######## delay_timer_sched ########
### Placed standard cells, delay_timer_sched

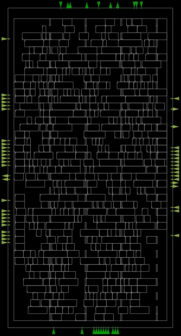
### Cell density map, delay_timer_sched

Scale: 4 px per µm. The die is cut into 6 by 12 equal tiles; dark blue is low, red is high, 0 to 100% covered.
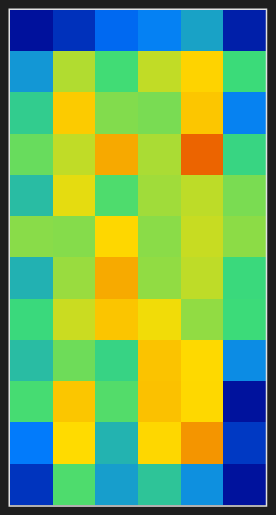
`config.mk`:
```
export PLATFORM = sky130hd
export DESIGN_NAME = delay_timer_sched
export DESIGN_NICKNAME = d
export VERILOG_FILES = /design/src/rtl/delay_timer_sched.sv
export SDC_FILE = /design/constraint.sdc
export NUM_CORES = 1
export LEC_CHECK = 0
export CORE_ASPECT_RATIO = 2
export CORE_MARGIN = 2
export CORE_UTILIZATION = 46
export CTS_BUF_LIST = sky130_fd_sc_hd__clkbuf_4 sky130_fd_sc_hd__clkbuf_8 sky130_fd_sc_hd__clkbuf_16
export DETAILED_ROUTE_END_ITERATION = 8
export PLACE_DENSITY = 0.69
export SETUP_SLACK_MARGIN = 0.5
export SYNTH_ARGS = -nofsm -noshare
export SYNTH_HDL_FRONTEND = slang
export SYNTH_SLANG_ARGS = --single-unit
```
`constraint.sdc`:
```
create_clock -name iClk -period 5.13 [get_ports iClk]
set_clock_uncertainty 0.2 [all_clocks]
set_input_delay 0.7695 -clock iClk [delete_from_list [all_inputs] [get_ports iClk]]
set_output_delay 0.7695 -clock iClk [all_outputs]
set_load 0.01 [all_outputs]
```
`src/rtl/delay_timer_sched.sv`:
```
// ---------------------------------------------------------------------------
// delay_timer_sched
//   NCH independent delay channels, each counting a programmable number of
//   timebase ticks (1us / 1ms / 100ms / 1s), plus a round-robin arbiter that
//   reports channel expiries one at a time over a valid/ack handshake.
//
// Ports
//   iClk           system clock, all registers update on its rising edge
//   rst_i          synchronous active-high reset
//   tick_1us..1s   single-cycle timebase pulses
//   start_i[c]     (re)start channel c with tb_sel_i / count_i fields
//   cancel_i[c]    return channel c to IDLE (wins over start_i[c])
//   tb_sel_i       2 bits per channel: 0=1us 1=1ms 2=100ms 3=1s
//   count_i        CNT_W bits per channel: delay in ticks
//   busy_o[c]      channel c is running
//   expired_o[c]   channel c has expired and waits for start/cancel
//   evt_valid_o    an expiry event is presented on evt_id_o
//   evt_id_o       index of the presented channel
//   evt_ack_i      consumes the presented event (ignored while not valid)
// ---------------------------------------------------------------------------
module delay_timer_sched #(
   parameter int NCH   = 4,
   parameter int CNT_W = 8
) (
   input  logic                 iClk,
   input  logic                 rst_i,
   input  logic                 tick_1us,
   input  logic                 tick_1ms,
   input  logic                 tick_100ms,
   input  logic                 tick_1s,
   input  logic [NCH-1:0]       start_i,
   input  logic [NCH-1:0]       cancel_i,
   input  logic [2*NCH-1:0]     tb_sel_i,
   input  logic [CNT_W*NCH-1:0] count_i,
   output logic [NCH-1:0]       busy_o,
   output logic [NCH-1:0]       expired_o,
   output logic                 evt_valid_o,
   output logic [1:0]           evt_id_o,
   input  logic                 evt_ack_i
);

   typedef enum logic [1:0] {
      ST_IDLE = 2'b00,
      ST_RUN  = 2'b01,
      ST_EXP  = 2'b10
   } ch_state_t;

   localparam logic [CNT_W-1:0] CNT_ZERO = {CNT_W{1'b0}};
   localparam logic [CNT_W-1:0] CNT_ONE  = {{(CNT_W-1){1'b0}}, 1'b1};

   ch_state_t        r_state     [NCH];
   ch_state_t        w_state_nxt [NCH];
   logic [CNT_W-1:0] r_cnt       [NCH];
   logic [CNT_W-1:0] w_cnt_nxt   [NCH];
   logic [1:0]       r_tb        [NCH];
   logic [1:0]       w_tb_nxt    [NCH];
   logic [NCH-1:0]   r_pending;
   logic [NCH-1:0]   w_pending_nxt;
   logic [NCH-1:0]   w_tick;
   logic [NCH-1:0]   w_ack_clr;
   logic [NCH-1:0]   w_avail;
   logic             w_found;
   logic [1:0]       w_pick;
   logic             r_evt_valid;
   logic             w_evt_valid_nxt;
   logic [1:0]       r_evt_id;
   logic [1:0]       w_evt_id_nxt;
   logic [1:0]       r_rr_ptr;
   logic [1:0]       w_rr_ptr_nxt;

   // Route each channel's latched timebase to a single tick strobe
   always_comb begin
      w_tick = {NCH{1'b0}};
      for (int c = 0; c < NCH; c++) begin
         case (r_tb[c])
            2'd0:    w_tick[c] = tick_1us;
            2'd1:    w_tick[c] = tick_1ms;
            2'd2:    w_tick[c] = tick_100ms;
            2'd3:    w_tick[c] = tick_1s;
            default: w_tick[c] = 1'b0;
         endcase
      end
   end

   // Decode a valid acknowledge into a per-channel pending clear
   always_comb begin
      w_ack_clr = {NCH{1'b0}};
      for (int c = 0; c < NCH; c++) begin
         w_ack_clr[c] = r_evt_valid & evt_ack_i & (r_evt_id == 2'(c));
      end
   end

   // Channel next-state: cancel > start > tick decrement; expiry beats ack
   always_comb begin
      w_pending_nxt = r_pending;
      for (int c = 0; c < NCH; c++) begin
         w_state_nxt[c] = r_state[c];
         w_cnt_nxt[c]   = r_cnt[c];
         w_tb_nxt[c]    = r_tb[c];
         if (cancel_i[c]) begin
            w_state_nxt[c]   = ST_IDLE;
            w_cnt_nxt[c]     = CNT_ZERO;
            w_pending_nxt[c] = 1'b0;
         end else if (start_i[c]) begin
            // A tick in the start cycle is deliberately not counted
            w_tb_nxt[c]  = tb_sel_i[2*c +: 2];
            w_cnt_nxt[c] = count_i[CNT_W*c +: CNT_W];
            if (count_i[CNT_W*c +: CNT_W] == CNT_ZERO) begin
               w_state_nxt[c]   = ST_EXP;
               w_pending_nxt[c] = 1'b1;
            end else begin
               w_state_nxt[c]   = ST_RUN;
               w_pending_nxt[c] = 1'b0;
            end
         end else if ((r_state[c] == ST_RUN) && w_tick[c] && (r_cnt[c] != CNT_ZERO)) begin
            w_cnt_nxt[c] = r_cnt[c] - CNT_ONE;
            if (r_cnt[c] == CNT_ONE) begin
               w_state_nxt[c]   = ST_EXP;
               w_pending_nxt[c] = 1'b1;
            end else begin
               w_pending_nxt[c] = r_pending[c] & ~w_ack_clr[c];
            end
         end else begin
            w_pending_nxt[c] = r_pending[c] & ~w_ack_clr[c];
         end
      end
   end

   // Round-robin search from r_rr_ptr; channels being restarted or
   // cancelled this cycle are skipped so a stale event is never presented
   always_comb begin
      logic [1:0] w_idx;
      w_avail = r_pending & ~start_i & ~cancel_i;
      w_found = 1'b0;
      w_pick  = r_rr_ptr;
      w_idx   = r_rr_ptr;
      for (int k = 0; k < NCH; k++) begin
         w_idx   = r_rr_ptr + 2'(k);
         w_pick  = (!w_found && w_avail[w_idx]) ? w_idx : w_pick;
         w_found = w_found | w_avail[w_idx];
      end
   end

   // Arbiter next-state: hold until ack, drop on restart/cancel of the
   // presented channel, and only present again from the idle (low) cycle
   always_comb begin
      w_evt_valid_nxt = r_evt_valid;
      w_evt_id_nxt    = r_evt_id;
      w_rr_ptr_nxt    = r_rr_ptr;
      if (r_evt_valid) begin
         if (evt_ack_i) begin
            w_evt_valid_nxt = 1'b0;
            w_rr_ptr_nxt    = r_evt_id + 2'd1;
         end else if (start_i[r_evt_id] || cancel_i[r_evt_id]) begin
            w_evt_valid_nxt = 1'b0;
         end else begin
            w_evt_valid_nxt = 1'b1;
         end
      end else if (w_found) begin
         w_evt_valid_nxt = 1'b1;
         w_evt_id_nxt    = w_pick;
      end else begin
         w_evt_valid_nxt = 1'b0;
      end
   end

   // State registers with synchronous reset
   always_ff @(posedge iClk) begin
      if (rst_i) begin
         for (int c = 0; c < NCH; c++) begin
            r_state[c] <= ST_IDLE;
            r_cnt[c]   <= CNT_ZERO;
            r_tb[c]    <= 2'd0;
         end
         r_pending   <= {NCH{1'b0}};
         r_evt_valid <= 1'b0;
         r_evt_id    <= 2'd0;
         r_rr_ptr    <= 2'd0;
      end else begin
         for (int c = 0; c < NCH; c++) begin
            r_state[c] <= w_state_nxt[c];
            r_cnt[c]   <= w_cnt_nxt[c];
            r_tb[c]    <= w_tb_nxt[c];
         end
         r_pending   <= w_pending_nxt;
         r_evt_valid <= w_evt_valid_nxt;
         r_evt_id    <= w_evt_id_nxt;
         r_rr_ptr    <= w_rr_ptr_nxt;
      end
   end

   // Status outputs decoded straight from the state registers
   always_comb begin
      busy_o    = {NCH{1'b0}};
      expired_o = {NCH{1'b0}};
      for (int c = 0; c < NCH; c++) begin
         busy_o[c]    = (r_state[c] == ST_RUN);
         expired_o[c] = (r_state[c] == ST_EXP);
      end
   end

   assign evt_valid_o = r_evt_valid;
   assign evt_id_o    = r_evt_id;

endmodule

```
==> impl_metrics.csv <==
group,metric,value,unit
detailed_routing,met1Wirelength,3.28,mm
global_route,grt_use_met1,24.1,%
final_layout,buf_share,15.1,%
synth,topCellsByArea,"dfxtp_1 (35%), o21ai_0 (6.4%), nor2_1 (4.9%), a21oi_1 (4.9%), ha_1 (4.5%)",
floorplanning,chipArea,7910,µm²
detailed_routing,route.met2.wl,4.73,mm
final_layout,area_growth,30.7,%
worst_setup_path,cp-endpoint,"r_cnt[3][7]",
placement,portBuffers,65,
sta,finalSetupTns,0,ns
worst_setup_path,crit_type,"in2reg",
placement,place_congestion,0.889,
detailed_routing,top_layer,"met4",
final_layout,regArea,1140,µm²
final_layout,regMostFlops,"r_cnt",
power_and_ir_drop,p_switching,0.000303,W
synth,fp_nets,473,
synth,most_common_cell,"dfxtp_1",
sta,maxSlewViolCount,0,
worst_setup_path,cp_cell_sequence,"clkdlybuf4s50_1 -> nor2_1 -> and3_1 -> a311o_1",
sta,finalClockPeriodUsage,54.3,%
power_and_ir_drop,switching_share,24.4,%
outcome,status,"complete, no violations",
synth,ys_area,3300,µm²
placement,place_hpwl,6.52,mm
final_layout,num-clock-buffers,14,
final_layout,logic_gate_count,319,
min_path,hp-class,"reg2reg",
synth,top_area_cell,"dfxtp_1",
final_layout,seq_area_share,26.4,%
Notes on 'Placed standard cells' of delay_timer_sched above:
final core utilization: 62.2%
Core ar.: 6940 µm²
Fill cells: 633
flip-flops: 57
tap cells: 90

Notes on 'Cell density map' of delay_timer_sched above:
The emptiest ninth of the die: lower right. The fullest tile reaches 89%. The mean over all tiles is 53%. The densest ninth of the die: centre. 22% of the tiles are over 75% full.

## power by group through the flow
| stage | Combinational [W] | Sequential (W) | Clock, W |
|---|---|---|---|
| after floorplan | 0.000106 | 0.000485 | 0 |
| after global placement | 0.000181 | 0.000490 | 0 |
| after detailed placement | 0.000183 | 0.000490 | 0 |
| after CTS | 0.000184 | 0.000482 | 0.000582 |
| after global routing | 0.000205 | 0.000485 | 0.000603 |
| final | 0.000184 | 0.000482 | 0.000574 |
## layout by cell type, fill, tap and decap left out, types with 3 or more instances in the layout
cell type        synthesis  final
or2_2                    3      3
xnor2_1                 10     10
clkbuf_8                 0      4
a21boi_0                 3      3
nor2_1                  43     43
or3_1                    3      3
nor3_1                   4      4
nor3b_1                  3      3
mux2i_1                 10     10
a311o_1                  3      3
a31oi_1                  9      9
o22ai_1                  3      3
nand2_1                 34     34
and2_1                   3      3
nand3_1                 10     10
nor4_1                   6      6
o21ai_0                 42     42
a211oi_1                 3      3
ha_1                    12     12
clkdlybuf4s50_1          0     65
xor2_1                   8      8
inv_1                   19     19
dfxtp_1                 57     57
clkbuf_16                0      9
nor2b_1                 10     10
nand3b_1                 4      4
nand4_1                  8      8
nand4b_1                 3      3
a21oi_1                 32     32
or4_1                   13     13

######## uart_tx_frame ########
### Port wiring, uart_tx_frame

Scale: 6 px per µm.
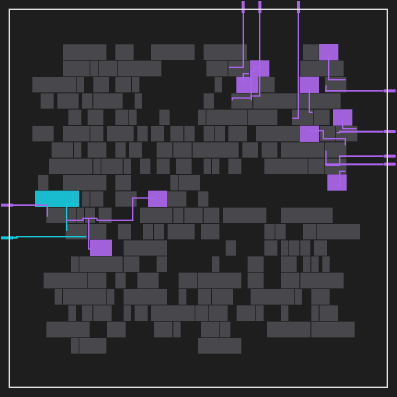
===== config.mk =====
export PLATFORM = sky130hd
export DESIGN_NAME = uart_tx_frame
export DESIGN_NICKNAME = d
export VERILOG_FILES = /design/src/rtl/uart_tx_frame.sv
export SDC_FILE = /design/constraint.sdc
export NUM_CORES = 1
export LEC_CHECK = 0
export CAP_MARGIN = 10
export CELL_PAD_IN_SITES_DETAIL_PLACEMENT = 0
export CELL_PAD_IN_SITES_GLOBAL_PLACEMENT = 1
export CORE_MARGIN = 3
export CORE_UTILIZATION = 46
export CTS_CLUSTER_DIAMETER = 120
export DETAILED_ROUTE_END_ITERATION = 8
export GPL_TIMING_DRIVEN = 0
export PLACE_DENSITY_LB_ADDON = 0.05
export SYNTH_ARGS = -nofsm -noshare
export SYNTH_HDL_FRONTEND = slang
export SYNTH_SLANG_ARGS = --single-unit

===== constraint.sdc =====
create_clock -name i_sysclk -period 3.1 [get_ports i_sysclk]
set_input_delay 0.62 -clock i_sysclk [delete_from_list [all_inputs] [get_ports i_sysclk]]
set_output_delay 0.62 -clock i_sysclk [all_outputs]
set_load 0.05 [all_outputs]

===== src/rtl/uart_tx_frame.sv =====
// uart_tx_frame: parametrised UART transmitter (5..9 data bits, 1/2 stop) with valid/ready input.
// Define UART_TX_PARITY_EN to add a parity bit whose sense is set by PARITY_ODD.
module uart_tx_frame #(
  parameter int CLOCK_FREQ = 50_000_000,
  parameter int BAUD = 9600,
  parameter int DATA_BITS = 8,
  parameter int STOP_BITS = 1,
  parameter int PARITY_ODD = 0
) (
  input  logic                 i_sysclk,
  input  logic                 i_rst_n,
  input  logic [DATA_BITS-1:0] i_data,
  input  logic                 i_valid,
  output logic                 o_ready,
  output logic                 o_uart_tx,
  output logic                 o_uart_tx_done
);
  localparam int BAUD_DIV = CLOCK_FREQ / BAUD;
  localparam int BDW = $clog2(BAUD_DIV);
  localparam int BW = $clog2(DATA_BITS);
  localparam logic [BDW-1:0] BLAST = BDW'(BAUD_DIV - 1);
  localparam logic [BW-1:0] DLAST = BW'(DATA_BITS - 1);
  localparam logic [BW-1:0] SLAST = BW'(STOP_BITS - 1);
  if (BAUD_DIV < 2 || DATA_BITS < 5 || DATA_BITS > 9 || STOP_BITS < 1 || STOP_BITS > 2 ||
      PARITY_ODD < 0 || PARITY_ODD > 1) begin : g_bad_cfg
    $error("uart_tx_frame: illegal parameter set");
  end
  typedef enum logic [2:0] {
    IDLE,
    START,
    DATA,
`ifdef UART_TX_PARITY_EN
    PARITY,
`endif
    STOP
  } state_t;
  state_t state, state_nxt;
  logic [BDW-1:0] baud_cnt, baud_nxt;
  logic [BW-1:0] bit_cnt, bit_nxt;
  logic [DATA_BITS-1:0] shreg, sh_nxt;
  logic tx_nxt, done_nxt, baud_end, last_stop, hs;
`ifdef UART_TX_PARITY_EN
  localparam logic ODD = PARITY_ODD != 0;
  logic par, par_nxt;
`endif
  assign baud_end = baud_cnt == BLAST;
  assign last_stop = state == STOP && baud_end && bit_cnt == SLAST;
  assign o_ready = i_rst_n && (state == IDLE || last_stop);
  assign hs = i_valid && o_ready;
  always_ff @(posedge i_sysclk) begin
    if (!i_rst_n) begin
      state <= IDLE;
      baud_cnt <= '0;
      bit_cnt <= '0;
      shreg <= '0;
      o_uart_tx <= 1'b1;
      o_uart_tx_done <= 1'b0;
`ifdef UART_TX_PARITY_EN
      par <= 1'b0;
`endif
    end else begin
      state <= state_nxt;
      baud_cnt <= baud_nxt;
      bit_cnt <= bit_nxt;
      shreg <= sh_nxt;
      o_uart_tx <= tx_nxt;
      o_uart_tx_done <= done_nxt;
`ifdef UART_TX_PARITY_EN
      par <= par_nxt;
`endif
    end
  end
  // every state change happens on baud_end, so the baud counter wraps with it
  always_comb begin
    state_nxt = state;
    bit_nxt = bit_cnt;
    sh_nxt = shreg;
    done_nxt = 1'b0;
    baud_nxt = (state == IDLE || baud_end) ? '0 : baud_cnt + 1'b1;
`ifdef UART_TX_PARITY_EN
    par_nxt = hs ? ((^i_data) ^ ODD) : par;
`endif
    unique case (state)
      IDLE: begin
        state_nxt = hs ? START : IDLE;
        sh_nxt = hs ? i_data : shreg;
      end
      START: state_nxt = baud_end ? DATA : START;
      DATA: if (baud_end) begin
        bit_nxt = bit_cnt == DLAST ? '0 : bit_cnt + 1'b1;
        sh_nxt = shreg >> 1;
`ifdef UART_TX_PARITY_EN
        state_nxt = bit_cnt == DLAST ? PARITY : DATA;
`else
        state_nxt = bit_cnt == DLAST ? STOP : DATA;
`endif
      end
`ifdef UART_TX_PARITY_EN
      PARITY: state_nxt = baud_end ? STOP : PARITY;
`endif
      STOP: if (baud_end) begin
        bit_nxt = last_stop ? '0 : bit_cnt + 1'b1;
        done_nxt = last_stop;
        state_nxt = last_stop ? (hs ? START : IDLE) : STOP;
        sh_nxt = hs ? i_data : shreg;
      end
      default: state_nxt = IDLE;
    endcase
    // line is registered from the next state so the start bit appears on the handshake edge
`ifdef UART_TX_PARITY_EN
    tx_nxt = state_nxt == START ? 1'b0 : state_nxt == DATA ? sh_nxt[0] :
             state_nxt == PARITY ? par_nxt : 1'b1;
`else
    tx_nxt = state_nxt == START ? 1'b0 : state_nxt == DATA ? sh_nxt[0] : 1'b1;
`endif
  end
endmodule


==> impl_metrics.csv <==
group,metric,value,unit
outcome,status,"complete, no violations",
global_route,grt_max_degree,11,
synth,fp_nets,174,
sta,rsz0062_at_grt,"false",
worst_setup_path,required,2.48,ns
detailed_routing,antenna_left,0,
power_and_ir_drop,power.leakage,0.695,nW
sta,maxSlewViolCount,0,
sta,hold_viol,0,
sta,hold-worst-slack,0.458,ns
final_layout,clock_area_share,4.05,%
power_and_ir_drop,vdd.ir_drop.worst,0.267,mV
final_layout,flops,29,
clock_network,cts_tree,"built",
worst_setup_path,startpoint_type,"input pin",
synth,mux_share,2.03,%
detailed_routing,vias_per_cell,5.65,
worst_setup_path,crit_start,"i_rst_n",
About 'Port wiring' of uart_tx_frame:
Key: `o_uart_tx` = cyan [direction output, edge left, end cells 1, buffers 1, wire 18.6 µm]; `i_data` = purple [direction input, edge 4 right, 3 top, 1 left, end cells 9, buffers 8, wire 159 µm]

power groups by stage:
| stage | clock network (W) | registers (W) | logic, W |
|---|---|---|---|
| global route | 0.000291 | 0.000388 | 0.0000588 |
| detailed placement | 0 | 0.000396 | 0.0000533 |
| finish | 0.000262 | 0.000387 | 0.0000525 |
| global placement | 0 | 0.000395 | 0.0000521 |
| CTS | 0.000269 | 0.000387 | 0.0000530 |
| floorplan | 0 | 0.000395 | 0.0000306 |
cell usage after synthesis (2+ instances only):
master and number:
nand4_1 2, nor2_1 19, ha_1 4, a41oi_1 3, inv_1 4, mux2i_1 3, nor4bb_1 2, or3_1 3
clkbuf_1 2, o21ai_0 8, nand2_1 7, and4_1 2, dfxtp_1 29, a22o_1 6, xor2_1 6, nand2b_1 4
a21o_1 6, nor2b_1 5, xnor2_1 3, a21oi_1 6, and4b_1 2, nand3b_1 2, nand3_1 4, buf_2 3
through the flow:
stage	cells	worst slack (ns)	utilization, %	power (W)
2_1_floorplan	159	0.760	-	0.000425
3_3_place_gp	214	-0.118	57.4	0.000447
3_5_place_dp	214	-0.136	57.4	0.000449
4_1_cts	222	0.129	59.8	0.000709
5_1_grt	222	0.170	59.7	0.000738
6_report	222	0.366	59.7	0.000701

######## spi_flash_read_ctrl ########
**config.mk**
```make
export PLATFORM = sky130hd
export DESIGN_NAME = spi_flash_read_ctrl
export DESIGN_NICKNAME = d
export VERILOG_FILES = /design/src/rtl/spi_flash_read_ctrl.sv
export SDC_FILE = /design/constraint.sdc
export NUM_CORES = 1
export LEC_CHECK = 0
export CAP_MARGIN = 10
export CORE_ASPECT_RATIO = 0.75
export CORE_MARGIN = 4
export CORE_UTILIZATION = 30
export CTS_CLUSTER_DIAMETER = 60
export DETAILED_ROUTE_END_ITERATION = 10
export GPL_TIMING_DRIVEN = 0
export PLACE_DENSITY = 0.49
export SYNTH_ARGS = -nofsm -noshare
export SYNTH_HDL_FRONTEND = slang
export SYNTH_SLANG_ARGS = --single-unit
```
**constraint.sdc**
```tcl
create_clock -name core_clk -period 2.9 [get_ports core_clk]
set_input_delay 0.435 -clock core_clk [delete_from_list [all_inputs] [get_ports core_clk]]
set_output_delay 0.435 -clock core_clk [all_outputs]
set_load 0.01 [all_outputs]
```
**src/rtl/spi_flash_read_ctrl.sv**
```systemverilog
// spi_flash_read_ctrl
//   Single-bit SPI mode-0 read initiator for the external boot flash. Each
//   accepted request sends READ (0x03) plus a 24-bit address and then shifts
//   in one 32-bit little-endian word. It can optionally send a single 0xAB
//   release-from-power-down frame after reset.
//
// Ports
//   core_clk, core_rstn      clock, asynchronous active-low reset
//   req_valid/req_ready      request handshake; req_addr is sampled on accept
//   req_addr[23:0]           flash byte address
//   rsp_valid                one-cycle pulse when rsp_data is updated
//   rsp_data[31:0]           {byte@a+3, byte@a+2, byte@a+1, byte@a}
//   busy                     high in every state except IDLE
//   flash_csb, flash_clk     SPI chip select (active low) and SPI clock
//   flash_io0_do/_oeb        MOSI and its active-low output enable
//   flash_io1_di             MISO
//
// State table
//   state      | meaning
//   WAKE_GAP   | csb high for CS_GAP cycles before the wake frame
//   WAKE       | 8-bit 0xAB frame on io0
//   GAP        | csb high for CS_GAP cycles between frames
//   IDLE       | ready for a request
//   SHIFT      | 64-bit READ frame: 8 cmd + 24 addr out, 32 data in
//   DONE       | csb high, rsp_valid pulse, then GAP

module spi_flash_read_ctrl #(
  parameter int unsigned DIV    = 2,
  parameter int unsigned CS_GAP = 2,
  parameter bit          WAKEUP = 1'b1
) (
  input  logic        core_clk,
  input  logic        core_rstn,
  input  logic        req_valid,
  output logic        req_ready,
  input  logic [23:0] req_addr,
  output logic        rsp_valid,
  output logic [31:0] rsp_data,
  output logic        busy,
  output logic        flash_csb,
  output logic        flash_clk,
  output logic        flash_io0_do,
  output logic        flash_io0_oeb,
  input  logic        flash_io1_di
);

  typedef enum logic [2:0] {
    S_WAKE_GAP = 3'd0,
    S_WAKE     = 3'd1,
    S_GAP      = 3'd2,
    S_IDLE     = 3'd3,
    S_SHIFT    = 3'd4,
    S_DONE     = 3'd5
  } state_t;

  localparam state_t     RESET_STATE = WAKEUP ? S_WAKE_GAP : S_GAP;
  localparam logic [7:0] DIV_LOAD    = 8'(DIV - 1);
  localparam logic [7:0] GAP_LOAD    = 8'(CS_GAP - 1);
  localparam logic [7:0] CMD_READ    = 8'h03;
  localparam logic [7:0] CMD_WAKE    = 8'hAB;

  state_t      state;
  state_t      state_nxt;
  logic [7:0]  div_cnt;
  logic [6:0]  bit_cnt;
  logic        clk_q;
  logic [31:0] tx_shift;
  logic [31:0] rx_shift;
  logic [31:0] rx_word;

  logic        in_frame;
  logic        tick;
  logic        last_bit;
  logic        frame_end;
  logic        out_phase;

  // The divider counter doubles as the csb-high gap timer outside frames.
  assign in_frame  = (state == S_WAKE) || (state == S_SHIFT);
  assign tick      = (div_cnt == 8'd0);
  assign last_bit  = (state == S_WAKE) ? (bit_cnt == 7'd7) : (bit_cnt == 7'd63);
  assign frame_end = in_frame & tick & clk_q & last_bit;
  assign out_phase = (state == S_WAKE) || (bit_cnt < 7'd32);

  // Bytes arrive first-address-first, so the first byte shifted in ends up in
  // rx_shift[31:24] and must move to the least-significant byte.
  assign rx_word = {rx_shift[7:0], rx_shift[15:8], rx_shift[23:16], rx_shift[31:24]};

  // State register
  always_ff @(posedge core_clk or negedge core_rstn) begin
    if (!core_rstn) begin
      state <= RESET_STATE;
    end else begin
      state <= state_nxt;
    end
  end

  // Next-state logic
  always_comb begin
    state_nxt = state;
    case (state)
      S_WAKE_GAP: if (tick)      state_nxt = S_WAKE;
      S_WAKE:     if (frame_end) state_nxt = S_GAP;
      S_GAP:      if (tick)      state_nxt = S_IDLE;
      S_IDLE:     if (req_valid) state_nxt = S_SHIFT;
      S_SHIFT:    if (frame_end) state_nxt = S_DONE;
      S_DONE:                    state_nxt = S_GAP;
      default:                   state_nxt = RESET_STATE;
    endcase
  end

  // Output logic; everything the pins see is decoded from registered state,
  // so an async reset forces the idle pin levels in the same cycle.
  always_comb begin
    flash_csb     = 1'b1;
    flash_io0_oeb = 1'b1;
    flash_io0_do  = 1'b0;
    req_ready     = 1'b0;
    busy          = 1'b1;
    case (state)
      S_IDLE: begin
        req_ready = 1'b1;
        busy      = 1'b0;
      end
      S_WAKE, S_SHIFT: begin
        flash_csb = 1'b0;
        if (out_phase) begin
          flash_io0_oeb = 1'b0;
          flash_io0_do  = tx_shift[31];
        end
      end
      default: ;
    endcase
    flash_clk = clk_q & in_frame;
  end

  // Bit timing, shift registers and response
  always_ff @(posedge core_clk or negedge core_rstn) begin
    if (!core_rstn) begin
      div_cnt   <= GAP_LOAD;
      bit_cnt   <= 7'd0;
      clk_q     <= 1'b0;
      tx_shift  <= 32'd0;
      rx_shift  <= 32'd0;
      rsp_valid <= 1'b0;
      rsp_data  <= 32'd0;
    end else begin
      rsp_valid <= 1'b0;
      case (state)
        S_WAKE_GAP: begin
          if (tick) begin
            div_cnt  <= DIV_LOAD;
            bit_cnt  <= 7'd0;
            clk_q    <= 1'b0;
            tx_shift <= {CMD_WAKE, 24'h000000};
          end else begin
            div_cnt <= div_cnt - 8'd1;
          end
        end
        S_GAP: begin
          if (!tick) div_cnt <= div_cnt - 8'd1;
        end
        S_IDLE: begin
          if (req_valid) begin
            div_cnt  <= DIV_LOAD;
            bit_cnt  <= 7'd0;
            clk_q    <= 1'b0;
            tx_shift <= {CMD_READ, req_addr};
          end
        end
        S_WAKE, S_SHIFT: begin
          if (!tick) begin
            div_cnt <= div_cnt - 8'd1;
          end else if (!clk_q) begin
            // rising edge: sample MISO
            clk_q    <= 1'b1;
            div_cnt  <= DIV_LOAD;
            rx_shift <= {rx_shift[30:0], flash_io1_di};
          end else begin
            // falling edge: advance to the next bit or close the frame
            clk_q <= 1'b0;
            if (last_bit) begin
              div_cnt <= GAP_LOAD;
              if (state == S_SHIFT) begin
                rsp_valid <= 1'b1;
                rsp_data  <= rx_word;
              end
            end else begin
              div_cnt  <= DIV_LOAD;
              bit_cnt  <= bit_cnt + 7'd1;
              tx_shift <= {tx_shift[30:0], 1'b0};
            end
          end
        end
        default: ;
      endcase
    end
  end

endmodule

```
### Signal wires on met1, spi_flash_read_ctrl

Scale: 4 px per µm. Supply wires on this layer in grey. Cells faint in the background.
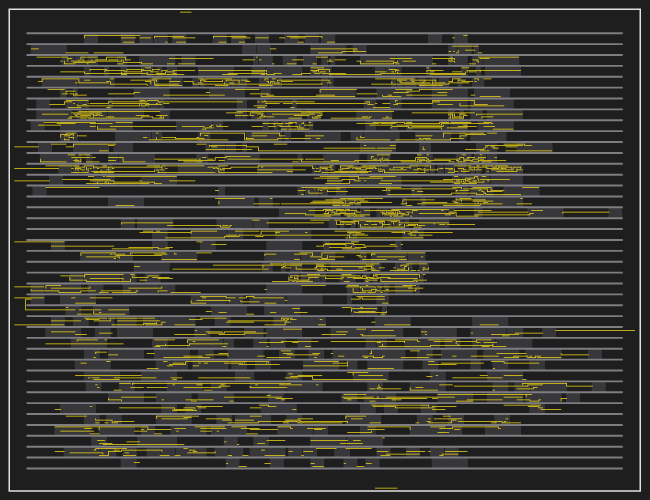
489 nets have wire on it. The layer holds 50% of the routed length. The wires run mostly horizontal. The longest straight run is 39.6 µm. The layer carries 5740 µm of wire.

### Cell density map, spi_flash_read_ctrl

Scale: 2 px per µm. The die is cut into 16 by 12 equal tiles; dark blue is low, red is high, 0 to 100% covered.
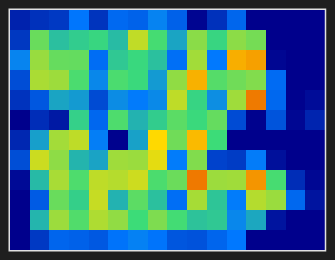
The emptiest ninth of the die: middle right. The fullest tile reaches 86%. 18% of the tiles are nearly empty. The mean over all tiles is 33%. 4.2% of the tiles are over 75% full.

-- layer usage --
layer | track usage (%) | up-vias
met5 | 0 | -
li1 | - | 1671
met4 | 5.05 | 0
met1 | 18.8 | 1744
met2 | 18.3 | 66
met3 | 3.75 | 12
-- cell usage in the layout, fill, tap and decap left out, types with 8 or more instances in the layout --
master,netlist,final
o21ai_0,33,33
a22oi_1,25,25
clkbuf_1,12,11
clkbuf_16,0,17
nor2_1,16,16
inv_1,8,8
dfrtp_1,115,115
buf_4,6,8
clkdlybuf4s50_1,0,65
o211ai_1,10,10
mux2_2,58,58
nand2_1,39,39
-- logic make-up (layout without fill, tap and decap cells) --
| logic type | after synthesis | count (layout) | share of synthesized area (%) |
|---|---|---|---|
| AND-OR/OR-AND | 100 | 100 | 13.5 |
| XOR/XNOR | 6 | 6 | 1.05 |
| adder cells (fa/ha/maj) | 3 | 3 | 0.747 |
| buffers and inverters | 32 | 133 | 3.34 |
| flip-flops | 116 | 116 | 57.8 |
| multiplexers | 65 | 65 | 14.8 |
| AND/OR/NAND/NOR | 87 | 87 | 8.72 |
==> impl_metrics.csv <==
group,metric,value,unit
clock_network,clock_sinks,116,
clock_network,numCtsBuffers,17,
final_layout,flops,116,
final_layout,fin_cells,720,
floorplanning,die_x,157,µm
sta,hold_viol,0,
final_layout,drive_gt1_share,22.7,%
floorplanning,num_rows,40,
outcome,status,"complete, no violations",
clock_network,clkTransAtPathRegs,0.05,ns
sta,relSlewSlack,46.5,%
job,drv_cap,0,
sta,max_freq,374,MHz
min_path,min_to,"tx_shift[22]",
worst_setup_path,startpoint_type,"register",
floorplanning,chipArea,18900,µm²
final_layout,nFillCells,1533,
worst_setup_path,cp-end-kind,"output pin",
synth,yosysWarnings,0,
final_layout,clock_area_share,8.86,%
detailed_routing,drt_pre_antenna_iters,4,
clock_network,htree_levels,4,
power_and_ir_drop,powerDensity,806,nW/µm²
final_layout,nets,528,
synth,ys.flop_type,"dfrtp_1",
sta,period_minus_slack,2.67,ns
sta,hold-worst-slack,0.478,ns
detailed_routing,drt_iter0_drc,196,
synth,topCellsByArea,"dfrtp_1 (57%), mux2_2 (13%), a22oi_1 (3.7%), o21ai_0 (3.3%), nand2_1 (2.9%)",
power_and_ir_drop,p_comb,0.00118,W

######## ppu_feed_sched_flat ########
### Port wiring, ppu_feed_sched_flat

Scale: 6 px per µm.
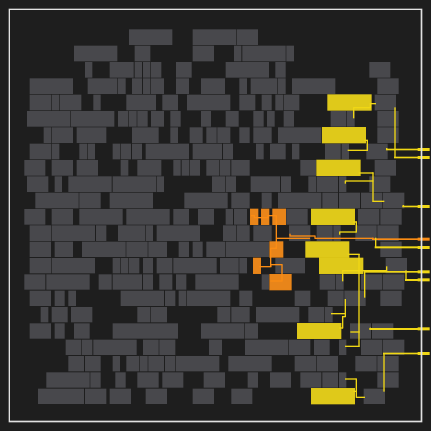
### Cells by drive strength, ppu_feed_sched_flat

Scale: 6 px per µm.
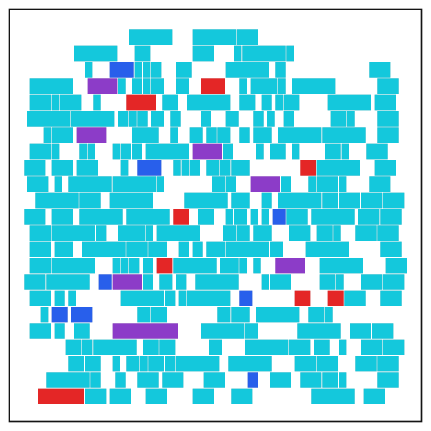
`config.mk`:
```
export PLATFORM = sky130hd
export DESIGN_NAME = ppu_feed_sched_flat
export DESIGN_NICKNAME = d
export VERILOG_FILES = /design/src/rtl/ppu_feed_sched_if.sv /design/src/rtl/ppu_feed_sched.sv /design/src/flat_wrapper.sv
export SDC_FILE = /design/constraint.sdc
export NUM_CORES = 1
export LEC_CHECK = 0
export CORE_MARGIN = 2
export CORE_UTILIZATION = 48
export DETAILED_ROUTE_END_ITERATION = 16
export PLACE_DENSITY_LB_ADDON = 0.25
export RECOVER_POWER = 25
export SLEW_MARGIN = 20
export SYNTH_ARGS = -nofsm -noshare
export SYNTH_HDL_FRONTEND = slang
export SYNTH_SLANG_ARGS = --single-unit
```
`constraint.sdc`:
```
create_clock -name clk -period 2.3 [get_ports clk]
set_input_delay 0.23 -clock clk [delete_from_list [all_inputs] [get_ports clk]]
set_output_delay 0.23 -clock clk [all_outputs]
set_load 0.005 [all_outputs]
```
`src/rtl/ppu_feed_sched_if.sv`:
```
// Requester and ppu byte handshakes of the ppu feed scheduler.
// master = the side that drives requests and acks bytes; slave = scheduler.
interface ppu_feed_sched_if;
  logic [7:0] rq0_data;
  logic       rq0_stb;
  logic       rq0_ack;
  logic [7:0] rq1_data;
  logic       rq1_stb;
  logic       rq1_ack;
  logic [7:0] data_o;
  logic       stb_o;
  logic       ack_o;

  modport master (
    output rq0_data, rq0_stb,
    input  rq0_ack,
    output rq1_data, rq1_stb,
    input  rq1_ack,
    input  data_o, stb_o,
    output ack_o
  );

  modport slave (
    input  rq0_data, rq0_stb,
    output rq0_ack,
    input  rq1_data, rq1_stb,
    output rq1_ack,
    output data_o, stb_o,
    input  ack_o
  );
endinterface

```
`src/rtl/ppu_feed_sched.sv`:
```
// Two-port round-robin byte feeder for the ppu, one line per sync pulse.
// Tracks completed lines, latched mode and sticky underrun.
module ppu_feed_sched #(
  parameter int LINE_BYTES = 32,
  parameter int BURST      = 8,
  parameter int LINE_W     = 10
) (
  input  logic              clk,
  input  logic              rst,
  input  logic              sync,
  input  logic [2:0]        mode_i,
  ppu_feed_sched_if.slave   bus,
  output logic [2:0]        mode_o,
  output logic [LINE_W-1:0] line_cnt,
  output logic              line_done,
  output logic              underrun
);

  localparam int BC_W = $clog2(LINE_BYTES) + 1;
  localparam int BU_W = $clog2(BURST) + 1;

  typedef enum logic [1:0] {
    WAIT_SYNC,
    ARB,
    LOAD,
    SEND
  } state_t;

  state_t state, nxt;

  logic            sync_q;
  logic            sync_pend;
  logic [2:0]      mode_pend;
  logic            rr;
  logic            grant;
  logic [BC_W-1:0] byte_cnt;
  logic [BU_W-1:0] burst_cnt;

  logic       sync_edge;
  logic       last;
  logic       burst_end;
  logic       any_req;
  logic       pick;
  logic       g_stb;
  logic [7:0] g_data;

  logic consume;
  logic arb_go;
  logic take;
  logic drop;
  logic accept;

  assign sync_edge = sync & ~sync_q;
  assign last      = byte_cnt == BC_W'(LINE_BYTES - 1);
  assign burst_end = burst_cnt == BU_W'(BURST - 1);
  assign any_req   = bus.rq0_stb | bus.rq1_stb;
  assign pick      = rr ? bus.rq1_stb : ~bus.rq0_stb;
  assign g_stb     = grant ? bus.rq1_stb : bus.rq0_stb;
  assign g_data    = grant ? bus.rq1_data : bus.rq0_data;

  always_ff @(posedge clk) begin
    if (rst) state <= WAIT_SYNC;
    else     state <= nxt;
  end

  always_comb begin
    nxt     = state;
    consume = 1'b0;
    arb_go  = 1'b0;
    take    = 1'b0;
    drop    = 1'b0;
    accept  = 1'b0;
    unique case (state)
      WAIT_SYNC: begin
        if (sync_pend) begin
          consume = 1'b1;
          nxt     = ARB;
        end
      end
      ARB: begin
        // a pending sync restarts the line before granting
        consume = sync_pend;
        if (any_req) begin
          arb_go = 1'b1;
          nxt    = LOAD;
        end
      end
      LOAD: begin
        if (g_stb) begin
          take = 1'b1;
          nxt  = SEND;
        end else begin
          drop = 1'b1;
          nxt  = ARB;
        end
      end
      SEND: begin
        if (bus.ack_o) begin
          accept = 1'b1;
          if (last)
            nxt = WAIT_SYNC;
          else if (burst_end | sync_pend | sync_edge)
            nxt = ARB;
          else
            nxt = LOAD;
        end
      end
      default: nxt = WAIT_SYNC;
    endcase
  end

  always_ff @(posedge clk) begin
    if (rst) begin
      sync_q      <= 1'b0;
      sync_pend   <= 1'b0;
      mode_pend   <= 3'd0;
      mode_o      <= 3'd0;
      rr          <= 1'b0;
      grant       <= 1'b0;
      byte_cnt    <= '0;
      burst_cnt   <= '0;
      bus.data_o  <= 8'h00;
      bus.stb_o   <= 1'b0;
      bus.rq0_ack <= 1'b0;
      bus.rq1_ack <= 1'b0;
      line_cnt    <= '0;
      line_done   <= 1'b0;
      underrun    <= 1'b0;
    end else begin
      sync_q      <= sync;
      bus.rq0_ack <= 1'b0;
      bus.rq1_ack <= 1'b0;
      line_done   <= 1'b0;

      if (sync_edge) begin
        sync_pend <= 1'b1;
        mode_pend <= mode_i;
      end else if (consume) begin
        sync_pend <= 1'b0;
      end

      if (consume) begin
        mode_o   <= mode_pend;
        byte_cnt <= '0;
      end

      if (arb_go) begin
        grant     <= pick;
        burst_cnt <= '0;
      end

      if (drop) rr <= ~grant;

      if (take) begin
        bus.data_o  <= g_data;
        bus.stb_o   <= 1'b1;
        bus.rq0_ack <= ~grant;
        bus.rq1_ack <= grant;
      end

      if (accept) begin
        bus.stb_o <= 1'b0;
        byte_cnt  <= byte_cnt + BC_W'(1);
        burst_cnt <= burst_cnt + BU_W'(1);
        if (last) begin
          line_done <= 1'b1;
          line_cnt  <= line_cnt + LINE_W'(1);
          rr        <= ~grant;
        end else if (burst_end) begin
          rr <= ~grant;
        end
      end

      // a sync landing on the final ack closes the line cleanly
      if (sync_edge && state != WAIT_SYNC && !(accept && last))
        underrun <= 1'b1;
    end
  end

endmodule

```
`src/flat_wrapper.sv`:
```
// flat-port wrapper written by rule: the top's interface ports become plain ports
module ppu_feed_sched_flat 
#(
  parameter int LINE_BYTES = 32,
  parameter int BURST      = 8,
  parameter int LINE_W     = 10
)
  (clk, rst, sync, mode_i, mode_o, line_cnt, line_done, underrun, bus_rq0_data, bus_rq0_stb, bus_rq0_ack, bus_rq1_data, bus_rq1_stb, bus_rq1_ack, bus_data_o, bus_stb_o, bus_ack_o);
  ppu_feed_sched_if bus_i ();
  input  logic clk;
  input  logic rst;
  input  logic sync;
  input  logic [2:0] mode_i;
  output logic [2:0] mode_o;
  output logic [LINE_W-1:0] line_cnt;
  output logic line_done;
  output logic underrun;
  input wire logic [$bits(bus_i.rq0_data)-1:0] bus_rq0_data;
  input wire logic [$bits(bus_i.rq0_stb)-1:0] bus_rq0_stb;
  output wire logic [$bits(bus_i.rq0_ack)-1:0] bus_rq0_ack;
  input wire logic [$bits(bus_i.rq1_data)-1:0] bus_rq1_data;
  input wire logic [$bits(bus_i.rq1_stb)-1:0] bus_rq1_stb;
  output wire logic [$bits(bus_i.rq1_ack)-1:0] bus_rq1_ack;
  output wire logic [$bits(bus_i.data_o)-1:0] bus_data_o;
  output wire logic [$bits(bus_i.stb_o)-1:0] bus_stb_o;
  input wire logic [$bits(bus_i.ack_o)-1:0] bus_ack_o;
  assign bus_i.rq0_data = bus_rq0_data;
  assign bus_i.rq0_stb = bus_rq0_stb;
  assign bus_rq0_ack = bus_i.rq0_ack;
  assign bus_i.rq1_data = bus_rq1_data;
  assign bus_i.rq1_stb = bus_rq1_stb;
  assign bus_rq1_ack = bus_i.rq1_ack;
  assign bus_data_o = bus_i.data_o;
  assign bus_stb_o = bus_i.stb_o;
  assign bus_i.ack_o = bus_ack_o;
  ppu_feed_sched #(.LINE_BYTES(LINE_BYTES), .BURST(BURST), .LINE_W(LINE_W)) u_core (.clk(clk), .rst(rst), .sync(sync), .mode_i(mode_i), .bus(bus_i), .mode_o(mode_o), .line_cnt(line_cnt), .line_done(line_done), .underrun(underrun));
endmodule
```
==> impl_metrics.csv <==
group,metric,value,unit
outcome,status,"complete, no violations",
synth,fp_nets,249,
global_route,grt_usage,19.3,%
final_layout,drive_gt1_share,8.49,%
final_layout,num-clock-buffers,7,
job,drv_cap,0,
final_layout,area_growth,32.6,%
worst_setup_path,startpoint_type,"register",
synth,edf_count,0,
worst_setup_path,required,2.52,ns
final_layout,lay_top_cells,"dfxtp_1 (45), clkdlybuf4s50_1 (43), nor2_1 (38)",
sta,finalClockPeriodUsage,82.9,%
floorplanning,chipArea,4690,µm²
power_and_ir_drop,powerDensity,648,nW/µm²
worst_setup_path,crit_type,"reg2reg",
worst_setup_path,slowest_delay,0.55,ns
floorplanning,ios,51,
placement,dp_cells,313,
clock_network,root_buffer,"clkbuf_8",
About 'Port wiring' of ppu_feed_sched_flat:
Key: `bus_rq0_stb` = orange [direction input, edge right, end cells 6, buffers 1, wire 50.7 µm]; `bus_data_o` = yellow [direction output, edge right, end cells 8, buffers 8, wire 142 µm]

About 'Cells by drive strength' of ppu_feed_sched_flat:
Key: x2 = blue [cells 8]; x3 and x4 = red [cells 8, most used buf_4]; x1 and smaller = cyan [cells 248, most used dfxtp_1]; x6 and larger = purple [cells 7, most used clkbuf_8]

metrics by stage:
| step | setup slack (ns) | hold WS, ns | total power, W | cell area (µm²) |
|---|---|---|---|---|
| after floorplan | 0.656 | 0.358 | 0.00101 | 1990 |
| after global placement | 0.315 | 0.453 | 0.00111 | 2530 |
| after detailed placement | 0.244 | 0.454 | 0.00111 | 2530 |
| after CTS | 0.423 | 0.471 | 0.00173 | 2650 |
| after global routing | 0.292 | 0.489 | 0.00179 | 2640 |
| final | 0.393 | 0.481 | 0.00171 | 2640 |
Yosys cell counts (all sizes together) (2+ instances only):
cell type / number / area share, %
dfxtp: 45 / 45
nor2: 39 / 7.5
a21oi: 18 / 4.5
mux2i: 16 / 8.0
a211oi: 11 / 4.1
nand2: 10 / 1.9
clkbuf: 8 / 2.0
nand3: 8 / 2.3
buf: 6 / 1.6
nor3: 5 / 1.3
nand2b: 4 / 1.3
nand4: 4 / 2.0
nor2b: 4 / 1.3
o21ai: 4 / 1.0
o31ai: 4 / 1.5
or3: 4 / 1.3
or4: 4 / 1.5
ha: 3 / 1.9
and2: 2 / 0.63
mux2: 2 / 1.1
or2: 2 / 0.63
xor2: 2 / 0.88

######## pulse_decoder ########
### Cells by drive strength, pulse_decoder

Scale: 8 px per µm.
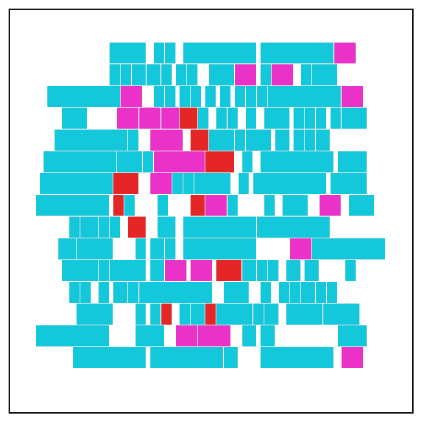
### Cell density map, pulse_decoder

Scale: 8 px per µm. The die is cut into 10 by 10 equal tiles; dark blue is low, red is high, 0 to 100% covered.
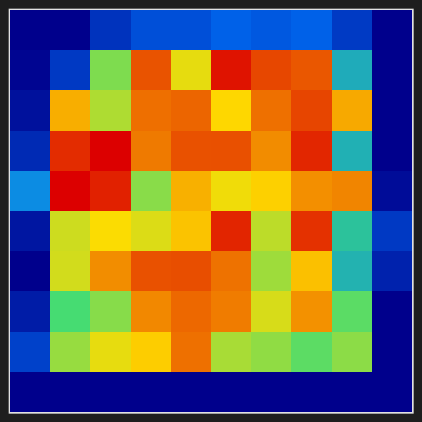
### Placed standard cells, pulse_decoder

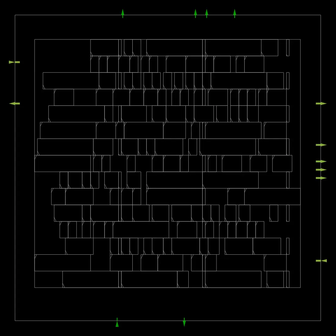
===== config.mk =====
export PLATFORM = sky130hd
export DESIGN_NAME = pulse_decoder
export DESIGN_NICKNAME = d
export VERILOG_FILES = /design/src/rtl/pulse_decoder_pkg.sv /design/src/rtl/pulse_decoder.sv
export SDC_FILE = /design/constraint.sdc
export NUM_CORES = 1
export LEC_CHECK = 0
export ABC_AREA = 1
export CORE_MARGIN = 3
export CORE_UTILIZATION = 52
export CTS_CLUSTER_DIAMETER = 80
export CTS_CLUSTER_SIZE = 40
export DETAILED_ROUTE_END_ITERATION = 8
export PLACE_DENSITY = 0.76
export SYNTH_ARGS = -nofsm -noshare
export SYNTH_HDL_FRONTEND = slang
export SYNTH_SLANG_ARGS = --single-unit

===== constraint.sdc =====
create_clock -name clk -period 1.5 [get_ports clk]
set_input_delay 0.3 -clock clk [delete_from_list [all_inputs] [get_ports clk]]
set_output_delay 0.3 -clock clk [all_outputs]
set_load 0.01 [all_outputs]

===== src/rtl/pulse_decoder_pkg.sv =====
// rtl/pulse_decoder_pkg.sv - shared state encodings and pulse-width constants for pulse_decoder
package pulse_decoder_pkg;

  typedef enum logic [1:0] {
    ARM  = 2'd0,
    IDLE = 2'd1,
    HIGH = 2'd2,
    GAP  = 2'd3
  } state_t;

  localparam int GAP_MIN_DEF = 4;
  localparam int CNT_W_DEF   = 8;

  localparam logic [2:0] W_SHORT = 3'd1;
  localparam logic [2:0] W_LONG  = 3'd2;
  localparam logic [2:0] W_SAT   = 3'd7;

endpackage


===== src/rtl/pulse_decoder.sv =====
// rtl/pulse_decoder.sv - classifies 1/2-cycle pulses on a serial line, flags overlong pulses and short gaps
module pulse_decoder
  import pulse_decoder_pkg::*;
#(
  parameter int GAP_MIN = GAP_MIN_DEF,
  parameter int CNT_W   = CNT_W_DEF
) (
  input  logic             clk,
  input  logic             rst_n,
  input  logic             inp,
  output logic             valid,
  output logic             long_p,
  output logic             err,
  output logic [CNT_W-1:0] evt_cnt
);

  localparam int GAP_W = (GAP_MIN < 2) ? 1 : $clog2(GAP_MIN + 1);

  state_t           state, state_d;
  logic [2:0]       width_q, width_d;
  logic [GAP_W-1:0] gap_q, gap_d;
  logic             valid_d, err_d, long_d;

  always_ff @(posedge clk or negedge rst_n) begin
    if (!rst_n) begin
      state   <= ARM;
      width_q <= '0;
      gap_q   <= '0;
    end else begin
      state   <= state_d;
      width_q <= width_d;
      gap_q   <= gap_d;
    end
  end

  always_comb begin
    state_d = state;
    width_d = width_q;
    gap_d   = gap_q;
    valid_d = 1'b0;
    err_d   = 1'b0;
    long_d  = long_p;
    case (state)
      ARM: begin
        if (!inp) state_d = IDLE;
      end
      IDLE: begin
        if (inp) begin
          state_d = HIGH;
          width_d = W_SHORT;
        end
      end
      HIGH: begin
        if (inp) begin
          if (width_q != W_SAT) width_d = width_q + 3'd1;
        end else begin
          if (width_q == W_SHORT || width_q == W_LONG) begin
            valid_d = 1'b1;
            long_d  = (width_q == W_LONG);
          end else begin
            err_d = 1'b1;
          end
          width_d = '0;
          // The falling sample is the first low of the gap.
          gap_d   = GAP_W'(1);
          state_d = (GAP_MIN <= 1) ? IDLE : GAP;
        end
      end
      GAP: begin
        if (inp) begin
          err_d   = 1'b1;
          state_d = HIGH;
          width_d = W_SHORT;
          gap_d   = '0;
        end else if (gap_q >= GAP_W'(GAP_MIN - 1)) begin
          state_d = IDLE;
          gap_d   = '0;
        end else begin
          gap_d = gap_q + GAP_W'(1);
        end
      end
      default: begin
        state_d = ARM;
        width_d = '0;
        gap_d   = '0;
      end
    endcase
  end

  always_ff @(posedge clk or negedge rst_n) begin
    if (!rst_n) begin
      valid   <= 1'b0;
      err     <= 1'b0;
      long_p  <= 1'b0;
      evt_cnt <= '0;
    end else begin
      valid  <= valid_d;
      err    <= err_d;
      long_p <= long_d;
      if (valid_d) evt_cnt <= evt_cnt + CNT_W'(1);
    end
  end

endmodule


==> impl_metrics.csv <==
group,metric,value,unit
final_layout,lay_top_cells,"nand2_1 (42), dfrtp_1 (19), inv_1 (12), buf_4 (12), nand3_1 (9)",
worst_setup_path,reg2reg_to,"gap_q[0]",
final_layout,regArea,475,µm²
sta,maxSlewViolCount,0,
power_and_ir_drop,switching_share,41.9,%
clock_network,root_buffer,"clkbuf_4",
placement,dp_cells,166,
synth,most_common_cell,"nand2_1",
synth,fp_nets,133,
synth,ys.flop_type,"dfrtp_1",
clock_network,htree_levels,1,
power_and_ir_drop,power_frac_comb,48.8,%
worst_setup_path,rrSetupSlack,0.12,ns
detailed_routing,antenna_left,0,
final_layout,n_antenna_cell,0,
global_route,grt_usage,18.6,%
outcome,status,"complete, no violations",
worst_setup_path,cp-endpoint,"valid",
power_and_ir_drop,p_comb,0.000997,W
detailed_routing,wl_met3,75,µm
worst_setup_path,cp_top_family,"buffers and inverters",
floorplanning,fp_util,57.1,%
final_layout,fin_area,1310,µm²
synth,top_area_cell,"dfrtp_1",
global_route,top_usage_layer,"met2",
detailed_routing,top_layer,"met4",
synth,post_synth.cell_area_avg,8.28,µm²
clock_network,numCtsBuffers,3,
## Picture notes: 'Cells by drive strength' of pulse_decoder
Key: x3 and x4 = magenta [cells 19, most used buf_4]; x2 = red [cells 10, most used inv_2]; x1 and smaller = cyan [cells 123, most used nand2_1]

## Picture notes: 'Cell density map' of pulse_decoder
The mean over all tiles is 51%. The fullest tile reaches 100%. 38% of the tiles are over 75% full. 20% of the tiles are nearly empty. The densest ninth of the die: centre.

## Picture notes: 'Placed standard cells' of pulse_decoder
flop share of the area: 36.4%
Core ar.: 1780 µm²
Fill cells: 141
final core utilization: 73.3%
fin cells: 177

[kinds of logic (layout without fill, tap and decap cells)]
| family | after synthesis | in the layout | share of synthesized area (%) |
|---|---|---|---|
| compound gates | 12 | 12 | 7.00 |
| flops | 19 | 19 | 46.7 |
| buf+inv | 17 | 45 | 7.00 |
| fa+ha+maj | 7 | 7 | 8.60 |
| simple gates | 64 | 65 | 27.3 |
| xor+xnor | 4 | 4 | 3.44 |
[per-stage QoR]
| step | setup slack (ns) | setup TNS (ns) | utilization, % |
|---|---|---|---|
| after floorplan | 0.264 | 0 | - |
| after global placement | 0.0592 | 0 | 68.1 |
| after detailed placement | 0.0341 | 0 | 68.1 |
| after CTS | 0.00165 | 0 | 71.2 |
| after global routing | -0.00929 | -0.0115 | 73.3 |
| final | 0.0327 | 0 | 73.3 |
[registers in the layout, summed over array words and instances (netlist names)]
| signal | flops |
|---|---|
| width_q | 3 |
| gap_q | 3 |
| err | 1 |
| long_p | 1 |
| valid | 1 |
| state | 2 |
| evt_cnt | 8 |
[what timing repair did]
action,in CTS,in global routing
resized,7,6
hold buffers,0,0
pin swaps,0,1
cloned,0,1
buffers inserted,5,1
endpoints found under the setup margin,8,13

######## button_debounce_array ########
$ cat src/rtl/pong_input_pkg.sv
// Shared types and default timing for the pong button input path.
package pong_input_pkg;

  typedef enum logic [1:0] {
    REL_STABLE = 2'd0,
    PRESS_CHK  = 2'd1,
    PRS_STABLE = 2'd2,
    REL_CHK    = 2'd3
  } dbnc_state_t;

  localparam int unsigned DFLT_NUM_CH        = 4;
  localparam int unsigned DFLT_STABLE_CYCLES = 454545;
  localparam int unsigned DFLT_REPEAT_DELAY  = 25000000;
  localparam int unsigned DFLT_REPEAT_PERIOD = 5000000;

endpackage

$ cat src/rtl/debounce_channel.sv
// One debounced button: 2-FF synchroniser, both-edge stable-time filter, press/release pulses.
// Hold auto-repeat is present only when BUTTON_REPEAT_EN is defined.
//
// state      | meaning
// REL_STABLE | debounced released, waiting for sync=1
// PRESS_CHK  | sync=1 seen, counting stable cycles before declaring press
// PRS_STABLE | debounced pressed, hold/repeat timer running
// REL_CHK    | sync=0 seen, counting stable cycles before declaring release
module debounce_channel
  import pong_input_pkg::*;
#(
  parameter int unsigned STABLE_CYCLES = DFLT_STABLE_CYCLES,
  parameter int unsigned REPEAT_DELAY  = DFLT_REPEAT_DELAY,
  parameter int unsigned REPEAT_PERIOD = DFLT_REPEAT_PERIOD
) (
  input  logic clk,
  input  logic rst,
  input  logic btn_i,
  output logic level_o,
  output logic press_o,
  output logic release_o,
  output logic repeat_o
);

  localparam int CW = $clog2(STABLE_CYCLES + 1);
  localparam logic [CW-1:0] CNT_LAST = CW'(STABLE_CYCLES - 1);
  localparam logic [CW-1:0] CNT_MAX  = CW'(STABLE_CYCLES);

  logic          sync1_q, sync2_q;
  dbnc_state_t   state_q, state_d;
  logic [CW-1:0] cnt_q, cnt_d, cnt_inc;
  logic          level_q, level_d;
  logic          press_q, press_d;
  logic          rel_q, rel_d;

  assign cnt_inc = (cnt_q == CNT_MAX) ? cnt_q : cnt_q + CW'(1);

  // cnt holds how many consecutive sync samples have shown the new level
  always_comb begin
    state_d = state_q;
    cnt_d   = cnt_q;
    level_d = level_q;
    press_d = 1'b0;
    rel_d   = 1'b0;
    case (state_q)
      REL_STABLE: if (sync2_q) begin
        if (CNT_LAST == '0) begin
          state_d = PRS_STABLE;
          level_d = 1'b1;
          press_d = 1'b1;
          cnt_d   = '0;
        end else begin
          state_d = PRESS_CHK;
          cnt_d   = CW'(1);
        end
      end
      PRESS_CHK: begin
        if (!sync2_q) begin
          state_d = REL_STABLE;
          cnt_d   = '0;
        end else if (cnt_q >= CNT_LAST) begin
          state_d = PRS_STABLE;
          level_d = 1'b1;
          press_d = 1'b1;
          cnt_d   = '0;
        end else begin
          cnt_d = cnt_inc;
        end
      end
      PRS_STABLE: if (!sync2_q) begin
        if (CNT_LAST == '0) begin
          state_d = REL_STABLE;
          level_d = 1'b0;
          rel_d   = 1'b1;
          cnt_d   = '0;
        end else begin
          state_d = REL_CHK;
          cnt_d   = CW'(1);
        end
      end
      REL_CHK: begin
        if (sync2_q) begin
          state_d = PRS_STABLE;
          cnt_d   = '0;
        end else if (cnt_q >= CNT_LAST) begin
          state_d = REL_STABLE;
          level_d = 1'b0;
          rel_d   = 1'b1;
          cnt_d   = '0;
        end else begin
          cnt_d = cnt_inc;
        end
      end
      default: begin
        state_d = REL_STABLE;
        cnt_d   = '0;
      end
    endcase
  end

  always_ff @(posedge clk) begin
    if (rst) begin
      sync1_q <= 1'b0;
      sync2_q <= 1'b0;
      state_q <= REL_STABLE;
      cnt_q   <= '0;
      level_q <= 1'b0;
      press_q <= 1'b0;
      rel_q   <= 1'b0;
    end else begin
      sync1_q <= btn_i;
      sync2_q <= sync1_q;
      state_q <= state_d;
      cnt_q   <= cnt_d;
      level_q <= level_d;
      press_q <= press_d;
      rel_q   <= rel_d;
    end
  end

  assign level_o   = level_q;
  assign press_o   = press_q;
  assign release_o = rel_q;

`ifdef BUTTON_REPEAT_EN
  localparam int unsigned RPT_MAX = (REPEAT_DELAY > REPEAT_PERIOD) ? REPEAT_DELAY : REPEAT_PERIOD;
  localparam int HW = $clog2(RPT_MAX + 1);
  localparam logic [HW-1:0] DLY_LAST = HW'(REPEAT_DELAY - 1);
  localparam logic [HW-1:0] PER_LAST = HW'(REPEAT_PERIOD - 1);

  logic [HW-1:0] hold_q, hold_d;
  logic          first_q, first_d;
  logic          rpt_q, rpt_d;

  // first_q selects the initial delay; after a repeat or an aborted release check the period applies
  always_comb begin
    hold_d  = hold_q;
    first_d = first_q;
    rpt_d   = 1'b0;
    if (press_d) begin
      hold_d  = '0;
      first_d = 1'b1;
    end else if (state_q == PRS_STABLE && state_d == PRS_STABLE) begin
      if (hold_q == (first_q ? DLY_LAST : PER_LAST)) begin
        rpt_d   = 1'b1;
        hold_d  = '0;
        first_d = 1'b0;
      end else begin
        hold_d = hold_q + HW'(1);
      end
    end else begin
      hold_d  = '0;
      first_d = 1'b0;
    end
  end

  always_ff @(posedge clk) begin
    if (rst) begin
      hold_q  <= '0;
      first_q <= 1'b0;
      rpt_q   <= 1'b0;
    end else begin
      hold_q  <= hold_d;
      first_q <= first_d;
      rpt_q   <= rpt_d;
    end
  end

  assign repeat_o = rpt_q;
`else
  assign repeat_o = 1'b0;
`endif

endmodule

$ cat src/rtl/button_debounce_array.sv
// NUM_CH independent button debouncers with optional active-low pin inversion.
// Define BUTTON_REPEAT_EN to enable hold auto-repeat on btn_repeat.
module button_debounce_array
  import pong_input_pkg::*;
#(
  parameter int unsigned NUM_CH        = DFLT_NUM_CH,
  parameter int unsigned STABLE_CYCLES = DFLT_STABLE_CYCLES,
  parameter bit          ACTIVE_LOW    = 1'b0,
  parameter int unsigned REPEAT_DELAY  = DFLT_REPEAT_DELAY,
  parameter int unsigned REPEAT_PERIOD = DFLT_REPEAT_PERIOD
) (
  input  logic              clk,
  input  logic              rst,
  input  logic [NUM_CH-1:0] btn_raw,
  output logic [NUM_CH-1:0] btn_level,
  output logic [NUM_CH-1:0] btn_press,
  output logic [NUM_CH-1:0] btn_release,
  output logic [NUM_CH-1:0] btn_repeat
);

  // Inverting ahead of the synchroniser keeps the reset value of the sync FFs meaning "released".
  logic [NUM_CH-1:0] btn_pol;
  assign btn_pol = ACTIVE_LOW ? ~btn_raw : btn_raw;

  for (genvar g = 0; g < NUM_CH; g++) begin : g_ch
    debounce_channel #(
      .STABLE_CYCLES(STABLE_CYCLES),
      .REPEAT_DELAY (REPEAT_DELAY),
      .REPEAT_PERIOD(REPEAT_PERIOD)
    ) u_ch (
      .clk      (clk),
      .rst      (rst),
      .btn_i    (btn_pol[g]),
      .level_o  (btn_level[g]),
      .press_o  (btn_press[g]),
      .release_o(btn_release[g]),
      .repeat_o (btn_repeat[g])
    );
  end

endmodule
$ cat config.mk
export PLATFORM = sky130hd
export DESIGN_NAME = button_debounce_array
export DESIGN_NICKNAME = d
export VERILOG_FILES = /design/src/rtl/pong_input_pkg.sv /design/src/rtl/debounce_channel.sv /design/src/rtl/button_debounce_array.sv
export SDC_FILE = /design/constraint.sdc
export NUM_CORES = 1
export LEC_CHECK = 0
export ABC_AREA = 1
export CELL_PAD_IN_SITES_DETAIL_PLACEMENT = 0
export CELL_PAD_IN_SITES_GLOBAL_PLACEMENT = 1
export CORE_UTILIZATION = 47
export DETAILED_ROUTE_END_ITERATION = 8
export PLACE_DENSITY = 0.88
export REMOVE_ABC_BUFFERS = 1
export SKIP_LAST_GASP = 1
export SYNTH_ARGS = -nofsm -noshare
export SYNTH_HDL_FRONTEND = slang
export SYNTH_SLANG_ARGS = --single-unit
$ cat constraint.sdc
create_clock -name clk -period 3.6 [get_ports clk]
set_input_delay 0.72 -clock clk [delete_from_list [all_inputs] [get_ports clk]]
set_output_delay 0.72 -clock clk [all_outputs]
set_load 0.01 [all_outputs]
### Cells by drive strength, button_debounce_array

Scale: 3 px per µm.
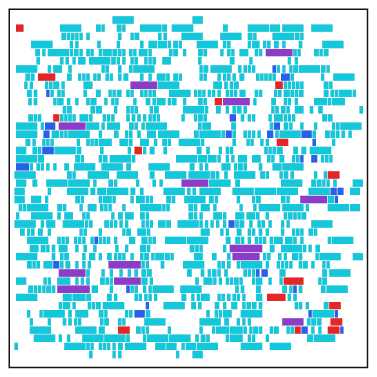
Key: x2 = blue [cells 31, most used inv_2]; x3 and x4 = red [cells 15, most used nor2_4]; x6 and larger = purple [cells 13, most used clkbuf_16]; x1 and smaller = cyan [cells 953, most used nand2_1]

==> impl_metrics.csv <==
group,metric,value,unit
sta,worst_slack,1.57,ns
synth,edf_count,0,
final_layout,fin_area,6880,µm²
synth,topCellsByArea,"dfxtp_1 (32%), nand2_1 (20%), nor2_1 (9.2%), a21oi_1 (5.9%), xor2_1 (5.0%)",
power_and_ir_drop,power.leakage,2.55,nW
detailed_routing,wl_met3,482,µm
final_layout,nets,1025,
sta,worst_pin_slew,0.729,ns
sta,finalSetupTns,0,ns
sta,hold-worst-slack,0.401,ns
outcome,status,"complete, no violations",
final_layout,inverters,102,
job,drv_cap,0,
floorplanning,num_rows,42,
synth,top_area_cell,"dfxtp_1",
detailed_routing,drc_errors,0,
synth,synthTopCellsByCount,"nand2_1 (346), nor2_1 (157), dfxtp_1 (104)",
synth,yosysWarnings,0,
min_path,worstHoldPathCells,2,
detailed_routing,route.met2.wl,6.39,mm
placement,place_congestion,0.847,
power_and_ir_drop,vdd.ir_drop.worst,0.251,mV
synth,ys_cells,1018,
worst_setup_path,crit_buf_inv,1,
synth,simple_gate_share,40.4,%
placement,place_hpwl,10.1,mm
final_layout,comb_area,3680,µm²
floorplanning,fp_util,48.3,%
placement,portBuffers,17,
min_path,hp-class,"reg2reg",
[power breakdown]
part	switching (W)	internal [W]
logic	0.0000903	0.0000289
clock network	0.000462	0.000681
registers	0.0000142	0.00116
total	0.000566	0.00187
[registers in the layout, summed over array words and instances, names as in the netlist, named ones only]
register	cells
g_ch.u_ch.release_o	4
g_ch.u_ch.cnt_q	76
g_ch.u_ch.level_o	4
g_ch.u_ch.sync1_q	4
g_ch.u_ch.press_o	4
g_ch.u_ch.sync2_q	4
g_ch.u_ch.state_q	4
[cells in the final DEF (no fill, tap or decap), types with 3 or more instances in the layout]
cell type | netlist | final
nand4_1 | 17 | 17
nand3_1 | 57 | 57
a21oi_1 | 76 | 76
conb_1 | 1 | 4
inv_1 | 86 | 86
nand3b_1 | 3 | 3
nor2_1 | 157 | 157
nor3_1 | 7 | 7
nand3_2 | 3 | 3
xor2_1 | 37 | 37
ha_1 | 12 | 12
clkdlybuf4s50_1 | 0 | 16
inv_2 | 13 | 13
nand2_1 | 346 | 346
dfxtp_1 | 104 | 104
o21ai_0 | 9 | 9
bufinv_16 | 0 | 3
nor2_4 | 6 | 6
nor2_2 | 9 | 9
nand2_2 | 3 | 3
clkbuf_16 | 0 | 9
xnor2_1 | 10 | 10

######## polar_encoder_seq_flat ########
### Cell density map, polar_encoder_seq_flat

Scale: 2 px per µm. The die is cut into 15 by 15 equal tiles; dark blue is low, red is high, 0 to 100% covered.
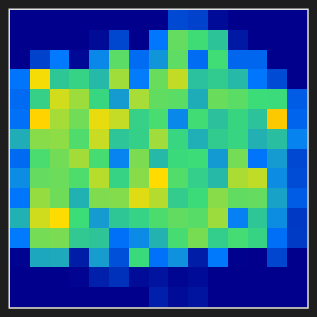
### Cells by drive strength, polar_encoder_seq_flat

Scale: 2 px per µm.
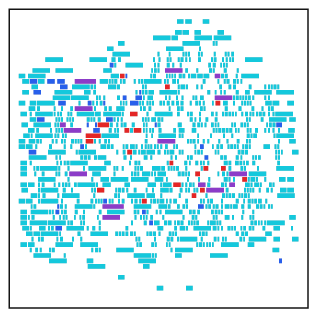
**src/rtl/polar_pkg.sv**
```systemverilog
// Shared definitions for the sequential polar encoder and the decoder reference models.
// butterfly_stage works on a MAX_N-wide vector so any legal block length can reuse it.
package polar_pkg;

   typedef enum logic [1:0] {
      IDLE   = 2'd0,
      FILL   = 2'd1,
      ENCODE = 2'd2,
      DONE   = 2'd3
   } enc_state_e;

   localparam int MAX_N = 1024;

   // Bits at positions >= N stay zero because j | 2^s < N whenever j < N and 2^s < N.
   function automatic logic [MAX_N-1:0] butterfly_stage(input logic [MAX_N-1:0] v,
                                                        input int unsigned      s);
      logic [MAX_N-1:0] r;
      r = v;
      for (int j = 0; j < MAX_N; j++) begin
         if (((j >> s) & 1) == 0) begin
            r[j] = v[j] ^ v[j | (1 << s)];
         end
      end
      return r;
   endfunction

endpackage

```
**src/rtl/polar_encoder_seq_if.sv**
```systemverilog
// Block-control, info-bit stream and codeword handshake of the polar encoder.
interface polar_encoder_seq_if #(
   parameter int N = 32
);
   logic         start_i;
   logic [N-1:0] frozen_mask_i;
   logic         busy_o;
   logic         info_valid_i;
   logic         info_bit_i;
   logic         info_ready_o;
   logic         cw_valid_o;
   logic         cw_ready_i;
   logic [N-1:0] cw_o;

   modport master (
      output start_i, frozen_mask_i, info_valid_i, info_bit_i, cw_ready_i,
      input  busy_o, info_ready_o, cw_valid_o, cw_o
   );

   modport slave (
      input  start_i, frozen_mask_i, info_valid_i, info_bit_i, cw_ready_i,
      output busy_o, info_ready_o, cw_valid_o, cw_o
   );
endinterface

```
**src/rtl/polar_encoder_seq.sv**
```systemverilog
// Sequential polar encoder: fills u from a serial info stream around a frozen mask,
// then runs one in-place XOR butterfly stage per cycle and presents x = u*F^(xn).
module polar_encoder_seq
   import polar_pkg::*;
#(
   parameter  int N     = 32,
   localparam int LOG2N = $clog2(N)
) (
   input  logic                clk_i,
   input  logic                rst_ni,
   polar_encoder_seq_if.slave  bus
);

   localparam int IDXW = LOG2N;
   localparam int SW   = (LOG2N > 1) ? $clog2(LOG2N) : 1;
   localparam logic [IDXW-1:0] IDX_ONE   = IDXW'(1);
   localparam logic [IDXW-1:0] IDX_LAST  = IDXW'(N - 1);
   localparam logic [SW-1:0]   STG_ONE   = SW'(1);
   localparam logic [SW-1:0]   STG_LAST  = SW'(LOG2N - 1);

   enc_state_e       state_r;
   logic [IDXW-1:0]  idx_r;
   logic [SW-1:0]    stage_r;
   logic [N-1:0]     mask_r;
   logic [N-1:0]     v_r;
   logic             busy_r;
   logic             cw_valid_r;
   logic             info_ready_s;
   logic [MAX_N-1:0] v_ext_s;
   logic [MAX_N-1:0] bfly_full_s;
   logic [N-1:0]     bfly_s;

   // Widen the vector, apply the current butterfly stage, keep the low N bits.
   always_comb begin
      v_ext_s          = '0;
      v_ext_s[N-1:0]   = v_r;
      bfly_full_s      = butterfly_stage(v_ext_s, {{(32-SW){1'b0}}, stage_r});
      bfly_s           = bfly_full_s[N-1:0];
   end

   generate
      if (N < MAX_N) begin : g_unused
         logic unused_s;
         assign unused_s = ^bfly_full_s[MAX_N-1:N];
      end
   endgenerate

   // Ready depends only on state, position and mask, never on info_valid_i.
   always_comb begin
      if ((state_r == FILL) && !mask_r[idx_r]) begin
         info_ready_s = 1'b1;
      end else begin
         info_ready_s = 1'b0;
      end
   end

   // Block FSM with fill/encode counters, vector register and registered status outputs.
   always_ff @(posedge clk_i or negedge rst_ni) begin
      if (!rst_ni) begin
         state_r    <= IDLE;
         idx_r      <= '0;
         stage_r    <= '0;
         mask_r     <= '0;
         v_r        <= '0;
         busy_r     <= 1'b0;
         cw_valid_r <= 1'b0;
      end else begin
         case (state_r)
            IDLE: begin
               if (bus.start_i) begin
                  mask_r  <= bus.frozen_mask_i;
                  idx_r   <= '0;
                  busy_r  <= 1'b1;
                  state_r <= FILL;
               end
            end
            FILL: begin
               if (mask_r[idx_r] || bus.info_valid_i) begin
                  v_r[idx_r] <= mask_r[idx_r] ? 1'b0 : bus.info_bit_i;
                  if (idx_r == IDX_LAST) begin
                     stage_r <= '0;
                     state_r <= ENCODE;
                  end else begin
                     idx_r <= idx_r + IDX_ONE;
                  end
               end
            end
            ENCODE: begin
               v_r <= bfly_s;
               if (stage_r == STG_LAST) begin
                  cw_valid_r <= 1'b1;
                  state_r    <= DONE;
               end else begin
                  stage_r <= stage_r + STG_ONE;
               end
            end
            DONE: begin
               if (bus.cw_ready_i) begin
                  cw_valid_r <= 1'b0;
                  busy_r     <= 1'b0;
                  state_r    <= IDLE;
               end
            end
            default: begin
               state_r    <= IDLE;
               busy_r     <= 1'b0;
               cw_valid_r <= 1'b0;
            end
         endcase
      end
   end

   assign bus.busy_o       = busy_r;
   assign bus.info_ready_o = info_ready_s;
   assign bus.cw_valid_o   = cw_valid_r;
   assign bus.cw_o         = v_r;

endmodule

```
**src/flat_wrapper.sv**
```systemverilog
// flat-port wrapper written by rule: the top's interface ports become plain ports
module polar_encoder_seq_flat import polar_pkg::*;
#(
   parameter  int N     = 32,
   localparam int LOG2N = $clog2(N)
)
  (clk_i, rst_ni, bus_start_i, bus_frozen_mask_i, bus_info_valid_i, bus_info_bit_i, bus_cw_ready_i, bus_busy_o, bus_info_ready_o, bus_cw_valid_o, bus_cw_o);
  polar_encoder_seq_if #(.N(N)) bus_i ();
  input  logic clk_i;
  input  logic rst_ni;
  input wire logic [$bits(bus_i.start_i)-1:0] bus_start_i;
  input wire logic [$bits(bus_i.frozen_mask_i)-1:0] bus_frozen_mask_i;
  input wire logic [$bits(bus_i.info_valid_i)-1:0] bus_info_valid_i;
  input wire logic [$bits(bus_i.info_bit_i)-1:0] bus_info_bit_i;
  input wire logic [$bits(bus_i.cw_ready_i)-1:0] bus_cw_ready_i;
  output wire logic [$bits(bus_i.busy_o)-1:0] bus_busy_o;
  output wire logic [$bits(bus_i.info_ready_o)-1:0] bus_info_ready_o;
  output wire logic [$bits(bus_i.cw_valid_o)-1:0] bus_cw_valid_o;
  output wire logic [$bits(bus_i.cw_o)-1:0] bus_cw_o;
  assign bus_i.start_i = bus_start_i;
  assign bus_i.frozen_mask_i = bus_frozen_mask_i;
  assign bus_i.info_valid_i = bus_info_valid_i;
  assign bus_i.info_bit_i = bus_info_bit_i;
  assign bus_i.cw_ready_i = bus_cw_ready_i;
  assign bus_busy_o = bus_i.busy_o;
  assign bus_info_ready_o = bus_i.info_ready_o;
  assign bus_cw_valid_o = bus_i.cw_valid_o;
  assign bus_cw_o = bus_i.cw_o;
  polar_encoder_seq #(.N(N)) u_core (.clk_i(clk_i), .rst_ni(rst_ni), .bus(bus_i));
endmodule
```
**config.mk**
```make
export PLATFORM = sky130hd
export DESIGN_NAME = polar_encoder_seq_flat
export DESIGN_NICKNAME = d
export VERILOG_FILES = /design/src/rtl/polar_pkg.sv /design/src/rtl/polar_encoder_seq_if.sv /design/src/rtl/polar_encoder_seq.sv /design/src/flat_wrapper.sv
export SDC_FILE = /design/constraint.sdc
export NUM_CORES = 1
export LEC_CHECK = 0
export ABC_AREA = 1
export CAP_MARGIN = 20
export CORE_MARGIN = 4
export CORE_UTILIZATION = 31
export DETAILED_ROUTE_END_ITERATION = 7
export MAX_ROUTING_LAYER = met4
export RECOVER_POWER = 50
export SYNTH_ARGS = -nofsm -noshare
export SYNTH_HDL_FRONTEND = slang
export SYNTH_SLANG_ARGS = --single-unit
```
**constraint.sdc**
```tcl
create_clock -name clk_i -period 3.7 [get_ports clk_i]
set_clock_uncertainty 0.1 [all_clocks]
set_input_delay 0.37 -clock clk_i [delete_from_list [all_inputs] [get_ports clk_i]]
set_output_delay 0.37 -clock clk_i [all_outputs]
set_load 0.01 [all_outputs]
```
==> impl_metrics.csv <==
group,metric,value,unit
global_route,grt_usage,20.2,%
sta,max_freq,296,MHz
power_and_ir_drop,power.leakage,3.57,nW
outcome,status,"finished with violations",
min_path,hp-start,"u_core.bus.busy_o",
worst_setup_path,crit_type,"reg2out",
floorplanning,num_rows,51,
synth,yosys.area_share.aoi,14.6,%
placement,dpl-instance-area,7040,µm²
detailed_routing,route.met2.wl,9.43,mm
global_route,grt_overflow,0,
sta,period_minus_slack,3.38,ns
job,drv_cap,1,
outcome,violations,"capacitance limit, slew limit",
sta,maxSlewViolCount,66,
synth,ys.flop_type,"dfrtp_1",
detailed_routing,antenna_left,0,
synth,synth-async-reset-ratio,100,%
floorplanning,ios,73,
## Picture notes: 'Cell density map' of polar_encoder_seq_flat
23% of the tiles are nearly empty. The emptiest ninth of the die: lower right. The mean over all tiles is 32%.

## Picture notes: 'Cells by drive strength' of polar_encoder_seq_flat
Key: x6 and larger = purple [cells 15, most used clkbuf_16]; x3 and x4 = red [cells 20, most used buf_4]; x1 and smaller = cyan [cells 957, most used nand2_1]; x2 = blue [cells 33, most used mux2_2]

-- final cells by class --
class | instances | area share [%]
flip-flops and latches | 76 | 25.8
well taps | 265 | 4.49
clock buffers | 9 | 3.05
repair buffers | 85 | 11.0
clock inverters | 7 | 1.42
multi-input cells | 744 | 48.9
inverters | 104 | 5.32
-- synthesized netlist by cell type, types with 3 or more instances --
library cell,count
nand2_1,300
nor2_1,112
inv_1,96
nand3_1,91
dfrtp_1,76
o21ai_0,64
a21oi_1,56
ha_1,19
o21ai_1,18
clkbuf_1,17
buf_2,14
nor3_1,10
o211ai_1,10
mux2_2,8
buf_4,7
inv_2,7
xor2_1,7
nand2_2,5
nand4_1,5
o22ai_1,5
nor2_4,4
buf_6,3
nand3_2,3
or2_2,3
-- repair_timing --
action | 4_1_cts | 5_1_grt
hold buffers | 0 | 1
setup buffers | 0 | 0
endpoints found under the setup margin | 0 | 0
endpoints found under the hold margin | 0 | 11
-- worst min-delay path: cells and delay by family, from the launching register on --
kind               cells  cell delay, ns
DFF                    1            0.33
AOI/OAI and AO/OA      2            0.14
-- report_power, final --
part           total [W]  switching, W  internal [W]
Combinational    0.00360       0.00238       0.00122
Sequential       0.00142      0.000286       0.00113
Clock            0.00102      0.000418      0.000604

######## sum_bcd_converter ########
**src/rtl/sum_bcd_pkg.sv**
```systemverilog
// Shared types and constants for the sum-to-BCD converter.
// Optional seven-segment output is enabled by defining SUM_BCD_SEG_EN.
package sum_bcd_pkg;

   typedef enum logic [1:0] {
      IDLE  = 2'd0,
      SHIFT = 2'd1,
      DONE  = 2'd2
   } state_t;

   localparam int BCD_DIGIT_W = 4;

   // Active-high {g,f,e,d,c,b,a}; non-decimal codes are blank.
   localparam logic [6:0] SEG7_LUT [16] = '{
      7'h3F, 7'h06, 7'h5B, 7'h4F,
      7'h66, 7'h6D, 7'h7D, 7'h07,
      7'h7F, 7'h6F, 7'h00, 7'h00,
      7'h00, 7'h00, 7'h00, 7'h00
   };

endpackage

```
**src/rtl/sum_bcd_converter_bcd_to_seg7.sv**
```systemverilog
// Combinational BCD digit to seven-segment decoder.
// Only instantiated when SUM_BCD_SEG_EN is defined.
module bcd_to_seg7
   import sum_bcd_pkg::*;
(
   input  logic [BCD_DIGIT_W-1:0] i_digit,
   output logic [6:0]             o_seg
);

   assign o_seg = SEG7_LUT[i_digit];

endmodule

```
**src/rtl/sum_bcd_converter.sv**
```systemverilog
// Iterative double-dabble converter from a binary sum to packed BCD.
// Define SUM_BCD_SEG_EN to add the registered out_seg port.
module sum_bcd_converter
   import sum_bcd_pkg::*;
#(
   parameter int IN_W   = 5,
   parameter int DIGITS = 2
)
(
   input  logic                          clk,
   input  logic                          reset,
   input  logic                          in_valid,
   output logic                          in_ready,
   input  logic [IN_W-1:0]               in_sum,
   output logic                          out_valid,
   input  logic                          out_ready,
   output logic [BCD_DIGIT_W*DIGITS-1:0] out_bcd,
   output logic                          out_overflow
`ifdef SUM_BCD_SEG_EN
   ,
   output logic [7*DIGITS-1:0]           out_seg
`endif
);

   localparam int BW    = BCD_DIGIT_W * DIGITS;
   localparam int CNT_W = (IN_W > 1) ? $clog2(IN_W) : 1;
   localparam logic [63:0] LIMIT = 64'(10 ** DIGITS);

   state_t           r_state;
   state_t           w_state_nxt;
   logic [IN_W-1:0]  r_sreg;
   logic [BW-1:0]    r_dig;
   logic [CNT_W-1:0] r_cnt;
   logic             r_ovf_cap;
   logic             r_out_valid;
   logic [BW-1:0]    r_out_bcd;
   logic             r_out_ovf;

   logic             w_in_ready;
   logic             w_accept;
   logic             w_step;
   logic             w_finish;
   logic             w_release;
   logic             w_ovf_in;
   logic [BW-1:0]    w_adj;
   logic [BW+IN_W-1:0] w_shift;
   logic [BW-1:0]    w_dig_nxt;
   logic [IN_W-1:0]  w_sreg_nxt;
   logic             w_unused_carry;

   assign w_ovf_in = (64'(in_sum) >= LIMIT);

   // Per-digit +3 correction; digits never carry into each other.
   always_comb begin
      w_adj = r_dig;
      for (int d = 0; d < DIGITS; d++) begin
         if (r_dig[d*BCD_DIGIT_W +: BCD_DIGIT_W] >= 4'd5) begin
            w_adj[d*BCD_DIGIT_W +: BCD_DIGIT_W] =
               r_dig[d*BCD_DIGIT_W +: BCD_DIGIT_W] + 4'd3;
         end
      end
   end

   // The top digit bit falls off the end, giving value mod 10**DIGITS.
   assign w_shift        = {w_adj[BW-2:0], r_sreg, 1'b0};
   assign w_dig_nxt      = w_shift[BW+IN_W-1 -: BW];
   assign w_sreg_nxt     = w_shift[IN_W-1:0];
   assign w_unused_carry = w_adj[BW-1];

   // State register.
   always_ff @(posedge clk or posedge reset) begin
      if (reset) begin
         r_state <= IDLE;
      end else begin
         r_state <= w_state_nxt;
      end
   end

   // Next-state and handshake decode.
   always_comb begin
      w_state_nxt = r_state;
      w_in_ready  = 1'b0;
      w_accept    = 1'b0;
      w_step      = 1'b0;
      w_finish    = 1'b0;
      w_release   = 1'b0;
      unique case (r_state)
         IDLE: begin
            w_in_ready = 1'b1;
            if (in_valid) begin
               w_accept    = 1'b1;
               w_state_nxt = SHIFT;
            end
         end
         SHIFT: begin
            w_step = 1'b1;
            if (r_cnt == '0) begin
               w_finish    = 1'b1;
               w_state_nxt = DONE;
            end
         end
         DONE: begin
            if (out_ready) begin
               w_release   = 1'b1;
               w_state_nxt = IDLE;
            end
         end
         default: begin
            w_state_nxt = IDLE;
         end
      endcase
   end

   // Conversion datapath and held result.
   always_ff @(posedge clk or posedge reset) begin
      if (reset) begin
         r_sreg      <= '0;
         r_dig       <= '0;
         r_cnt       <= '0;
         r_ovf_cap   <= 1'b0;
         r_out_valid <= 1'b0;
         r_out_bcd   <= '0;
         r_out_ovf   <= 1'b0;
      end else begin
         if (w_accept) begin
            r_sreg    <= in_sum;
            r_dig     <= '0;
            r_cnt     <= CNT_W'(IN_W - 1);
            r_ovf_cap <= w_ovf_in;
         end
         if (w_step) begin
            r_sreg <= w_sreg_nxt;
            r_dig  <= w_dig_nxt;
            if (r_cnt != '0) begin
               r_cnt <= r_cnt - 1'b1;
            end
         end
         if (w_finish) begin
            r_out_bcd   <= w_dig_nxt;
            r_out_ovf   <= r_ovf_cap;
            r_out_valid <= 1'b1;
         end
         if (w_release) begin
            r_out_valid <= 1'b0;
         end
      end
   end

   assign in_ready     = w_in_ready;
   assign out_valid    = r_out_valid;
   assign out_bcd      = r_out_bcd;
   assign out_overflow = r_out_ovf;

`ifdef SUM_BCD_SEG_EN
   logic [7*DIGITS-1:0] w_seg;
   logic [7*DIGITS-1:0] r_seg;

   for (genvar g = 0; g < DIGITS; g++) begin : g_seg
      bcd_to_seg7 u_seg (
         .i_digit (w_dig_nxt[g*BCD_DIGIT_W +: BCD_DIGIT_W]),
         .o_seg   (w_seg[g*7 +: 7])
      );
   end

   // Segment codes load alongside out_bcd and hold with it.
   always_ff @(posedge clk or posedge reset) begin
      if (reset) begin
         r_seg <= '0;
      end else if (w_finish) begin
         r_seg <= w_seg;
      end
   end

   assign out_seg = r_seg;
`endif

endmodule

```
**config.mk**
```make
export PLATFORM = sky130hd
export DESIGN_NAME = sum_bcd_converter
export DESIGN_NICKNAME = d
export VERILOG_FILES = /design/src/rtl/sum_bcd_pkg.sv /design/src/rtl/sum_bcd_converter_bcd_to_seg7.sv /design/src/rtl/sum_bcd_converter.sv
export SDC_FILE = /design/constraint.sdc
export NUM_CORES = 1
export LEC_CHECK = 0
export CORE_MARGIN = 3
export CORE_UTILIZATION = 50
export DETAILED_ROUTE_END_ITERATION = 8
export MAX_ROUTING_LAYER = met4
export PLACE_DENSITY = 0.8
export SETUP_SLACK_MARGIN = 0.02
export SLEW_MARGIN = 20
export SYNTH_ARGS = -nofsm -noshare
export SYNTH_HDL_FRONTEND = slang
export SYNTH_HIERARCHICAL = 1
export SYNTH_SLANG_ARGS = --single-unit
```
**constraint.sdc**
```tcl
create_clock -name clk -period 1.8 [get_ports clk]
set_input_delay 0.36 -clock clk [delete_from_list [all_inputs] [get_ports clk]]
set_output_delay 0.36 -clock clk [all_outputs]
set_load 0.03 [all_outputs]
```
==> impl_metrics.csv <==
group,metric,value,unit
outcome,status,"complete, no violations",
clock_network,postCtsSetupRepairBufs,0,
floorplanning,fp_util,53.7,%
global_route,gr-usage-met2,30.2,%
worst_setup_path,cp_slowest_cell,"clkdlybuf4s50_1",
final_layout,regArea,676,µm²
global_route,antenna_found_initial,0,
power_and_ir_drop,powerDensity,1820,nW/µm²
power_and_ir_drop,p_total,0.00293,W
detailed_routing,via_count,1041,
synth,top_area_cell,"dfrtp_1",
worst_setup_path,worstPathMaxFanout,2,
synth,synthTopLogicFamily,"AND-OR/OR-AND gates",
power_and_ir_drop,seq-power,0.00104,W
job,tool_warnings,29,
floorplanning,fp.dieH,58.1,µm
power_and_ir_drop,p_comb,0.00164,W
detailed_routing,routed_wl,2.63,mm
final_layout,lay_top_count,"dfrtp_1",
synth,post_synth.cell_area_avg,10.3,µm²
synth,ys_sh_xor,1.29,%
synth,simple_gate_share,12.1,%
floorplanning,chipArea,3370,µm²
synth,yosysWarnings,6,
floorplanning,core_area,2520,µm²
sta,fin_skew,0.00236,ns
synth,ys.flop_type,"dfrtp_1",
floorplanning,num_rows,18,
final_layout,fin_area,1610,µm²
==> routing by layer <==
layer | vias to the layer above | routed length, µm
met5 | - | 0
met4 | 0 | 39
met3 | 6 | 93
met2 | 21 | 1310
met1 | 515 | 1190
li1 | 499 | -
==> worst paths after layout <==
| path | startpoint | end | slack, ns | cells after the start |
|---|---|---|---|---|
| max | out_bcd[2] | out_bcd[2] | 0.09 | 1 |
| min reg2reg | out_bcd[7] | out_bcd[7] | 0.50 | 2 |
| min in group clk | out_bcd[7] | out_bcd[7] | 0.50 | 2 |
| max reg2reg | r_cnt[0] | out_bcd[1] | 0.14 | 5 |
| min | reset | out_bcd[5] | 0.40 | 3 |
| max in group asynchronous | reset | r_sreg[3] | 1.15 | 3 |
==> state kept, by name, indices dropped and copies added (netlist names) <==
| register | flops |
|---|---|
| r_state | 2 |
| r_cnt | 3 |
| out_bcd | 8 |
| out_valid | 1 |
| r_dig | 8 |
| r_sreg | 5 |
==> cell type report <==
class	count	area share [%]
Clock buffer	4	1.63
Inverter	8	1.86
Multi-Input combinational cell	89	37.7
Sequential cell	27	41.9
Tap cell	30	2.33
Timing Repair Buffer	24	14.7
### Placed standard cells, sum_bcd_converter

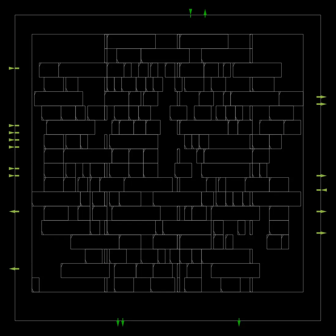
flip-flops: 27
Fill cells: 216

### Signal wires on met1, sum_bcd_converter

Scale: 10 px per µm. Supply wires on this layer in grey. Cells faint in the background.
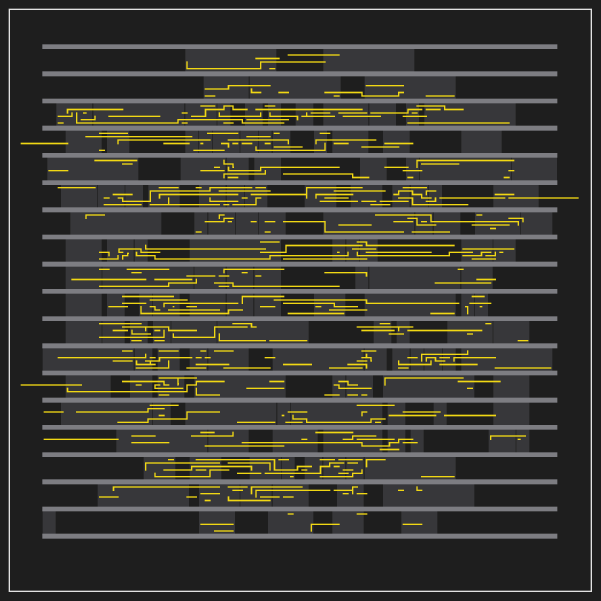
The layer carries 1200 µm of wire. The longest straight run is 12.0 µm. The wires run mostly horizontal. 145 nets have wire on it. The layer holds 45% of the routed length.


######## turn_controller_flat ########
### Port wiring, turn_controller_flat

Scale: 4 px per µm.
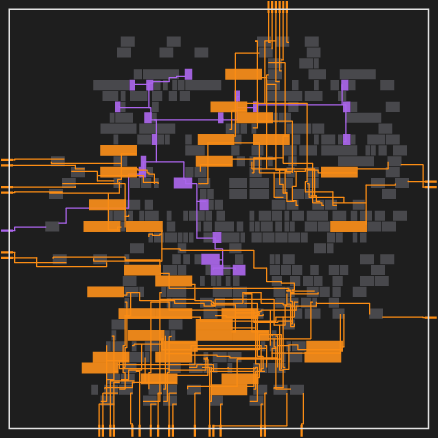
### Placed standard cells, turn_controller_flat

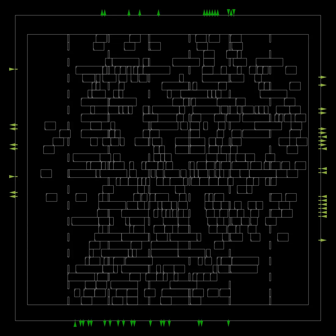
`src/rtl/ttt_pkg.sv`:
```
// Shared definitions for the turn controller.
// Holds the 2-bit cell codes, the result codes reported on `result`, and the
// FSM state encoding. The state encoding is also exposed on the top-level
// debug port.
package ttt_pkg;

  typedef enum logic [1:0] {
    EMPTY = 2'b00,
    X     = 2'b01,
    O     = 2'b10
  } cell_t;

  typedef enum logic [1:0] {
    NONE  = 2'b00,
    X_WIN = 2'b01,
    O_WIN = 2'b10,
    DRAW  = 2'b11
  } result_t;

  typedef enum logic [1:0] {
    X_TURN = 2'b00,
    O_TURN = 2'b01,
    DONE   = 2'b10
  } state_t;

  localparam int         NUM_CELLS = 16;
  localparam logic [4:0] MAX_MOVES = 5'd16;

endpackage

```
`src/rtl/turn_controller_if.sv`:
```
// Signal bundle between the game environment and the turn controller.
//
// Request semantics: play and pc are level requests, sampled on every rising
// clock edge. There is no ready/ack. A request is either accepted, which
// means the board is written at that edge, or rejected, which means
// illegal_move pulses for one cycle. A request from the side that is not on
// turn, or any request while the game is over, is dropped silently. The
// requester sees the outcome on the cycle after the edge.
//
//   master : drives new_game, play, player_pos, pc, pc_pos, winner
//            and observes the game status
//   slave  : the controller (drives board, turn, game_over, result,
//            illegal_move, move_count)
interface turn_controller_if;
  import ttt_pkg::*;

  logic        new_game;
  logic        play;
  logic [3:0]  player_pos;
  logic        pc;
  logic [3:0]  pc_pos;
  logic [1:0]  winner;

  logic [31:0] board;
  logic        turn;
  logic        game_over;
  logic [1:0]  result;
  logic        illegal_move;
  logic [4:0]  move_count;

  modport master (
    output new_game, play, player_pos, pc, pc_pos, winner,
    input  board, turn, game_over, result, illegal_move, move_count
  );

  modport slave (
    input  new_game, play, player_pos, pc, pc_pos, winner,
    output board, turn, game_over, result, illegal_move, move_count
  );

endinterface

```
`src/rtl/nospace_detector.sv`:
```
// Full-board detector.
// Ports:
//   cells    : the 16 registered board cells, 2 bits each
//   no_space : high when every cell is non-empty
module nospace_detector
  import ttt_pkg::*;
(
  input  logic [15:0][1:0] cells,
  output logic             no_space
);

  always_comb begin
    no_space = 1'b1;
    for (int k = 0; k < NUM_CELLS; k++) begin
      if (cells[k] == EMPTY) no_space = 1'b0;
    end
  end

endmodule

```
`src/rtl/turn_controller.sv`:
```
// Tic-tac-toe style turn controller on a 16-cell board.
// It alternates between X (player) and O (computer). It writes accepted moves
// into a registered board, rejects moves onto occupied cells, and ends the
// game on a reported win or on a full board.
// Ports:
//   clock, reset_n : rising-edge clock, asynchronous active-low reset
//   bus            : request/status bundle (turn_controller_if.slave)
//   state_dbg      : current FSM state (ttt_pkg::state_t encoding)
// Parameter:
//   FIRST_PLAYER   : side on turn after reset/new_game (0 = X, 1 = O)
module turn_controller
  import ttt_pkg::*;
#(
  parameter bit FIRST_PLAYER = 1'b0
)(
  input  logic                    clock,
  input  logic                    reset_n,
  turn_controller_if.slave        bus,
  output logic [1:0]              state_dbg
);

  localparam state_t FIRST_STATE = FIRST_PLAYER ? O_TURN : X_TURN;

  state_t      state_q, state_d;
  logic [31:0] board_q, board_d;
  logic [4:0]  count_q, count_d;
  logic [1:0]  result_q, result_d;
  logic        illegal_q, illegal_d;

  logic        no_space;
  logic [1:0]  winner_eff;
  logic        move_x, move_o;
  logic [3:0]  move_pos;
  logic [4:0]  move_lsb;

  // The detector looks at the registered board, so a full board is only
  // seen on the cycle after the last write.
  nospace_detector u_nospace (
    .cells    (board_q),
    .no_space (no_space)
  );

  // Winner code 11 is meaningless and is treated as "no winner".
  assign winner_eff = (bus.winner == 2'b11) ? 2'b00 : bus.winner;

  // Only the request belonging to the side on turn can act. The other side's
  // request is dropped without flagging an illegal move.
  assign move_x   = (state_q == X_TURN) && bus.play;
  assign move_o   = (state_q == O_TURN) && bus.pc;
  assign move_pos = move_o ? bus.pc_pos : bus.player_pos;
  assign move_lsb = {move_pos, 1'b0};

  always_ff @(posedge clock or negedge reset_n) begin
    if (!reset_n) begin
      state_q   <= FIRST_STATE;
      board_q   <= '0;
      count_q   <= '0;
      result_q  <= NONE;
      illegal_q <= 1'b0;
    end else begin
      state_q   <= state_d;
      board_q   <= board_d;
      count_q   <= count_d;
      result_q  <= result_d;
      illegal_q <= illegal_d;
    end
  end

  // Priority: new_game, then completion check, then the move request.
  always_comb begin
    state_d   = state_q;
    board_d   = board_q;
    count_d   = count_q;
    result_d  = result_q;
    illegal_d = 1'b0;

    if (bus.new_game) begin
      state_d  = FIRST_STATE;
      board_d  = '0;
      count_d  = '0;
      result_d = NONE;
    end else if (state_q != DONE) begin
      if (winner_eff != 2'b00) begin
        // A reported win beats a simultaneously full board.
        state_d  = DONE;
        result_d = winner_eff;
      end else if (no_space) begin
        state_d  = DONE;
        result_d = DRAW;
      end else if (move_x || move_o) begin
        if (board_q[move_lsb +: 2] == EMPTY) begin
          board_d[move_lsb +: 2] = move_x ? X : O;
          if (count_q != MAX_MOVES) count_d = count_q + 5'd1;
          state_d = move_x ? O_TURN : X_TURN;
        end else begin
          illegal_d = 1'b1;
        end
      end
    end
  end

  assign bus.board        = board_q;
  assign bus.turn         = (state_q == O_TURN);
  assign bus.game_over    = (state_q == DONE);
  assign bus.result       = result_q;
  assign bus.illegal_move = illegal_q;
  assign bus.move_count   = count_q;
  assign state_dbg        = state_q;

endmodule
```
`src/flat_wrapper.sv`:
```
// flat-port wrapper written by rule: the top's interface ports become plain ports
module turn_controller_flat import ttt_pkg::*;
#(
  parameter bit FIRST_PLAYER = 1'b0
)
  (clock, reset_n, state_dbg, bus_new_game, bus_play, bus_player_pos, bus_pc, bus_pc_pos, bus_winner, bus_board, bus_turn, bus_game_over, bus_result, bus_illegal_move, bus_move_count);
  turn_controller_if bus_i ();
  input  logic clock;
  input  logic reset_n;
  output logic [1:0] state_dbg;
  input wire logic [$bits(bus_i.new_game)-1:0] bus_new_game;
  input wire logic [$bits(bus_i.play)-1:0] bus_play;
  input wire logic [$bits(bus_i.player_pos)-1:0] bus_player_pos;
  input wire logic [$bits(bus_i.pc)-1:0] bus_pc;
  input wire logic [$bits(bus_i.pc_pos)-1:0] bus_pc_pos;
  input wire logic [$bits(bus_i.winner)-1:0] bus_winner;
  output wire logic [$bits(bus_i.board)-1:0] bus_board;
  output wire logic [$bits(bus_i.turn)-1:0] bus_turn;
  output wire logic [$bits(bus_i.game_over)-1:0] bus_game_over;
  output wire logic [$bits(bus_i.result)-1:0] bus_result;
  output wire logic [$bits(bus_i.illegal_move)-1:0] bus_illegal_move;
  output wire logic [$bits(bus_i.move_count)-1:0] bus_move_count;
  assign bus_i.new_game = bus_new_game;
  assign bus_i.play = bus_play;
  assign bus_i.player_pos = bus_player_pos;
  assign bus_i.pc = bus_pc;
  assign bus_i.pc_pos = bus_pc_pos;
  assign bus_i.winner = bus_winner;
  assign bus_board = bus_i.board;
  assign bus_turn = bus_i.turn;
  assign bus_game_over = bus_i.game_over;
  assign bus_result = bus_i.result;
  assign bus_illegal_move = bus_i.illegal_move;
  assign bus_move_count = bus_i.move_count;
  turn_controller #(.FIRST_PLAYER(FIRST_PLAYER)) u_core (.clock(clock), .reset_n(reset_n), .bus(bus_i), .state_dbg(state_dbg));
endmodule
```
`config.mk`:
```
export PLATFORM = sky130hd
export DESIGN_NAME = turn_controller_flat
export DESIGN_NICKNAME = d
export VERILOG_FILES = /design/src/rtl/ttt_pkg.sv /design/src/rtl/turn_controller_if.sv /design/src/rtl/nospace_detector.sv /design/src/rtl/turn_controller.sv /design/src/flat_wrapper.sv
export SDC_FILE = /design/constraint.sdc
export NUM_CORES = 1
export LEC_CHECK = 0
export CORE_MARGIN = 4
export CORE_UTILIZATION = 30
export CTS_CLUSTER_DIAMETER = 200
export DETAILED_ROUTE_END_ITERATION = 6
export SYNTH_ARGS = -nofsm -noshare
export SYNTH_HDL_FRONTEND = slang
export SYNTH_SLANG_ARGS = --single-unit
```
`constraint.sdc`:
```
create_clock -name clock -period 8.2 [get_ports clock]
set_clock_uncertainty 0.2 [all_clocks]
set_input_delay 2.46 -clock clock [delete_from_list [all_inputs] [get_ports clock]]
set_output_delay 2.46 -clock clock [all_outputs]
set_load 0.05 [all_outputs]
```
==> impl_metrics.csv <==
group,metric,value,unit
job,drv_cap,0,
floorplanning,fp_util,31.4,%
placement,dpl_worst_slack,2.26,ns
detailed_routing,drt_iter0_drc,271,
detailed_routing,route.met2.wl,4.21,mm
floorplanning,die_x,104,µm
worst_setup_path,required,8.22,ns
worst_setup_path,cp_top_family,"simple AND/OR/NAND/NOR gates",
detailed_routing,via_count,2710,
worst_setup_path,crit_path_frequent_cell,"mux2i_1",
clock_network,cts_hold_buffers,0,
synth,post_synth.cell_area_avg,9.12,µm²
final_layout,n_antenna_cell,0,
detailed_routing,vias_per_cell,5.85,
detailed_routing,wl_per_cell,19.7,µm
clock_network,root_buffer,"clkbuf_8",
clock_network,clkLatencyLatePin,0.30,ns
clock_network,cts.path.max_buffers,2,
worst_setup_path,worstPathMaxFanout,16,
power_and_ir_drop,p_comb,0.000103,W
detailed_routing,drc_errors,0,
detailed_routing,top_layer,"met4",
outcome,status,"complete, no violations",
placement,place_congestion,0.929,
synth,ys.flop_type,"dfrtp_1",
synth,synth.distinct_cells,53,
power_and_ir_drop,power_frac_comb,22.4,%
About 'Port wiring' of turn_controller_flat:
Key: `bus_new_game` = purple [direction input, edge left, end cells 20, buffers 1, wire 217 µm]; `bus_board` = orange [direction output, edge 17 bottom, 6 top, 6 left, 3 right, end cells 32, buffers 32, wire 2140 µm]

About 'Placed standard cells' of turn_controller_flat:
Fill cells: 877
final core utilization: 39.4%
flip-flops: 42

-- layout make-up --
class | instances | area share [%]
flip-flops and latches | 42 | 30.0
inverters | 13 | 1.39
clock inverters | 2 | 0.357
well taps | 108 | 3.86
repair buffers | 58 | 16.4
multi-input cells | 234 | 45.6
clock buffers | 6 | 2.36
-- kinds of logic (layout without fill, tap and decap cells) --
logic type	count (synthesis)	count (layout)	share of synthesized area, %
flip-flops	42	42	37.7
AND/OR/NAND/NOR	120	120	21.9
multiplexers	24	24	8.65
XOR/XNOR	5	5	1.57
adder cells (fa/ha/maj)	7	7	3.14
AND-OR/OR-AND	78	78	22.0
buffers and inverters	30	79	5.15
-- state kept, by name (all words and copies together) (netlist names) --
signal and flops:
u_core.state_dbg 2, u_core.bus.result 2, u_core.bus.board 32, u_core.bus.move_count 5
u_core.bus.illegal_move 1
-- worst register-to-register path: stages, from the launching register on --
cell      delay, ns
dfrtp_1        0.47
nand3b_1       0.56
mux2i_1        0.76
ha_1           0.36
a211o_1        0.17
o21a_1         0.23
and3b_1        0.20
nor3b_1        0.36
mux2i_1        0.23

######## traffic_light_monitor ########
### Signal wires on met1, traffic_light_monitor

Scale: 8 px per µm. Supply wires on this layer in grey. Cells faint in the background.
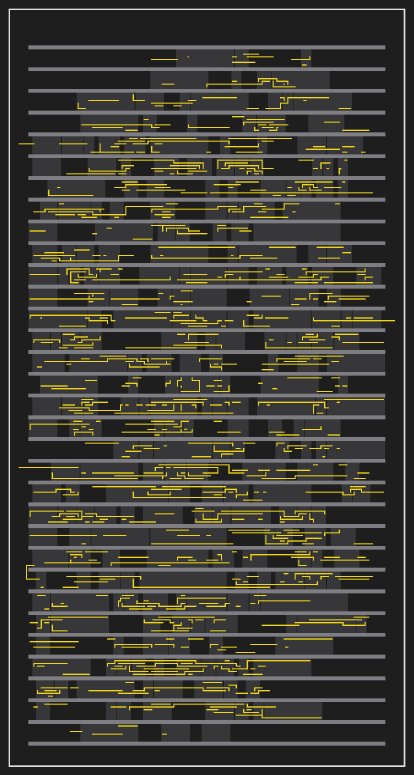
<file path="src/rtl/traffic_pkg.sv">
// Shared light codes, fault codes and monitor states for the traffic light monitor.
package traffic_pkg;

  typedef enum logic [2:0] {
    RED    = 3'b111,
    GREEN  = 3'b011,
    YELLOW = 3'b001
  } light_t;

  // Numeric order doubles as priority: lowest code wins when several faults coincide.
  typedef enum logic [2:0] {
    NONE      = 3'd0,
    INVALID   = 3'd1,
    CONFLICT  = 3'd2,
    ILLEGAL_A = 3'd3,
    ILLEGAL_B = 3'd4,
    GREEN_TO  = 3'd5,
    SYNC_TO   = 3'd6
  } fault_t;

  typedef enum logic [1:0] {
    SYNC    = 2'd0,
    MONITOR = 2'd1,
    FAULT   = 2'd2
  } mon_state_t;

  function automatic logic is_valid_light(input logic [2:0] code);
    return (code == RED) || (code == GREEN) || (code == YELLOW);
  endfunction

endpackage

</file>
<file path="src/rtl/light_seq_checker.sv">
// Per-approach sequence checker: remembers the previous light code and times how long
// the approach has been green, flagging bad codes, forbidden jumps and green overstay.
module light_seq_checker
  import traffic_pkg::*;
#(
  parameter int MAX_GREEN_TICKS = 16
) (
  input  logic       clock,
  input  logic       reset,
  input  logic       load,
  input  logic       run,
  input  logic       tick,
  input  logic [2:0] light,
  output logic       invalid,
  output logic       illegal_trans,
  output logic       green_timeout,
  output logic       enter_green
);

  localparam int GW = $clog2(MAX_GREEN_TICKS + 2);

  logic [2:0]    prev_reg;
  logic [GW-1:0] green_cnt_reg;
  logic          is_green;

  assign is_green      = (light == GREEN);
  assign invalid       = !is_valid_light(light);
  assign illegal_trans = ((prev_reg == GREEN) && (light == RED)) ||
                         ((prev_reg == RED) && (light == GREEN));
  // Flags the tick that would push the green count past the limit, so the
  // registered fault lands one clock after that sample.
  assign green_timeout = is_green && tick && (green_cnt_reg >= GW'(MAX_GREEN_TICKS));
  assign enter_green   = (prev_reg == YELLOW) && is_green;

  always_ff @(posedge clock) begin
    if (reset) begin
      prev_reg      <= RED;
      green_cnt_reg <= '0;
    end else if (load) begin
      prev_reg      <= light;
      green_cnt_reg <= '0;
    end else if (run) begin
      prev_reg <= light;
      if (!is_green)
        green_cnt_reg <= '0;
      else if (tick && (green_cnt_reg <= GW'(MAX_GREEN_TICKS)))
        green_cnt_reg <= green_cnt_reg + GW'(1);
    end
  end

endmodule

</file>
<file path="src/rtl/traffic_light_monitor.sv">
// Receiving-side checker for the controller's La/Lb light buses: locks onto the cycle
// start, then watches sequence, exclusion and green timing, latching the first fault.
module traffic_light_monitor
  import traffic_pkg::*;
#(
  parameter int MAX_GREEN_TICKS = 16,
  parameter int SYNC_TICKS      = 16,
  parameter int CNT_W           = 8
) (
  input  logic             clock,
  input  logic             reset,
  input  logic             tick,
  input  logic [2:0]       La,
  input  logic [2:0]       Lb,
  input  logic             clear_fault,
  output logic             fault,
  output logic [2:0]       fault_code,
  output logic             in_sync,
  output logic [CNT_W-1:0] cycle_count
);

  localparam int SW = $clog2(SYNC_TICKS + 1);

  mon_state_t       state_reg;
  logic [SW-1:0]    sync_cnt_reg;
  logic             fault_reg;
  fault_t           fault_code_reg;
  logic             in_sync_reg;
  logic [CNT_W-1:0] cycle_count_reg;

  logic [1:0] invalid;
  logic [1:0] illegal;
  logic [1:0] green_to;
  logic [1:0] enter_green;
  logic       sync_match;
  logic       load;
  logic       run;
  fault_t     detected;
  logic       unused_enter_green_b;

  assign sync_match = (La == GREEN) && (Lb == RED);
  assign load       = (state_reg == SYNC) && sync_match;
  assign run        = (state_reg == MONITOR);

  generate
    for (genvar gi = 0; gi < 2; gi++) begin : g_chk
      light_seq_checker #(
        .MAX_GREEN_TICKS(MAX_GREEN_TICKS)
      ) u_chk (
        .clock        (clock),
        .reset        (reset),
        .load         (load),
        .run          (run),
        .tick         (tick),
        .light        ((gi == 0) ? La : Lb),
        .invalid      (invalid[gi]),
        .illegal_trans(illegal[gi]),
        .green_timeout(green_to[gi]),
        .enter_green  (enter_green[gi])
      );
    end
  endgenerate

  // Only approach A's Y->G completes a counted cycle.
  assign unused_enter_green_b = enter_green[1];

  always_comb begin
    detected = NONE;
    if (|invalid)
      detected = INVALID;
    else if ((La != RED) && (Lb != RED))
      detected = CONFLICT;
    else if (illegal[0])
      detected = ILLEGAL_A;
    else if (illegal[1])
      detected = ILLEGAL_B;
    else if (|green_to)
      detected = GREEN_TO;
  end

  always_ff @(posedge clock) begin
    if (reset) begin
      state_reg       <= SYNC;
      sync_cnt_reg    <= '0;
      fault_reg       <= 1'b0;
      fault_code_reg  <= NONE;
      in_sync_reg     <= 1'b0;
      cycle_count_reg <= '0;
    end else begin
      case (state_reg)
        SYNC: begin
          if (sync_match) begin
            state_reg    <= MONITOR;
            in_sync_reg  <= 1'b1;
            sync_cnt_reg <= '0;
          end else if (tick) begin
            if (sync_cnt_reg == SW'(SYNC_TICKS - 1)) begin
              state_reg      <= FAULT;
              fault_reg      <= 1'b1;
              fault_code_reg <= SYNC_TO;
              sync_cnt_reg   <= '0;
            end else begin
              sync_cnt_reg <= sync_cnt_reg + SW'(1);
            end
          end
        end
        MONITOR: begin
          if (detected != NONE) begin
            state_reg      <= FAULT;
            fault_reg      <= 1'b1;
            fault_code_reg <= detected;
            in_sync_reg    <= 1'b0;
          end else if (enter_green[0] && (cycle_count_reg != '1)) begin
            cycle_count_reg <= cycle_count_reg + CNT_W'(1);
          end
        end
        FAULT: begin
          if (clear_fault) begin
            state_reg      <= SYNC;
            fault_reg      <= 1'b0;
            fault_code_reg <= NONE;
          end
        end
        default: state_reg <= SYNC;
      endcase
    end
  end

  assign fault       = fault_reg;
  assign fault_code  = fault_code_reg;
  assign in_sync     = in_sync_reg;
  assign cycle_count = cycle_count_reg;

endmodule
</file>
<file path="config.mk">
export PLATFORM = sky130hd
export DESIGN_NAME = traffic_light_monitor
export DESIGN_NICKNAME = d
export VERILOG_FILES = /design/src/rtl/traffic_pkg.sv /design/src/rtl/light_seq_checker.sv /design/src/rtl/traffic_light_monitor.sv
export SDC_FILE = /design/constraint.sdc
export NUM_CORES = 1
export LEC_CHECK = 0
export CORE_ASPECT_RATIO = 2
export CORE_MARGIN = 2
export CORE_UTILIZATION = 50
export DETAILED_ROUTE_END_ITERATION = 7
export PLACE_DENSITY = 0.74
export SYNTH_ARGS = -nofsm -noshare
export SYNTH_HDL_FRONTEND = slang
export SYNTH_SLANG_ARGS = --single-unit
</file>
<file path="constraint.sdc">
create_clock -name clock -period 2.7 [get_ports clock]
set_clock_uncertainty 0.15 [all_clocks]
set_input_delay 0.405 -clock clock [delete_from_list [all_inputs] [get_ports clock]]
set_output_delay 0.405 -clock clock [all_outputs]
set_load 0.05 [all_outputs]
</file>
==> impl_metrics.csv <==
group,metric,value,unit
clock_network,clkTransAtPathRegs,0.08,ns
final_layout,nFillCells,353,
sta,setup_violations,0,
clock_network,cts_tree,"built",
synth,synth-async-reset-ratio,0,%
power_and_ir_drop,power.leakage,0.946,nW
final_layout,fin_util,65.5,%
power_and_ir_drop,powerDensity,559,nW/µm²
placement,place_hpwl,3.77,mm
clock_network,clkLatencyLatePin,0.28,ns
synth,synth_area,2040,µm²
worst_setup_path,startpoint_type,"input pin",
outcome,status,"complete, no violations",
global_route,first_global_vias,1910,
final_layout,drive_gt1_share,13.3,%
Notes on 'Signal wires on met1' of traffic_light_monitor above:
The wires run mostly horizontal. The longest straight run is 20.2 µm. 266 nets have wire on it. The layer holds 36% of the routed length.

-- area by class of cell --
class	instances	area, µm²	area share, %
multi-input combinational	188	1240	48.6
clock inverter	3	90.1	3.54
clock buffer	5	68.8	2.71
inverter	12	45.0	1.77
tap	51	63.8	2.51
timing repair buffer	35	318	12.5
sequential	36	721	28.3
-- per-layer routing --
| metal | part of all wire (%) | routed length (µm) | GRT usage (%) |
|---|---|---|---|
| met2 | 59 | 2890 | 47.0 |
| met4 | 2.2 | 110 | 11.7 |
| met5 | 0 | 0 | 0 |
| met1 | 36 | 1760 | 21.4 |
| met3 | 3.1 | 150 | 4.75 |
-- cells in the mapped netlist (all sizes together), types with 2 or more instances --
cell    count
nand3b      2
o21ai      17
mux2        2
and2        3
nand4       8
nand2      26
ha         10
clkbuf      9
o211ai      6
or4         4
nor2       17
o31ai       4
nor4        3
or2         2
and3        5
dfxtp      36
o21ba       2
a21oi      19
or3         3
a21o        2
nor2b       4
xnor2       2
nand3      15
xor2        4
and4        2
a311oi      4
inv        12
or3b        2
a21boi      3
o22ai       2
nor3        4
-- power breakdown --
group          switching, W  internal (W)
clock network      0.000193      0.000462
registers         0.0000135      0.000548
logic              0.000123     0.0000812
total              0.000330       0.00109

######## axistream_snooper ########
### Placed standard cells, axistream_snooper

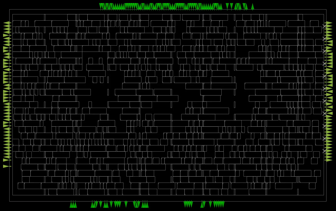
### Cell density map, axistream_snooper

Scale: 4 px per µm. The die is cut into 14 by 8 equal tiles; dark blue is low, red is high, 0 to 100% covered.
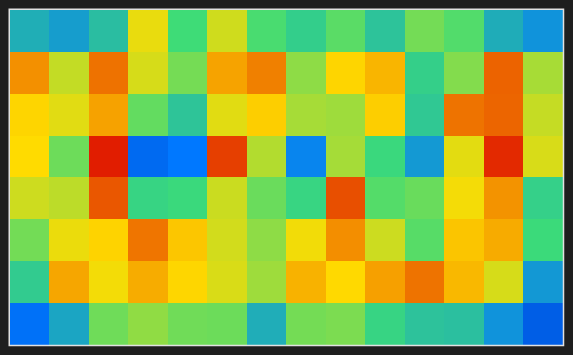
### Port wiring, axistream_snooper

Scale: 4 px per µm.
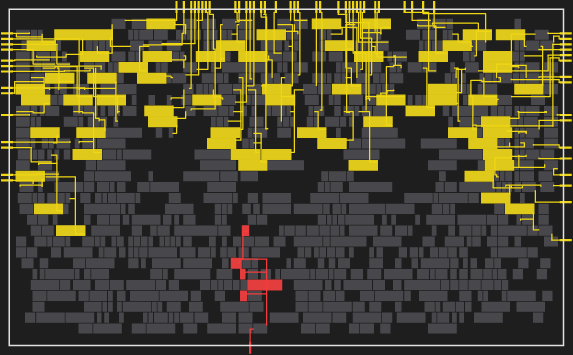
**config.mk**
```make
export PLATFORM = sky130hd
export DESIGN_NAME = axistream_snooper
export DESIGN_NICKNAME = d
export VERILOG_FILES = /design/src/rtl/axistream_snooper_pkg.sv /design/src/rtl/axistream_snooper_keep_popcount.sv /design/src/rtl/axistream_snooper.sv
export SDC_FILE = /design/constraint.sdc
export NUM_CORES = 1
export LEC_CHECK = 0
export CORE_ASPECT_RATIO = 0.6
export CORE_UTILIZATION = 44
export DETAILED_ROUTE_END_ITERATION = 8
export PLACE_DENSITY = 0.82
export SLEW_MARGIN = 20
export SYNTH_ARGS = -nofsm -noshare
export SYNTH_HDL_FRONTEND = slang
export SYNTH_SLANG_ARGS = --single-unit
```
**constraint.sdc**
```tcl
create_clock -name clk -period 3.89 [get_ports clk]
set_input_delay 1.167 -clock clk [delete_from_list [all_inputs] [get_ports clk]]
set_output_delay 1.167 -clock clk [all_outputs]
set_load 0.1 [all_outputs]
```
**src/rtl/axistream_snooper_pkg.sv**
```systemverilog
// -----------------------------------------------------------------------------
// axistream_snooper_pkg
// Shared definitions for the stream snooper and the forwarder that will follow
// it. Holds the CLOG2 helper, the width derivations used by the snooper's
// write port, the default sizes and the state encoding.
// Ports: none (package).
// -----------------------------------------------------------------------------
`ifndef AXISTREAM_SNOOPER_CLOG2_DEFINED
`define AXISTREAM_SNOOPER_CLOG2_DEFINED
`define CLOG2(x) $clog2(x)
`endif

package axistream_snooper_pkg;

  localparam int DEF_SN_FWD_DATA_WIDTH = 64;
  localparam int DEF_PACKET_MEM_BYTES  = 2048;

  // Word address width: buffer bytes divided by bytes per stream word.
  function automatic int sn_addr_width(input int data_width, input int mem_bytes);
    return `CLOG2(mem_bytes) - `CLOG2(data_width / 8);
  endfunction

  // The increment must be able to hold a full word's byte count, hence +1.
  function automatic int sn_inc_width(input int data_width);
    return `CLOG2(data_width / 8) + 1;
  endfunction

  localparam int DEF_SN_FWD_ADDR_WIDTH = sn_addr_width(DEF_SN_FWD_DATA_WIDTH, DEF_PACKET_MEM_BYTES);
  localparam int DEF_INC_WIDTH         = sn_inc_width(DEF_SN_FWD_DATA_WIDTH);

  // Encoding is fixed so the forwarder can decode the same state values.
  typedef enum logic [1:0] {
    SN_RESYNC   = 2'd0,
    SN_IDLE     = 2'd1,
    SN_WRITING  = 2'd2,
    SN_DROPPING = 2'd3
  } sn_state_t;

endpackage

```
**src/rtl/axistream_snooper_keep_popcount.sv**
```systemverilog
// -----------------------------------------------------------------------------
// keep_popcount
// Combinational count of set bits in a TKEEP vector, giving the number of
// valid bytes in a beat.
// Ports:
//   keep   in   KEEP_WIDTH  byte enables
//   count  out  CNT_WIDTH   number of enabled bytes
// -----------------------------------------------------------------------------
module keep_popcount #(
  parameter int KEEP_WIDTH = 8,
  parameter int CNT_WIDTH  = 4
) (
  input  logic [KEEP_WIDTH-1:0] keep,
  output logic [CNT_WIDTH-1:0]  count
);

  // A full popcount rather than a leading-one search, so a malformed
  // non-contiguous TKEEP still reports the true number of enabled bytes.
  always_comb begin
    count = '0;
    for (int i = 0; i < KEEP_WIDTH; i++) begin
      count = count + CNT_WIDTH'(keep[i]);
    end
  end

endmodule

```
**src/rtl/axistream_snooper.sv**
```systemverilog
// -----------------------------------------------------------------------------
// axistream_snooper
// Passively watches an AXI-Stream bus (never drives TREADY), claims a free
// packet buffer from the core, and copies each packet beat into packet memory.
// Packets arriving with no free buffer are dropped whole and counted.
// Ports:
//   clk, rst        clock and synchronous active-high reset
//   snoop_T*        observed stream (TDATA/TKEEP/TLAST/TVALID/TREADY)
//   sn_addr         registered word write address
//   sn_wr_data      registered write data
//   sn_wr_en        registered write strobe
//   sn_byte_inc     valid bytes in the current write, 0 when not writing
//   sn_done         one-cycle end-of-packet pulse
//   rdy_for_sn      core has a free buffer (sampled only between packets)
//   rdy_for_sn_ack  one-cycle buffer claim
//   pkt_drop_cnt    wrapping count of dropped packets
// -----------------------------------------------------------------------------
module axistream_snooper
  import axistream_snooper_pkg::*;
#(
  parameter int SN_FWD_DATA_WIDTH = DEF_SN_FWD_DATA_WIDTH,
  parameter int PACKET_MEM_BYTES  = DEF_PACKET_MEM_BYTES,
  parameter int RESYNC_ON_RST     = 1,
  localparam int SN_FWD_ADDR_WIDTH = sn_addr_width(SN_FWD_DATA_WIDTH, PACKET_MEM_BYTES),
  localparam int INC_WIDTH         = sn_inc_width(SN_FWD_DATA_WIDTH),
  localparam int KEEP_WIDTH        = SN_FWD_DATA_WIDTH / 8
) (
  input  logic                         clk,
  input  logic                         rst,
  input  logic [SN_FWD_DATA_WIDTH-1:0] snoop_TDATA,
  input  logic [KEEP_WIDTH-1:0]        snoop_TKEEP,
  input  logic                         snoop_TLAST,
  input  logic                         snoop_TVALID,
  input  logic                         snoop_TREADY,
  output logic [SN_FWD_ADDR_WIDTH-1:0] sn_addr,
  output logic [SN_FWD_DATA_WIDTH-1:0] sn_wr_data,
  output logic                         sn_wr_en,
  output logic [INC_WIDTH-1:0]         sn_byte_inc,
  output logic                         sn_done,
  input  logic                         rdy_for_sn,
  output logic                         rdy_for_sn_ack,
  output logic [31:0]                  pkt_drop_cnt
);

  localparam logic [SN_FWD_ADDR_WIDTH-1:0] ADDR_MAX = '1;

  sn_state_t                    state_q, state_d;
  logic [SN_FWD_ADDR_WIDTH-1:0] word_cnt_q, word_cnt_d;
  logic                         full_q, full_d;
  logic [SN_FWD_ADDR_WIDTH-1:0] addr_q, addr_d;
  logic [SN_FWD_DATA_WIDTH-1:0] data_q, data_d;
  logic                         wr_en_q, wr_en_d;
  logic [INC_WIDTH-1:0]         inc_q, inc_d;
  logic                         done_q, done_d;
  logic                         ack_q, ack_d;
  logic [31:0]                  drop_q, drop_d;

  logic                         beat;
  logic [INC_WIDTH-1:0]         keep_bytes;

  assign beat = snoop_TVALID & snoop_TREADY;

  keep_popcount #(
    .KEEP_WIDTH (KEEP_WIDTH),
    .CNT_WIDTH  (INC_WIDTH)
  ) u_keep_popcount (
    .keep  (snoop_TKEEP),
    .count (keep_bytes)
  );

  // Next-state and next-output logic. Strobes default low every cycle; the
  // address and data registers hold unless a write is issued.
  always_comb begin
    state_d    = state_q;
    word_cnt_d = word_cnt_q;
    full_d     = full_q;
    addr_d     = addr_q;
    data_d     = data_q;
    wr_en_d    = 1'b0;
    inc_d      = '0;
    done_d     = 1'b0;
    ack_d      = 1'b0;
    drop_d     = drop_q;

    case (state_q)
      SN_RESYNC: begin
        // Traffic seen right after reset may be a packet tail; wait for a
        // TLAST so the next beat is known to be a packet start.
        if (beat && snoop_TLAST) begin
          state_d = SN_IDLE;
        end
      end

      SN_IDLE: begin
        if (beat) begin
          if (rdy_for_sn) begin
            ack_d      = 1'b1;
            wr_en_d    = 1'b1;
            addr_d     = '0;
            data_d     = snoop_TDATA;
            inc_d      = keep_bytes;
            word_cnt_d = SN_FWD_ADDR_WIDTH'(1);
            full_d     = 1'b0;
            if (snoop_TLAST) begin
              done_d = 1'b1;
            end else begin
              state_d = SN_WRITING;
            end
          end else begin
            drop_d = drop_q + 32'd1;
            if (!snoop_TLAST) begin
              state_d = SN_DROPPING;
            end
          end
        end
      end

      SN_WRITING: begin
        if (beat) begin
          // Once the last word is written the counter parks and further
          // beats are discarded rather than wrapping over the packet start.
          if (!full_q) begin
            wr_en_d = 1'b1;
            addr_d  = word_cnt_q;
            data_d  = snoop_TDATA;
            inc_d   = keep_bytes;
            if (word_cnt_q == ADDR_MAX) begin
              full_d = 1'b1;
            end else begin
              word_cnt_d = word_cnt_q + SN_FWD_ADDR_WIDTH'(1);
            end
          end
          if (snoop_TLAST) begin
            done_d  = 1'b1;
            full_d  = 1'b0;
            state_d = SN_IDLE;
          end
        end
      end

      SN_DROPPING: begin
        if (beat && snoop_TLAST) begin
          state_d = SN_IDLE;
        end
      end

      default: state_d = SN_IDLE;
    endcase
  end

  // State and output registers.
  always_ff @(posedge clk) begin
    if (rst) begin
      state_q    <= (RESYNC_ON_RST != 0) ? SN_RESYNC : SN_IDLE;
      word_cnt_q <= '0;
      full_q     <= 1'b0;
      addr_q     <= '0;
      data_q     <= '0;
      wr_en_q    <= 1'b0;
      inc_q      <= '0;
      done_q     <= 1'b0;
      ack_q      <= 1'b0;
      drop_q     <= '0;
    end else begin
      state_q    <= state_d;
      word_cnt_q <= word_cnt_d;
      full_q     <= full_d;
      addr_q     <= addr_d;
      data_q     <= data_d;
      wr_en_q    <= wr_en_d;
      inc_q      <= inc_d;
      done_q     <= done_d;
      ack_q      <= ack_d;
      drop_q     <= drop_d;
    end
  end

  assign sn_addr        = addr_q;
  assign sn_wr_data     = data_q;
  assign sn_wr_en       = wr_en_q;
  assign sn_byte_inc    = inc_q;
  assign sn_done        = done_q;
  assign rdy_for_sn_ack = ack_q;
  assign pkt_drop_cnt   = drop_q;

endmodule

```
==> impl_metrics.csv <==
group,metric,value,unit
global_route,grt_max_degree,73,
placement,portBuffers,188,
synth,edf_count,0,
worst_setup_path,cp-end-kind,"register",
outcome,violations,"DRC",
detailed_routing,drc_errors,22,
clock_network,clkLatencyLatePin,0.40,ns
outcome,status,"finished with violations",
clock_network,numCtsBuffers,17,
floorplanning,fp_util,45.7,%
sta,worst_slack,0.312,ns
floorplanning,fp.dieH,83.7,µm
floorplanning,num_rows,29,
worst_setup_path,startpoint_type,"input pin",
sta,setup_violations,0,
worst_setup_path,worstPathMaxFanout,2,
detailed_routing,wl_per_cell,14.8,µm
## Picture notes: 'Placed standard cells' of axistream_snooper
tap cells: 139
fin cells: 922
Core ar.: 10700 µm²
Fill cells: 814
flip-flops: 122

## Picture notes: 'Cell density map' of axistream_snooper
The mean over all tiles is 63%. 30% of the tiles are over 75% full. The fullest tile reaches 97%.

## Picture notes: 'Port wiring' of axistream_snooper
Key: `snoop_TREADY` = red [direction input, edge bottom, end cells 5, buffers 1, wire 49.6 µm]; `sn_wr_data` = yellow [direction output, edge 34 top, 16 right, 14 left, end cells 64, buffers 64, wire 1760 µm]

[logic make-up (layout without fill, tap and decap cells)]
logic type	count (synthesis)	in the layout	share of synthesized area, %
buffers and inverters	53	246	4.17
adder cells (fa/ha/maj)	11	11	3.42
AND-OR/OR-AND	108	108	12.4
multiplexers	1	1	0.204
XOR/XNOR	29	29	5.19
flip-flops	122	122	49.9
AND/OR/NAND/NOR	266	266	24.7
[report_power, final]
part | switching (W) | total, W | internal (W)
Sequential | 0.0000357 | 0.00136 | 0.00132
Combinational | 0.000704 | 0.000957 | 0.000253
Clock | 0.000551 | 0.00170 | 0.00115
[path summary, 6_finish.rpt]
check,start,end,slack [ns]
worst max register to register,state_q[1],pkt_drop_cnt[25],1.13
worst max-delay path,snoop_TKEEP[1],sn_byte_inc[1],0.31
worst min register to register,sn_wr_data[59],sn_wr_data[59],0.45
worst min-delay path,sn_wr_data[59],sn_wr_data[59],0.45
[registers in the layout, summed over array words and instances (netlist names)]
signal	flops
sn_wr_data	64
pkt_drop_cnt	32
sn_addr	8
word_cnt_q	8
sn_byte_inc	4
state_q	2
full_q	1
rdy_for_sn_ack	1
sn_done	1
sn_wr_en	1

######## fir_filter_seq ########
### Cell density map, fir_filter_seq

Scale: 2 px per µm. The die is cut into 16 by 28 equal tiles; dark blue is low, red is high, 0 to 100% covered.
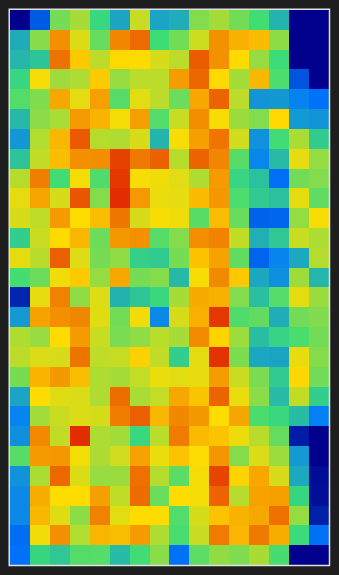
### Port wiring, fir_filter_seq

Scale: 2 px per µm.
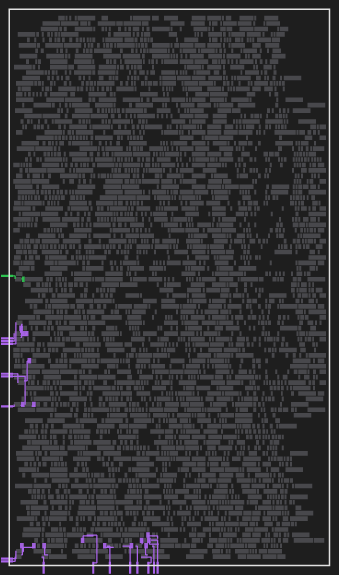
--- src/rtl/fir_filter_seq.sv ---
// Time-multiplexed FIR filter: one shared multiplier performs one tap MAC per clock,
// with runtime-loadable coefficients, valid/ready input and round/saturate output.
module fir_filter_seq #(
    parameter int DATA_W    = 16,
    parameter int COEF_W    = 16,
    parameter int TAPS      = 8,
    parameter int OUT_SHIFT = 15,
    parameter int SATURATE  = 1,
    localparam int AW       = $clog2(TAPS),
    localparam int ACC_W    = DATA_W + COEF_W + $clog2(TAPS)
) (
    input  logic                     clk,
    input  logic                     reset,
    input  logic                     in_valid,
    output logic                     in_ready,
    input  logic signed [DATA_W-1:0] Xn,
    input  logic                     clear,
    input  logic                     coef_we,
    input  logic [AW-1:0]            coef_addr,
    input  logic signed [COEF_W-1:0] coef_data,
    output logic                     out_valid,
    output logic signed [DATA_W-1:0] Yn
);

    typedef enum logic [1:0] {
        IDLE = 2'd0,
        MAC  = 2'd1,
        OUT  = 2'd2
    } state_t;

    // Rounding bias and clamp limits live one bit wider than the accumulator so the
    // bias addition can never wrap.
    localparam logic signed [ACC_W:0] RND  = ((ACC_W+1)'(1) << OUT_SHIFT) >> 1;
    localparam logic signed [ACC_W:0] YMAX = {{(ACC_W-DATA_W+2){1'b0}}, {(DATA_W-1){1'b1}}};
    localparam logic signed [ACC_W:0] YMIN = {{(ACC_W-DATA_W+2){1'b1}}, {(DATA_W-1){1'b0}}};

    state_t                   r_state;
    logic signed [DATA_W-1:0] r_x [TAPS];
    logic signed [COEF_W-1:0] r_c [TAPS];
    logic signed [ACC_W-1:0]  r_acc;
    logic [AW-1:0]            r_cnt;
    logic signed [DATA_W-1:0] r_yn;
    logic                     r_out_valid;

    logic                     w_coef_wr;
    logic signed [ACC_W-1:0]  w_prod;

    function automatic logic signed [ACC_W:0] round_shift(input logic signed [ACC_W-1:0] a);
        logic signed [ACC_W:0] t;
        t = {a[ACC_W-1], a} + RND;
        return t >>> OUT_SHIFT;
    endfunction

    function automatic logic signed [DATA_W-1:0] sat_trunc(input logic signed [ACC_W:0] r);
        if (SATURATE != 0) begin
            if (r > YMAX) return YMAX[DATA_W-1:0];
            if (r < YMIN) return YMIN[DATA_W-1:0];
        end
        return r[DATA_W-1:0];
    endfunction

    assign in_ready  = (r_state == IDLE) && !clear;
    assign w_coef_wr = (r_state == IDLE) && coef_we && (int'(coef_addr) < TAPS);
    assign w_prod    = ACC_W'(r_x[r_cnt]) * ACC_W'(r_c[r_cnt]);
    assign out_valid = r_out_valid;
    assign Yn        = r_yn;

    always_ff @(posedge clk or negedge reset) begin
        if (!reset) begin
            r_state     <= IDLE;
            r_acc       <= '0;
            r_cnt       <= '0;
            r_yn        <= '0;
            r_out_valid <= 1'b0;
            for (int k = 0; k < TAPS; k++) begin
                r_x[k] <= '0;
                r_c[k] <= '0;
            end
        end else begin
            r_out_valid <= 1'b0;
            // A write landing on the acceptance edge is seen by the MAC that follows.
            if (w_coef_wr) begin
                r_c[coef_addr] <= coef_data;
            end
            case (r_state)
                IDLE: begin
                    if (clear) begin
                        for (int k = 0; k < TAPS; k++) begin
                            r_x[k] <= '0;
                        end
                    end else if (in_valid) begin
                        r_x[0] <= Xn;
                        for (int k = 1; k < TAPS; k++) begin
                            r_x[k] <= r_x[k-1];
                        end
                        r_acc   <= '0;
                        r_cnt   <= '0;
                        r_state <= MAC;
                    end
                end
                MAC: begin
                    r_acc <= r_acc + w_prod;
                    if (r_cnt == AW'(TAPS-1)) begin
                        r_cnt   <= '0;
                        r_state <= OUT;
                    end else begin
                        r_cnt <= r_cnt + AW'(1);
                    end
                end
                OUT: begin
                    r_yn        <= sat_trunc(round_shift(r_acc));
                    r_out_valid <= 1'b1;
                    r_state     <= IDLE;
                end
                default: r_state <= IDLE;
            endcase
        end
    end

endmodule

--- config.mk ---
export PLATFORM = sky130hd
export DESIGN_NAME = fir_filter_seq
export DESIGN_NICKNAME = d
export VERILOG_FILES = /design/src/rtl/fir_filter_seq.sv
export SDC_FILE = /design/constraint.sdc
export NUM_CORES = 1
export LEC_CHECK = 0
export ABC_AREA = 1
export CAP_MARGIN = 20
export CORE_ASPECT_RATIO = 1.75
export CORE_MARGIN = 1
export CORE_UTILIZATION = 60
export CTS_CLUSTER_DIAMETER = 50
export DETAILED_ROUTE_END_ITERATION = 16
export PLACE_DENSITY = 0.77
export REMOVE_ABC_BUFFERS = 1
export SKIP_CTS_REPAIR_TIMING = 1
export SKIP_LAST_GASP = 1
export SLEW_MARGIN = 20
export SYNTH_ARGS = -nofsm -noshare
export SYNTH_HDL_FRONTEND = slang
export SYNTH_SLANG_ARGS = --single-unit
export TNS_END_PERCENT = 1
--- constraint.sdc ---
create_clock -name clk -period 8.8 [get_ports clk]
set_input_delay 1.76 -clock clk [delete_from_list [all_inputs] [get_ports clk]]
set_output_delay 1.76 -clock clk [all_outputs]
set_load 0.02 [all_outputs]
==> impl_metrics.csv <==
group,metric,value,unit
outcome,status,"complete, no violations",
worst_setup_path,cp_top_family,"adder cells",
worst_setup_path,cp.arrival,8.96,ns
detailed_routing,top_layer,"met4",
synth,synth-async-reset-ratio,100,%
final_layout,nFillCells,3558,
detailed_routing,drt_pre_antenna_iters,6,
sta,setup_violations,0,
synth,top_area_cell,"dfrtp_1",
job,drv_cap,0,
worst_setup_path,crit_path_frequent_cell,"nand2_1",
min_path,hp-start,"r_c[111]",
worst_setup_path,slowest_delay,0.72,ns
synth,synthAdderAreaFrac,29.0,%
sta,worst_pin_slew,1.11,ns
global_route,antenna_found_initial,1,
synth,ys.flop_type,"dfrtp_1",
min_path,hp-class,"reg2reg",
clock_network,clkTransAtPathRegs,0.06,ns
detailed_routing,drt_iter0_drc,1581,
synth,most_common_cell,"inv_1",
worst_setup_path,crit_type,"reg2reg",
clock_network,root_buffer,"clkbuf_16",
final_layout,area_growth,8.65,%
global_route,grt_overflow,0,
synth,yosysWarnings,0,
## Picture notes: 'Cell density map' of fir_filter_seq
The emptiest ninth of the die: upper right. The mean over all tiles is 62%. 2.7% of the tiles are nearly empty. The fullest tile reaches 95%. 29% of the tiles are over 75% full.

## Picture notes: 'Port wiring' of fir_filter_seq
Key: `Xn` = purple [direction input, edge 8 bottom, 8 left, end cells 16, buffers 16, wire 240 µm]; `coef_we` = green [direction input, edge left, end cells 1, buffers 1, wire 4.20 µm]

==> through the flow <==
stage	area [µm²]	setup TNS, ns	instances	utilization, %	hold WS (ns)
finish	28300	0	3704	66.2	0.480
global route	28300	0	3704	66.2	0.499
CTS	28200	0	3702	66.1	0.483
detailed placement	27100	0	3645	63.5	0.468
global placement	27100	0	3644	63.4	0.461
floorplan	25400	-12.05	2983	-	0.448
==> worst min-delay path, cell delays in order, from the launching register on <==
cell and delay (ns):
dfrtp_1 0.33, nand2_1 0.05, o21ai_0 0.06
==> area by class of cell <==
type	count	area share [%]
Clock buffer	46	3.49
Clock inverter	11	0.487
Inverter	637	8.46
Multi-Input combinational cell	2033	53.8
Sequential cell	313	27.7
Tap cell	561	2.48
Timing Repair Buffer	103	3.56
==> registers in the layout, indices dropped and copies added, names as in the netlist <==
signal and count:
r_c 128, r_x 128, r_acc 35, Yn 16, r_cnt 3, r_state 2
out_valid 1
==> layer usage <==
metal	up-vias	global-route usage (%)
li1	9689	-
met4	0	22.5
met2	701	60.9
met1	10400	36.7
met5	-	0
met3	289	3.26

######## reg_file_2r1w_flat ########
### Port wiring, reg_file_2r1w_flat

Scale: 2 px per µm.
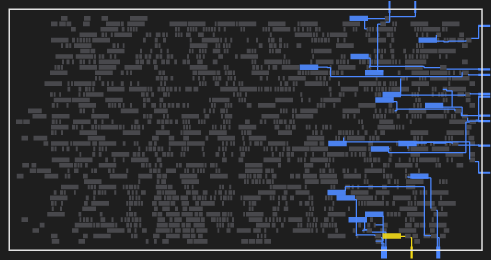
### Cell density map, reg_file_2r1w_flat

Scale: 2 px per µm. The die is cut into 24 by 12 equal tiles; dark blue is low, red is high, 0 to 100% covered.
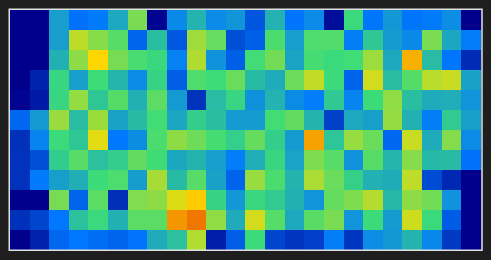
### Signal wires on met1, reg_file_2r1w_flat

Scale: 3 px per µm. Supply wires on this layer in grey. Cells faint in the background.
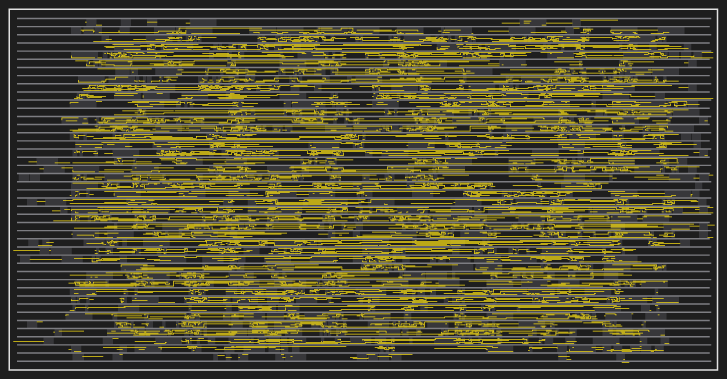
**config.mk**
```make
export PLATFORM = sky130hd
export DESIGN_NAME = reg_file_2r1w_flat
export DESIGN_NICKNAME = d
export VERILOG_FILES = /design/src/rtl/proc_pkg.sv /design/src/rtl/reg_file_2r1w_if.sv /design/src/rtl/reg_file_read_port.sv /design/src/rtl/reg_file_2r1w.sv /design/src/flat_wrapper.sv
export SDC_FILE = /design/constraint.sdc
export NUM_CORES = 1
export LEC_CHECK = 0
export ABC_AREA = 1
export CAP_MARGIN = 20
export CELL_PAD_IN_SITES_DETAIL_PLACEMENT = 0
export CELL_PAD_IN_SITES_GLOBAL_PLACEMENT = 1
export CORE_ASPECT_RATIO = 0.5
export CORE_MARGIN = 2
export CORE_UTILIZATION = 32
export DETAILED_ROUTE_END_ITERATION = 8
export HOLD_SLACK_MARGIN = 0.08
export PLACE_DENSITY_LB_ADDON = 0.1
export RECOVER_POWER = 100
export SLEW_MARGIN = 20
export SYNTH_ARGS = -nofsm -noshare
export SYNTH_HDL_FRONTEND = slang
export SYNTH_HIERARCHICAL = 1
export SYNTH_SLANG_ARGS = --single-unit
```
**constraint.sdc**
```tcl
create_clock -name clk -period 1.7 [get_ports clk]
set_clock_uncertainty 0.2 [all_clocks]
set_input_delay 0.34 -clock clk [delete_from_list [all_inputs] [get_ports clk]]
set_output_delay 0.34 -clock clk [all_outputs]
set_load 0.005 [all_outputs]
```
**src/rtl/proc_pkg.sv**
```systemverilog
// Shared processor constants for the register file: default data width, register
// count, address width and the zero-register index, plus the address-width helper.
package proc_pkg;

    localparam int DATA_W       = 16;
    localparam int REG_COUNT    = 8;
    localparam int REG_ADDR_W   = 3;
    localparam int ZERO_REG_IDX = 0;

    // Address bits needed to index `depth` registers, never fewer than one.
    function automatic int addr_width(input int depth);
        return (depth > 1) ? $clog2(depth) : 1;
    endfunction

endpackage

```
**src/rtl/reg_file_2r1w_if.sv**
```systemverilog
// Write port plus two read ports of the 2-read/1-write register file.
// The master drives addresses and enables; the slave returns read data and valids.
interface reg_file_2r1w_if
    import proc_pkg::*;
#(
    parameter int WIDTH = DATA_W,
    parameter int DEPTH = REG_COUNT
);

    localparam int ADDR_W = addr_width(DEPTH);

    logic              we;
    logic [ADDR_W-1:0] waddr;
    logic [WIDTH-1:0]  wdata;
    logic              re0;
    logic [ADDR_W-1:0] raddr0;
    logic              re1;
    logic [ADDR_W-1:0] raddr1;
    logic [WIDTH-1:0]  Q0;
    logic [WIDTH-1:0]  Q1;
    logic              valid0;
    logic              valid1;

    modport master (
        output we, waddr, wdata, re0, raddr0, re1, raddr1,
        input  Q0, Q1, valid0, valid1
    );

    modport slave (
        input  we, waddr, wdata, re0, raddr0, re1, raddr1,
        output Q0, Q1, valid0, valid1
    );

endinterface

```
**src/rtl/reg_file_read_port.sv**
```systemverilog
// One registered read port: DEPTH:1 select, range/zero-register masking, optional
// write-through forwarding (REG_FILE_BYPASS_EN) and the Q/valid output flops.
module reg_file_read_port
    import proc_pkg::*;
#(
    parameter int WIDTH    = DATA_W,
    parameter int DEPTH    = REG_COUNT,
    parameter int ZERO_REG = 0,
    localparam int ADDR_W  = addr_width(DEPTH)
) (
    input  logic              clk,
    input  logic              rst_n,
    input  logic [WIDTH-1:0]  mem [DEPTH],
    input  logic              re,
    input  logic [ADDR_W-1:0] raddr,
    input  logic              wr_en,
    input  logic [ADDR_W-1:0] waddr,
    input  logic [WIDTH-1:0]  wdata,
    output logic [WIDTH-1:0]  q,
    output logic              valid
);

    logic [WIDTH-1:0] sel;
    logic [WIDTH-1:0] q_d,     q_q;
    logic             valid_d, valid_q;

    // An address matching no register leaves sel at zero, so out-of-range reads return 0.
    always_comb begin
        sel = '0;
        for (int i = 0; i < DEPTH; i++) begin
            if (raddr == ADDR_W'(i)) sel = mem[i];
        end
        if (ZERO_REG != 0 && raddr == ADDR_W'(ZERO_REG_IDX)) sel = '0;
`ifdef REG_FILE_BYPASS_EN
        // wr_en already excludes the zero register and out-of-range addresses.
        if (wr_en && waddr == raddr) sel = wdata;
`endif
    end

`ifndef REG_FILE_BYPASS_EN
    logic unused_bypass;
    assign unused_bypass = ^{wr_en, waddr, wdata};
`endif

    // NOTE: every always_comb output gets a default first so no path leaves it unassigned (no latch).
    always_comb begin
        q_d     = q_q;
        valid_d = 1'b0;
        if (re) begin
            q_d     = sel;
            valid_d = 1'b1;
        end
    end

    // NOTE: sequential state uses non-blocking (<=) so all flops sample pre-edge values together.
    always_ff @(posedge clk or negedge rst_n) begin
        if (!rst_n) begin
            q_q     <= '0;
            valid_q <= 1'b0;
        end else begin
            q_q     <= q_d;
            valid_q <= valid_d;
        end
    end

    assign q     = q_q;
    assign valid = valid_q;

endmodule

```
**src/rtl/reg_file_2r1w.sv**
```systemverilog
// DEPTH x WIDTH register file, one synchronous write port, two registered read ports.
// Define REG_FILE_BYPASS_EN to forward same-edge write data to a matching read.
module reg_file_2r1w
    import proc_pkg::*;
#(
    parameter int WIDTH    = DATA_W,
    parameter int DEPTH    = REG_COUNT,
    parameter int ZERO_REG = 0
) (
    input  logic            clk,
    input  logic            rst_n,
    reg_file_2r1w_if.slave  bus
);

    localparam int ADDR_W = addr_width(DEPTH);

    logic [WIDTH-1:0] mem_d [DEPTH];
    logic [WIDTH-1:0] mem_q [DEPTH];
    logic             wr_en;

    // Writes to nonexistent registers or to a hard-wired zero register are dropped.
    always_comb begin
        wr_en = bus.we && (32'(bus.waddr) < DEPTH);
        if (ZERO_REG != 0 && bus.waddr == ADDR_W'(ZERO_REG_IDX)) wr_en = 1'b0;
    end

    always_comb begin
        mem_d = mem_q;
        for (int i = 0; i < DEPTH; i++) begin
            if (wr_en && bus.waddr == ADDR_W'(i)) mem_d[i] = bus.wdata;
        end
    end

    // NOTE: the storage array is reset because a read must never return X after reset.
    always_ff @(posedge clk or negedge rst_n) begin
        if (!rst_n) mem_q <= '{default: '0};
        else        mem_q <= mem_d;
    end

    reg_file_read_port #(
        .WIDTH    (WIDTH),
        .DEPTH    (DEPTH),
        .ZERO_REG (ZERO_REG)
    ) u_rd0 (
        .clk   (clk),
        .rst_n (rst_n),
        .mem   (mem_q),
        .re    (bus.re0),
        .raddr (bus.raddr0),
        .wr_en (wr_en),
        .waddr (bus.waddr),
        .wdata (bus.wdata),
        .q     (bus.Q0),
        .valid (bus.valid0)
    );

    reg_file_read_port #(
        .WIDTH    (WIDTH),
        .DEPTH    (DEPTH),
        .ZERO_REG (ZERO_REG)
    ) u_rd1 (
        .clk   (clk),
        .rst_n (rst_n),
        .mem   (mem_q),
        .re    (bus.re1),
        .raddr (bus.raddr1),
        .wr_en (wr_en),
        .waddr (bus.waddr),
        .wdata (bus.wdata),
        .q     (bus.Q1),
        .valid (bus.valid1)
    );

endmodule
```
**src/flat_wrapper.sv**
```systemverilog
// flat-port wrapper written by rule: the top's interface ports become plain ports
module reg_file_2r1w_flat import proc_pkg::*;
#(
    parameter int WIDTH    = DATA_W,
    parameter int DEPTH    = REG_COUNT,
    parameter int ZERO_REG = 0
)
  (clk, rst_n, bus_we, bus_waddr, bus_wdata, bus_re0, bus_raddr0, bus_re1, bus_raddr1, bus_Q0, bus_Q1, bus_valid0, bus_valid1);
  reg_file_2r1w_if #(.WIDTH(WIDTH), .DEPTH(DEPTH)) bus_i ();
  input  logic clk;
  input  logic rst_n;
  input wire logic [$bits(bus_i.we)-1:0] bus_we;
  input wire logic [$bits(bus_i.waddr)-1:0] bus_waddr;
  input wire logic [$bits(bus_i.wdata)-1:0] bus_wdata;
  input wire logic [$bits(bus_i.re0)-1:0] bus_re0;
  input wire logic [$bits(bus_i.raddr0)-1:0] bus_raddr0;
  input wire logic [$bits(bus_i.re1)-1:0] bus_re1;
  input wire logic [$bits(bus_i.raddr1)-1:0] bus_raddr1;
  output wire logic [$bits(bus_i.Q0)-1:0] bus_Q0;
  output wire logic [$bits(bus_i.Q1)-1:0] bus_Q1;
  output wire logic [$bits(bus_i.valid0)-1:0] bus_valid0;
  output wire logic [$bits(bus_i.valid1)-1:0] bus_valid1;
  assign bus_i.we = bus_we;
  assign bus_i.waddr = bus_waddr;
  assign bus_i.wdata = bus_wdata;
  assign bus_i.re0 = bus_re0;
  assign bus_i.raddr0 = bus_raddr0;
  assign bus_i.re1 = bus_re1;
  assign bus_i.raddr1 = bus_raddr1;
  assign bus_Q0 = bus_i.Q0;
  assign bus_Q1 = bus_i.Q1;
  assign bus_valid0 = bus_i.valid0;
  assign bus_valid1 = bus_i.valid1;
  reg_file_2r1w #(.WIDTH(WIDTH), .DEPTH(DEPTH), .ZERO_REG(ZERO_REG)) u_core (.clk(clk), .rst_n(rst_n), .bus(bus_i));
endmodule
```
==> impl_metrics.csv <==
group,metric,value,unit
outcome,status,"complete, no violations",
global_route,grt_max_degree,51,
detailed_routing,wl_met3,2.44,mm
final_layout,nFillCells,2732,
synth,top_area_cell,"dfrtp_1",
worst_setup_path,cp.arrival,1.82,ns
clock_network,clkLatencyLatePin,0.45,ns
synth,synth.distinct_cells,20,
power_and_ir_drop,clock_power_share,34.3,%
power_and_ir_drop,p_int,0.00790,W
worst_setup_path,cp_slowest_cell,"dlygate4sd2_1",
global_route,use_met3,6.28,%
global_route,antenna_found_initial,0,
placement,dpl-instance-area,10500,µm²
clock_network,clock_sinks,162,
sta,hold-worst-slack,0.0794,ns
synth,post_synth.cell_area_avg,7.13,µm²
final_layout,n_antenna_cell,0,
synth,ys_sh_xor,0,%
synth,synthTopLogicFamily,"simple AND/OR/NAND/NOR gates",
detailed_routing,drc_errors,0,
clock_network,postCtsSetupRepairBufs,26,
placement,portBuffers,63,
sta,relSlewSlack,49.8,%
synth,synth-async-reset-ratio,100,%
About 'Port wiring' of reg_file_2r1w_flat:
Key: `bus_Q0` = blue [direction output, edge 9 right, 5 bottom, 2 top, end cells 16, buffers 16, wire 764 µm]; `bus_valid0` = yellow [direction output, edge bottom, end cells 1, buffers 1, wire 8.40 µm]

About 'Cell density map' of reg_file_2r1w_flat:
2.1% of the tiles are over 75% full. The fullest tile reaches 87%. The densest ninth of the die: bottom centre. 5.9% of the tiles are nearly empty.

About 'Signal wires on met1' of reg_file_2r1w_flat:
The layer carries 17700 µm of wire. The layer holds 54% of the routed length.

-- critical path: cells and delay by family --
family | cells | cell delay, ns
simple gates | 5 | 0.63
compound gates | 1 | 0.06
buf+inv | 5 | 0.76
-- layout make-up --
type	count	area [µm²]	share of cell area [%]
clock buffer	23	488	4.28
multi-input combinational	881	3890	34.2
timing repair buffer	205	2090	18.3
inverter	82	318	2.79
timing repair inverter	2	15.0	0.132
sequential	162	4050	35.6
tap	352	440	3.87
clock inverter	7	100	0.878
-- metrics by stage --
| step | setup WS, ns | power [W] | util (%) |
|---|---|---|---|
| after global placement | -0.890 | 0.00760 | 39.9 |
| final | 0.0169 | 0.0116 | 43.2 |
| after floorplan | 0.121 | 0.00623 | - |
| after global routing | -0.00819 | 0.0122 | 43.2 |
| after detailed placement | -0.847 | 0.00763 | 39.9 |
| after CTS | 0.00147 | 0.0116 | 43.4 |
-- cells in the final DEF (no fill, tap or decap), drive strengths merged --
cell           count
a21oi             64
nand4             70
clkdlybuf4s50     19
clkinvlp           2
inv               83
nand2            519
nand3            126
dfrtp            162
bufinv             2
clkbuf            42
nor3              10
buf              125
clkdlybuf4s15     13
dlygate4sd3        5
dlygate4sd2       24
nor2              92
clkinv             4

######## sprite_line_sched ########
### Placed standard cells, sprite_line_sched

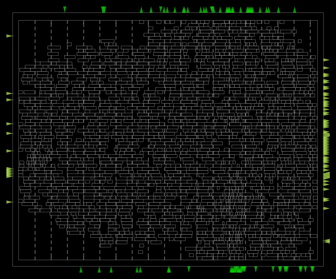
### Cell density map, sprite_line_sched

Scale: 1.5 px per µm. The die is cut into 26 by 22 equal tiles; dark blue is low, red is high, 0 to 100% covered.
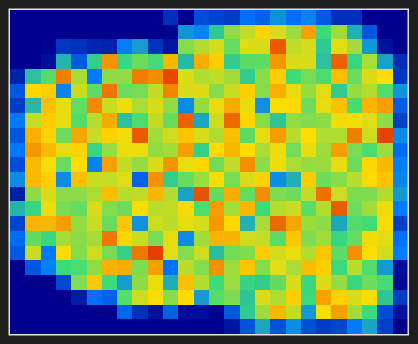
### Port wiring, sprite_line_sched

Scale: 1.5 px per µm.
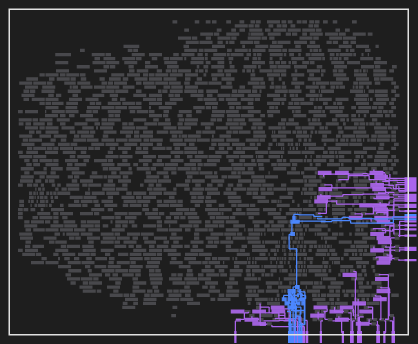
## src/rtl/sprite_pkg.sv

```systemverilog
// Shared sprite pipeline definitions: scheduler FSM encoding, object record width, hit test.
package sprite_pkg;

  typedef enum logic [1:0] {
    ST_IDLE = 2'd0,
    ST_SCAN = 2'd1,
    ST_DONE = 2'd2
  } sched_state_e;

  // Object record is packed as {vis, y, x}.
  function automatic int obj_rec_w(input int cordw);
    return 2 * cordw + 1;
  endfunction

  // Line-overlap test on sign-extended coordinates; one spare bit keeps the difference exact.
  function automatic logic hit_test(input logic               vis,
                                    input logic signed [31:0] target,
                                    input logic signed [31:0] y,
                                    input logic        [31:0] height);
    logic signed [32:0] d;
    d = {target[31], target} - {y[31], y};
    return vis && !d[32] && (d < $signed({1'b0, height}));
  endfunction

endpackage

```

## src/rtl/sprite_obj_table.sv

```systemverilog
// Object table: N_OBJ records, one write port, one registered read port, resets to invisible at (0,0).
module sprite_obj_table #(
  parameter  int N_OBJ = 16,
  parameter  int W     = 21,
  localparam int IW    = $clog2(N_OBJ)
) (
  input  logic          clk,
  input  logic          rst,
  input  logic          wr_en_i,
  input  logic [IW-1:0] wr_idx_i,
  input  logic [W-1:0]  wr_data_i,
  input  logic          rd_en_i,
  input  logic [IW-1:0] rd_idx_i,
  output logic [W-1:0]  rd_data_o
);

  logic [W-1:0] mem_q [N_OBJ];
  logic [W-1:0] rd_data_q;

  // A read in the same cycle as a write to that entry returns the old record.
  always_ff @(posedge clk or negedge rst) begin
    if (!rst) begin
      for (int i = 0; i < N_OBJ; i++) mem_q[i] <= '0;
      rd_data_q <= '0;
    end else begin
      if (wr_en_i) mem_q[wr_idx_i] <= wr_data_i;
      if (rd_en_i) rd_data_q <= mem_q[rd_idx_i];
    end
  end

  assign rd_data_o = rd_data_q;

endmodule

```

## src/rtl/sprite_line_sched.sv

```systemverilog
// Per-scanline sprite scheduler: scans the object table for the next line, commits slots on each line pulse.
// Optional SPRITE_SCHED_OVF_CNT_EN adds a saturating count of committed overflow lines.
module sprite_line_sched
  import sprite_pkg::*;
#(
  parameter  int CORDW      = 10,
  parameter  int V_RES      = 600,
  parameter  int N_OBJ      = 16,
  parameter  int N_SLOT     = 4,
  parameter  int SPR_HEIGHT = 8,
  parameter  int SPR_SCALE  = 0,
  localparam int IW         = $clog2(N_OBJ)
) (
  input  logic                     clk,
  input  logic                     rst,
  input  logic                     line,
  input  logic signed [CORDW-1:0]  sy,
  input  logic                     wr_en,
  input  logic [IW-1:0]            wr_idx,
  input  logic signed [CORDW-1:0]  wr_x,
  input  logic signed [CORDW-1:0]  wr_y,
  input  logic                     wr_vis,
  output logic [N_SLOT-1:0]        slot_en,
  output logic [N_SLOT*CORDW-1:0]  slot_x,
  output logic [N_SLOT*CORDW-1:0]  slot_y,
  output logic [N_SLOT*IW-1:0]     slot_idx,
  output logic                     busy,
  output logic                     ovf,
  output logic                     late
`ifdef SPRITE_SCHED_OVF_CNT_EN
  ,
  output logic [7:0]               ovf_cnt
`endif
);

  localparam int RW    = obj_rec_w(CORDW);
  localparam int CW    = $clog2(N_SLOT + 1);
  localparam int OBJ_H = SPR_HEIGHT << SPR_SCALE;

  sched_state_e state_q;
  logic [IW-1:0]            ptr_q;
  logic                     issue_q;
  logic                     valid_q;
  logic [IW-1:0]            vidx_q;
  logic signed [CORDW-1:0]  target_q, target_d;
  logic                     busy_q;
  logic                     late_q;
  logic [CW-1:0]            fill_q;
  logic [N_SLOT-1:0]        sh_en_q;
  logic [N_SLOT*CORDW-1:0]  sh_x_q, sh_y_q;
  logic [N_SLOT*IW-1:0]     sh_idx_q;
  logic                     sh_ovf_q;
  logic [N_SLOT-1:0]        slot_en_q;
  logic [N_SLOT*CORDW-1:0]  slot_x_q, slot_y_q;
  logic [N_SLOT*IW-1:0]     slot_idx_q;
  logic                     ovf_q;
`ifdef SPRITE_SCHED_OVF_CNT_EN
  logic [7:0]               ovf_cnt_q;
`endif

  logic                     rd_en_s;
  logic [RW-1:0]            rd_data_s;
  logic signed [CORDW-1:0]  rd_x_s, rd_y_s;
  logic                     rd_vis_s;
  logic                     hit_s;

  assign rd_en_s = (state_q == ST_SCAN) && issue_q && !line;

  sprite_obj_table #(
    .N_OBJ (N_OBJ),
    .W     (RW)
  ) u_table (
    .clk       (clk),
    .rst       (rst),
    .wr_en_i   (wr_en),
    .wr_idx_i  (wr_idx),
    .wr_data_i ({wr_vis, wr_y, wr_x}),
    .rd_en_i   (rd_en_s),
    .rd_idx_i  (ptr_q),
    .rd_data_o (rd_data_s)
  );

  assign rd_x_s   = rd_data_s[CORDW-1:0];
  assign rd_y_s   = rd_data_s[2*CORDW-1:CORDW];
  assign rd_vis_s = rd_data_s[2*CORDW];

  // Target line for the coming scan, wrapping at the bottom of the frame.
  always_comb begin
    target_d = '0;
    if (sy == CORDW'(V_RES - 1)) begin
      target_d = '0;
    end else begin
      target_d = sy + CORDW'(1);
    end
  end

  // Overlap test of the record returned by the previous cycle's read.
  always_comb begin
    hit_s = hit_test(rd_vis_s,
                     {{(32-CORDW){target_q[CORDW-1]}}, target_q},
                     {{(32-CORDW){rd_y_s[CORDW-1]}}, rd_y_s},
                     32'(OBJ_H));
  end

  // Scan FSM, slot allocator into the shadow set, and commit of the shadow on each line pulse.
  always_ff @(posedge clk or negedge rst) begin
    if (!rst) begin
      state_q    <= ST_IDLE;
      ptr_q      <= '0;
      issue_q    <= 1'b0;
      valid_q    <= 1'b0;
      vidx_q     <= '0;
      target_q   <= '0;
      busy_q     <= 1'b0;
      late_q     <= 1'b0;
      fill_q     <= '0;
      sh_en_q    <= '0;
      sh_x_q     <= '0;
      sh_y_q     <= '0;
      sh_idx_q   <= '0;
      sh_ovf_q   <= 1'b0;
      slot_en_q  <= '0;
      slot_x_q   <= '0;
      slot_y_q   <= '0;
      slot_idx_q <= '0;
      ovf_q      <= 1'b0;
`ifdef SPRITE_SCHED_OVF_CNT_EN
      ovf_cnt_q  <= 8'd0;
`endif
    end else if (line) begin
      slot_en_q  <= sh_en_q;
      slot_x_q   <= sh_x_q;
      slot_y_q   <= sh_y_q;
      slot_idx_q <= sh_idx_q;
      ovf_q      <= sh_ovf_q;
`ifdef SPRITE_SCHED_OVF_CNT_EN
      if (sh_ovf_q && (ovf_cnt_q != 8'd255)) begin
        ovf_cnt_q <= ovf_cnt_q + 8'd1;
      end
`endif
      if (state_q == ST_SCAN) late_q <= 1'b1;
      fill_q   <= '0;
      sh_en_q  <= '0;
      sh_x_q   <= '0;
      sh_y_q   <= '0;
      sh_idx_q <= '0;
      sh_ovf_q <= 1'b0;
      target_q <= target_d;
      ptr_q    <= '0;
      issue_q  <= 1'b1;
      valid_q  <= 1'b0;
      busy_q   <= 1'b1;
      state_q  <= ST_SCAN;
    end else begin
      case (state_q)
        ST_SCAN: begin
          valid_q <= issue_q;
          vidx_q  <= ptr_q;
          if (issue_q) begin
            if (ptr_q == IW'(N_OBJ - 1)) begin
              issue_q <= 1'b0;
            end else begin
              ptr_q <= ptr_q + IW'(1);
            end
          end
          if (valid_q) begin
            if (hit_s) begin
              if (fill_q < CW'(N_SLOT)) begin
                for (int k = 0; k < N_SLOT; k++) begin
                  if (fill_q == CW'(k)) begin
                    sh_en_q[k]                <= 1'b1;
                    sh_x_q[k*CORDW +: CORDW]  <= rd_x_s;
                    sh_y_q[k*CORDW +: CORDW]  <= rd_y_s;
                    sh_idx_q[k*IW +: IW]      <= vidx_q;
                  end
                end
                fill_q <= fill_q + CW'(1);
              end else begin
                sh_ovf_q <= 1'b1;
              end
            end
            if (vidx_q == IW'(N_OBJ - 1)) begin
              busy_q  <= 1'b0;
              state_q <= ST_DONE;
            end
          end
        end
        default: begin
          valid_q <= 1'b0;
        end
      endcase
    end
  end

  assign slot_en  = slot_en_q;
  assign slot_x   = slot_x_q;
  assign slot_y   = slot_y_q;
  assign slot_idx = slot_idx_q;
  assign busy     = busy_q;
  assign ovf      = ovf_q;
  assign late     = late_q;
`ifdef SPRITE_SCHED_OVF_CNT_EN
  assign ovf_cnt  = ovf_cnt_q;
`endif

endmodule

```

## config.mk

```make
export PLATFORM = sky130hd
export DESIGN_NAME = sprite_line_sched
export DESIGN_NICKNAME = d
export VERILOG_FILES = /design/src/rtl/sprite_pkg.sv /design/src/rtl/sprite_obj_table.sv /design/src/rtl/sprite_line_sched.sv
export SDC_FILE = /design/constraint.sdc
export NUM_CORES = 1
export LEC_CHECK = 0
export CORE_AREA = 5 5 260 211
export DETAILED_ROUTE_END_ITERATION = 10
export DIE_AREA = 0 0 265 216
export PLACE_DENSITY = 0.68
export REMOVE_ABC_BUFFERS = 1
export SKIP_CTS_REPAIR_TIMING = 1
export SLEW_MARGIN = 20
export SYNTH_ARGS = -nofsm -noshare
export SYNTH_HDL_FRONTEND = slang
export SYNTH_SLANG_ARGS = --single-unit
```

## constraint.sdc

```tcl
create_clock -name clk -period 5.3 [get_ports clk]
set_input_delay 1.06 -clock clk [delete_from_list [all_inputs] [get_ports clk]]
set_output_delay 1.06 -clock clk [all_outputs]
set_load 0.005 [all_outputs]
```

==> impl_metrics.csv <==
group,metric,value,unit
outcome,status,"complete, no violations",
synth,synthAdderAreaFrac,0.777,%
synth,synthCells,1708,
floorplanning,fp.dieH,216,µm
final_layout,comb_area_share,35.1,%
synth,synth_top_area_share,56.8,%
detailed_routing,wl_per_cell,21.3,µm
clock_network,cts.path.max_buffers,3,
clock_network,clkTransAtPathRegs,0.07,ns
synth,synth-async-reset-ratio,100,%
placement,place_congestion,0.814,
worst_setup_path,worstPathMaxFanout,25,
synth,most_common_cell,"dfrtp_1",
global_route,grt_max_degree,169,
placement,dp_cells,2447,
floorplanning,core_area,52000,µm²
power_and_ir_drop,power_frac_comb,15.2,%
sta,maxSlewViolCount,0,
detailed_routing,drt_pre_antenna_iters,6,
global_route,first_global_vias,15400,
final_layout,n_antenna_cell,0,
final_layout,buf_share,5.70,%
sta,period_minus_slack,3.48,ns
sta,rsz0062_at_grt,"false",
clock_network,root_buffer,"clkbuf_16",
About 'Placed standard cells' of sprite_line_sched:
fin cells: 2557
flop share of the area: 49.0%
Fill cells: 4076
tap cells: 693
FP Rows: 75

About 'Cell density map' of sprite_line_sched:
19% of the tiles are over 75% full. The mean over all tiles is 51%. The densest ninth of the die: centre. 11% of the tiles are nearly empty. The fullest tile reaches 93%.

About 'Port wiring' of sprite_line_sched:
Key: `sy` = blue [direction input, edge 8 bottom, 2 right, end cells 22, buffers 10, wire 550 µm]; `slot_y` = purple [direction output, edge 22 right, 18 bottom, end cells 40, buffers 40, wire 1250 µm]

-- state kept, by name, indices dropped and copies added (netlist names) --
signal	flops
state_q	2
sh_idx_q	16
ptr_q	4
valid_q	1
ovf	1
sh_y_q	40
slot_y	40
u_table.rd_data_o	21
vidx_q	4
slot_x	40
sh_en_q	4
slot_en	4
u_table.mem_q	336
target_q	10
slot_idx	16
fill_q	3
late	1
sh_ovf_q	1
issue_q	1
sh_x_q	40
-- per-layer routing --
metal  track usage (%)  routed length [µm]  vias up
li1                  -                   -     6392
met1              29.7               26700     7649
met3              3.46                2370       76
met2              29.3               24500      249
met5                 0                  33        -
met4              4.43                 968        4
-- worst paths after layout --
kind,start,end,slack (ns),depth (start not counted)
hold / removal,rst,slot_y[25],0.39,1
max in group asynchronous,rst,u_table.mem_q[312],3.56,2
min in group clk,u_table.mem_q[109],u_table.mem_q[109],0.50,1
hold reg to reg,u_table.mem_q[109],u_table.mem_q[109],0.50,1
setup / recovery,target_q[2],sh_x_q[27],1.82,8
setup reg to reg,target_q[2],sh_x_q[27],1.82,8
-- kinds of logic after synthesis --
family,after synthesis
buf+inv,156
mux,656
xor+xnor,10
fa+ha+maj,16
flops,585
compound gates,57
simple gates,228

######## uart_tx ########
`config.mk`:
```
export PLATFORM = sky130hd
export DESIGN_NAME = uart_tx
export DESIGN_NICKNAME = d
export VERILOG_FILES = /design/src/rtl/uart_tx.sv
export SDC_FILE = /design/constraint.sdc
export NUM_CORES = 1
export LEC_CHECK = 0
export CORE_ASPECT_RATIO = 1.4
export CORE_MARGIN = 4
export CORE_UTILIZATION = 30
export CTS_CLUSTER_DIAMETER = 80
export DETAILED_ROUTE_END_ITERATION = 10
export PLACE_DENSITY = 0.5
export SLEW_MARGIN = 20
export SYNTH_ARGS = -nofsm -noshare
export SYNTH_HDL_FRONTEND = slang
export SYNTH_SLANG_ARGS = --single-unit
export TNS_END_PERCENT = 30
```
`constraint.sdc`:
```
create_clock -name clk -period 5.4 [get_ports clk]
set_clock_uncertainty 0.05 [all_clocks]
set_input_delay 0.81 -clock clk [delete_from_list [all_inputs] [get_ports clk]]
set_output_delay 0.81 -clock clk [all_outputs]
set_load 0.01 [all_outputs]
```
`src/rtl/uart_tx.sv`:
```
// UART transmitter: start bit, LSB-first data, optional parity, 1 or 2 stop bits at CLK_DIV clocks per bit.
// Define UART_TX_PARITY_EN to insert a parity bit after the data bits (even, or odd when PARITY_ODD=1).
`timescale 1ns/1ps

module uart_tx #(
    parameter int CLK_DIV    = 868,
    parameter int DATA_BITS  = 8,
    parameter int STOP_BITS  = 1,
    parameter int PARITY_ODD = 0
) (
    input  logic                 clk,
    input  logic                 rst,
    input  logic                 en,
    input  logic [DATA_BITS-1:0] data,
    output logic                 tx,
    output logic                 busy
);

    localparam int CNT_W = $clog2(CLK_DIV);
    localparam int IDX_W = $clog2(DATA_BITS + 1);

    localparam logic [CNT_W-1:0] CNT_LAST  = CNT_W'(CLK_DIV - 1);
    localparam logic [IDX_W-1:0] DATA_LAST = IDX_W'(DATA_BITS - 1);
    localparam logic [IDX_W-1:0] STOP_LAST = IDX_W'(STOP_BITS - 1);

    if (CLK_DIV < 2 || CLK_DIV > 65535 || DATA_BITS < 5 || DATA_BITS > 8 ||
        (STOP_BITS != 1 && STOP_BITS != 2) || (PARITY_ODD != 0 && PARITY_ODD != 1)) begin : g_bad_param
        $error("uart_tx: parameter out of legal range");
    end

    typedef enum logic [2:0] {
        S_IDLE,
        S_START,
        S_DATA,
`ifdef UART_TX_PARITY_EN
        S_PARITY,
`endif
        S_STOP
    } state_t;

    state_t                 r_state;
    logic [CNT_W-1:0]       r_cnt;
    logic [IDX_W-1:0]       r_idx;
    logic [DATA_BITS-1:0]   r_shift;
    logic                   r_tx;
    logic                   r_busy;

    state_t                 w_state_next;
    logic [CNT_W-1:0]       w_cnt_next;
    logic [IDX_W-1:0]       w_idx_next;
    logic [DATA_BITS-1:0]   w_shift_next;
    logic                   w_tx_next;
    logic                   w_busy_next;
    logic                   w_bit_end;

`ifdef UART_TX_PARITY_EN
    logic                   r_parity;
    logic                   w_parity_next;
`endif

    assign w_bit_end = (r_cnt == CNT_LAST);

    // Next-state and next-output logic; tx is computed one edge early so it leaves a flop.
    always_comb begin
        // NOTE: every signal assigned here gets a default first, so no path leaves it unassigned and no latch is inferred.
        w_state_next = r_state;
        w_cnt_next   = (r_state == S_IDLE || w_bit_end) ? '0 : r_cnt + 1'b1;
        w_idx_next   = r_idx;
        w_shift_next = r_shift;
        w_tx_next    = r_tx;
        w_busy_next  = r_busy;
`ifdef UART_TX_PARITY_EN
        w_parity_next = r_parity;
`endif

        case (r_state)
            S_IDLE: begin
                w_tx_next   = 1'b1;
                w_busy_next = 1'b0;
                if (en) begin
                    w_state_next = S_START;
                    w_shift_next = data;
                    w_idx_next   = '0;
                    w_tx_next    = 1'b0;
                    w_busy_next  = 1'b1;
`ifdef UART_TX_PARITY_EN
                    w_parity_next = 1'(PARITY_ODD);
`endif
                end
            end

            S_START: begin
                if (w_bit_end) begin
                    w_state_next = S_DATA;
                    w_idx_next   = '0;
                    w_tx_next    = r_shift[0];
                end
            end

            S_DATA: begin
                if (w_bit_end) begin
                    w_shift_next = r_shift >> 1;
`ifdef UART_TX_PARITY_EN
                    w_parity_next = r_parity ^ r_shift[0];
`endif
                    if (r_idx == DATA_LAST) begin
                        w_idx_next = '0;
`ifdef UART_TX_PARITY_EN
                        w_state_next = S_PARITY;
                        w_tx_next    = r_parity ^ r_shift[0];
`else
                        w_state_next = S_STOP;
                        w_tx_next    = 1'b1;
`endif
                    end else begin
                        w_idx_next = r_idx + 1'b1;
                        w_tx_next  = r_shift[1];
                    end
                end
            end

`ifdef UART_TX_PARITY_EN
            S_PARITY: begin
                if (w_bit_end) begin
                    w_state_next = S_STOP;
                    w_idx_next   = '0;
                    w_tx_next    = 1'b1;
                end
            end
`endif

            S_STOP: begin
                w_tx_next = 1'b1;
                if (w_bit_end) begin
                    if (r_idx == STOP_LAST) begin
                        w_state_next = S_IDLE;
                        w_idx_next   = '0;
                        w_busy_next  = 1'b0;
                    end else begin
                        w_idx_next = r_idx + 1'b1;
                    end
                end
            end

            default: begin
                w_state_next = S_IDLE;
                w_idx_next   = '0;
                w_tx_next    = 1'b1;
                w_busy_next  = 1'b0;
            end
        endcase
    end

    // Reset aborts any frame in flight and forces the line high at once.
    always_ff @(posedge clk or negedge rst) begin
        if (!rst) begin
            r_state <= S_IDLE;
            r_cnt   <= '0;
            r_idx   <= '0;
            r_shift <= '0;
            r_tx    <= 1'b1;
            r_busy  <= 1'b0;
`ifdef UART_TX_PARITY_EN
            r_parity <= 1'b0;
`endif
        end else begin
            // NOTE: state flops use non-blocking assignments so every register sees pre-edge values.
            r_state <= w_state_next;
            r_cnt   <= w_cnt_next;
            r_idx   <= w_idx_next;
            r_shift <= w_shift_next;
            r_tx    <= w_tx_next;
            r_busy  <= w_busy_next;
`ifdef UART_TX_PARITY_EN
            r_parity <= w_parity_next;
`endif
        end
    end

    assign tx   = r_tx;
    assign busy = r_busy;

endmodule

```
==> impl_metrics.csv <==
group,metric,value,unit
global_route,first_global_vias,1082,
clock_network,clock_sinks,26,
detailed_routing,via_count,1059,
synth,mux_share,14.6,%
worst_setup_path,crit_start,"en",
sta,hold_viol,0,
placement,dpl-instance-area,1700,µm²
floorplanning,fp_util,31.5,%
synth,ys_seq_share,42.1,%
worst_setup_path,reg2reg_depth,6,
sta,relSlewSlack,55.7,%
detailed_routing,routed_wl,2.90,mm
outcome,status,"complete, no violations",
synth,synthCells,143,
sta,setup_violations,0,
final_layout,clock_area_share,4.03,%
worst_setup_path,cp_top_family,"simple AND/OR/NAND/NOR gates",
worst_setup_path,reg2reg_to,"r_shift[1]",
synth,fp_nets,162,
final_layout,reg.largest.list,"r_cnt: 10 flops, r_shift: 8 flops, r_idx: 4 flops",
==> cells in the mapped netlist, types with 2 or more instances <==
cell | n | share of area, %
or2_2 | 2 | 0.81
dfrtp_1 | 25 | 40
nor2_1 | 19 | 4.6
mux2_2 | 9 | 6.5
xnor2_1 | 2 | 1.1
nand2_1 | 5 | 1.2
inv_1 | 12 | 2.9
o21a_1 | 2 | 0.97
a31oi_1 | 3 | 1.2
nand4_1 | 2 | 0.81
o21ai_0 | 5 | 1.6
nand3_1 | 5 | 1.6
o31ai_1 | 2 | 0.97
mux2i_1 | 2 | 1.3
xor2_1 | 6 | 3.4
mux2_4 | 7 | 6.8
ha_1 | 8 | 6.5
buf_6 | 4 | 2.9
==> layer usage <==
metal	part of all wire (%)	vias to the layer above	GRT usage, %
met5	0	-	0
met4	2.0	0	4.55
met3	3.6	5	1.92
met2	52	20	16.3
met1	43	518	12.7
li1	-	516	-
==> power breakdown <==
group | internal, W | switching (W) | leakage (nW) | total [W]
sequential | 0.000262 | 0.0000519 | 0.334 | 0.000314
combinational | 0.000239 | 0.000211 | 0.408 | 0.000450
clock | 0.0000993 | 0.0000674 | 0.0357 | 0.000167
total | 0.000600 | 0.000330 | 0.778 | 0.000930
### Cells by drive strength, uart_tx

Scale: 4 px per µm.
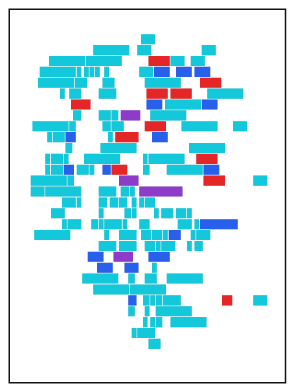
Key: x6 and larger = purple [cells 4, most used clkbuf_8]; x3 and x4 = red [cells 11, most used mux2_4]; x1 and smaller = cyan [cells 122, most used dfrtp_1]; x2 = blue [cells 17, most used mux2_2]

### Cell density map, uart_tx

Scale: 4 px per µm. The die is cut into 7 by 9 equal tiles; dark blue is low, red is high, 0 to 100% covered.
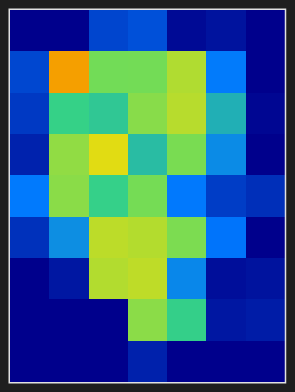
27% of the tiles are nearly empty. The mean over all tiles is 26%. The fullest tile reaches 82%.

### Port wiring, uart_tx

Scale: 4 px per µm.
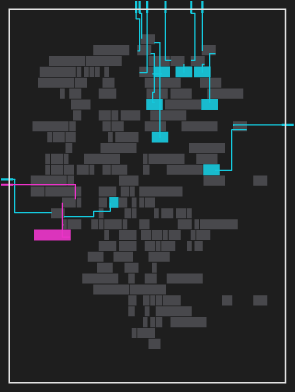
Key: `busy` = magenta [direction output, edge left, end cells 1, buffers 1, wire 30.0 µm]; `data` = cyan [direction input, edge 6 top, 1 right, 1 left, end cells 8, buffers 8, wire 198 µm]


######## uram_burst_reader ########
--- src/rtl/uram_pkg.sv ---
// rtl/uram_pkg.sv - shared constants and types for the URAM burst reader
package uram_pkg;

  localparam int URAM_WORD_WIDTH   = 16;
  localparam int URAM_READ_LATENCY = 2;

  typedef enum logic [1:0] {
    IDLE  = 2'd0,
    ISSUE = 2'd1,
    DRAIN = 2'd2,
    DONE  = 2'd3
  } burst_state_t;

  // One returned word plus the end-of-burst marker that travelled with it.
  typedef struct packed {
    logic                       last;
    logic [URAM_WORD_WIDTH-1:0] data;
  } fifo_entry_t;

  localparam int FIFO_ENTRY_WIDTH = $bits(fifo_entry_t);

endpackage

--- src/rtl/uram_read_fifo.sv ---
// rtl/uram_read_fifo.sv - synchronous output FIFO with same-cycle push/pop
module uram_read_fifo #(
  parameter  int DEPTH = 4,
  parameter  int WIDTH = 17,
  localparam int CW    = $clog2(DEPTH + 1)
) (
  input  logic             clock_i,
  input  logic             reset_i,
  input  logic             push_i,
  input  logic [WIDTH-1:0] push_data_i,
  input  logic             pop_i,
  output logic [WIDTH-1:0] pop_data_o,
  output logic             full_o,
  output logic             empty_o,
  output logic [CW-1:0]    count_o
);

  localparam int              PW         = (DEPTH > 1) ? $clog2(DEPTH) : 1;
  localparam logic [PW-1:0]   LAST_PTR   = PW'(DEPTH - 1);
  localparam logic [CW-1:0]   FULL_COUNT = CW'(DEPTH);

  logic [WIDTH-1:0] mem_q [DEPTH];
  logic [PW-1:0]    wptr_q, wptr_d;
  logic [PW-1:0]    rptr_q, rptr_d;
  logic [CW-1:0]    count_q, count_d;
  logic             do_push, do_pop;

  // Pointer and occupancy update; a push into a full FIFO is taken only when a pop frees the slot.
  always_comb begin
    do_pop  = pop_i & (count_q != '0);
    do_push = push_i & ((count_q != FULL_COUNT) | do_pop);
    wptr_d  = wptr_q;
    rptr_d  = rptr_q;
    count_d = count_q;
    if (do_push) begin
      wptr_d = (wptr_q == LAST_PTR) ? '0 : wptr_q + 1'b1;
    end
    if (do_pop) begin
      rptr_d = (rptr_q == LAST_PTR) ? '0 : rptr_q + 1'b1;
    end
    case ({do_push, do_pop})
      2'b10:   count_d = count_q + 1'b1;
      2'b01:   count_d = count_q - 1'b1;
      default: count_d = count_q;
    endcase
  end

  // Control state; reset empties the FIFO.
  always_ff @(posedge clock_i) begin
    if (reset_i) begin
      wptr_q  <= '0;
      rptr_q  <= '0;
      count_q <= '0;
    end else begin
      wptr_q  <= wptr_d;
      rptr_q  <= rptr_d;
      count_q <= count_d;
    end
  end

  // Storage write; contents are never read while empty so they need no reset.
  always_ff @(posedge clock_i) begin
    if (do_push) begin
      mem_q[wptr_q] <= push_data_i;
    end
  end

  assign pop_data_o = mem_q[rptr_q];
  assign full_o     = (count_q == FULL_COUNT);
  assign empty_o    = (count_q == '0);
  assign count_o    = count_q;

endmodule

--- src/rtl/uram_burst_reader.sv ---
// rtl/uram_burst_reader.sv - burst read initiator for the fixed-latency URAM read port
module uram_burst_reader
  import uram_pkg::*;
#(
  parameter int ADDRESS_WIDTH = 14,
  parameter int READ_LATENCY  = URAM_READ_LATENCY,
  parameter int FIFO_DEPTH    = 4
) (
  input  logic                       clock_i,
  input  logic                       reset_i,
  input  logic                       cmd_valid_i,
  output logic                       cmd_ready_o,
  input  logic [ADDRESS_WIDTH-1:0]   cmd_base_i,
  input  logic [ADDRESS_WIDTH:0]     cmd_count_i,
  output logic [ADDRESS_WIDTH-1:0]   raddr_o,
  input  logic [URAM_WORD_WIDTH-1:0] rdata_i,
  output logic                       out_valid_o,
  input  logic                       out_ready_i,
  output logic [URAM_WORD_WIDTH-1:0] out_data_o,
  output logic                       out_last_o,
  output logic                       busy_o,
  output logic                       done_o
);

  localparam int                     CW        = $clog2(FIFO_DEPTH + 1);
  localparam logic [ADDRESS_WIDTH:0] COUNT_ONE = {{ADDRESS_WIDTH{1'b0}}, 1'b1};

  burst_state_t               state_q, state_d;
  logic [ADDRESS_WIDTH-1:0]   addr_q, addr_d;
  logic [ADDRESS_WIDTH-1:0]   raddr_q, raddr_d;
  logic [ADDRESS_WIDTH:0]     remaining_q, remaining_d;
  logic [READ_LATENCY:0]      v_q, last_q;
  logic                       issue, issue_last, can_issue;
  logic                       pop_now, push_valid, fifo_push;
  logic                       fifo_full, fifo_empty;
  logic [CW-1:0]              fifo_count;
  logic [FIFO_ENTRY_WIDTH-1:0] head_bits;
  fifo_entry_t                push_entry, head_entry;
  int                         credit_need;

  assign out_valid_o = ~fifo_empty;
  assign pop_now     = out_valid_o & out_ready_i;

  // A read may only launch if its word is guaranteed a FIFO slot when it returns.
  always_comb begin
    credit_need = int'(fifo_count) + $countones(v_q) - int'(pop_now) + 1;
    can_issue   = (credit_need <= FIFO_DEPTH);
  end

  // Burst FSM and address issue. The accepting handshake itself launches the first
  // read so that the first address is on the port the cycle after the command.
  always_comb begin
    state_d     = state_q;
    addr_d      = addr_q;
    raddr_d     = raddr_q;
    remaining_d = remaining_q;
    issue       = 1'b0;
    issue_last  = 1'b0;
    cmd_ready_o = (state_q == IDLE);
    busy_o      = (state_q != IDLE);
    done_o      = (state_q == DONE);
    case (state_q)
      IDLE: begin
        if (cmd_valid_i) begin
          if (cmd_count_i == '0) begin
            state_d = DONE;
          end else begin
            state_d     = ISSUE;
            issue       = 1'b1;
            issue_last  = (cmd_count_i == COUNT_ONE);
            raddr_d     = cmd_base_i;
            addr_d      = cmd_base_i + 1'b1;
            remaining_d = cmd_count_i - COUNT_ONE;
          end
        end
      end
      ISSUE: begin
        if (remaining_q == '0) begin
          state_d = DRAIN;
        end else if (can_issue) begin
          issue       = 1'b1;
          issue_last  = (remaining_q == COUNT_ONE);
          raddr_d     = addr_q;
          addr_d      = addr_q + 1'b1;
          remaining_d = remaining_q - COUNT_ONE;
          if (remaining_q == COUNT_ONE) begin
            state_d = DRAIN;
          end
        end
      end
      DRAIN: begin
        if (pop_now && out_last_o) begin
          state_d = DONE;
        end
      end
      DONE: begin
        state_d = IDLE;
      end
      default: begin
        state_d = IDLE;
      end
    endcase
  end

  // State, counters and the in-flight valid/last pipeline; reset drops in-flight reads.
  always_ff @(posedge clock_i) begin
    if (reset_i) begin
      state_q     <= IDLE;
      addr_q      <= '0;
      raddr_q     <= '0;
      remaining_q <= '0;
      v_q         <= '0;
      last_q      <= '0;
    end else begin
      state_q     <= state_d;
      addr_q      <= addr_d;
      raddr_q     <= raddr_d;
      remaining_q <= remaining_d;
      v_q         <= {v_q[READ_LATENCY-1:0], issue};
      last_q      <= {last_q[READ_LATENCY-1:0], issue_last};
    end
  end

  assign raddr_o    = raddr_q;
  assign push_valid = v_q[READ_LATENCY];
  assign push_entry = '{last: last_q[READ_LATENCY], data: rdata_i};
  assign fifo_push  = push_valid & (~fifo_full | pop_now);

  uram_read_fifo #(
    .DEPTH (FIFO_DEPTH),
    .WIDTH (FIFO_ENTRY_WIDTH)
  ) u_fifo (
    .clock_i     (clock_i),
    .reset_i     (reset_i),
    .push_i      (fifo_push),
    .push_data_i (push_entry),
    .pop_i       (pop_now),
    .pop_data_o  (head_bits),
    .full_o      (fifo_full),
    .empty_o     (fifo_empty),
    .count_o     (fifo_count)
  );

  assign head_entry = fifo_entry_t'(head_bits);
  assign out_data_o = fifo_empty ? '0   : head_entry.data;
  assign out_last_o = fifo_empty ? 1'b0 : head_entry.last;

endmodule
--- config.mk ---
export PLATFORM = sky130hd
export DESIGN_NAME = uram_burst_reader
export DESIGN_NICKNAME = d
export VERILOG_FILES = /design/src/rtl/uram_pkg.sv /design/src/rtl/uram_read_fifo.sv /design/src/rtl/uram_burst_reader.sv
export SDC_FILE = /design/constraint.sdc
export NUM_CORES = 1
export LEC_CHECK = 0
export CAP_MARGIN = 30
export CORE_MARGIN = 2
export CORE_UTILIZATION = 50
export CTS_CLUSTER_SIZE = 25
export DETAILED_ROUTE_END_ITERATION = 7
export PLACE_DENSITY = 0.79
export SLEW_MARGIN = 10
export SYNTH_ARGS = -nofsm -noshare
export SYNTH_HDL_FRONTEND = slang
export SYNTH_SLANG_ARGS = --single-unit
--- constraint.sdc ---
create_clock -name clock_i -period 5 [get_ports clock_i]
set_input_delay 0.5 -clock clock_i [delete_from_list [all_inputs] [get_ports clock_i]]
set_output_delay 0.5 -clock clock_i [all_outputs]
set_load 0.02 [all_outputs]
### Port wiring, uram_burst_reader

Scale: 3 px per µm.
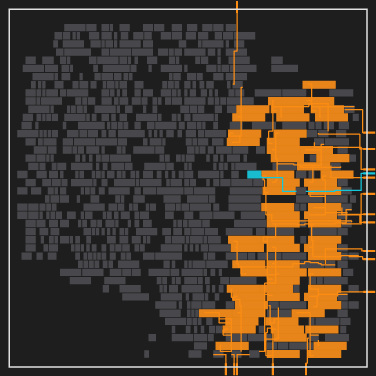
Key: `done_o` = cyan [direction output, edge right, end cells 1, buffers 1, wire 42.2 µm]; `rdata_i` = orange [direction input, edge 10 right, 5 bottom, 1 top, end cells 64, buffers 16, wire 837 µm]

==> impl_metrics.csv <==
group,metric,value,unit
outcome,status,"complete, no violations",
synth,topCellsByArea,"edfxtp_1 (31%), dfxtp_1 (18%), mux4_2 (5.8%), ha_1 (4.2%), nand2_1 (3.4%)",
worst_setup_path,r2r_start,"u_fifo.count_o[1]",
synth,fp_nets,703,
worst_setup_path,crit_type,"reg2reg",
global_route,grt_pass1_wl,24.8,mm
final_layout,fin_util,63.9,%
synth,simple_gate_share,18.0,%
synth,ys_sh_xor,2.66,%
synth,synth_area,6580,µm²
clock_network,htree_levels,4,
synth,ys_seq_share,49.3,%
sta,period_minus_slack,4.36,ns
worst_setup_path,cp.depth,16,
final_layout,area_growth,23.5,%
final_layout,inverters,27,
==> cell families (layout without fill, tap and decap cells) <==
family                     Yosys count  count (layout)
xor gates and xnor gates            20              20
and+or+nand+nor                    235             235
muxes                               24              24
buffers and inverters               57             153
AOI/OAI and AO/OA                  140             140
DFF                                128             128
adders and majority gates           25              25
==> stage by stage <==
step | worst slack, ns | hold WS, ns | instances | cell area [µm²]
6_report | 0.638 | 0.446 | 897 | 8130
5_1_grt | 0.367 | 0.463 | 897 | 8130
4_1_cts | 0.678 | 0.449 | 897 | 8130
3_5_place_dp | 0.623 | 0.430 | 865 | 7570
3_3_place_gp | 0.751 | 0.425 | 863 | 7560
2_1_floorplan | 1.28 | 0.414 | 629 | 6580
==> flip-flops by register name, indices dropped and copies added (netlist names), named ones only <==
| signal | count |
|---|---|
| last_q | 3 |
| state_q | 2 |
| remaining_q | 15 |
| raddr_o | 14 |
| v_q | 3 |
| u_fifo.count_o | 3 |
| u_fifo.wptr_q | 2 |
| u_fifo.mem_q | 68 |
| addr_q | 14 |
| u_fifo.rptr_q | 2 |
==> routing by layer <==
layer,track usage [%],vias up
met3,4.87,30
met4,8.93,0
li1,-,2497
met5,0,-
met2,37.5,188
met1,26.9,2499

######## spi_pixel_rx ########
File: config.mk
export PLATFORM = sky130hd
export DESIGN_NAME = spi_pixel_rx
export DESIGN_NICKNAME = d
export VERILOG_FILES = /design/src/rtl/fpga_pkg.sv /design/src/rtl/spi_sync_edge.sv /design/src/rtl/spi_pixel_rx.sv
export SDC_FILE = /design/constraint.sdc
export NUM_CORES = 1
export LEC_CHECK = 0
export ABC_AREA = 1
export CORE_MARGIN = 2
export CORE_UTILIZATION = 30
export CTS_CLUSTER_DIAMETER = 40
export DETAILED_ROUTE_END_ITERATION = 12
export PLACE_DENSITY = 0.45
export SYNTH_ARGS = -nofsm -noshare
export SYNTH_HDL_FRONTEND = slang
export SYNTH_SLANG_ARGS = --single-unit
export TNS_END_PERCENT = 100
File: constraint.sdc
create_clock -name clk -period 4.5 [get_ports clk]
set_input_delay 0.45 -clock clk [delete_from_list [all_inputs] [get_ports clk]]
set_output_delay 0.45 -clock clk [all_outputs]
set_load 0.1 [all_outputs]
File: src/rtl/fpga_pkg.sv
// Shared types and frame field layout for the MCU-to-framebuffer SPI command path.
package fpga_pkg;

    typedef enum logic [3:0] {
        OP_NOP   = 4'h0,
        OP_WRITE = 4'h1,
        OP_CLEAR = 4'h2
    } op_t;

    typedef enum logic [1:0] {
        ST_IDLE,
        ST_WRITE,
        ST_CLEAR
    } state_t;

    localparam int COLOR_W_DEF = 12;
    localparam int FRAME_BITS  = 32;

    localparam int OP_MSB  = 31;
    localparam int OP_LSB  = 28;
    localparam int COL_LSB = 16;
    localparam int X_MSB   = 15;
    localparam int X_LSB   = 8;
    localparam int Y_MSB   = 7;
    localparam int Y_LSB   = 0;

endpackage

File: src/rtl/spi_sync_edge.sv
// Two-flop synchroniser for an asynchronous pin, with single-cycle rise/fall pulses.
module spi_sync_edge (
    input  logic clk,
    input  logic reset,
    input  logic d,
    output logic q,
    output logic rise,
    output logic fall
);

    logic [2:0] sr;

    always_ff @(posedge clk or negedge reset) begin
        if (!reset) sr <= '0;
        else        sr <= {sr[1:0], d};
    end

    // sr[2] is the previous synced value, used only for edge detection
    assign q    = sr[1];
    assign rise = sr[1] & ~sr[2];
    assign fall = ~sr[1] & sr[2];

endmodule

File: src/rtl/spi_pixel_rx.sv
// SPI slave that turns 32-bit MCU commands into framebuffer write strobes in the VGA clock domain.
module spi_pixel_rx
    import fpga_pkg::*;
#(
    parameter int FB_W    = 160,
    parameter int FB_H    = 120,
    parameter int COLOR_W = COLOR_W_DEF
) (
    input  logic               clk,
    input  logic               reset,
    input  logic               sck,
    input  logic               sdi,
    input  logic               ce,
    output logic               sdo,
    output logic               we,
    output logic [7:0]         wx,
    output logic [6:0]         wy,
    output logic [COLOR_W-1:0] wdata,
    output logic               busy
);

    localparam logic [7:0] X_MAX = 8'(FB_W - 1);
    localparam logic [6:0] Y_MAX = 7'(FB_H - 1);

    logic sck_q, sck_rise, sck_fall;
    logic ce_q, ce_rise, ce_fall;
    logic [1:0] sdi_sr;
    logic sdi_q;

    logic [FRAME_BITS-1:0] shreg;
    logic [5:0] bit_cnt;
    logic frame_done;

    logic [FRAME_BITS-1:0] pend_frame;
    logic pending, overflow, accept;

    op_t p_op;
    logic [7:0] p_x;
    logic [6:0] p_y;
    logic [COLOR_W-1:0] p_col;
    logic in_range;

    state_t state, state_nx;
    logic [7:0] cur_x;
    logic [6:0] cur_y;
    logic [COLOR_W-1:0] cur_color;
    logic [7:0] sts;
    logic unused_bits;

    spi_sync_edge u_sck_sync (.clk(clk), .reset(reset), .d(sck), .q(sck_q), .rise(sck_rise), .fall(sck_fall));
    spi_sync_edge u_ce_sync  (.clk(clk), .reset(reset), .d(ce),  .q(ce_q),  .rise(ce_rise),  .fall(ce_fall));

    // sdi gets the same two-flop delay as sck so the sampled bit lines up with the sck rise pulse
    always_ff @(posedge clk) begin
        sdi_sr <= {sdi_sr[0], sdi};
    end
    assign sdi_q = sdi_sr[1];

    always_ff @(posedge clk or negedge reset) begin
        if (!reset) begin
            bit_cnt    <= '0;
            frame_done <= 1'b0;
        end else begin
            frame_done <= 1'b0;
            if (ce_rise || ce_fall) begin
                bit_cnt <= '0;
            end else if (ce_q && sck_rise && bit_cnt != 6'(FRAME_BITS)) begin
                bit_cnt    <= bit_cnt + 6'd1;
                frame_done <= (bit_cnt == 6'(FRAME_BITS - 1));
            end
        end
    end

    always_ff @(posedge clk) begin
        if (ce_q && sck_rise && bit_cnt != 6'(FRAME_BITS))
            shreg <= {shreg[FRAME_BITS-2:0], sdi_q};
    end

    assign p_op     = op_t'(pend_frame[OP_MSB:OP_LSB]);
    assign p_col    = pend_frame[COL_LSB +: COLOR_W];
    assign p_x      = pend_frame[X_MSB:X_LSB];
    assign p_y      = pend_frame[Y_MSB-1:Y_LSB];
    assign in_range = (p_x <= X_MAX) && (p_y <= Y_MAX);
    assign accept   = (state == ST_IDLE) && pending;

    // A slot freed by accept in the same cycle can take the new frame without overflow
    always_ff @(posedge clk or negedge reset) begin
        if (!reset) begin
            pending  <= 1'b0;
            overflow <= 1'b0;
        end else begin
            if (frame_done && pending && !accept) overflow <= 1'b1;
            if (frame_done && (!pending || accept)) pending <= 1'b1;
            else if (accept)                         pending <= 1'b0;
        end
    end

    always_ff @(posedge clk) begin
        if (frame_done && (!pending || accept)) pend_frame <= shreg;
    end

    always_ff @(posedge clk or negedge reset) begin
        if (!reset) state <= ST_IDLE;
        else        state <= state_nx;
    end

    always_comb begin
        state_nx = state;
        case (state)
            ST_IDLE: begin
                if (pending && p_op == OP_WRITE && in_range) state_nx = ST_WRITE;
                else if (pending && p_op == OP_CLEAR)        state_nx = ST_CLEAR;
            end
            ST_WRITE: state_nx = ST_IDLE;
            ST_CLEAR: if (cur_x == X_MAX && cur_y == Y_MAX) state_nx = ST_IDLE;
            default:  state_nx = ST_IDLE;
        endcase
    end

    always_comb begin
        we    = (state == ST_WRITE) || (state == ST_CLEAR);
        busy  = (state == ST_CLEAR);
        wx    = cur_x;
        wy    = cur_y;
        wdata = cur_color;
    end

    // Sweep holds at the last pixel when it finishes rather than wrapping
    always_ff @(posedge clk or negedge reset) begin
        if (!reset) begin
            cur_x     <= '0;
            cur_y     <= '0;
            cur_color <= '0;
        end else if (state == ST_IDLE && pending && p_op == OP_WRITE && in_range) begin
            cur_x     <= p_x;
            cur_y     <= p_y;
            cur_color <= p_col;
        end else if (state == ST_IDLE && pending && p_op == OP_CLEAR) begin
            cur_x     <= '0;
            cur_y     <= '0;
            cur_color <= p_col;
        end else if (state == ST_CLEAR) begin
            if (cur_x != X_MAX) begin
                cur_x <= cur_x + 8'd1;
            end else if (cur_y != Y_MAX) begin
                cur_x <= '0;
                cur_y <= cur_y + 7'd1;
            end
        end
    end

    always_ff @(posedge clk or negedge reset) begin
        if (!reset)                sts <= '0;
        else if (ce_rise)          sts <= {busy, overflow, pending, 5'b0};
        else if (ce_q && sck_fall) sts <= {sts[6:0], 1'b0};
    end

    assign sdo = ce_q & sts[7];

    assign unused_bits = ^{sck_q, pend_frame[Y_MSB]};

endmodule

==> impl_metrics.csv <==
group,metric,value,unit
synth,ys_cells,413,
synth,synth_area,4550,µm²
clock_network,clock_sinks,112,
global_route,first_global_vias,2783,
synth,synthCells,413,
clock_network,cts.path.max_buffers,2,
final_layout,logic_gate_count,255,
final_layout,area_growth,17.6,%
worst_setup_path,cp-end-kind,"output pin",
clock_network,clkLatencyLatePin,0.35,ns
synth,fp_nets,425,
outcome,status,"complete, no violations",
final_layout,n_antenna_cell,0,
sta,finalClockPeriodUsage,59.1,%
synth,most_common_cell,"nand2_1",
power_and_ir_drop,power_frac_comb,2.0,%
synth,synth_top_area_share,41.5,%
sta,fin_skew,0.00682,ns
final_layout,inverters,39,
detailed_routing,antenna_left,0,
global_route,grt_max_degree,48,
power_and_ir_drop,power_frac_seq,59.2,%
power_and_ir_drop,power.leakage,2.20,nW
power_and_ir_drop,switching_share,20.7,%
synth,edf_count,63,
worst_setup_path,cp-endpoint,"busy",
final_layout,lay_top_count,"nand2_1",
final_layout,fin_area,5360,µm²
global_route,antenna_found_initial,0,
[metal layers]
metal,track usage [%],part of all wire (%),vias up
li1,-,-,1432
met1,15.9,51,1360
met2,15.9,44,34
met3,2.47,2.7,13
met4,6.46,2.7,0
met5,0,0,-
[worst max-delay path: cells and delay by family (launching register included)]
family,cells,cell delay (ns)
adders and majority gates,1,0.24
buffers and inverters,2,1.24
DFF,1,0.38
[flip-flops by register name, summed over array words and instances, names as in the netlist]
signal	count
wx	8
sdi_sr	2
wdata	12
u_ce_sync.sr	3
state	2
bit_cnt	6
wy	7
pending	1
sts	3
pend_frame	31
overflow	1
u_sck_sync.sr	3
shreg	32
frame_done	1
[cell families after synthesis]
kind of cell	share of synthesized area, %
AND-OR/OR-AND	3.30
XOR/XNOR	0.577
adder cells (fa/ha/maj)	1.92
buffers and inverters	4.37
flip-flops	68.2
AND/OR/NAND/NOR	21.6
[power groups by stage]
stage | logic (W) | clock network (W) | registers [W]
global placement | 0.0000384 | 0 | 0.00112
detailed placement | 0.0000388 | 0 | 0.00112
CTS | 0.0000388 | 0.000749 | 0.00110
global route | 0.0000429 | 0.000785 | 0.00110
floorplan | 0.0000193 | 0 | 0.00112
finish | 0.0000372 | 0.000720 | 0.00110
### Signal wires on met1, spi_pixel_rx

Scale: 4 px per µm. Supply wires on this layer in grey. Cells faint in the background.
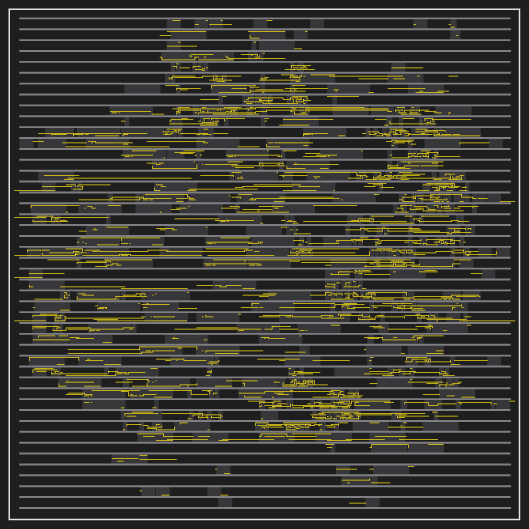
The wires run mostly horizontal. The longest straight run is 49.2 µm.

### Port wiring, spi_pixel_rx

Scale: 3 px per µm.
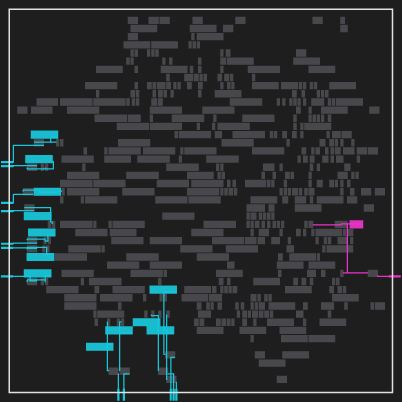
Key: `wdata` = cyan [direction output, edge 7 left, 5 bottom, end cells 12, buffers 12, wire 305 µm]; `busy` = magenta [direction output, edge right, end cells 1, buffers 1, wire 45.9 µm]

### Placed standard cells, spi_pixel_rx

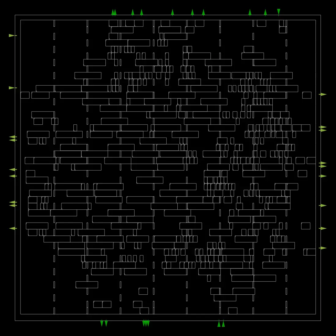
Fill cells: 1488
final core utilization: 35.6%
flip-flops: 112
fin cells: 647


######## demux_1to4 ########
### Port wiring, demux_1to4

Scale: 8 px per µm.
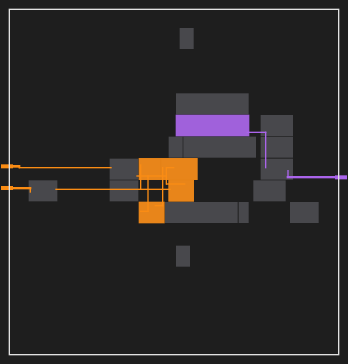
### Signal wires on met1, demux_1to4

Scale: 12 px per µm. Supply wires on this layer in grey. Cells faint in the background.
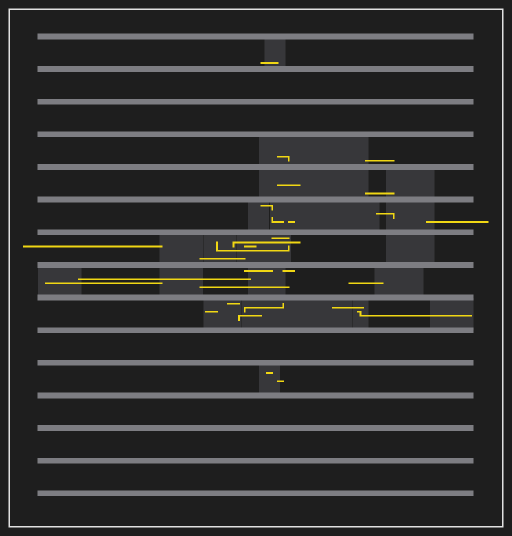
### Cells by drive strength, demux_1to4

Scale: 8 px per µm.
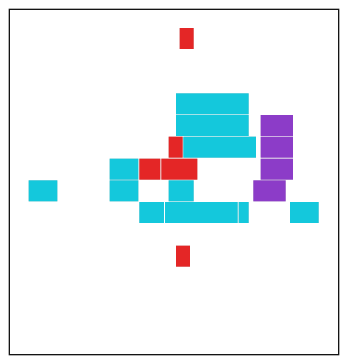
[src/rtl/demux_pkg.sv]
// Shared select encoding and types for the 1-to-4 demultiplexer.
package demux_pkg;

  typedef logic [1:0] sel_t;

  localparam sel_t SEL_Y0 = 2'b00;
  localparam sel_t SEL_Y1 = 2'b01;
  localparam sel_t SEL_Y2 = 2'b10;
  localparam sel_t SEL_Y3 = 2'b11;

endpackage

[src/rtl/demux_decode_2to4.sv]
// Combinational 2-to-4 one-hot decoder; an unknown select yields no enables.
module demux_decode_2to4
  import demux_pkg::*;
(
  input  sel_t       sel,
  output logic [3:0] en
);

  always_comb begin
    en = '0;
    case (sel)
      SEL_Y0:  en = 4'b0001;
      SEL_Y1:  en = 4'b0010;
      SEL_Y2:  en = 4'b0100;
      SEL_Y3:  en = 4'b1000;
      default: en = '0;
    endcase
  end

endmodule

[src/rtl/demux_1to4.sv]
// 1-to-4 demultiplexer: din steered to one of y0..y3, unselected outputs held at zero.
// Output stage is either a reset-cleared register or a combinational pass-through.
module demux_1to4
  import demux_pkg::*;
#(
  parameter int unsigned WIDTH      = 1,
  parameter bit          REGISTERED = 1'b1
) (
  input  logic             clk,
  input  logic             rst,
  input  logic [WIDTH-1:0] din,
  input  sel_t             sel,
  output logic [WIDTH-1:0] y0,
  output logic [WIDTH-1:0] y1,
  output logic [WIDTH-1:0] y2,
  output logic [WIDTH-1:0] y3
);

  logic [3:0]            en;
  logic [3:0][WIDTH-1:0] lane_d;
  logic [3:0][WIDTH-1:0] lane_out;

  demux_decode_2to4 u_decode (
    .sel (sel),
    .en  (en)
  );

  always_comb begin
    lane_d = '0;
    for (int i = 0; i < 4; i++) begin
      lane_d[i] = en[i] ? din : '0;
    end
  end

  if (REGISTERED) begin : gen_reg
    logic [3:0][WIDTH-1:0] lane_q;

    always_ff @(posedge clk or posedge rst) begin
      if (rst) begin
        lane_q <= '0;
      end else begin
        lane_q <= lane_d;
      end
    end

    assign lane_out = lane_q;
  end else begin : gen_comb
    assign lane_out = lane_d;
  end

  assign y0 = lane_out[0];
  assign y1 = lane_out[1];
  assign y2 = lane_out[2];
  assign y3 = lane_out[3];

`ifndef SYNTHESIS
  always @(posedge clk) begin
    if (!rst) begin
      assert (!$isunknown(sel))
        else $error("demux_1to4: sel is unknown outside reset");
    end
    assert ($onehot0({|y3, |y2, |y1, |y0}))
      else $error("demux_1to4: more than one output active");
  end
`endif

endmodule

[config.mk]
export PLATFORM = sky130hd
export DESIGN_NAME = demux_1to4
export DESIGN_NICKNAME = d
export VERILOG_FILES = /design/src/rtl/demux_pkg.sv /design/src/rtl/demux_decode_2to4.sv /design/src/rtl/demux_1to4.sv
export SDC_FILE = /design/constraint.sdc
export NUM_CORES = 1
export LEC_CHECK = 0
export CAP_MARGIN = 15
export CORE_AREA = 2 2 39 41
export CTS_BUF_LIST = sky130_fd_sc_hd__clkbuf_2
export DETAILED_ROUTE_END_ITERATION = 8
export DIE_AREA = 0 0 41 43
export GPL_ROUTABILITY_DRIVEN = 0
export SYNTH_ARGS = -nofsm -noshare
export SYNTH_HDL_FRONTEND = slang
export SYNTH_SLANG_ARGS = --single-unit
[constraint.sdc]
create_clock -name clk -period 0.8 [get_ports clk]
set_input_delay 0.08 -clock clk [delete_from_list [all_inputs] [get_ports clk]]
set_output_delay 0.08 -clock clk [all_outputs]
set_load 0.02 [all_outputs]
==> impl_metrics.csv <==
group,metric,value,unit
detailed_routing,via_count,109,
min_path,hp-class,"in2async",
synth,ys_area,141,µm²
floorplanning,fp.dieH,43,µm
sta,maxSlewViolCount,0,
worst_setup_path,cp-endpoint,"y1",
clock_network,htree_levels,1,
final_layout,nets,27,
detailed_routing,drt_iter0_drc,0,
detailed_routing,drc_errors,0,
synth,fp_nets,14,
sta,period_minus_slack,0.776,ns
detailed_routing,wl_per_cell,7.69,µm
floorplanning,core_area,1380,µm²
clock_network,cts_hold_buffers,0,
synth,synth.distinct_cells,5,
sta,hold_viol,0,
outcome,status,"complete, no violations",
synth,topCellsByArea,"dfrtp_1 (71%), and3b_1 (12%), nor3b_2 (8.8%), and3_2 (5.3%), inv_1 (2.7%)",
floorplanning,chipArea,1760,µm²
final_layout,comb_area,37.5,µm²
floorplanning,die_x,41,µm
## Picture notes: 'Port wiring' of demux_1to4
Key: `sel` = orange [direction input, edge left, end cells 4, buffers 2, wire 52.2 µm]; `y3` = purple [direction output, edge right, end cells 1, buffers 1, wire 13.4 µm]

## Picture notes: 'Signal wires on met1' of demux_1to4
The wires run mostly horizontal. The layer holds 39% of the routed length. 19 nets have wire on it. The layer carries 108 µm of wire.

## Picture notes: 'Cells by drive strength' of demux_1to4
Key: x2 = red [cells 5, most used clkbuf_2]; x6 and larger = purple [cells 4, most used buf_6]; x1 and smaller = cyan [cells 11]

[where the power goes]
group	internal [W]	leakage [nW]	switching, W
sequential	0.000211	0.0538	0.00000329
clock	0.000101	0.0125	0.0000783
combinational	0.0000383	0.0679	0.0000254
[routing by layer]
metal	wire length, µm	GRT usage [%]
met1	107	3.56
met2	119	4.69
met3	50	3.14
met4	0	8.00
met5	0	0
[cells by family after synthesis]
logic type	Yosys count	synth area share [%]
simple gates	4	26.6
buf+inv	1	2.65
flops	4	70.8
[worst min-delay path by stage]
stage | endpoint | from
finish | y1 | rst
CTS | y1 | rst
global placement | y1 | rst
detailed placement | y1 | rst
global route | y1 | rst
floorplan | y0 | rst
[state kept, by name (all words and copies together) (netlist names)]
signal,count
y0,1
y1,1
y2,1
y3,1
[synthesized netlist by cell type]
| master | count |
|---|---|
| dfrtp_1 | 4 |
| and3b_1 | 2 |
| nor3b_2 | 1 |
| inv_1 | 1 |
| and3_2 | 1 |
[cell usage in the layout (no fill, tap or decap)]
cell type        netlist  routed
buf_6                  0       4
dfrtp_1                4       4
and3b_1                2       2
clkdlybuf4s50_1        0       4
clkbuf_2               0       3
inv_1                  1       1
nor3b_2                1       1
and3_2                 1       1

######## mem_sweep_ctrl_flat ########
### Port wiring, mem_sweep_ctrl_flat

Scale: 3 px per µm.
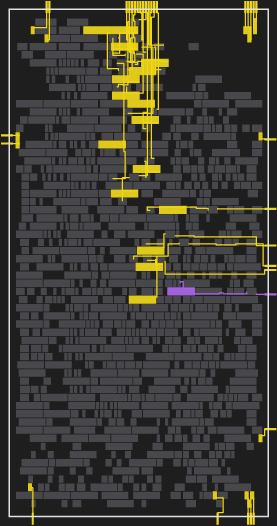
### Placed standard cells, mem_sweep_ctrl_flat

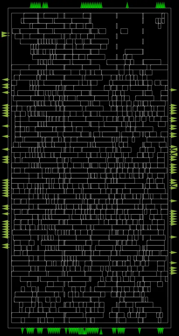
### Signal wires on met1, mem_sweep_ctrl_flat

Scale: 4 px per µm. Supply wires on this layer in grey. Cells faint in the background.
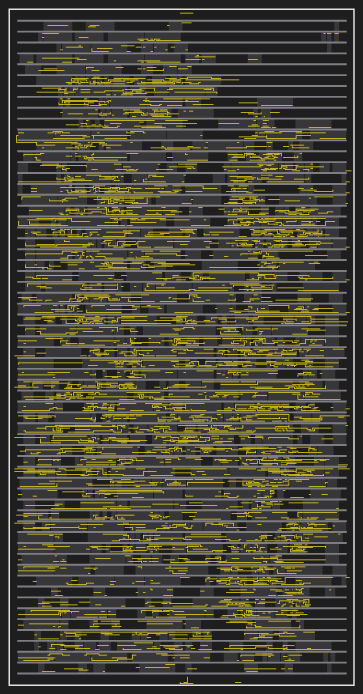
===== config.mk =====
export PLATFORM = sky130hd
export DESIGN_NAME = mem_sweep_ctrl_flat
export DESIGN_NICKNAME = d
export VERILOG_FILES = /design/src/rtl/mem_sweep_pkg.sv /design/src/rtl/mem_sweep_ctrl_if.sv /design/src/rtl/mem_sweep_cmp.sv /design/src/rtl/mem_sweep_ctrl.sv /design/src/flat_wrapper.sv
export SDC_FILE = /design/constraint.sdc
export NUM_CORES = 1
export LEC_CHECK = 0
export CORE_ASPECT_RATIO = 2
export CORE_MARGIN = 1.5
export CORE_UTILIZATION = 51
export CTS_CLUSTER_DIAMETER = 50
export DETAILED_ROUTE_END_ITERATION = 10
export PLACE_DENSITY = 0.82
export SETUP_SLACK_MARGIN = 0.1
export SLEW_MARGIN = 20
export SYNTH_ARGS = -nofsm -noshare
export SYNTH_HDL_FRONTEND = slang
export SYNTH_SLANG_ARGS = --single-unit

===== constraint.sdc =====
create_clock -name clk -period 2.6 [get_ports clk]
set_input_delay 0.52 -clock clk [delete_from_list [all_inputs] [get_ports clk]]
set_output_delay 0.52 -clock clk [all_outputs]
set_load 0.03 [all_outputs]

===== src/rtl/mem_sweep_pkg.sv =====
// Shared types and helpers for the memory sweep controller.
// The pattern is derived from the address and a per-run seed.
package mem_sweep_pkg;

    typedef enum logic [2:0] {
        IDLE,
        FILL,
        CHECK,
        DRAIN,
        DONE
    } state_t;

    localparam logic [31:0] ERR_SAT = 32'hFFFF_FFFF;

    // Callers truncate the result to the memory data width.
    function automatic logic [31:0] pat(input logic [31:0] addr, input logic [31:0] seed);
        return addr ^ seed;
    endfunction

endpackage


===== src/rtl/mem_sweep_ctrl_if.sv =====
// Read/write port bundle between the sweep controller and the block-RAM stage.
interface mem_sweep_ctrl_if #(
    parameter int WID_MEM = 2
);
    logic [31:0]        mem_raddr;
    logic [31:0]        mem_waddr;
    logic               mem_we;
    logic [WID_MEM-1:0] mem_din;
    logic [WID_MEM-1:0] mem_dout;

    modport master (
        output mem_raddr,
        output mem_waddr,
        output mem_we,
        output mem_din,
        input  mem_dout
    );

    modport slave (
        input  mem_raddr,
        input  mem_waddr,
        input  mem_we,
        input  mem_din,
        output mem_dout
    );
endinterface


===== src/rtl/mem_sweep_cmp.sv =====
// Compare pipeline: registers the expected word alongside each read, then checks the
// returning data, counting mismatches (saturating) and capturing the first failing address.
module mem_sweep_cmp
    import mem_sweep_pkg::*;
#(
    parameter int WID_MEM = 2,
    parameter int CNT_W   = 16
) (
    input  logic               clk,
    input  logic               reset,
    input  logic               clear,
    input  logic               flush,
    input  logic               issue,
    input  logic [WID_MEM-1:0] exp,
    input  logic [CNT_W-1:0]   addr,
    input  logic [WID_MEM-1:0] dout,
    output logic [31:0]        err_count,
    output logic               first_err_valid,
    output logic [31:0]        first_err_addr
);

    logic               cmp_v_q;
    logic [WID_MEM-1:0] exp_q;
    logic [CNT_W-1:0]   addr_q;
    logic               mismatch;

    // A flush drops the compare in flight without touching the accumulated results.
    assign mismatch = cmp_v_q && !flush && (dout != exp_q);

    always_ff @(posedge clk or negedge reset) begin
        if (!reset) begin
            cmp_v_q         <= 1'b0;
            exp_q           <= '0;
            addr_q          <= '0;
            err_count       <= '0;
            first_err_valid <= 1'b0;
            first_err_addr  <= '0;
        end else if (clear) begin
            cmp_v_q         <= 1'b0;
            err_count       <= '0;
            first_err_valid <= 1'b0;
            first_err_addr  <= '0;
        end else begin
            cmp_v_q <= issue && !flush;
            if (issue) begin
                exp_q  <= exp;
                addr_q <= addr;
            end
            if (mismatch) begin
                if (err_count != ERR_SAT) begin
                    err_count <= err_count + 32'd1;
                end
                if (!first_err_valid) begin
                    first_err_valid <= 1'b1;
                    first_err_addr  <= 32'(addr_q);
                end
            end
        end
    end

endmodule


===== src/rtl/mem_sweep_ctrl.sv =====
// Memory sweep controller: optional fill pass with an address-derived pattern followed by
// a full read-back check, reporting mismatch count and first failing address.
module mem_sweep_ctrl
    import mem_sweep_pkg::*;
#(
    parameter int WID_MEM    = 2,
    parameter int DEPTH_MEM  = 32768,
    localparam int CNT_W     = $clog2(DEPTH_MEM) + 1
) (
    input  logic               clk,
    input  logic               reset,
    input  logic               start,
    input  logic               do_fill,
    input  logic [WID_MEM-1:0] seed,
    input  logic               abort,
    mem_sweep_ctrl_if.master   mem,
    output logic               busy,
    output logic               done,
    output logic               pass,
    output logic [31:0]        err_count,
    output logic               first_err_valid,
    output logic [31:0]        first_err_addr,
    output logic               aborted
);

    state_t             state_q, state_d;
    logic [CNT_W-1:0]   cnt_q, cnt_d;
    logic [WID_MEM-1:0] seed_q, seed_d;
    logic               pass_q, pass_d;
    logic               aborted_q, aborted_d;
    logic [31:0]        waddr_q, raddr_q;
    logic [WID_MEM-1:0] din_q;
    logic [WID_MEM-1:0] pat_w;
    logic               last;
    logic               clear, issue, flush;

    assign pat_w = WID_MEM'(pat(32'(cnt_q), 32'(seed_q)));
    assign last  = (cnt_q == CNT_W'(DEPTH_MEM - 1));

    always_comb begin
        state_d   = state_q;
        cnt_d     = cnt_q;
        seed_d    = seed_q;
        pass_d    = pass_q;
        aborted_d = aborted_q;
        clear     = 1'b0;
        issue     = 1'b0;
        flush     = 1'b0;
        unique case (state_q)
            IDLE: begin
                if (start) begin
                    clear     = 1'b1;
                    seed_d    = seed;
                    cnt_d     = '0;
                    pass_d    = 1'b0;
                    aborted_d = 1'b0;
                    state_d   = do_fill ? FILL : CHECK;
                end
            end
            FILL: begin
                cnt_d = cnt_q + CNT_W'(1);
                if (last) begin
                    cnt_d   = '0;
                    state_d = CHECK;
                end
            end
            CHECK: begin
                issue = 1'b1;
                cnt_d = cnt_q + CNT_W'(1);
                if (last) begin
                    state_d = DRAIN;
                end
            end
            DRAIN: state_d = DONE;
            DONE: begin
                pass_d  = (err_count == 32'd0);
                state_d = IDLE;
            end
            default: state_d = IDLE;
        endcase
        // Abort overrides everything except the idle-state start decision.
        if (state_q != IDLE && abort) begin
            state_d   = IDLE;
            issue     = 1'b0;
            flush     = 1'b1;
            aborted_d = 1'b1;
            pass_d    = 1'b0;
        end
    end

    always_ff @(posedge clk or negedge reset) begin
        if (!reset) begin
            state_q   <= IDLE;
            cnt_q     <= '0;
            seed_q    <= '0;
            pass_q    <= 1'b0;
            aborted_q <= 1'b0;
            waddr_q   <= '0;
            raddr_q   <= '0;
            din_q     <= '0;
        end else begin
            state_q   <= state_d;
            cnt_q     <= cnt_d;
            seed_q    <= seed_d;
            pass_q    <= pass_d;
            aborted_q <= aborted_d;
            if (state_q == FILL) begin
                waddr_q <= 32'(cnt_q);
                din_q   <= pat_w;
            end
            if (state_q == CHECK) begin
                raddr_q <= 32'(cnt_q);
            end
        end
    end

    // Address ports follow the counter while active and hold their last value otherwise.
    always_comb begin
        mem.mem_we    = (state_q == FILL);
        mem.mem_waddr = (state_q == FILL) ? 32'(cnt_q) : waddr_q;
        mem.mem_din   = (state_q == FILL) ? pat_w : din_q;
        mem.mem_raddr = (state_q == CHECK) ? 32'(cnt_q) : raddr_q;
        busy          = (state_q == FILL) || (state_q == CHECK) || (state_q == DRAIN);
        done          = (state_q == DONE);
        pass          = (state_q == DONE) ? (err_count == 32'd0) : pass_q;
        aborted       = aborted_q;
    end

    mem_sweep_cmp #(
        .WID_MEM(WID_MEM),
        .CNT_W  (CNT_W)
    ) u_cmp (
        .clk            (clk),
        .reset          (reset),
        .clear          (clear),
        .flush          (flush),
        .issue          (issue),
        .exp            (pat_w),
        .addr           (cnt_q),
        .dout           (mem.mem_dout),
        .err_count      (err_count),
        .first_err_valid(first_err_valid),
        .first_err_addr (first_err_addr)
    );

endmodule


===== src/flat_wrapper.sv =====
// flat-port wrapper written by rule: the top's interface ports become plain ports
module mem_sweep_ctrl_flat import mem_sweep_pkg::*;
#(
    parameter int WID_MEM    = 2,
    parameter int DEPTH_MEM  = 32768,
    localparam int CNT_W     = $clog2(DEPTH_MEM) + 1
)
  (clk, reset, start, do_fill, seed, abort, busy, done, pass, err_count, first_err_valid, first_err_addr, aborted, mem_mem_raddr, mem_mem_waddr, mem_mem_we, mem_mem_din, mem_mem_dout);
  mem_sweep_ctrl_if #(.WID_MEM(WID_MEM)) mem_i ();
  input  logic clk;
  input  logic reset;
  input  logic start;
  input  logic do_fill;
  input  logic [WID_MEM-1:0] seed;
  input  logic abort;
  output logic busy;
  output logic done;
  output logic pass;
  output logic [31:0] err_count;
  output logic first_err_valid;
  output logic [31:0] first_err_addr;
  output logic aborted;
  output wire logic [$bits(mem_i.mem_raddr)-1:0] mem_mem_raddr;
  output wire logic [$bits(mem_i.mem_waddr)-1:0] mem_mem_waddr;
  output wire logic [$bits(mem_i.mem_we)-1:0] mem_mem_we;
  output wire logic [$bits(mem_i.mem_din)-1:0] mem_mem_din;
  input wire logic [$bits(mem_i.mem_dout)-1:0] mem_mem_dout;
  assign mem_mem_raddr = mem_i.mem_raddr;
  assign mem_mem_waddr = mem_i.mem_waddr;
  assign mem_mem_we = mem_i.mem_we;
  assign mem_mem_din = mem_i.mem_din;
  assign mem_i.mem_dout = mem_mem_dout;
  mem_sweep_ctrl #(.WID_MEM(WID_MEM), .DEPTH_MEM(DEPTH_MEM)) u_core (.clk(clk), .reset(reset), .start(start), .do_fill(do_fill), .seed(seed), .abort(abort), .mem(mem_i), .busy(busy), .done(done), .pass(pass), .err_count(err_count), .first_err_valid(first_err_valid), .first_err_addr(first_err_addr), .aborted(aborted));
endmodule

==> impl_metrics.csv <==
group,metric,value,unit
power_and_ir_drop,clock_power_share,38.0,%
outcome,status,"complete, no violations",
synth,ys.flop_type,"dfrtp_1",
detailed_routing,drt_iter0_drc,313,
synth,ys_seq_share,56.2,%
detailed_routing,vias_per_cell,5.75,
worst_setup_path,cp-endpoint,"u_core.pass_q",
floorplanning,ios,145,
synth,synthTopCellsByCount,"dfrtp_1 (157), nand2_1 (132), nor2_1 (39)",
worst_setup_path,reg2reg_depth,16,
sta,fin_skew,0.0102,ns
clock_network,cts_tree,"built",
placement,place_hpwl,13.5,mm
detailed_routing,wl_per_cell,19.0,µm
job,drv_cap,0,
final_layout,fin_area,9440,µm²
power_and_ir_drop,p_total,0.00662,W
detailed_routing,drc_errors,0,
clock_network,postCtsSetupRepairBufs,12,
About 'Port wiring' of mem_sweep_ctrl_flat:
Key: `first_err_addr` = yellow [direction output, edge 19 top, 6 right, 5 bottom, 2 left, end cells 32, buffers 16, wire 827 µm]; `aborted` = purple [direction output, edge right, end cells 1, buffers 1, wire 29.3 µm]

About 'Placed standard cells' of mem_sweep_ctrl_flat:
final core utilization: 70.3%
flip-flops: 157
flop share of the area: 41.7%
Fill cells: 947

About 'Signal wires on met1' of mem_sweep_ctrl_flat:
The layer carries 6880 µm of wire. The layer holds 36% of the routed length. The wires run mostly horizontal. 753 nets have wire on it. The longest straight run is 36.3 µm.

-- worst max-delay path: cells and delay by family, from the launching register on --
kind	cells	cell delay, ns
AND-OR/OR-AND	2	0.34
buffers and inverters	10	1.22
adder cells (fa/ha/maj)	1	0.16
flip-flops	1	0.37
AND/OR/NAND/NOR	3	0.32
-- cells by family after synthesis --
kind of cell	share of synthesized area [%]
adder cells (fa/ha/maj)	0.537
buffers and inverters	4.54
XOR/XNOR	2.00
AND-OR/OR-AND	8.52
multiplexers	4.44
flip-flops	56.2
AND/OR/NAND/NOR	23.7
other	0.0536
-- area by class of cell --
class,count,share of cell area [%]
clock inverter,15,1.86
clock buffer,17,4.51
inverter,8,0.371
antenna,1,0.0265
sequential,157,41.7
timing repair buffer,182,18.4
multi-input combinational,478,31.1
tap,155,2.05
-- metal layers --
metal | part of all wire (%) | routed length, µm | GRT usage (%) | vias to the layer above
met5 | 0 | 0 | 0 | -
met4 | 4.4 | 843 | 14.2 | 0
met3 | 4.0 | 778 | 3.90 | 55
met2 | 56 | 10800 | 48.7 | 223
met1 | 36 | 6880 | 30.0 | 2890
li1 | - | - | - | 2656

######## div_reconstruct ########
===== src/rtl/calc_pkg.sv =====
`default_nettype none
// ============================================================================
// Module : calc_pkg
// Brief  : Shared calculator constants and the reconstruct-checker state type.
// Rev    : 1.0
// ============================================================================
package calc_pkg;

  localparam int CALC_W = 10;

  typedef enum logic [1:0] {
    IDLE = 2'd0,
    RUN  = 2'd1,
    DONE = 2'd2
  } recon_state_t;

endpackage
`default_nettype wire


===== src/rtl/div_reconstruct.sv =====
`default_nettype none
// ============================================================================
// Module : div_reconstruct
// Brief  : Rebuilds Q*B+R by shift-add (one quotient bit per clock) and checks
//          it against the dividend fed to the divider.
// Rev    : 1.0
// ============================================================================
module div_reconstruct
  import calc_pkg::*;
#(
  parameter int W = CALC_W
) (
  input  logic           clk,
  input  logic           rst_n,
  input  logic           in_valid,
  output logic           in_ready,
  input  logic [W-1:0]   q,
  input  logic [W-1:0]   r,
  input  logic [W-1:0]   b,
  input  logic [W-1:0]   a_exp,
  output logic           out_valid,
  input  logic           out_ready,
  output logic [2*W-1:0] recon,
  output logic           match,
  output logic           err_rem,
  output logic           err_div0
);

  localparam int                 c_CNT_W    = $clog2(W);
  localparam logic [c_CNT_W-1:0] c_CNT_LAST = c_CNT_W'(W - 1);

  recon_state_t       r_state;
  recon_state_t       w_state_next;
  logic [2*W-1:0]     r_acc;
  logic [2*W-1:0]     r_mb;
  logic [W-1:0]       r_mq;
  logic [W-1:0]       r_a_exp;
  logic [c_CNT_W-1:0] r_cnt;
  logic               r_sh_rem;
  logic               r_sh_div0;
  logic               r_out_valid;
  logic [2*W-1:0]     r_recon;
  logic               r_match;
  logic               r_err_rem;
  logic               r_err_div0;

  logic [2*W-1:0]     w_acc_next;
  logic               w_last;
  logic               w_match;

  always_comb begin
    w_state_next = r_state;
    w_acc_next   = r_mq[0] ? (r_acc + r_mb) : r_acc;
    w_last       = (r_cnt == c_CNT_LAST);
    // Any error flag vetoes a match even if the arithmetic happens to agree.
    w_match      = (w_acc_next == {{W{1'b0}}, r_a_exp}) && !(r_sh_rem || r_sh_div0);
    case (r_state)
      IDLE:    if (in_valid)  w_state_next = RUN;
      RUN:     if (w_last)    w_state_next = DONE;
      DONE:    if (out_ready) w_state_next = IDLE;
      default: w_state_next = IDLE;
    endcase
  end

  always_ff @(posedge clk or negedge rst_n) begin
    if (!rst_n) begin
      r_state     <= IDLE;
      r_acc       <= '0;
      r_mb        <= '0;
      r_mq        <= '0;
      r_a_exp     <= '0;
      r_cnt       <= '0;
      r_sh_rem    <= 1'b0;
      r_sh_div0   <= 1'b0;
      r_out_valid <= 1'b0;
      r_recon     <= '0;
      r_match     <= 1'b0;
      r_err_rem   <= 1'b0;
      r_err_div0  <= 1'b0;
    end else begin
      r_state <= w_state_next;
      case (r_state)
        IDLE: begin
          if (in_valid) begin
            r_acc     <= {{W{1'b0}}, r};
            r_mb      <= {{W{1'b0}}, b};
            r_mq      <= q;
            r_a_exp   <= a_exp;
            r_cnt     <= '0;
            r_sh_div0 <= (b == '0);
            r_sh_rem  <= (b != '0) && (r >= b);
          end
        end
        RUN: begin
          r_acc <= w_acc_next;
          r_mq  <= r_mq >> 1;
          r_mb  <= r_mb << 1;
          r_cnt <= w_last ? '0 : r_cnt + c_CNT_W'(1);
          if (w_last) begin
            r_recon     <= w_acc_next;
            r_match     <= w_match;
            r_err_rem   <= r_sh_rem;
            r_err_div0  <= r_sh_div0;
            r_out_valid <= 1'b1;
          end
        end
        DONE: begin
          // Result registers are deliberately left holding after the handshake.
          if (out_ready) r_out_valid <= 1'b0;
        end
        default: ;
      endcase
    end
  end

  assign in_ready  = (r_state == IDLE);
  assign out_valid = r_out_valid;
  assign recon     = r_recon;
  assign match     = r_match;
  assign err_rem   = r_err_rem;
  assign err_div0  = r_err_div0;

endmodule
`default_nettype wire

===== config.mk =====
export PLATFORM = sky130hd
export DESIGN_NAME = div_reconstruct
export DESIGN_NICKNAME = d
export VERILOG_FILES = /design/src/rtl/calc_pkg.sv /design/src/rtl/div_reconstruct.sv
export SDC_FILE = /design/constraint.sdc
export NUM_CORES = 1
export LEC_CHECK = 0
export CAP_MARGIN = 20
export CORE_AREA = 2 2 108 110
export DETAILED_ROUTE_END_ITERATION = 12
export DIE_AREA = 0 0 110 112
export PLACE_DENSITY = 0.76
export SLEW_MARGIN = 20
export SYNTH_ARGS = -nofsm -noshare
export SYNTH_HDL_FRONTEND = slang
export SYNTH_SLANG_ARGS = --single-unit

===== constraint.sdc =====
create_clock -name clk -period 2.67 [get_ports clk]
set_input_delay 0.4005 -clock clk [delete_from_list [all_inputs] [get_ports clk]]
set_output_delay 0.4005 -clock clk [all_outputs]
set_load 0.01 [all_outputs]

### Cells by drive strength, div_reconstruct

Scale: 3 px per µm.
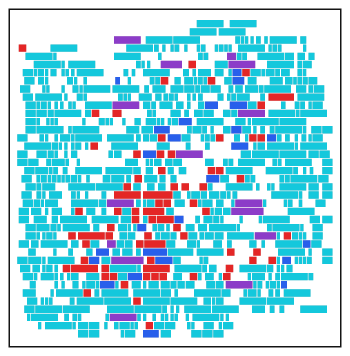
Key: x1 and smaller = cyan [cells 643, most used nand2_1]; x2 = blue [cells 25]; x6 and larger = purple [cells 15, most used clkbuf_16]; x3 and x4 = red [cells 72, most used buf_4]

### Cell density map, div_reconstruct

Scale: 3 px per µm. The die is cut into 11 by 11 equal tiles; dark blue is low, red is high, 0 to 100% covered.
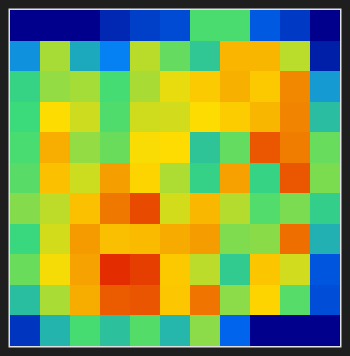
The mean over all tiles is 58%. 31% of the tiles are over 75% full. 5.8% of the tiles are nearly empty. The fullest tile reaches 95%.

### Signal wires on met1, div_reconstruct

Scale: 4 px per µm. Supply wires on this layer in grey. Cells faint in the background.
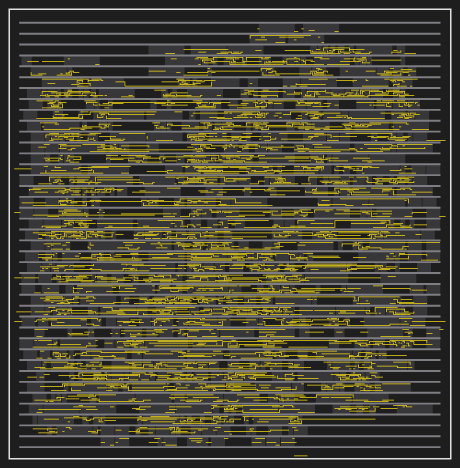
The layer holds 45% of the routed length. 751 nets have wire on it.

==> power groups by stage <==
stage          combinational (W)  sequential [W]  clock (W)
6_report                 0.00721         0.00263    0.00138
5_1_grt                  0.00792         0.00271    0.00147
4_1_cts                  0.00690         0.00262    0.00141
3_5_place_dp             0.00661         0.00261          0
3_3_place_gp             0.00644         0.00257          0
2_1_floorplan            0.00411         0.00252          0
==> cells by family after synthesis <==
group	synth area share [%]
adders and majority gates	7.31
buffers and inverters	3.63
DFF	41.3
AOI/OAI and AO/OA	20.4
xor gates and xnor gates	4.19
and+or+nand+nor	21.2
muxes	1.97
==> flip-flops by register name, summed over array words and instances, names as in the netlist <==
name / cells
recon: 20
err_div0: 1
r_sh_rem: 1
r_cnt: 4
err_rem: 1
r_acc: 20
r_sh_div0: 1
r_mb: 20
out_valid: 1
r_state: 2
r_a_exp: 10
r_mq: 10
match: 1
==> per-layer routing <==
metal / share of wire, % / GRT usage (%) / up-vias
met5: 0 / 0 / -
li1: - / - / 2495
met4: 1.8 / 9.62 / 0
met2: 48 / 42.0 / 183
met1: 45 / 36.7 / 2533
met3: 5.8 / 3.57 / 17
==> impl_metrics.csv <==
group,metric,value,unit
job,drv_cap,0,
synth,yosysWarnings,0,
job,tool_warnings,29,
power_and_ir_drop,switching_share,43.7,%
outcome,violations,"setup timing",
detailed_routing,antenna_left,0,
worst_setup_path,crit_type,"reg2reg",
final_layout,nets,826,
sta,worst_slack,-0.148,ns
placement,dpl_worst_slack,-0.206,ns
floorplanning,fp.dieH,112,µm
sta,hold-worst-slack,0.0565,ns
final_layout,comb_area_share,44.5,%
worst_setup_path,reg2reg_to,"match",
synth,synthTopCellsByCount,"nand2_1 (140), dfrtp_1 (92), o21ai_0 (62)",
outcome,status,"finished with violations",
sta,worst_pin_slew,0.721,ns
worst_setup_path,crit_path_frequent_cell,"nand4_1",
sta,maxSlewViolCount,0,
final_layout,inverters,19,
detailed_routing,routed_wl,15.5,mm
clock_network,clock_sinks,92,
floorplanning,num_rows,39,
sta,setup_violations,2,
worst_setup_path,cp_cell_sequence,"ha_2 -> fa_2 -> a21oi_2 -> mux2i_2 -> or3_1 -> a32oi_1 -> nand4_1 -> nor3b_2 -> and4_1 -> nand4_1 -> o41ai_2",
detailed_routing,drt_pre_antenna_iters,5,
floorplanning,chipArea,12300,µm²
floorplanning,ios,69,
clock_network,root_buffer,"clkbuf_16",

######## traffic_light_ctrl ########
### Cells by drive strength, traffic_light_ctrl

Scale: 4 px per µm.
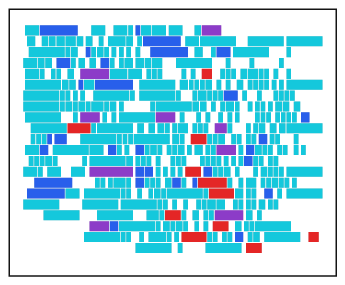
### Signal wires on met1, traffic_light_ctrl

Scale: 8 px per µm. Supply wires on this layer in grey. Cells faint in the background.
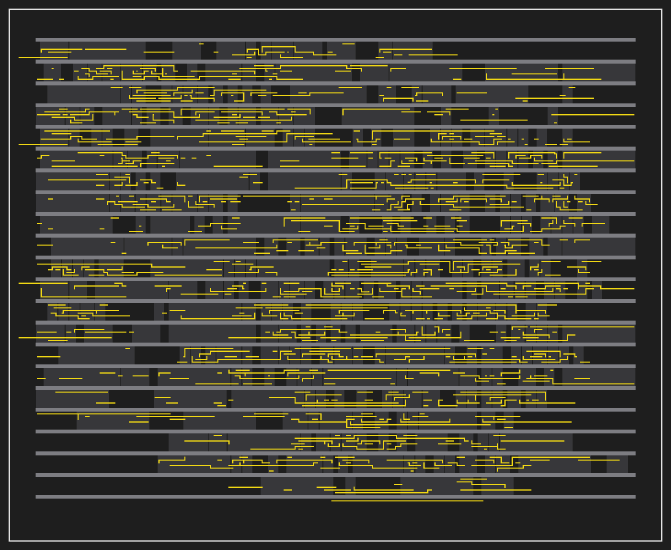
--- src/rtl/traffic_pkg.sv ---
// ----------------------------------------------------------------------------
// traffic_pkg
// Shared definitions for the traffic light controller:
//   - state_t      : controller phases (NIGHT only when TRAFFIC_NIGHT_MODE_EN)
//   - LAMP_*       : lamp codes in {R,Y,G} order
//   - next_phase   : normal-cycle successor of a phase
//   - phase_duration : seconds loaded into the countdown on entering a phase
// Optional feature macro: TRAFFIC_NIGHT_MODE_EN
// ----------------------------------------------------------------------------
package traffic_pkg;

    typedef enum logic [2:0] {
        NS_GREEN  = 3'd0,
        NS_YELLOW = 3'd1,
        ALL_RED1  = 3'd2,
        EW_GREEN  = 3'd3,
        EW_YELLOW = 3'd4,
        ALL_RED2  = 3'd5
`ifdef TRAFFIC_NIGHT_MODE_EN
        ,
        NIGHT     = 3'd6
`endif
    } state_t;

    localparam logic [2:0] LAMP_R   = 3'b100;
    localparam logic [2:0] LAMP_Y   = 3'b010;
    localparam logic [2:0] LAMP_G   = 3'b001;
    localparam logic [2:0] LAMP_OFF = 3'b000;

    function automatic state_t next_phase(input state_t s);
        state_t n;
        case (s)
            NS_GREEN:  n = NS_YELLOW;
            NS_YELLOW: n = ALL_RED1;
            ALL_RED1:  n = EW_GREEN;
            EW_GREEN:  n = EW_YELLOW;
            EW_YELLOW: n = ALL_RED2;
            default:   n = NS_GREEN;
        endcase
        return n;
    endfunction

    function automatic logic [7:0] phase_duration(input state_t s, input int green,
                                                  input int yellow, input int all_red);
        logic [7:0] d;
        case (s)
            NS_GREEN, EW_GREEN:   d = 8'(green);
            NS_YELLOW, EW_YELLOW: d = 8'(yellow);
            ALL_RED1, ALL_RED2:   d = 8'(all_red);
            default:              d = 8'd0;
        endcase
        return d;
    endfunction

endpackage

--- src/rtl/traffic_light_ctrl_sec_tick.sv ---
// ----------------------------------------------------------------------------
// sec_tick_module
// One-second prescaler: counts CLK cycles 0..CLK_FREQ-1 and wraps.
// Ports:
//   CLK      in  sole clock, rising edge
//   RSTn     in  asynchronous active-low reset
//   Sec_Tick out registered pulse, high exactly while count = CLK_FREQ-1
// ----------------------------------------------------------------------------
module sec_tick_module #(
    parameter int CLK_FREQ = 50_000_000
) (
    input  logic CLK,
    input  logic RSTn,
    output logic Sec_Tick
);

    localparam int CW = (CLK_FREQ > 1) ? $clog2(CLK_FREQ) : 1;
    localparam logic [CW-1:0] LAST = CW'(CLK_FREQ - 1);

    logic [CW-1:0] count;
    logic [CW-1:0] count_next;

    always_comb begin
        count_next = (count == LAST) ? '0 : count + 1'b1;
    end

    // Tick is registered from the next count so it lines up with count = LAST
    // while still coming straight from a flop.
    always_ff @(posedge CLK or negedge RSTn) begin
        if (!RSTn) begin
            count    <= '0;
            Sec_Tick <= 1'b0;
        end else begin
            count    <= count_next;
            Sec_Tick <= (count_next == LAST);
        end
    end

endmodule

--- src/rtl/traffic_light_ctrl.sv ---
// ----------------------------------------------------------------------------
// traffic_light_ctrl
// Two-way intersection controller with per-phase second countdown.
// Optional feature macro: TRAFFIC_NIGHT_MODE_EN (adds Night_Sig synchronizer
// and a flashing-yellow NIGHT state).
// Ports:
//   CLK          in   sole clock, rising edge
//   RSTn         in   asynchronous active-low reset
//   Night_Sig    in   asynchronous night request (unused without the macro)
//   Number_Data  out  [7:0] seconds remaining in current phase (0 in NIGHT)
//   NS_Light     out  [2:0] north-south lamps {R,Y,G}
//   EW_Light     out  [2:0] east-west lamps {R,Y,G}
//   Sec_Tick     out  one-cycle pulse per second
// All outputs come directly from flops.
// ----------------------------------------------------------------------------
module traffic_light_ctrl
    import traffic_pkg::*;
#(
    parameter int CLK_FREQ     = 50_000_000,
    parameter int GREEN_TIME   = 30,
    parameter int YELLOW_TIME  = 3,
    parameter int ALL_RED_TIME = 2
) (
    input  logic       CLK,
    input  logic       RSTn,
    input  logic       Night_Sig,
    output logic [7:0] Number_Data,
    output logic [2:0] NS_Light,
    output logic [2:0] EW_Light,
    output logic       Sec_Tick
);

    state_t     state, state_next;
    logic [7:0] num_next;
    logic [2:0] ns_next, ew_next;

    sec_tick_module #(.CLK_FREQ(CLK_FREQ)) u_sec_tick (
        .CLK      (CLK),
        .RSTn     (RSTn),
        .Sec_Tick (Sec_Tick)
    );

`ifdef TRAFFIC_NIGHT_MODE_EN
    logic night_meta, night_sync;
    logic blink, blink_next;

    always_ff @(posedge CLK or negedge RSTn) begin
        if (!RSTn) begin
            night_meta <= 1'b0;
            night_sync <= 1'b0;
            blink      <= 1'b0;
        end else begin
            night_meta <= Night_Sig;
            night_sync <= night_meta;
            blink      <= blink_next;
        end
    end
`else
    logic night_unused;
    assign night_unused = Night_Sig;
`endif

    always_comb begin
        state_next = state;
        num_next   = Number_Data;
`ifdef TRAFFIC_NIGHT_MODE_EN
        blink_next = blink;
`endif
        if (Sec_Tick) begin
`ifdef TRAFFIC_NIGHT_MODE_EN
            // Night request overrides the countdown from any phase.
            if (state == NIGHT) begin
                if (night_sync) begin
                    blink_next = ~blink;
                end else begin
                    state_next = ALL_RED2;
                    num_next   = phase_duration(ALL_RED2, GREEN_TIME, YELLOW_TIME, ALL_RED_TIME);
                end
            end else if (night_sync) begin
                state_next = NIGHT;
                num_next   = 8'd0;
                blink_next = 1'b1;
            end else
`endif
            if (Number_Data > 8'd1) begin
                num_next = Number_Data - 8'd1;
            end else begin
                state_next = next_phase(state);
                num_next   = phase_duration(state_next, GREEN_TIME, YELLOW_TIME, ALL_RED_TIME);
            end
        end

        // Lamps decode the next state so they change on the same edge as it.
        case (state_next)
            NS_GREEN:  begin ns_next = LAMP_G; ew_next = LAMP_R; end
            NS_YELLOW: begin ns_next = LAMP_Y; ew_next = LAMP_R; end
            EW_GREEN:  begin ns_next = LAMP_R; ew_next = LAMP_G; end
            EW_YELLOW: begin ns_next = LAMP_R; ew_next = LAMP_Y; end
`ifdef TRAFFIC_NIGHT_MODE_EN
            NIGHT: begin
                ns_next = blink_next ? LAMP_Y : LAMP_OFF;
                ew_next = blink_next ? LAMP_Y : LAMP_OFF;
            end
`endif
            default:   begin ns_next = LAMP_R; ew_next = LAMP_R; end
        endcase
    end

    always_ff @(posedge CLK or negedge RSTn) begin
        if (!RSTn) begin
            state       <= NS_GREEN;
            Number_Data <= 8'(GREEN_TIME);
            NS_Light    <= LAMP_G;
            EW_Light    <= LAMP_R;
        end else begin
            state       <= state_next;
            Number_Data <= num_next;
            NS_Light    <= ns_next;
            EW_Light    <= ew_next;
        end
    end

endmodule

--- config.mk ---
export PLATFORM = sky130hd
export DESIGN_NAME = traffic_light_ctrl
export DESIGN_NICKNAME = d
export VERILOG_FILES = /design/src/rtl/traffic_pkg.sv /design/src/rtl/traffic_light_ctrl_sec_tick.sv /design/src/rtl/traffic_light_ctrl.sv
export SDC_FILE = /design/constraint.sdc
export NUM_CORES = 1
export LEC_CHECK = 0
export ABC_AREA = 1
export CAP_MARGIN = 20
export CORE_ASPECT_RATIO = 0.8
export CORE_MARGIN = 3
export CORE_UTILIZATION = 60
export DETAILED_ROUTE_END_ITERATION = 8
export PLACE_DENSITY = 0.92
export SLEW_MARGIN = 25
export SYNTH_ARGS = -nofsm -noshare
export SYNTH_HDL_FRONTEND = slang
export SYNTH_SLANG_ARGS = --single-unit
--- constraint.sdc ---
create_clock -name CLK -period 4 [get_ports CLK]
set_input_delay 0.4 -clock CLK [delete_from_list [all_inputs] [get_ports CLK]]
set_output_delay 0.4 -clock CLK [all_outputs]
set_load 0.005 [all_outputs]
==> impl_metrics.csv <==
group,metric,value,unit
synth,ys_area,2730,µm²
final_layout,nFillCells,345,
worst_setup_path,cp.depth,10,
detailed_routing,drc_errors,0,
worst_setup_path,r2r_start,"Number_Data[1]",
worst_setup_path,crit_buf_inv,1,
detailed_routing,routed_wl,6.12,mm
synth,ys_cells,381,
floorplanning,num_tap_cells,57,
detailed_routing,drt_iter0_drc,284,
detailed_routing,vias_per_cell,5.35,
worst_setup_path,slowest_delay,0.56,ns
worst_setup_path,required,4.23,ns
final_layout,largest_cell_class,"logic gates",
outcome,status,"complete, no violations",
global_route,grt_usage,25.8,%
placement,portBuffers,16,
worst_setup_path,crit_type,"reg2reg",
detailed_routing,antenna_left,0,
final_layout,comb_area,1370,µm²
final_layout,logic_gate_count,271,
synth,ys_seq_share,40.7,%
final_layout,comb_area_share,44.6,%
worst_setup_path,cp-end-kind,"register",
synth,edf_count,0,
power_and_ir_drop,power.leakage,1.52,nW
Notes on 'Cells by drive strength' of traffic_light_ctrl above:
Key: x2 = blue [cells 31, most used nor2_2]; x6 and larger = purple [cells 9, most used clkbuf_8]; x1 and smaller = cyan [cells 354, most used nand2_1]; x3 and x4 = red [cells 11, most used nor2_4]

Notes on 'Signal wires on met1' of traffic_light_ctrl above:
The layer holds 43% of the routed length. The layer carries 2610 µm of wire. 375 nets have wire on it. The longest straight run is 26.2 µm.

[metrics by stage]
step / utilization, % / instances / power [W]
after global routing: 71.7 / 462 / 0.000837
after detailed placement: 68.9 / 454 / 0.000463
final: 71.7 / 462 / 0.000807
after CTS: 71.6 / 462 / 0.000812
after floorplan: - / 381 / 0.000453
after global placement: 68.9 / 454 / 0.000462
[power by group]
| group | internal, W | total, W | switching [W] | leakage (nW) |
|---|---|---|---|---|
| combinational | 0.000000647 | 0.00000872 | 0.00000807 | 0.884 |
| clock | 0.000188 | 0.000353 | 0.000165 | 0.0548 |
| sequential | 0.000445 | 0.000445 | 0 | 0.579 |
[per-layer routing]
| layer | routed length [µm] | vias to the layer above | GRT usage, % |
|---|---|---|---|
| li1 | - | 1232 | - |
| met1 | 2610 | 1123 | 33.5 |
| met2 | 2850 | 100 | 41.7 |
| met3 | 535 | 15 | 5.99 |
| met4 | 123 | 0 | 9.49 |
| met5 | 0 | - | 0 |
[logic make-up (layout without fill, tap and decap cells)]
group	count (synthesis)	after routing	synth area share, %
compound gates	30	30	6.88
xor+xnor	2	2	0.643
fa+ha+maj	3	3	1.38
buf+inv	66	90	9.09
flops	44	44	40.7
simple gates	236	236	41.3

######## imem_arbiter_flat ########
### Signal wires on met1, imem_arbiter_flat

Scale: 6 px per µm. Supply wires on this layer in grey. Cells faint in the background.
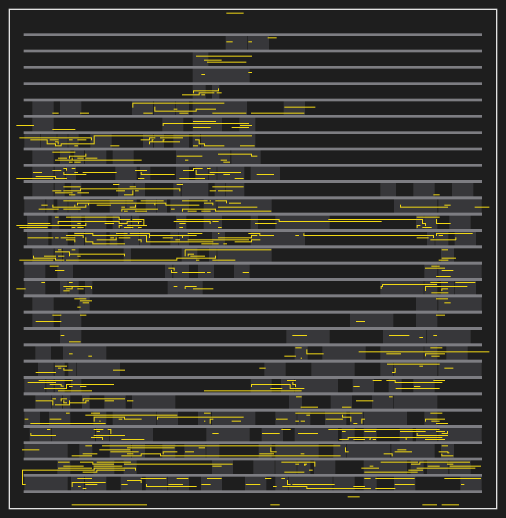
### Port wiring, imem_arbiter_flat

Scale: 4 px per µm.
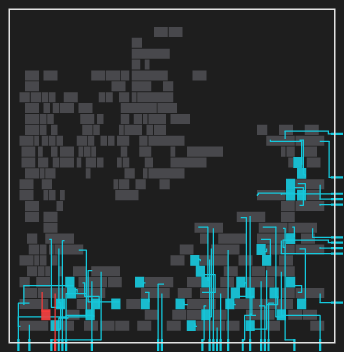
<file path="src/rtl/imem_arbiter_if.sv">
// imem_arbiter_if: bus bundle between fetch stage, program loader, arbiter and instruction memory.
// Ports: fetch (f_*), loader (l_*) and memory (mem_*) signals.
// The slave modport is the arbiter's view; the master modport is the surrounding environment.
interface imem_arbiter_if #(
   parameter int ADDR_W = 8,
   parameter int DATA_W = 32
);
   logic              f_req;
   logic [ADDR_W-1:0] f_addr;
   logic              f_gnt;
   logic              f_rvalid;
   logic [DATA_W-1:0] f_rdata;
   logic              l_req;
   logic              l_we_re;
   logic [3:0]        l_mask;
   logic [ADDR_W-1:0] l_addr;
   logic [DATA_W-1:0] l_wdata;
   logic              l_gnt;
   logic              l_rvalid;
   logic [DATA_W-1:0] l_rdata;
   logic              mem_request;
   logic              mem_we_re;
   logic [3:0]        mem_mask;
   logic [ADDR_W-1:0] mem_address;
   logic [DATA_W-1:0] mem_data_in;
   logic              mem_valid;
   logic [DATA_W-1:0] mem_data_out;
   modport slave (
      input  f_req, f_addr, l_req, l_we_re, l_mask, l_addr, l_wdata, mem_valid, mem_data_out,
      output f_gnt, f_rvalid, f_rdata, l_gnt, l_rvalid, l_rdata,
             mem_request, mem_we_re, mem_mask, mem_address, mem_data_in
   );
   modport master (
      output f_req, f_addr, l_req, l_we_re, l_mask, l_addr, l_wdata, mem_valid, mem_data_out,
      input  f_gnt, f_rvalid, f_rdata, l_gnt, l_rvalid, l_rdata,
             mem_request, mem_we_re, mem_mask, mem_address, mem_data_in
   );
endinterface

</file>
<file path="src/rtl/imem_arbiter.sv">
// imem_arbiter: shares one instruction-memory port between fetch (read-only) and loader (read/write).
// Ports: clk, rst_n (async active-low), boot_done in, boot_mode out, bus (imem_arbiter_if.slave).
// Optional macro IMEM_ARB_RR_EN: round-robin conflict resolution in RUN instead of
// fixed loader priority with a fetch starvation counter.
module imem_arbiter #(
   parameter int ADDR_W       = 8,
   parameter int DATA_W       = 32,
   parameter int STARVE_LIMIT = 4
) (
   input  logic           clk,
   input  logic           rst_n,
   input  logic           boot_done,
   output logic           boot_mode,
   imem_arbiter_if.slave  bus
);
   typedef enum logic {BOOT, RUN} state_t;
   typedef enum logic {PORT_L = 1'b0, PORT_F = 1'b1} port_t;
   state_t state;
   port_t  owner;
   logic   outstanding;
   logic   f_win;
   logic   f_gnt;
   logic   l_gnt;
`ifdef IMEM_ARB_RR_EN
   port_t  last_gnt;
   always_comb f_win = bus.f_req & (!bus.l_req | last_gnt == PORT_L);
`else
   logic [3:0] starve_cnt;
   always_comb f_win = bus.f_req & (!bus.l_req | starve_cnt == 4'(STARVE_LIMIT));
`endif
   // Grants are gated by reset so every memory command output reads 0 while held in reset.
   always_comb begin
      f_gnt           = rst_n & (state == RUN) & f_win;
      l_gnt           = rst_n & bus.l_req & !f_gnt;
      bus.f_gnt       = f_gnt;
      bus.l_gnt       = l_gnt;
      bus.mem_request = f_gnt | l_gnt;
      bus.mem_we_re   = l_gnt & bus.l_we_re;
      bus.mem_mask    = l_gnt ? bus.l_mask : f_gnt ? 4'hF : 4'h0;
      bus.mem_address = l_gnt ? bus.l_addr : f_gnt ? bus.f_addr : {ADDR_W{1'b0}};
      bus.mem_data_in = l_gnt ? bus.l_wdata : {DATA_W{1'b0}};
      bus.f_rvalid    = bus.mem_valid & outstanding & (owner == PORT_F);
      bus.l_rvalid    = bus.mem_valid & outstanding & (owner == PORT_L);
      bus.f_rdata     = bus.mem_data_out;
      bus.l_rdata     = bus.mem_data_out;
   end
   always_ff @(posedge clk or negedge rst_n) begin
      if (!rst_n) begin
         state       <= BOOT;
         boot_mode   <= 1'b1;
         owner       <= PORT_L;
         outstanding <= 1'b0;
`ifdef IMEM_ARB_RR_EN
         last_gnt    <= PORT_L;
`else
         starve_cnt  <= 4'd0;
`endif
      end else begin
         if (state == BOOT && boot_done) begin
            state     <= RUN;
            boot_mode <= 1'b0;
         end
         owner       <= f_gnt ? PORT_F : PORT_L;
         outstanding <= f_gnt | l_gnt;
`ifdef IMEM_ARB_RR_EN
         last_gnt    <= f_gnt ? PORT_F : l_gnt ? PORT_L : last_gnt;
`else
         // Counting only in RUN keeps the boot lockout from pre-loading the starvation count.
         starve_cnt  <= (state == RUN && bus.f_req && !f_gnt) ? starve_cnt + 4'd1 : 4'd0;
`endif
      end
   end
endmodule

</file>
<file path="src/flat_wrapper.sv">
// flat-port wrapper written by rule: the top's interface ports become plain ports
module imem_arbiter_flat 
#(
   parameter int ADDR_W       = 8,
   parameter int DATA_W       = 32,
   parameter int STARVE_LIMIT = 4
)
  (clk, rst_n, boot_done, boot_mode, bus_f_req, bus_f_addr, bus_l_req, bus_l_we_re, bus_l_mask, bus_l_addr, bus_l_wdata, bus_mem_valid, bus_mem_data_out, bus_f_gnt, bus_f_rvalid, bus_f_rdata, bus_l_gnt, bus_l_rvalid, bus_l_rdata, bus_mem_request, bus_mem_we_re, bus_mem_mask, bus_mem_address, bus_mem_data_in);
  imem_arbiter_if #(.ADDR_W(ADDR_W), .DATA_W(DATA_W)) bus_i ();
  input  logic clk;
  input  logic rst_n;
  input  logic boot_done;
  output logic boot_mode;
  input wire logic [$bits(bus_i.f_req)-1:0] bus_f_req;
  input wire logic [$bits(bus_i.f_addr)-1:0] bus_f_addr;
  input wire logic [$bits(bus_i.l_req)-1:0] bus_l_req;
  input wire logic [$bits(bus_i.l_we_re)-1:0] bus_l_we_re;
  input wire logic [$bits(bus_i.l_mask)-1:0] bus_l_mask;
  input wire logic [$bits(bus_i.l_addr)-1:0] bus_l_addr;
  input wire logic [$bits(bus_i.l_wdata)-1:0] bus_l_wdata;
  input wire logic [$bits(bus_i.mem_valid)-1:0] bus_mem_valid;
  input wire logic [$bits(bus_i.mem_data_out)-1:0] bus_mem_data_out;
  output wire logic [$bits(bus_i.f_gnt)-1:0] bus_f_gnt;
  output wire logic [$bits(bus_i.f_rvalid)-1:0] bus_f_rvalid;
  output wire logic [$bits(bus_i.f_rdata)-1:0] bus_f_rdata;
  output wire logic [$bits(bus_i.l_gnt)-1:0] bus_l_gnt;
  output wire logic [$bits(bus_i.l_rvalid)-1:0] bus_l_rvalid;
  output wire logic [$bits(bus_i.l_rdata)-1:0] bus_l_rdata;
  output wire logic [$bits(bus_i.mem_request)-1:0] bus_mem_request;
  output wire logic [$bits(bus_i.mem_we_re)-1:0] bus_mem_we_re;
  output wire logic [$bits(bus_i.mem_mask)-1:0] bus_mem_mask;
  output wire logic [$bits(bus_i.mem_address)-1:0] bus_mem_address;
  output wire logic [$bits(bus_i.mem_data_in)-1:0] bus_mem_data_in;
  assign bus_i.f_req = bus_f_req;
  assign bus_i.f_addr = bus_f_addr;
  assign bus_i.l_req = bus_l_req;
  assign bus_i.l_we_re = bus_l_we_re;
  assign bus_i.l_mask = bus_l_mask;
  assign bus_i.l_addr = bus_l_addr;
  assign bus_i.l_wdata = bus_l_wdata;
  assign bus_i.mem_valid = bus_mem_valid;
  assign bus_i.mem_data_out = bus_mem_data_out;
  assign bus_f_gnt = bus_i.f_gnt;
  assign bus_f_rvalid = bus_i.f_rvalid;
  assign bus_f_rdata = bus_i.f_rdata;
  assign bus_l_gnt = bus_i.l_gnt;
  assign bus_l_rvalid = bus_i.l_rvalid;
  assign bus_l_rdata = bus_i.l_rdata;
  assign bus_mem_request = bus_i.mem_request;
  assign bus_mem_we_re = bus_i.mem_we_re;
  assign bus_mem_mask = bus_i.mem_mask;
  assign bus_mem_address = bus_i.mem_address;
  assign bus_mem_data_in = bus_i.mem_data_in;
  imem_arbiter #(.ADDR_W(ADDR_W), .DATA_W(DATA_W), .STARVE_LIMIT(STARVE_LIMIT)) u_core (.clk(clk), .rst_n(rst_n), .boot_done(boot_done), .boot_mode(boot_mode), .bus(bus_i));
endmodule
</file>
<file path="config.mk">
export PLATFORM = sky130hd
export DESIGN_NAME = imem_arbiter_flat
export DESIGN_NICKNAME = d
export VERILOG_FILES = /design/src/rtl/imem_arbiter_if.sv /design/src/rtl/imem_arbiter.sv /design/src/flat_wrapper.sv
export SDC_FILE = /design/constraint.sdc
export NUM_CORES = 1
export LEC_CHECK = 0
export CORE_AREA = 2 2 79 81
export DETAILED_ROUTE_END_ITERATION = 16
export DIE_AREA = 0 0 81 83
export PLACE_DENSITY = 0.82
export SLEW_MARGIN = 30
export SYNTH_ARGS = -nofsm -noshare
export SYNTH_HDL_FRONTEND = slang
export SYNTH_SLANG_ARGS = --single-unit
</file>
<file path="constraint.sdc">
create_clock -name clk -period 5.4 [get_ports clk]
set_clock_uncertainty 0.2 [all_clocks]
set_input_delay 1.35 -clock clk [delete_from_list [all_inputs] [get_ports clk]]
set_output_delay 1.35 -clock clk [all_outputs]
set_load 0.05 [all_outputs]
</file>
==> impl_metrics.csv <==
group,metric,value,unit
final_layout,nets,329,
synth,ys_sh_xor,1.25,%
outcome,status,"complete, no violations",
global_route,grt_pass1_wl,7.09,mm
floorplanning,ios,206,
min_path,hp-start,"u_core.boot_mode",
detailed_routing,wl_per_cell,14.9,µm
worst_setup_path,cp.arrival,3.47,ns
worst_setup_path,cp-end-kind,"output pin",
detailed_routing,via_count,1384,
final_layout,nFillCells,585,
power_and_ir_drop,seq-power,0.0000640,W
detailed_routing,drc_errors,0,
global_route,grt_use_met1,13.1,%
synth,synthAdderAreaFrac,1.78,%
## Picture notes: 'Signal wires on met1' of imem_arbiter_flat
The layer holds 34% of the routed length. The layer carries 1600 µm of wire.

## Picture notes: 'Port wiring' of imem_arbiter_flat
Key: `bus_mem_data_in` = cyan [direction output, edge 22 bottom, 10 right, end cells 32, buffers 32, wire 804 µm]; `bus_l_gnt` = red [direction output, edge bottom, end cells 1, buffers 1, wire 18.3 µm]

## cell usage after synthesis
library cell / number
ha_1: 2
dfstp_2: 1
clkbuf_2: 2
nor2_1: 3
o21ai_4: 1
o21a_1: 8
buf_6: 3
inv_1: 4
and2_1: 2
and3b_1: 1
a21boi_0: 1
nand3_1: 9
and3_1: 38
clkbuf_1: 5
or2_2: 1
buf_2: 3
o21ai_0: 1
buf_4: 65
xnor2_1: 1
xor2_1: 1
a21oi_1: 21
inv_2: 1
dfrtp_1: 7
nand3b_1: 1
nand2_1: 14
## stage by stage
stage / total power, W / setup slack (ns) / cell area, µm² / utilization (%) / hold WS, ns
finish: 0.000333 / 0.385 / 2420 / 41.7 / 0.276
global route: 0.000349 / 0.246 / 2420 / 41.7 / 0.283
CTS: 0.000337 / 0.380 / 2420 / 41.7 / 0.280
detailed placement: 0.000263 / 0.382 / 2380 / 40.9 / 0.274
global placement: 0.000260 / 0.425 / 2380 / 40.9 / 0.269
floorplan: 0.000286 / 1.11 / 1400 / - / 0.366
## routing by layer
metal | vias up | part of all wire (%)
li1 | 666 | -
met1 | 626 | 34
met2 | 71 | 51
met3 | 21 | 12
met4 | 0 | 2.4
met5 | - | 0

######## cnt_timer_arbiter ########
File: config.mk
export PLATFORM = sky130hd
export DESIGN_NAME = cnt_timer_arbiter
export DESIGN_NICKNAME = d
export VERILOG_FILES = /design/src/rtl/cnt_timer_arbiter.sv
export SDC_FILE = /design/constraint.sdc
export NUM_CORES = 1
export LEC_CHECK = 0
export ABC_CLOCK_PERIOD_IN_PS = 3880
export CAP_MARGIN = 20
export CORE_MARGIN = 4
export CORE_UTILIZATION = 42
export CTS_CLUSTER_DIAMETER = 200
export DETAILED_ROUTE_END_ITERATION = 6
export PLACE_DENSITY_LB_ADDON = 0.3
export SLEW_MARGIN = 20
export SYNTH_ARGS = -nofsm -noshare
export SYNTH_HDL_FRONTEND = slang
export SYNTH_SLANG_ARGS = --single-unit
export TNS_END_PERCENT = 5
File: constraint.sdc
create_clock -name clk -period 3.88 [get_ports clk]
set_clock_uncertainty 0.2 [all_clocks]
set_input_delay 0.582 -clock clk [delete_from_list [all_inputs] [get_ports clk]]
set_output_delay 0.582 -clock clk [all_outputs]
set_load 0.01 [all_outputs]
File: src/rtl/cnt_timer_arbiter.sv
// ============================================================================
// Module   : cnt_timer_arbiter
// Brief    : Round-robin sequencer sharing one down-counter timer among
//            N_REQ requesters; pulses done to the owner when the count ends.
// Revision : 1.0 - initial release
// ============================================================================
`default_nettype none

module cnt_timer_arbiter #(
    parameter int N_REQ = 4,
    parameter int CW    = 4,
    parameter int IW    = 2
) (
    input  logic                clk,
    input  logic                rst_n,
    input  logic [N_REQ-1:0]    req,
    input  logic [N_REQ*CW-1:0] len,
    output logic [N_REQ-1:0]    gnt,
    output logic [IW-1:0]       owner,
    output logic                busy,
    output logic [CW-1:0]       cnt,
    output logic [N_REQ-1:0]    done
);

    typedef enum logic [1:0] {
        IDLE = 2'd0,
        RUN  = 2'd1,
        DONE = 2'd2
    } state_t;

    localparam logic [IW:0]      c_nreq = (IW+1)'(N_REQ);
    localparam logic [IW-1:0]    c_last = IW'(N_REQ - 1);
    localparam logic [N_REQ-1:0] c_one  = N_REQ'(1);

    state_t           r_state, w_state_nxt;
    logic [IW-1:0]    r_ptr, w_ptr_nxt;
    logic [N_REQ-1:0] r_gnt, w_gnt_nxt;
    logic [IW-1:0]    r_owner, w_owner_nxt;
    logic             r_busy, w_busy_nxt;
    logic [CW-1:0]    r_cnt, w_cnt_nxt;
    logic [N_REQ-1:0] r_done, w_done_nxt;

    logic             w_found;
    logic [IW-1:0]    w_win;
    logic [IW-1:0]    w_owner_inc;

    // Round-robin search starting at r_ptr; iterating downward lets the
    // lowest offset (closest to the pointer) overwrite any later match.
    always_comb begin
        w_found = 1'b0;
        w_win   = '0;
        for (int k = N_REQ - 1; k >= 0; k--) begin
            logic [IW:0] idx;
            idx = {1'b0, r_ptr} + (IW+1)'(k);
            if (idx >= c_nreq) begin
                idx = idx - c_nreq;
            end
            if (req[idx[IW-1:0]]) begin
                w_found = 1'b1;
                w_win   = idx[IW-1:0];
            end
        end
    end

    assign w_owner_inc = (r_owner == c_last) ? '0 : r_owner + 1'b1;

    always_comb begin
        w_state_nxt = r_state;
        w_ptr_nxt   = r_ptr;
        w_gnt_nxt   = r_gnt;
        w_owner_nxt = r_owner;
        w_busy_nxt  = r_busy;
        w_cnt_nxt   = r_cnt;
        w_done_nxt  = '0;
        case (r_state)
            IDLE: begin
                if (w_found) begin
                    w_state_nxt = RUN;
                    w_gnt_nxt   = c_one << w_win;
                    w_owner_nxt = w_win;
                    w_cnt_nxt   = len[w_win*CW +: CW];
                    w_busy_nxt  = 1'b1;
                end
            end
            RUN: begin
                // Cancel wins over a terminal count: no done pulse.
                if (!req[r_owner]) begin
                    w_state_nxt = IDLE;
                    w_gnt_nxt   = '0;
                    w_cnt_nxt   = '0;
                    w_ptr_nxt   = w_owner_inc;
                    w_busy_nxt  = 1'b0;
                end else if (r_cnt != '0) begin
                    w_cnt_nxt   = r_cnt - 1'b1;
                end else begin
                    w_state_nxt = DONE;
                    w_gnt_nxt   = '0;
                    w_done_nxt  = c_one << r_owner;
                end
            end
            DONE: begin
                w_state_nxt = IDLE;
                w_ptr_nxt   = w_owner_inc;
                w_busy_nxt  = 1'b0;
            end
            default: begin
                w_state_nxt = IDLE;
                w_gnt_nxt   = '0;
                w_busy_nxt  = 1'b0;
            end
        endcase
    end

    always_ff @(posedge clk or negedge rst_n) begin
        if (!rst_n) begin
            r_state <= IDLE;
            r_ptr   <= '0;
            r_gnt   <= '0;
            r_owner <= '0;
            r_busy  <= 1'b0;
            r_cnt   <= '0;
            r_done  <= '0;
        end else begin
            r_state <= w_state_nxt;
            r_ptr   <= w_ptr_nxt;
            r_gnt   <= w_gnt_nxt;
            r_owner <= w_owner_nxt;
            r_busy  <= w_busy_nxt;
            r_cnt   <= w_cnt_nxt;
            r_done  <= w_done_nxt;
        end
    end

    assign gnt   = r_gnt;
    assign owner = r_owner;
    assign busy  = r_busy;
    assign cnt   = r_cnt;
    assign done  = r_done;

endmodule

`default_nettype wire

==> impl_metrics.csv <==
group,metric,value,unit
global_route,grt_pass1_wl,4.45,mm
clock_network,numCtsBuffers,3,
synth,synth-async-reset-ratio,100,%
sta,hold-worst-slack,0.302,ns
floorplanning,chipArea,3570,µm²
placement,place_hpwl,2.13,mm
synth,fp_nets,138,
sta,hold_viol,0,
power_and_ir_drop,p_comb,0.000641,W
worst_setup_path,cp-end-kind,"register",
synth,ys_sh_xor,0,%
power_and_ir_drop,p_total,0.00110,W
floorplanning,core_area,2520,µm²
synth,ys_area,1120,µm²
detailed_routing,routed_wl,2.66,mm
sta,worst_pin_slew,0.839,ns
sta,setup_violations,0,
detailed_routing,via_count,1004,
outcome,status,"complete, no violations",
final_layout,drive_gt1_share,11.3,%
power_and_ir_drop,switching_share,42.5,%
synth,synth.distinct_cells,35,
detailed_routing,antenna_left,0,
## final cells by class
cell class,count,area (µm²),area share (%)
clock buffer,3,22.5,1.46
inverter,6,22.5,1.46
sequential,19,475,30.7
multi-input combinational,84,613,39.6
clock inverter,1,7.51,0.485
timing repair buffer,37,368,23.8
tap,30,37.5,2.43
## worst min-delay path by stage
stage | start | end | slack [ns] | depth (start not counted)
floorplan | rst_n | busy | 0.09 | 0
global placement | gnt[0] | gnt[0] | 0.28 | 1
detailed placement | gnt[1] | gnt[1] | 0.28 | 1
CTS | gnt[0] | gnt[0] | 0.31 | 1
global route | gnt[0] | gnt[0] | 0.32 | 1
finish | gnt[0] | gnt[0] | 0.30 | 1
## flip-flops by register name (all words and copies together) (netlist names)
signal / flops
cnt: 4
done: 4
gnt: 4
owner: 2
r_ptr: 2
r_state: 2
busy: 1
## cells by family (layout without fill, tap and decap cells)
logic type / Yosys count / after routing
flip-flops: 19 / 19
AND/OR/NAND/NOR: 39 / 39
buffers and inverters: 8 / 47
adder cells (fa/ha/maj): 5 / 5
multiplexers: 12 / 12
AND-OR/OR-AND: 28 / 28
### Port wiring, cnt_timer_arbiter

Scale: 6 px per µm.
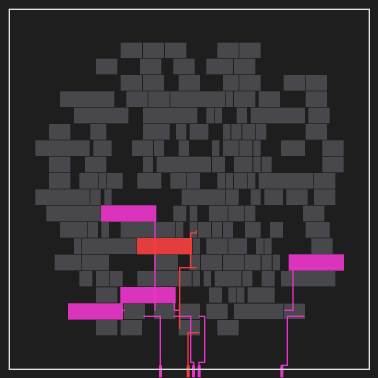
Key: `busy` = red [direction output, edge bottom, end cells 1, buffers 1, wire 27.4 µm]; `done` = magenta [direction output, edge bottom, end cells 4, buffers 4, wire 80.3 µm]

### Signal wires on met1, cnt_timer_arbiter

Scale: 10 px per µm. Supply wires on this layer in grey. Cells faint in the background.
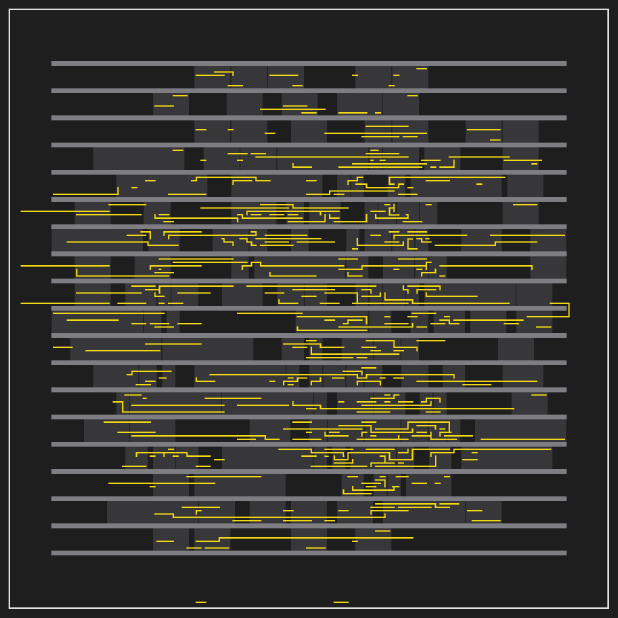
The wires run mostly horizontal. The layer holds 42% of the routed length. The longest straight run is 21.2 µm.

### Cell density map, cnt_timer_arbiter

Scale: 6 px per µm. The die is cut into 12 by 12 equal tiles; dark blue is low, red is high, 0 to 100% covered.
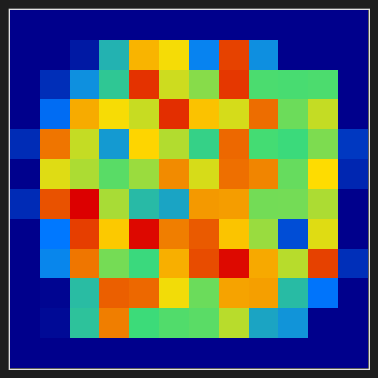
24% of the tiles are over 75% full. The densest ninth of the die: centre. The emptiest ninth of the die: upper left.



==> layout pictures side by side <==
Signal wires on met1.
(a)
Scale: 12 px per µm. Supply wires on this layer in grey. Cells faint in the background.
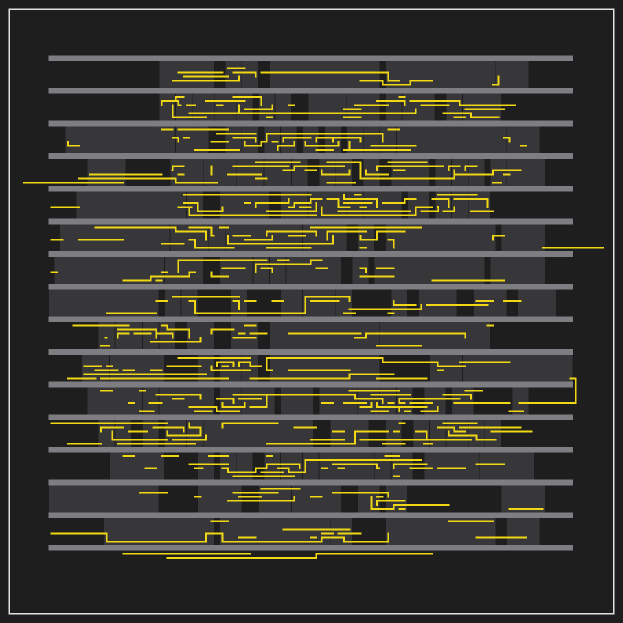
(b)
Scale: 6 px per µm. Supply wires on this layer in grey. Cells faint in the background.
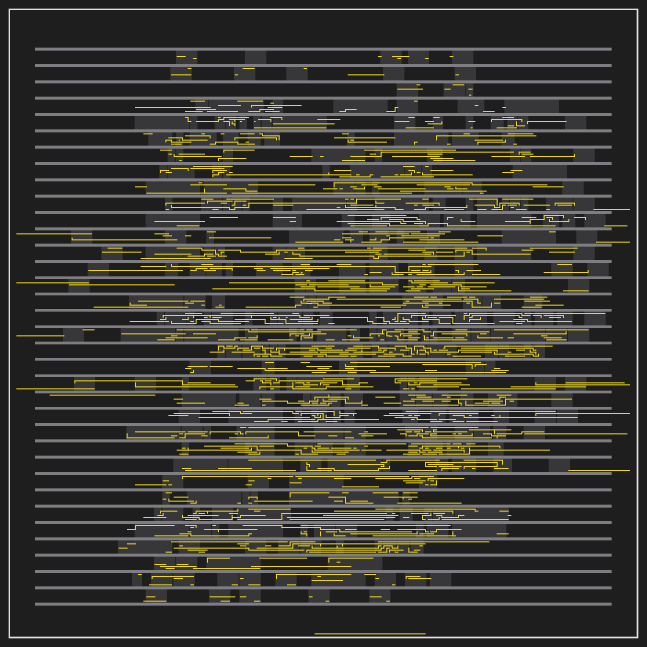
(c)
Scale: 10 px per µm. Supply wires on this layer in grey. Cells faint in the background.
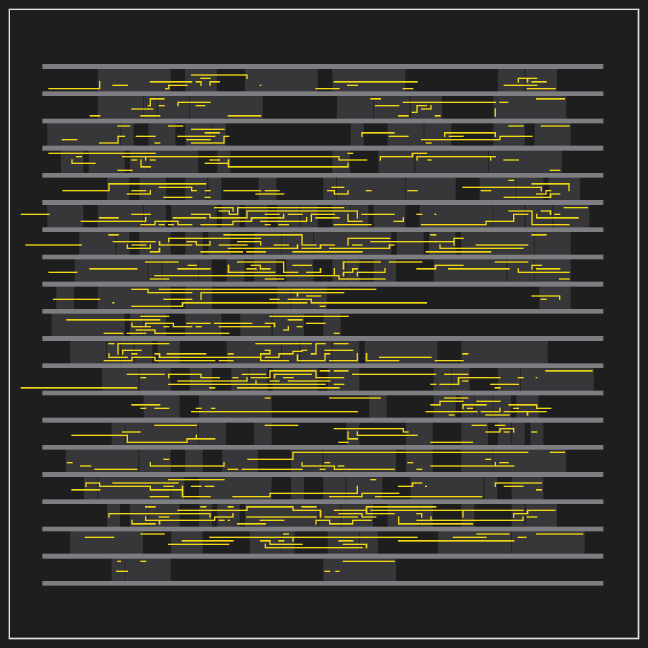
(d)
Scale: 6 px per µm. Supply wires on this layer in grey. Cells faint in the background.
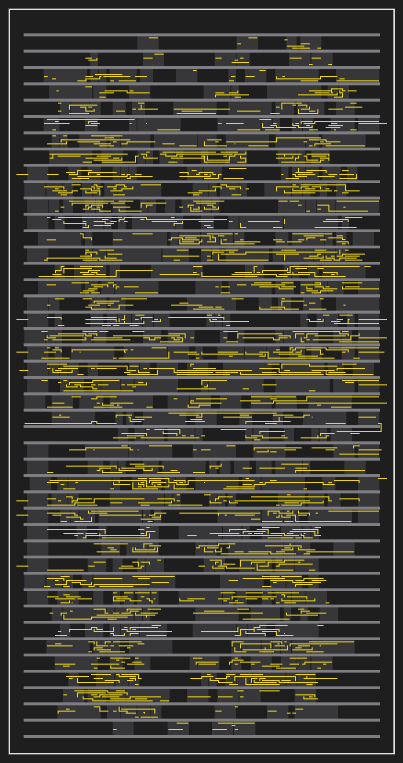
(e)
Scale: 6 px per µm. Supply wires on this layer in grey. Cells faint in the background.
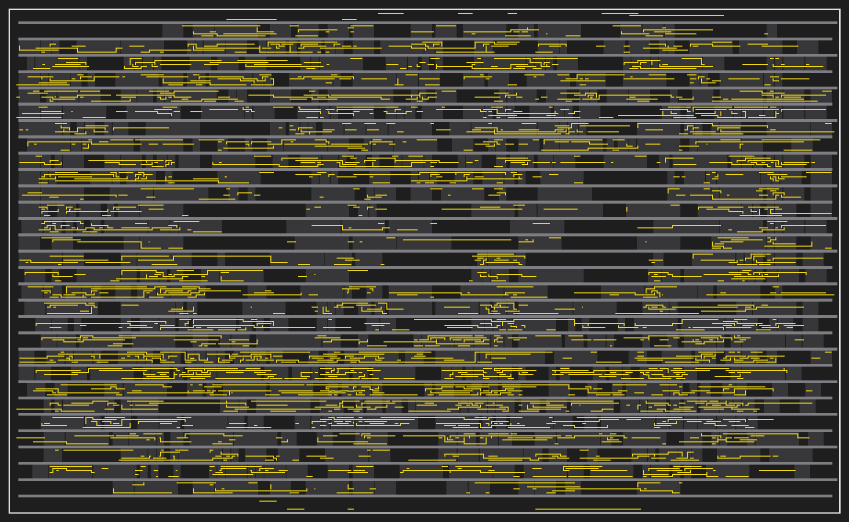
(f)
Scale: 6 px per µm. Supply wires on this layer in grey. Cells faint in the background.
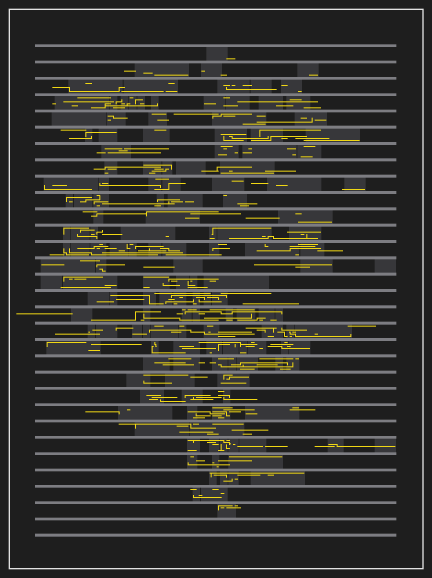
Of these, smallest die: (a)
turn_controller_flat -> (b)
delay_timer_sched -> (d)
pulse_decoder -> (a)
uart_tx -> (f)
axistream_snooper -> (e)
uart_tx_frame -> (c)

Key to (c):
The longest straight run is 23.5 µm. The layer carries 1410 µm of wire.


==> screenshots <==
Signal wires on met1.
picture 1
Scale: 3 px per µm. Supply wires on this layer in grey. Cells faint in the background.
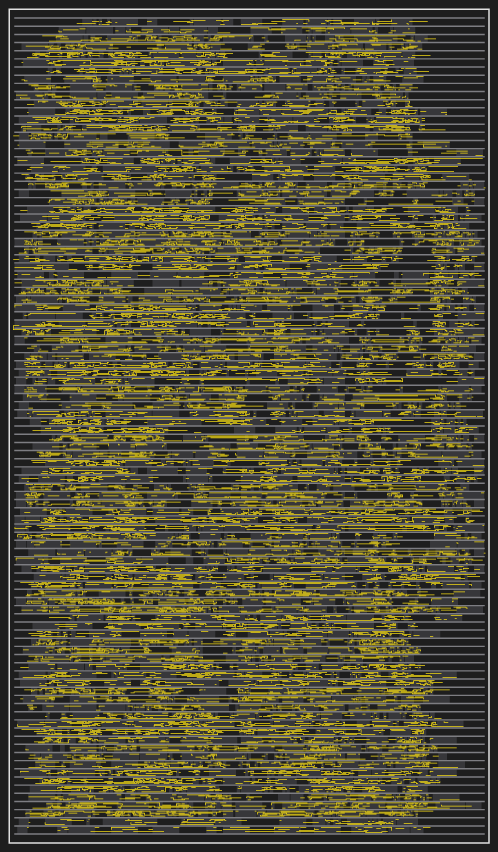
picture 2
Scale: 4 px per µm. Supply wires on this layer in grey. Cells faint in the background.
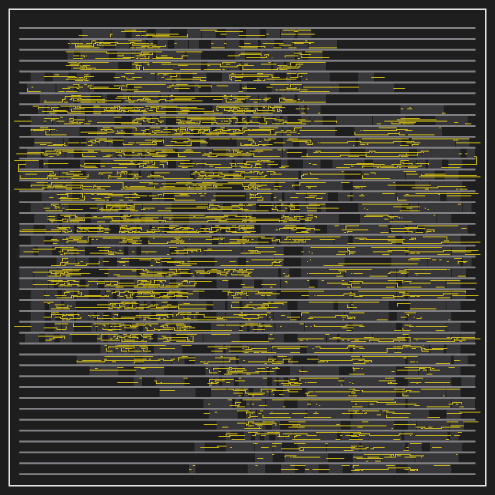
picture 3
Scale: 8 px per µm. Supply wires on this layer in grey. Cells faint in the background.
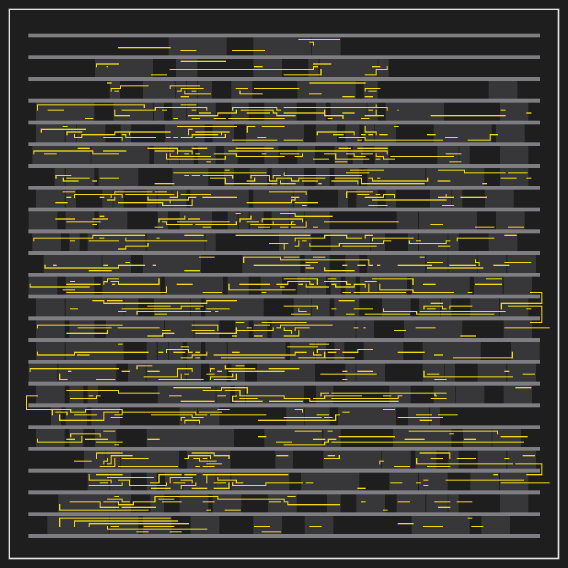
picture 4
Scale: 4 px per µm. Supply wires on this layer in grey. Cells faint in the background.
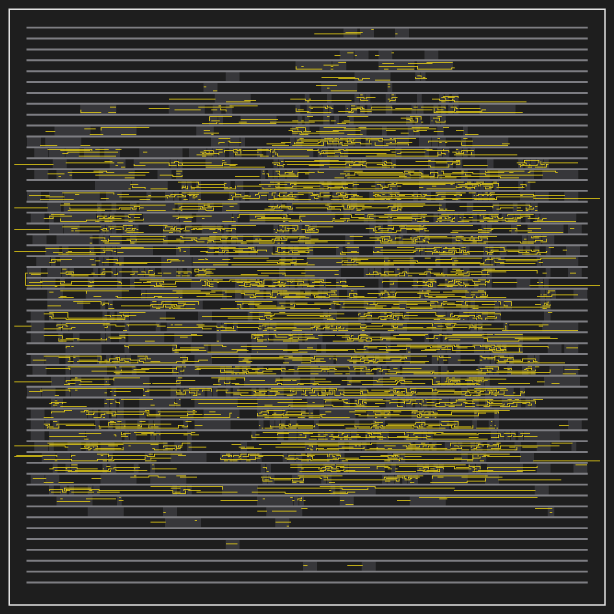
picture 5
Scale: 2 px per µm. Supply wires on this layer in grey. Cells faint in the background.
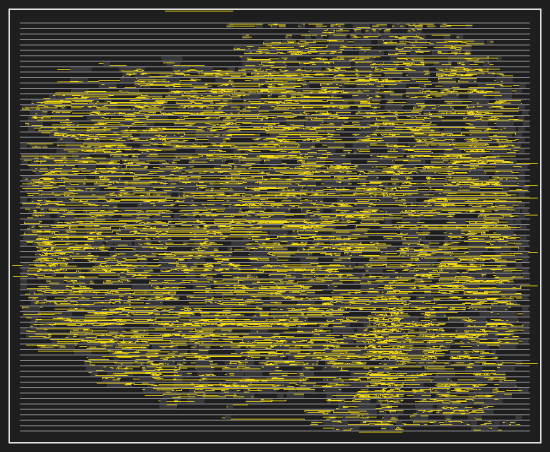
picture 6
Scale: 4 px per µm. Supply wires on this layer in grey. Cells faint in the background.
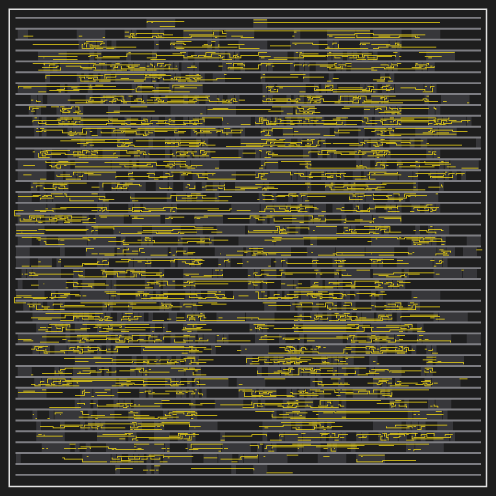
button_debounce_array is picture 6.
polar_encoder_seq_flat is picture 4.
fir_filter_seq is picture 1.
ppu_feed_sched_flat is picture 3.
sprite_line_sched is picture 5.
uram_burst_reader is picture 2.
- smallest die: picture 3
- largest die: picture 5

Power is estimated from default activity; no workload was simulated.
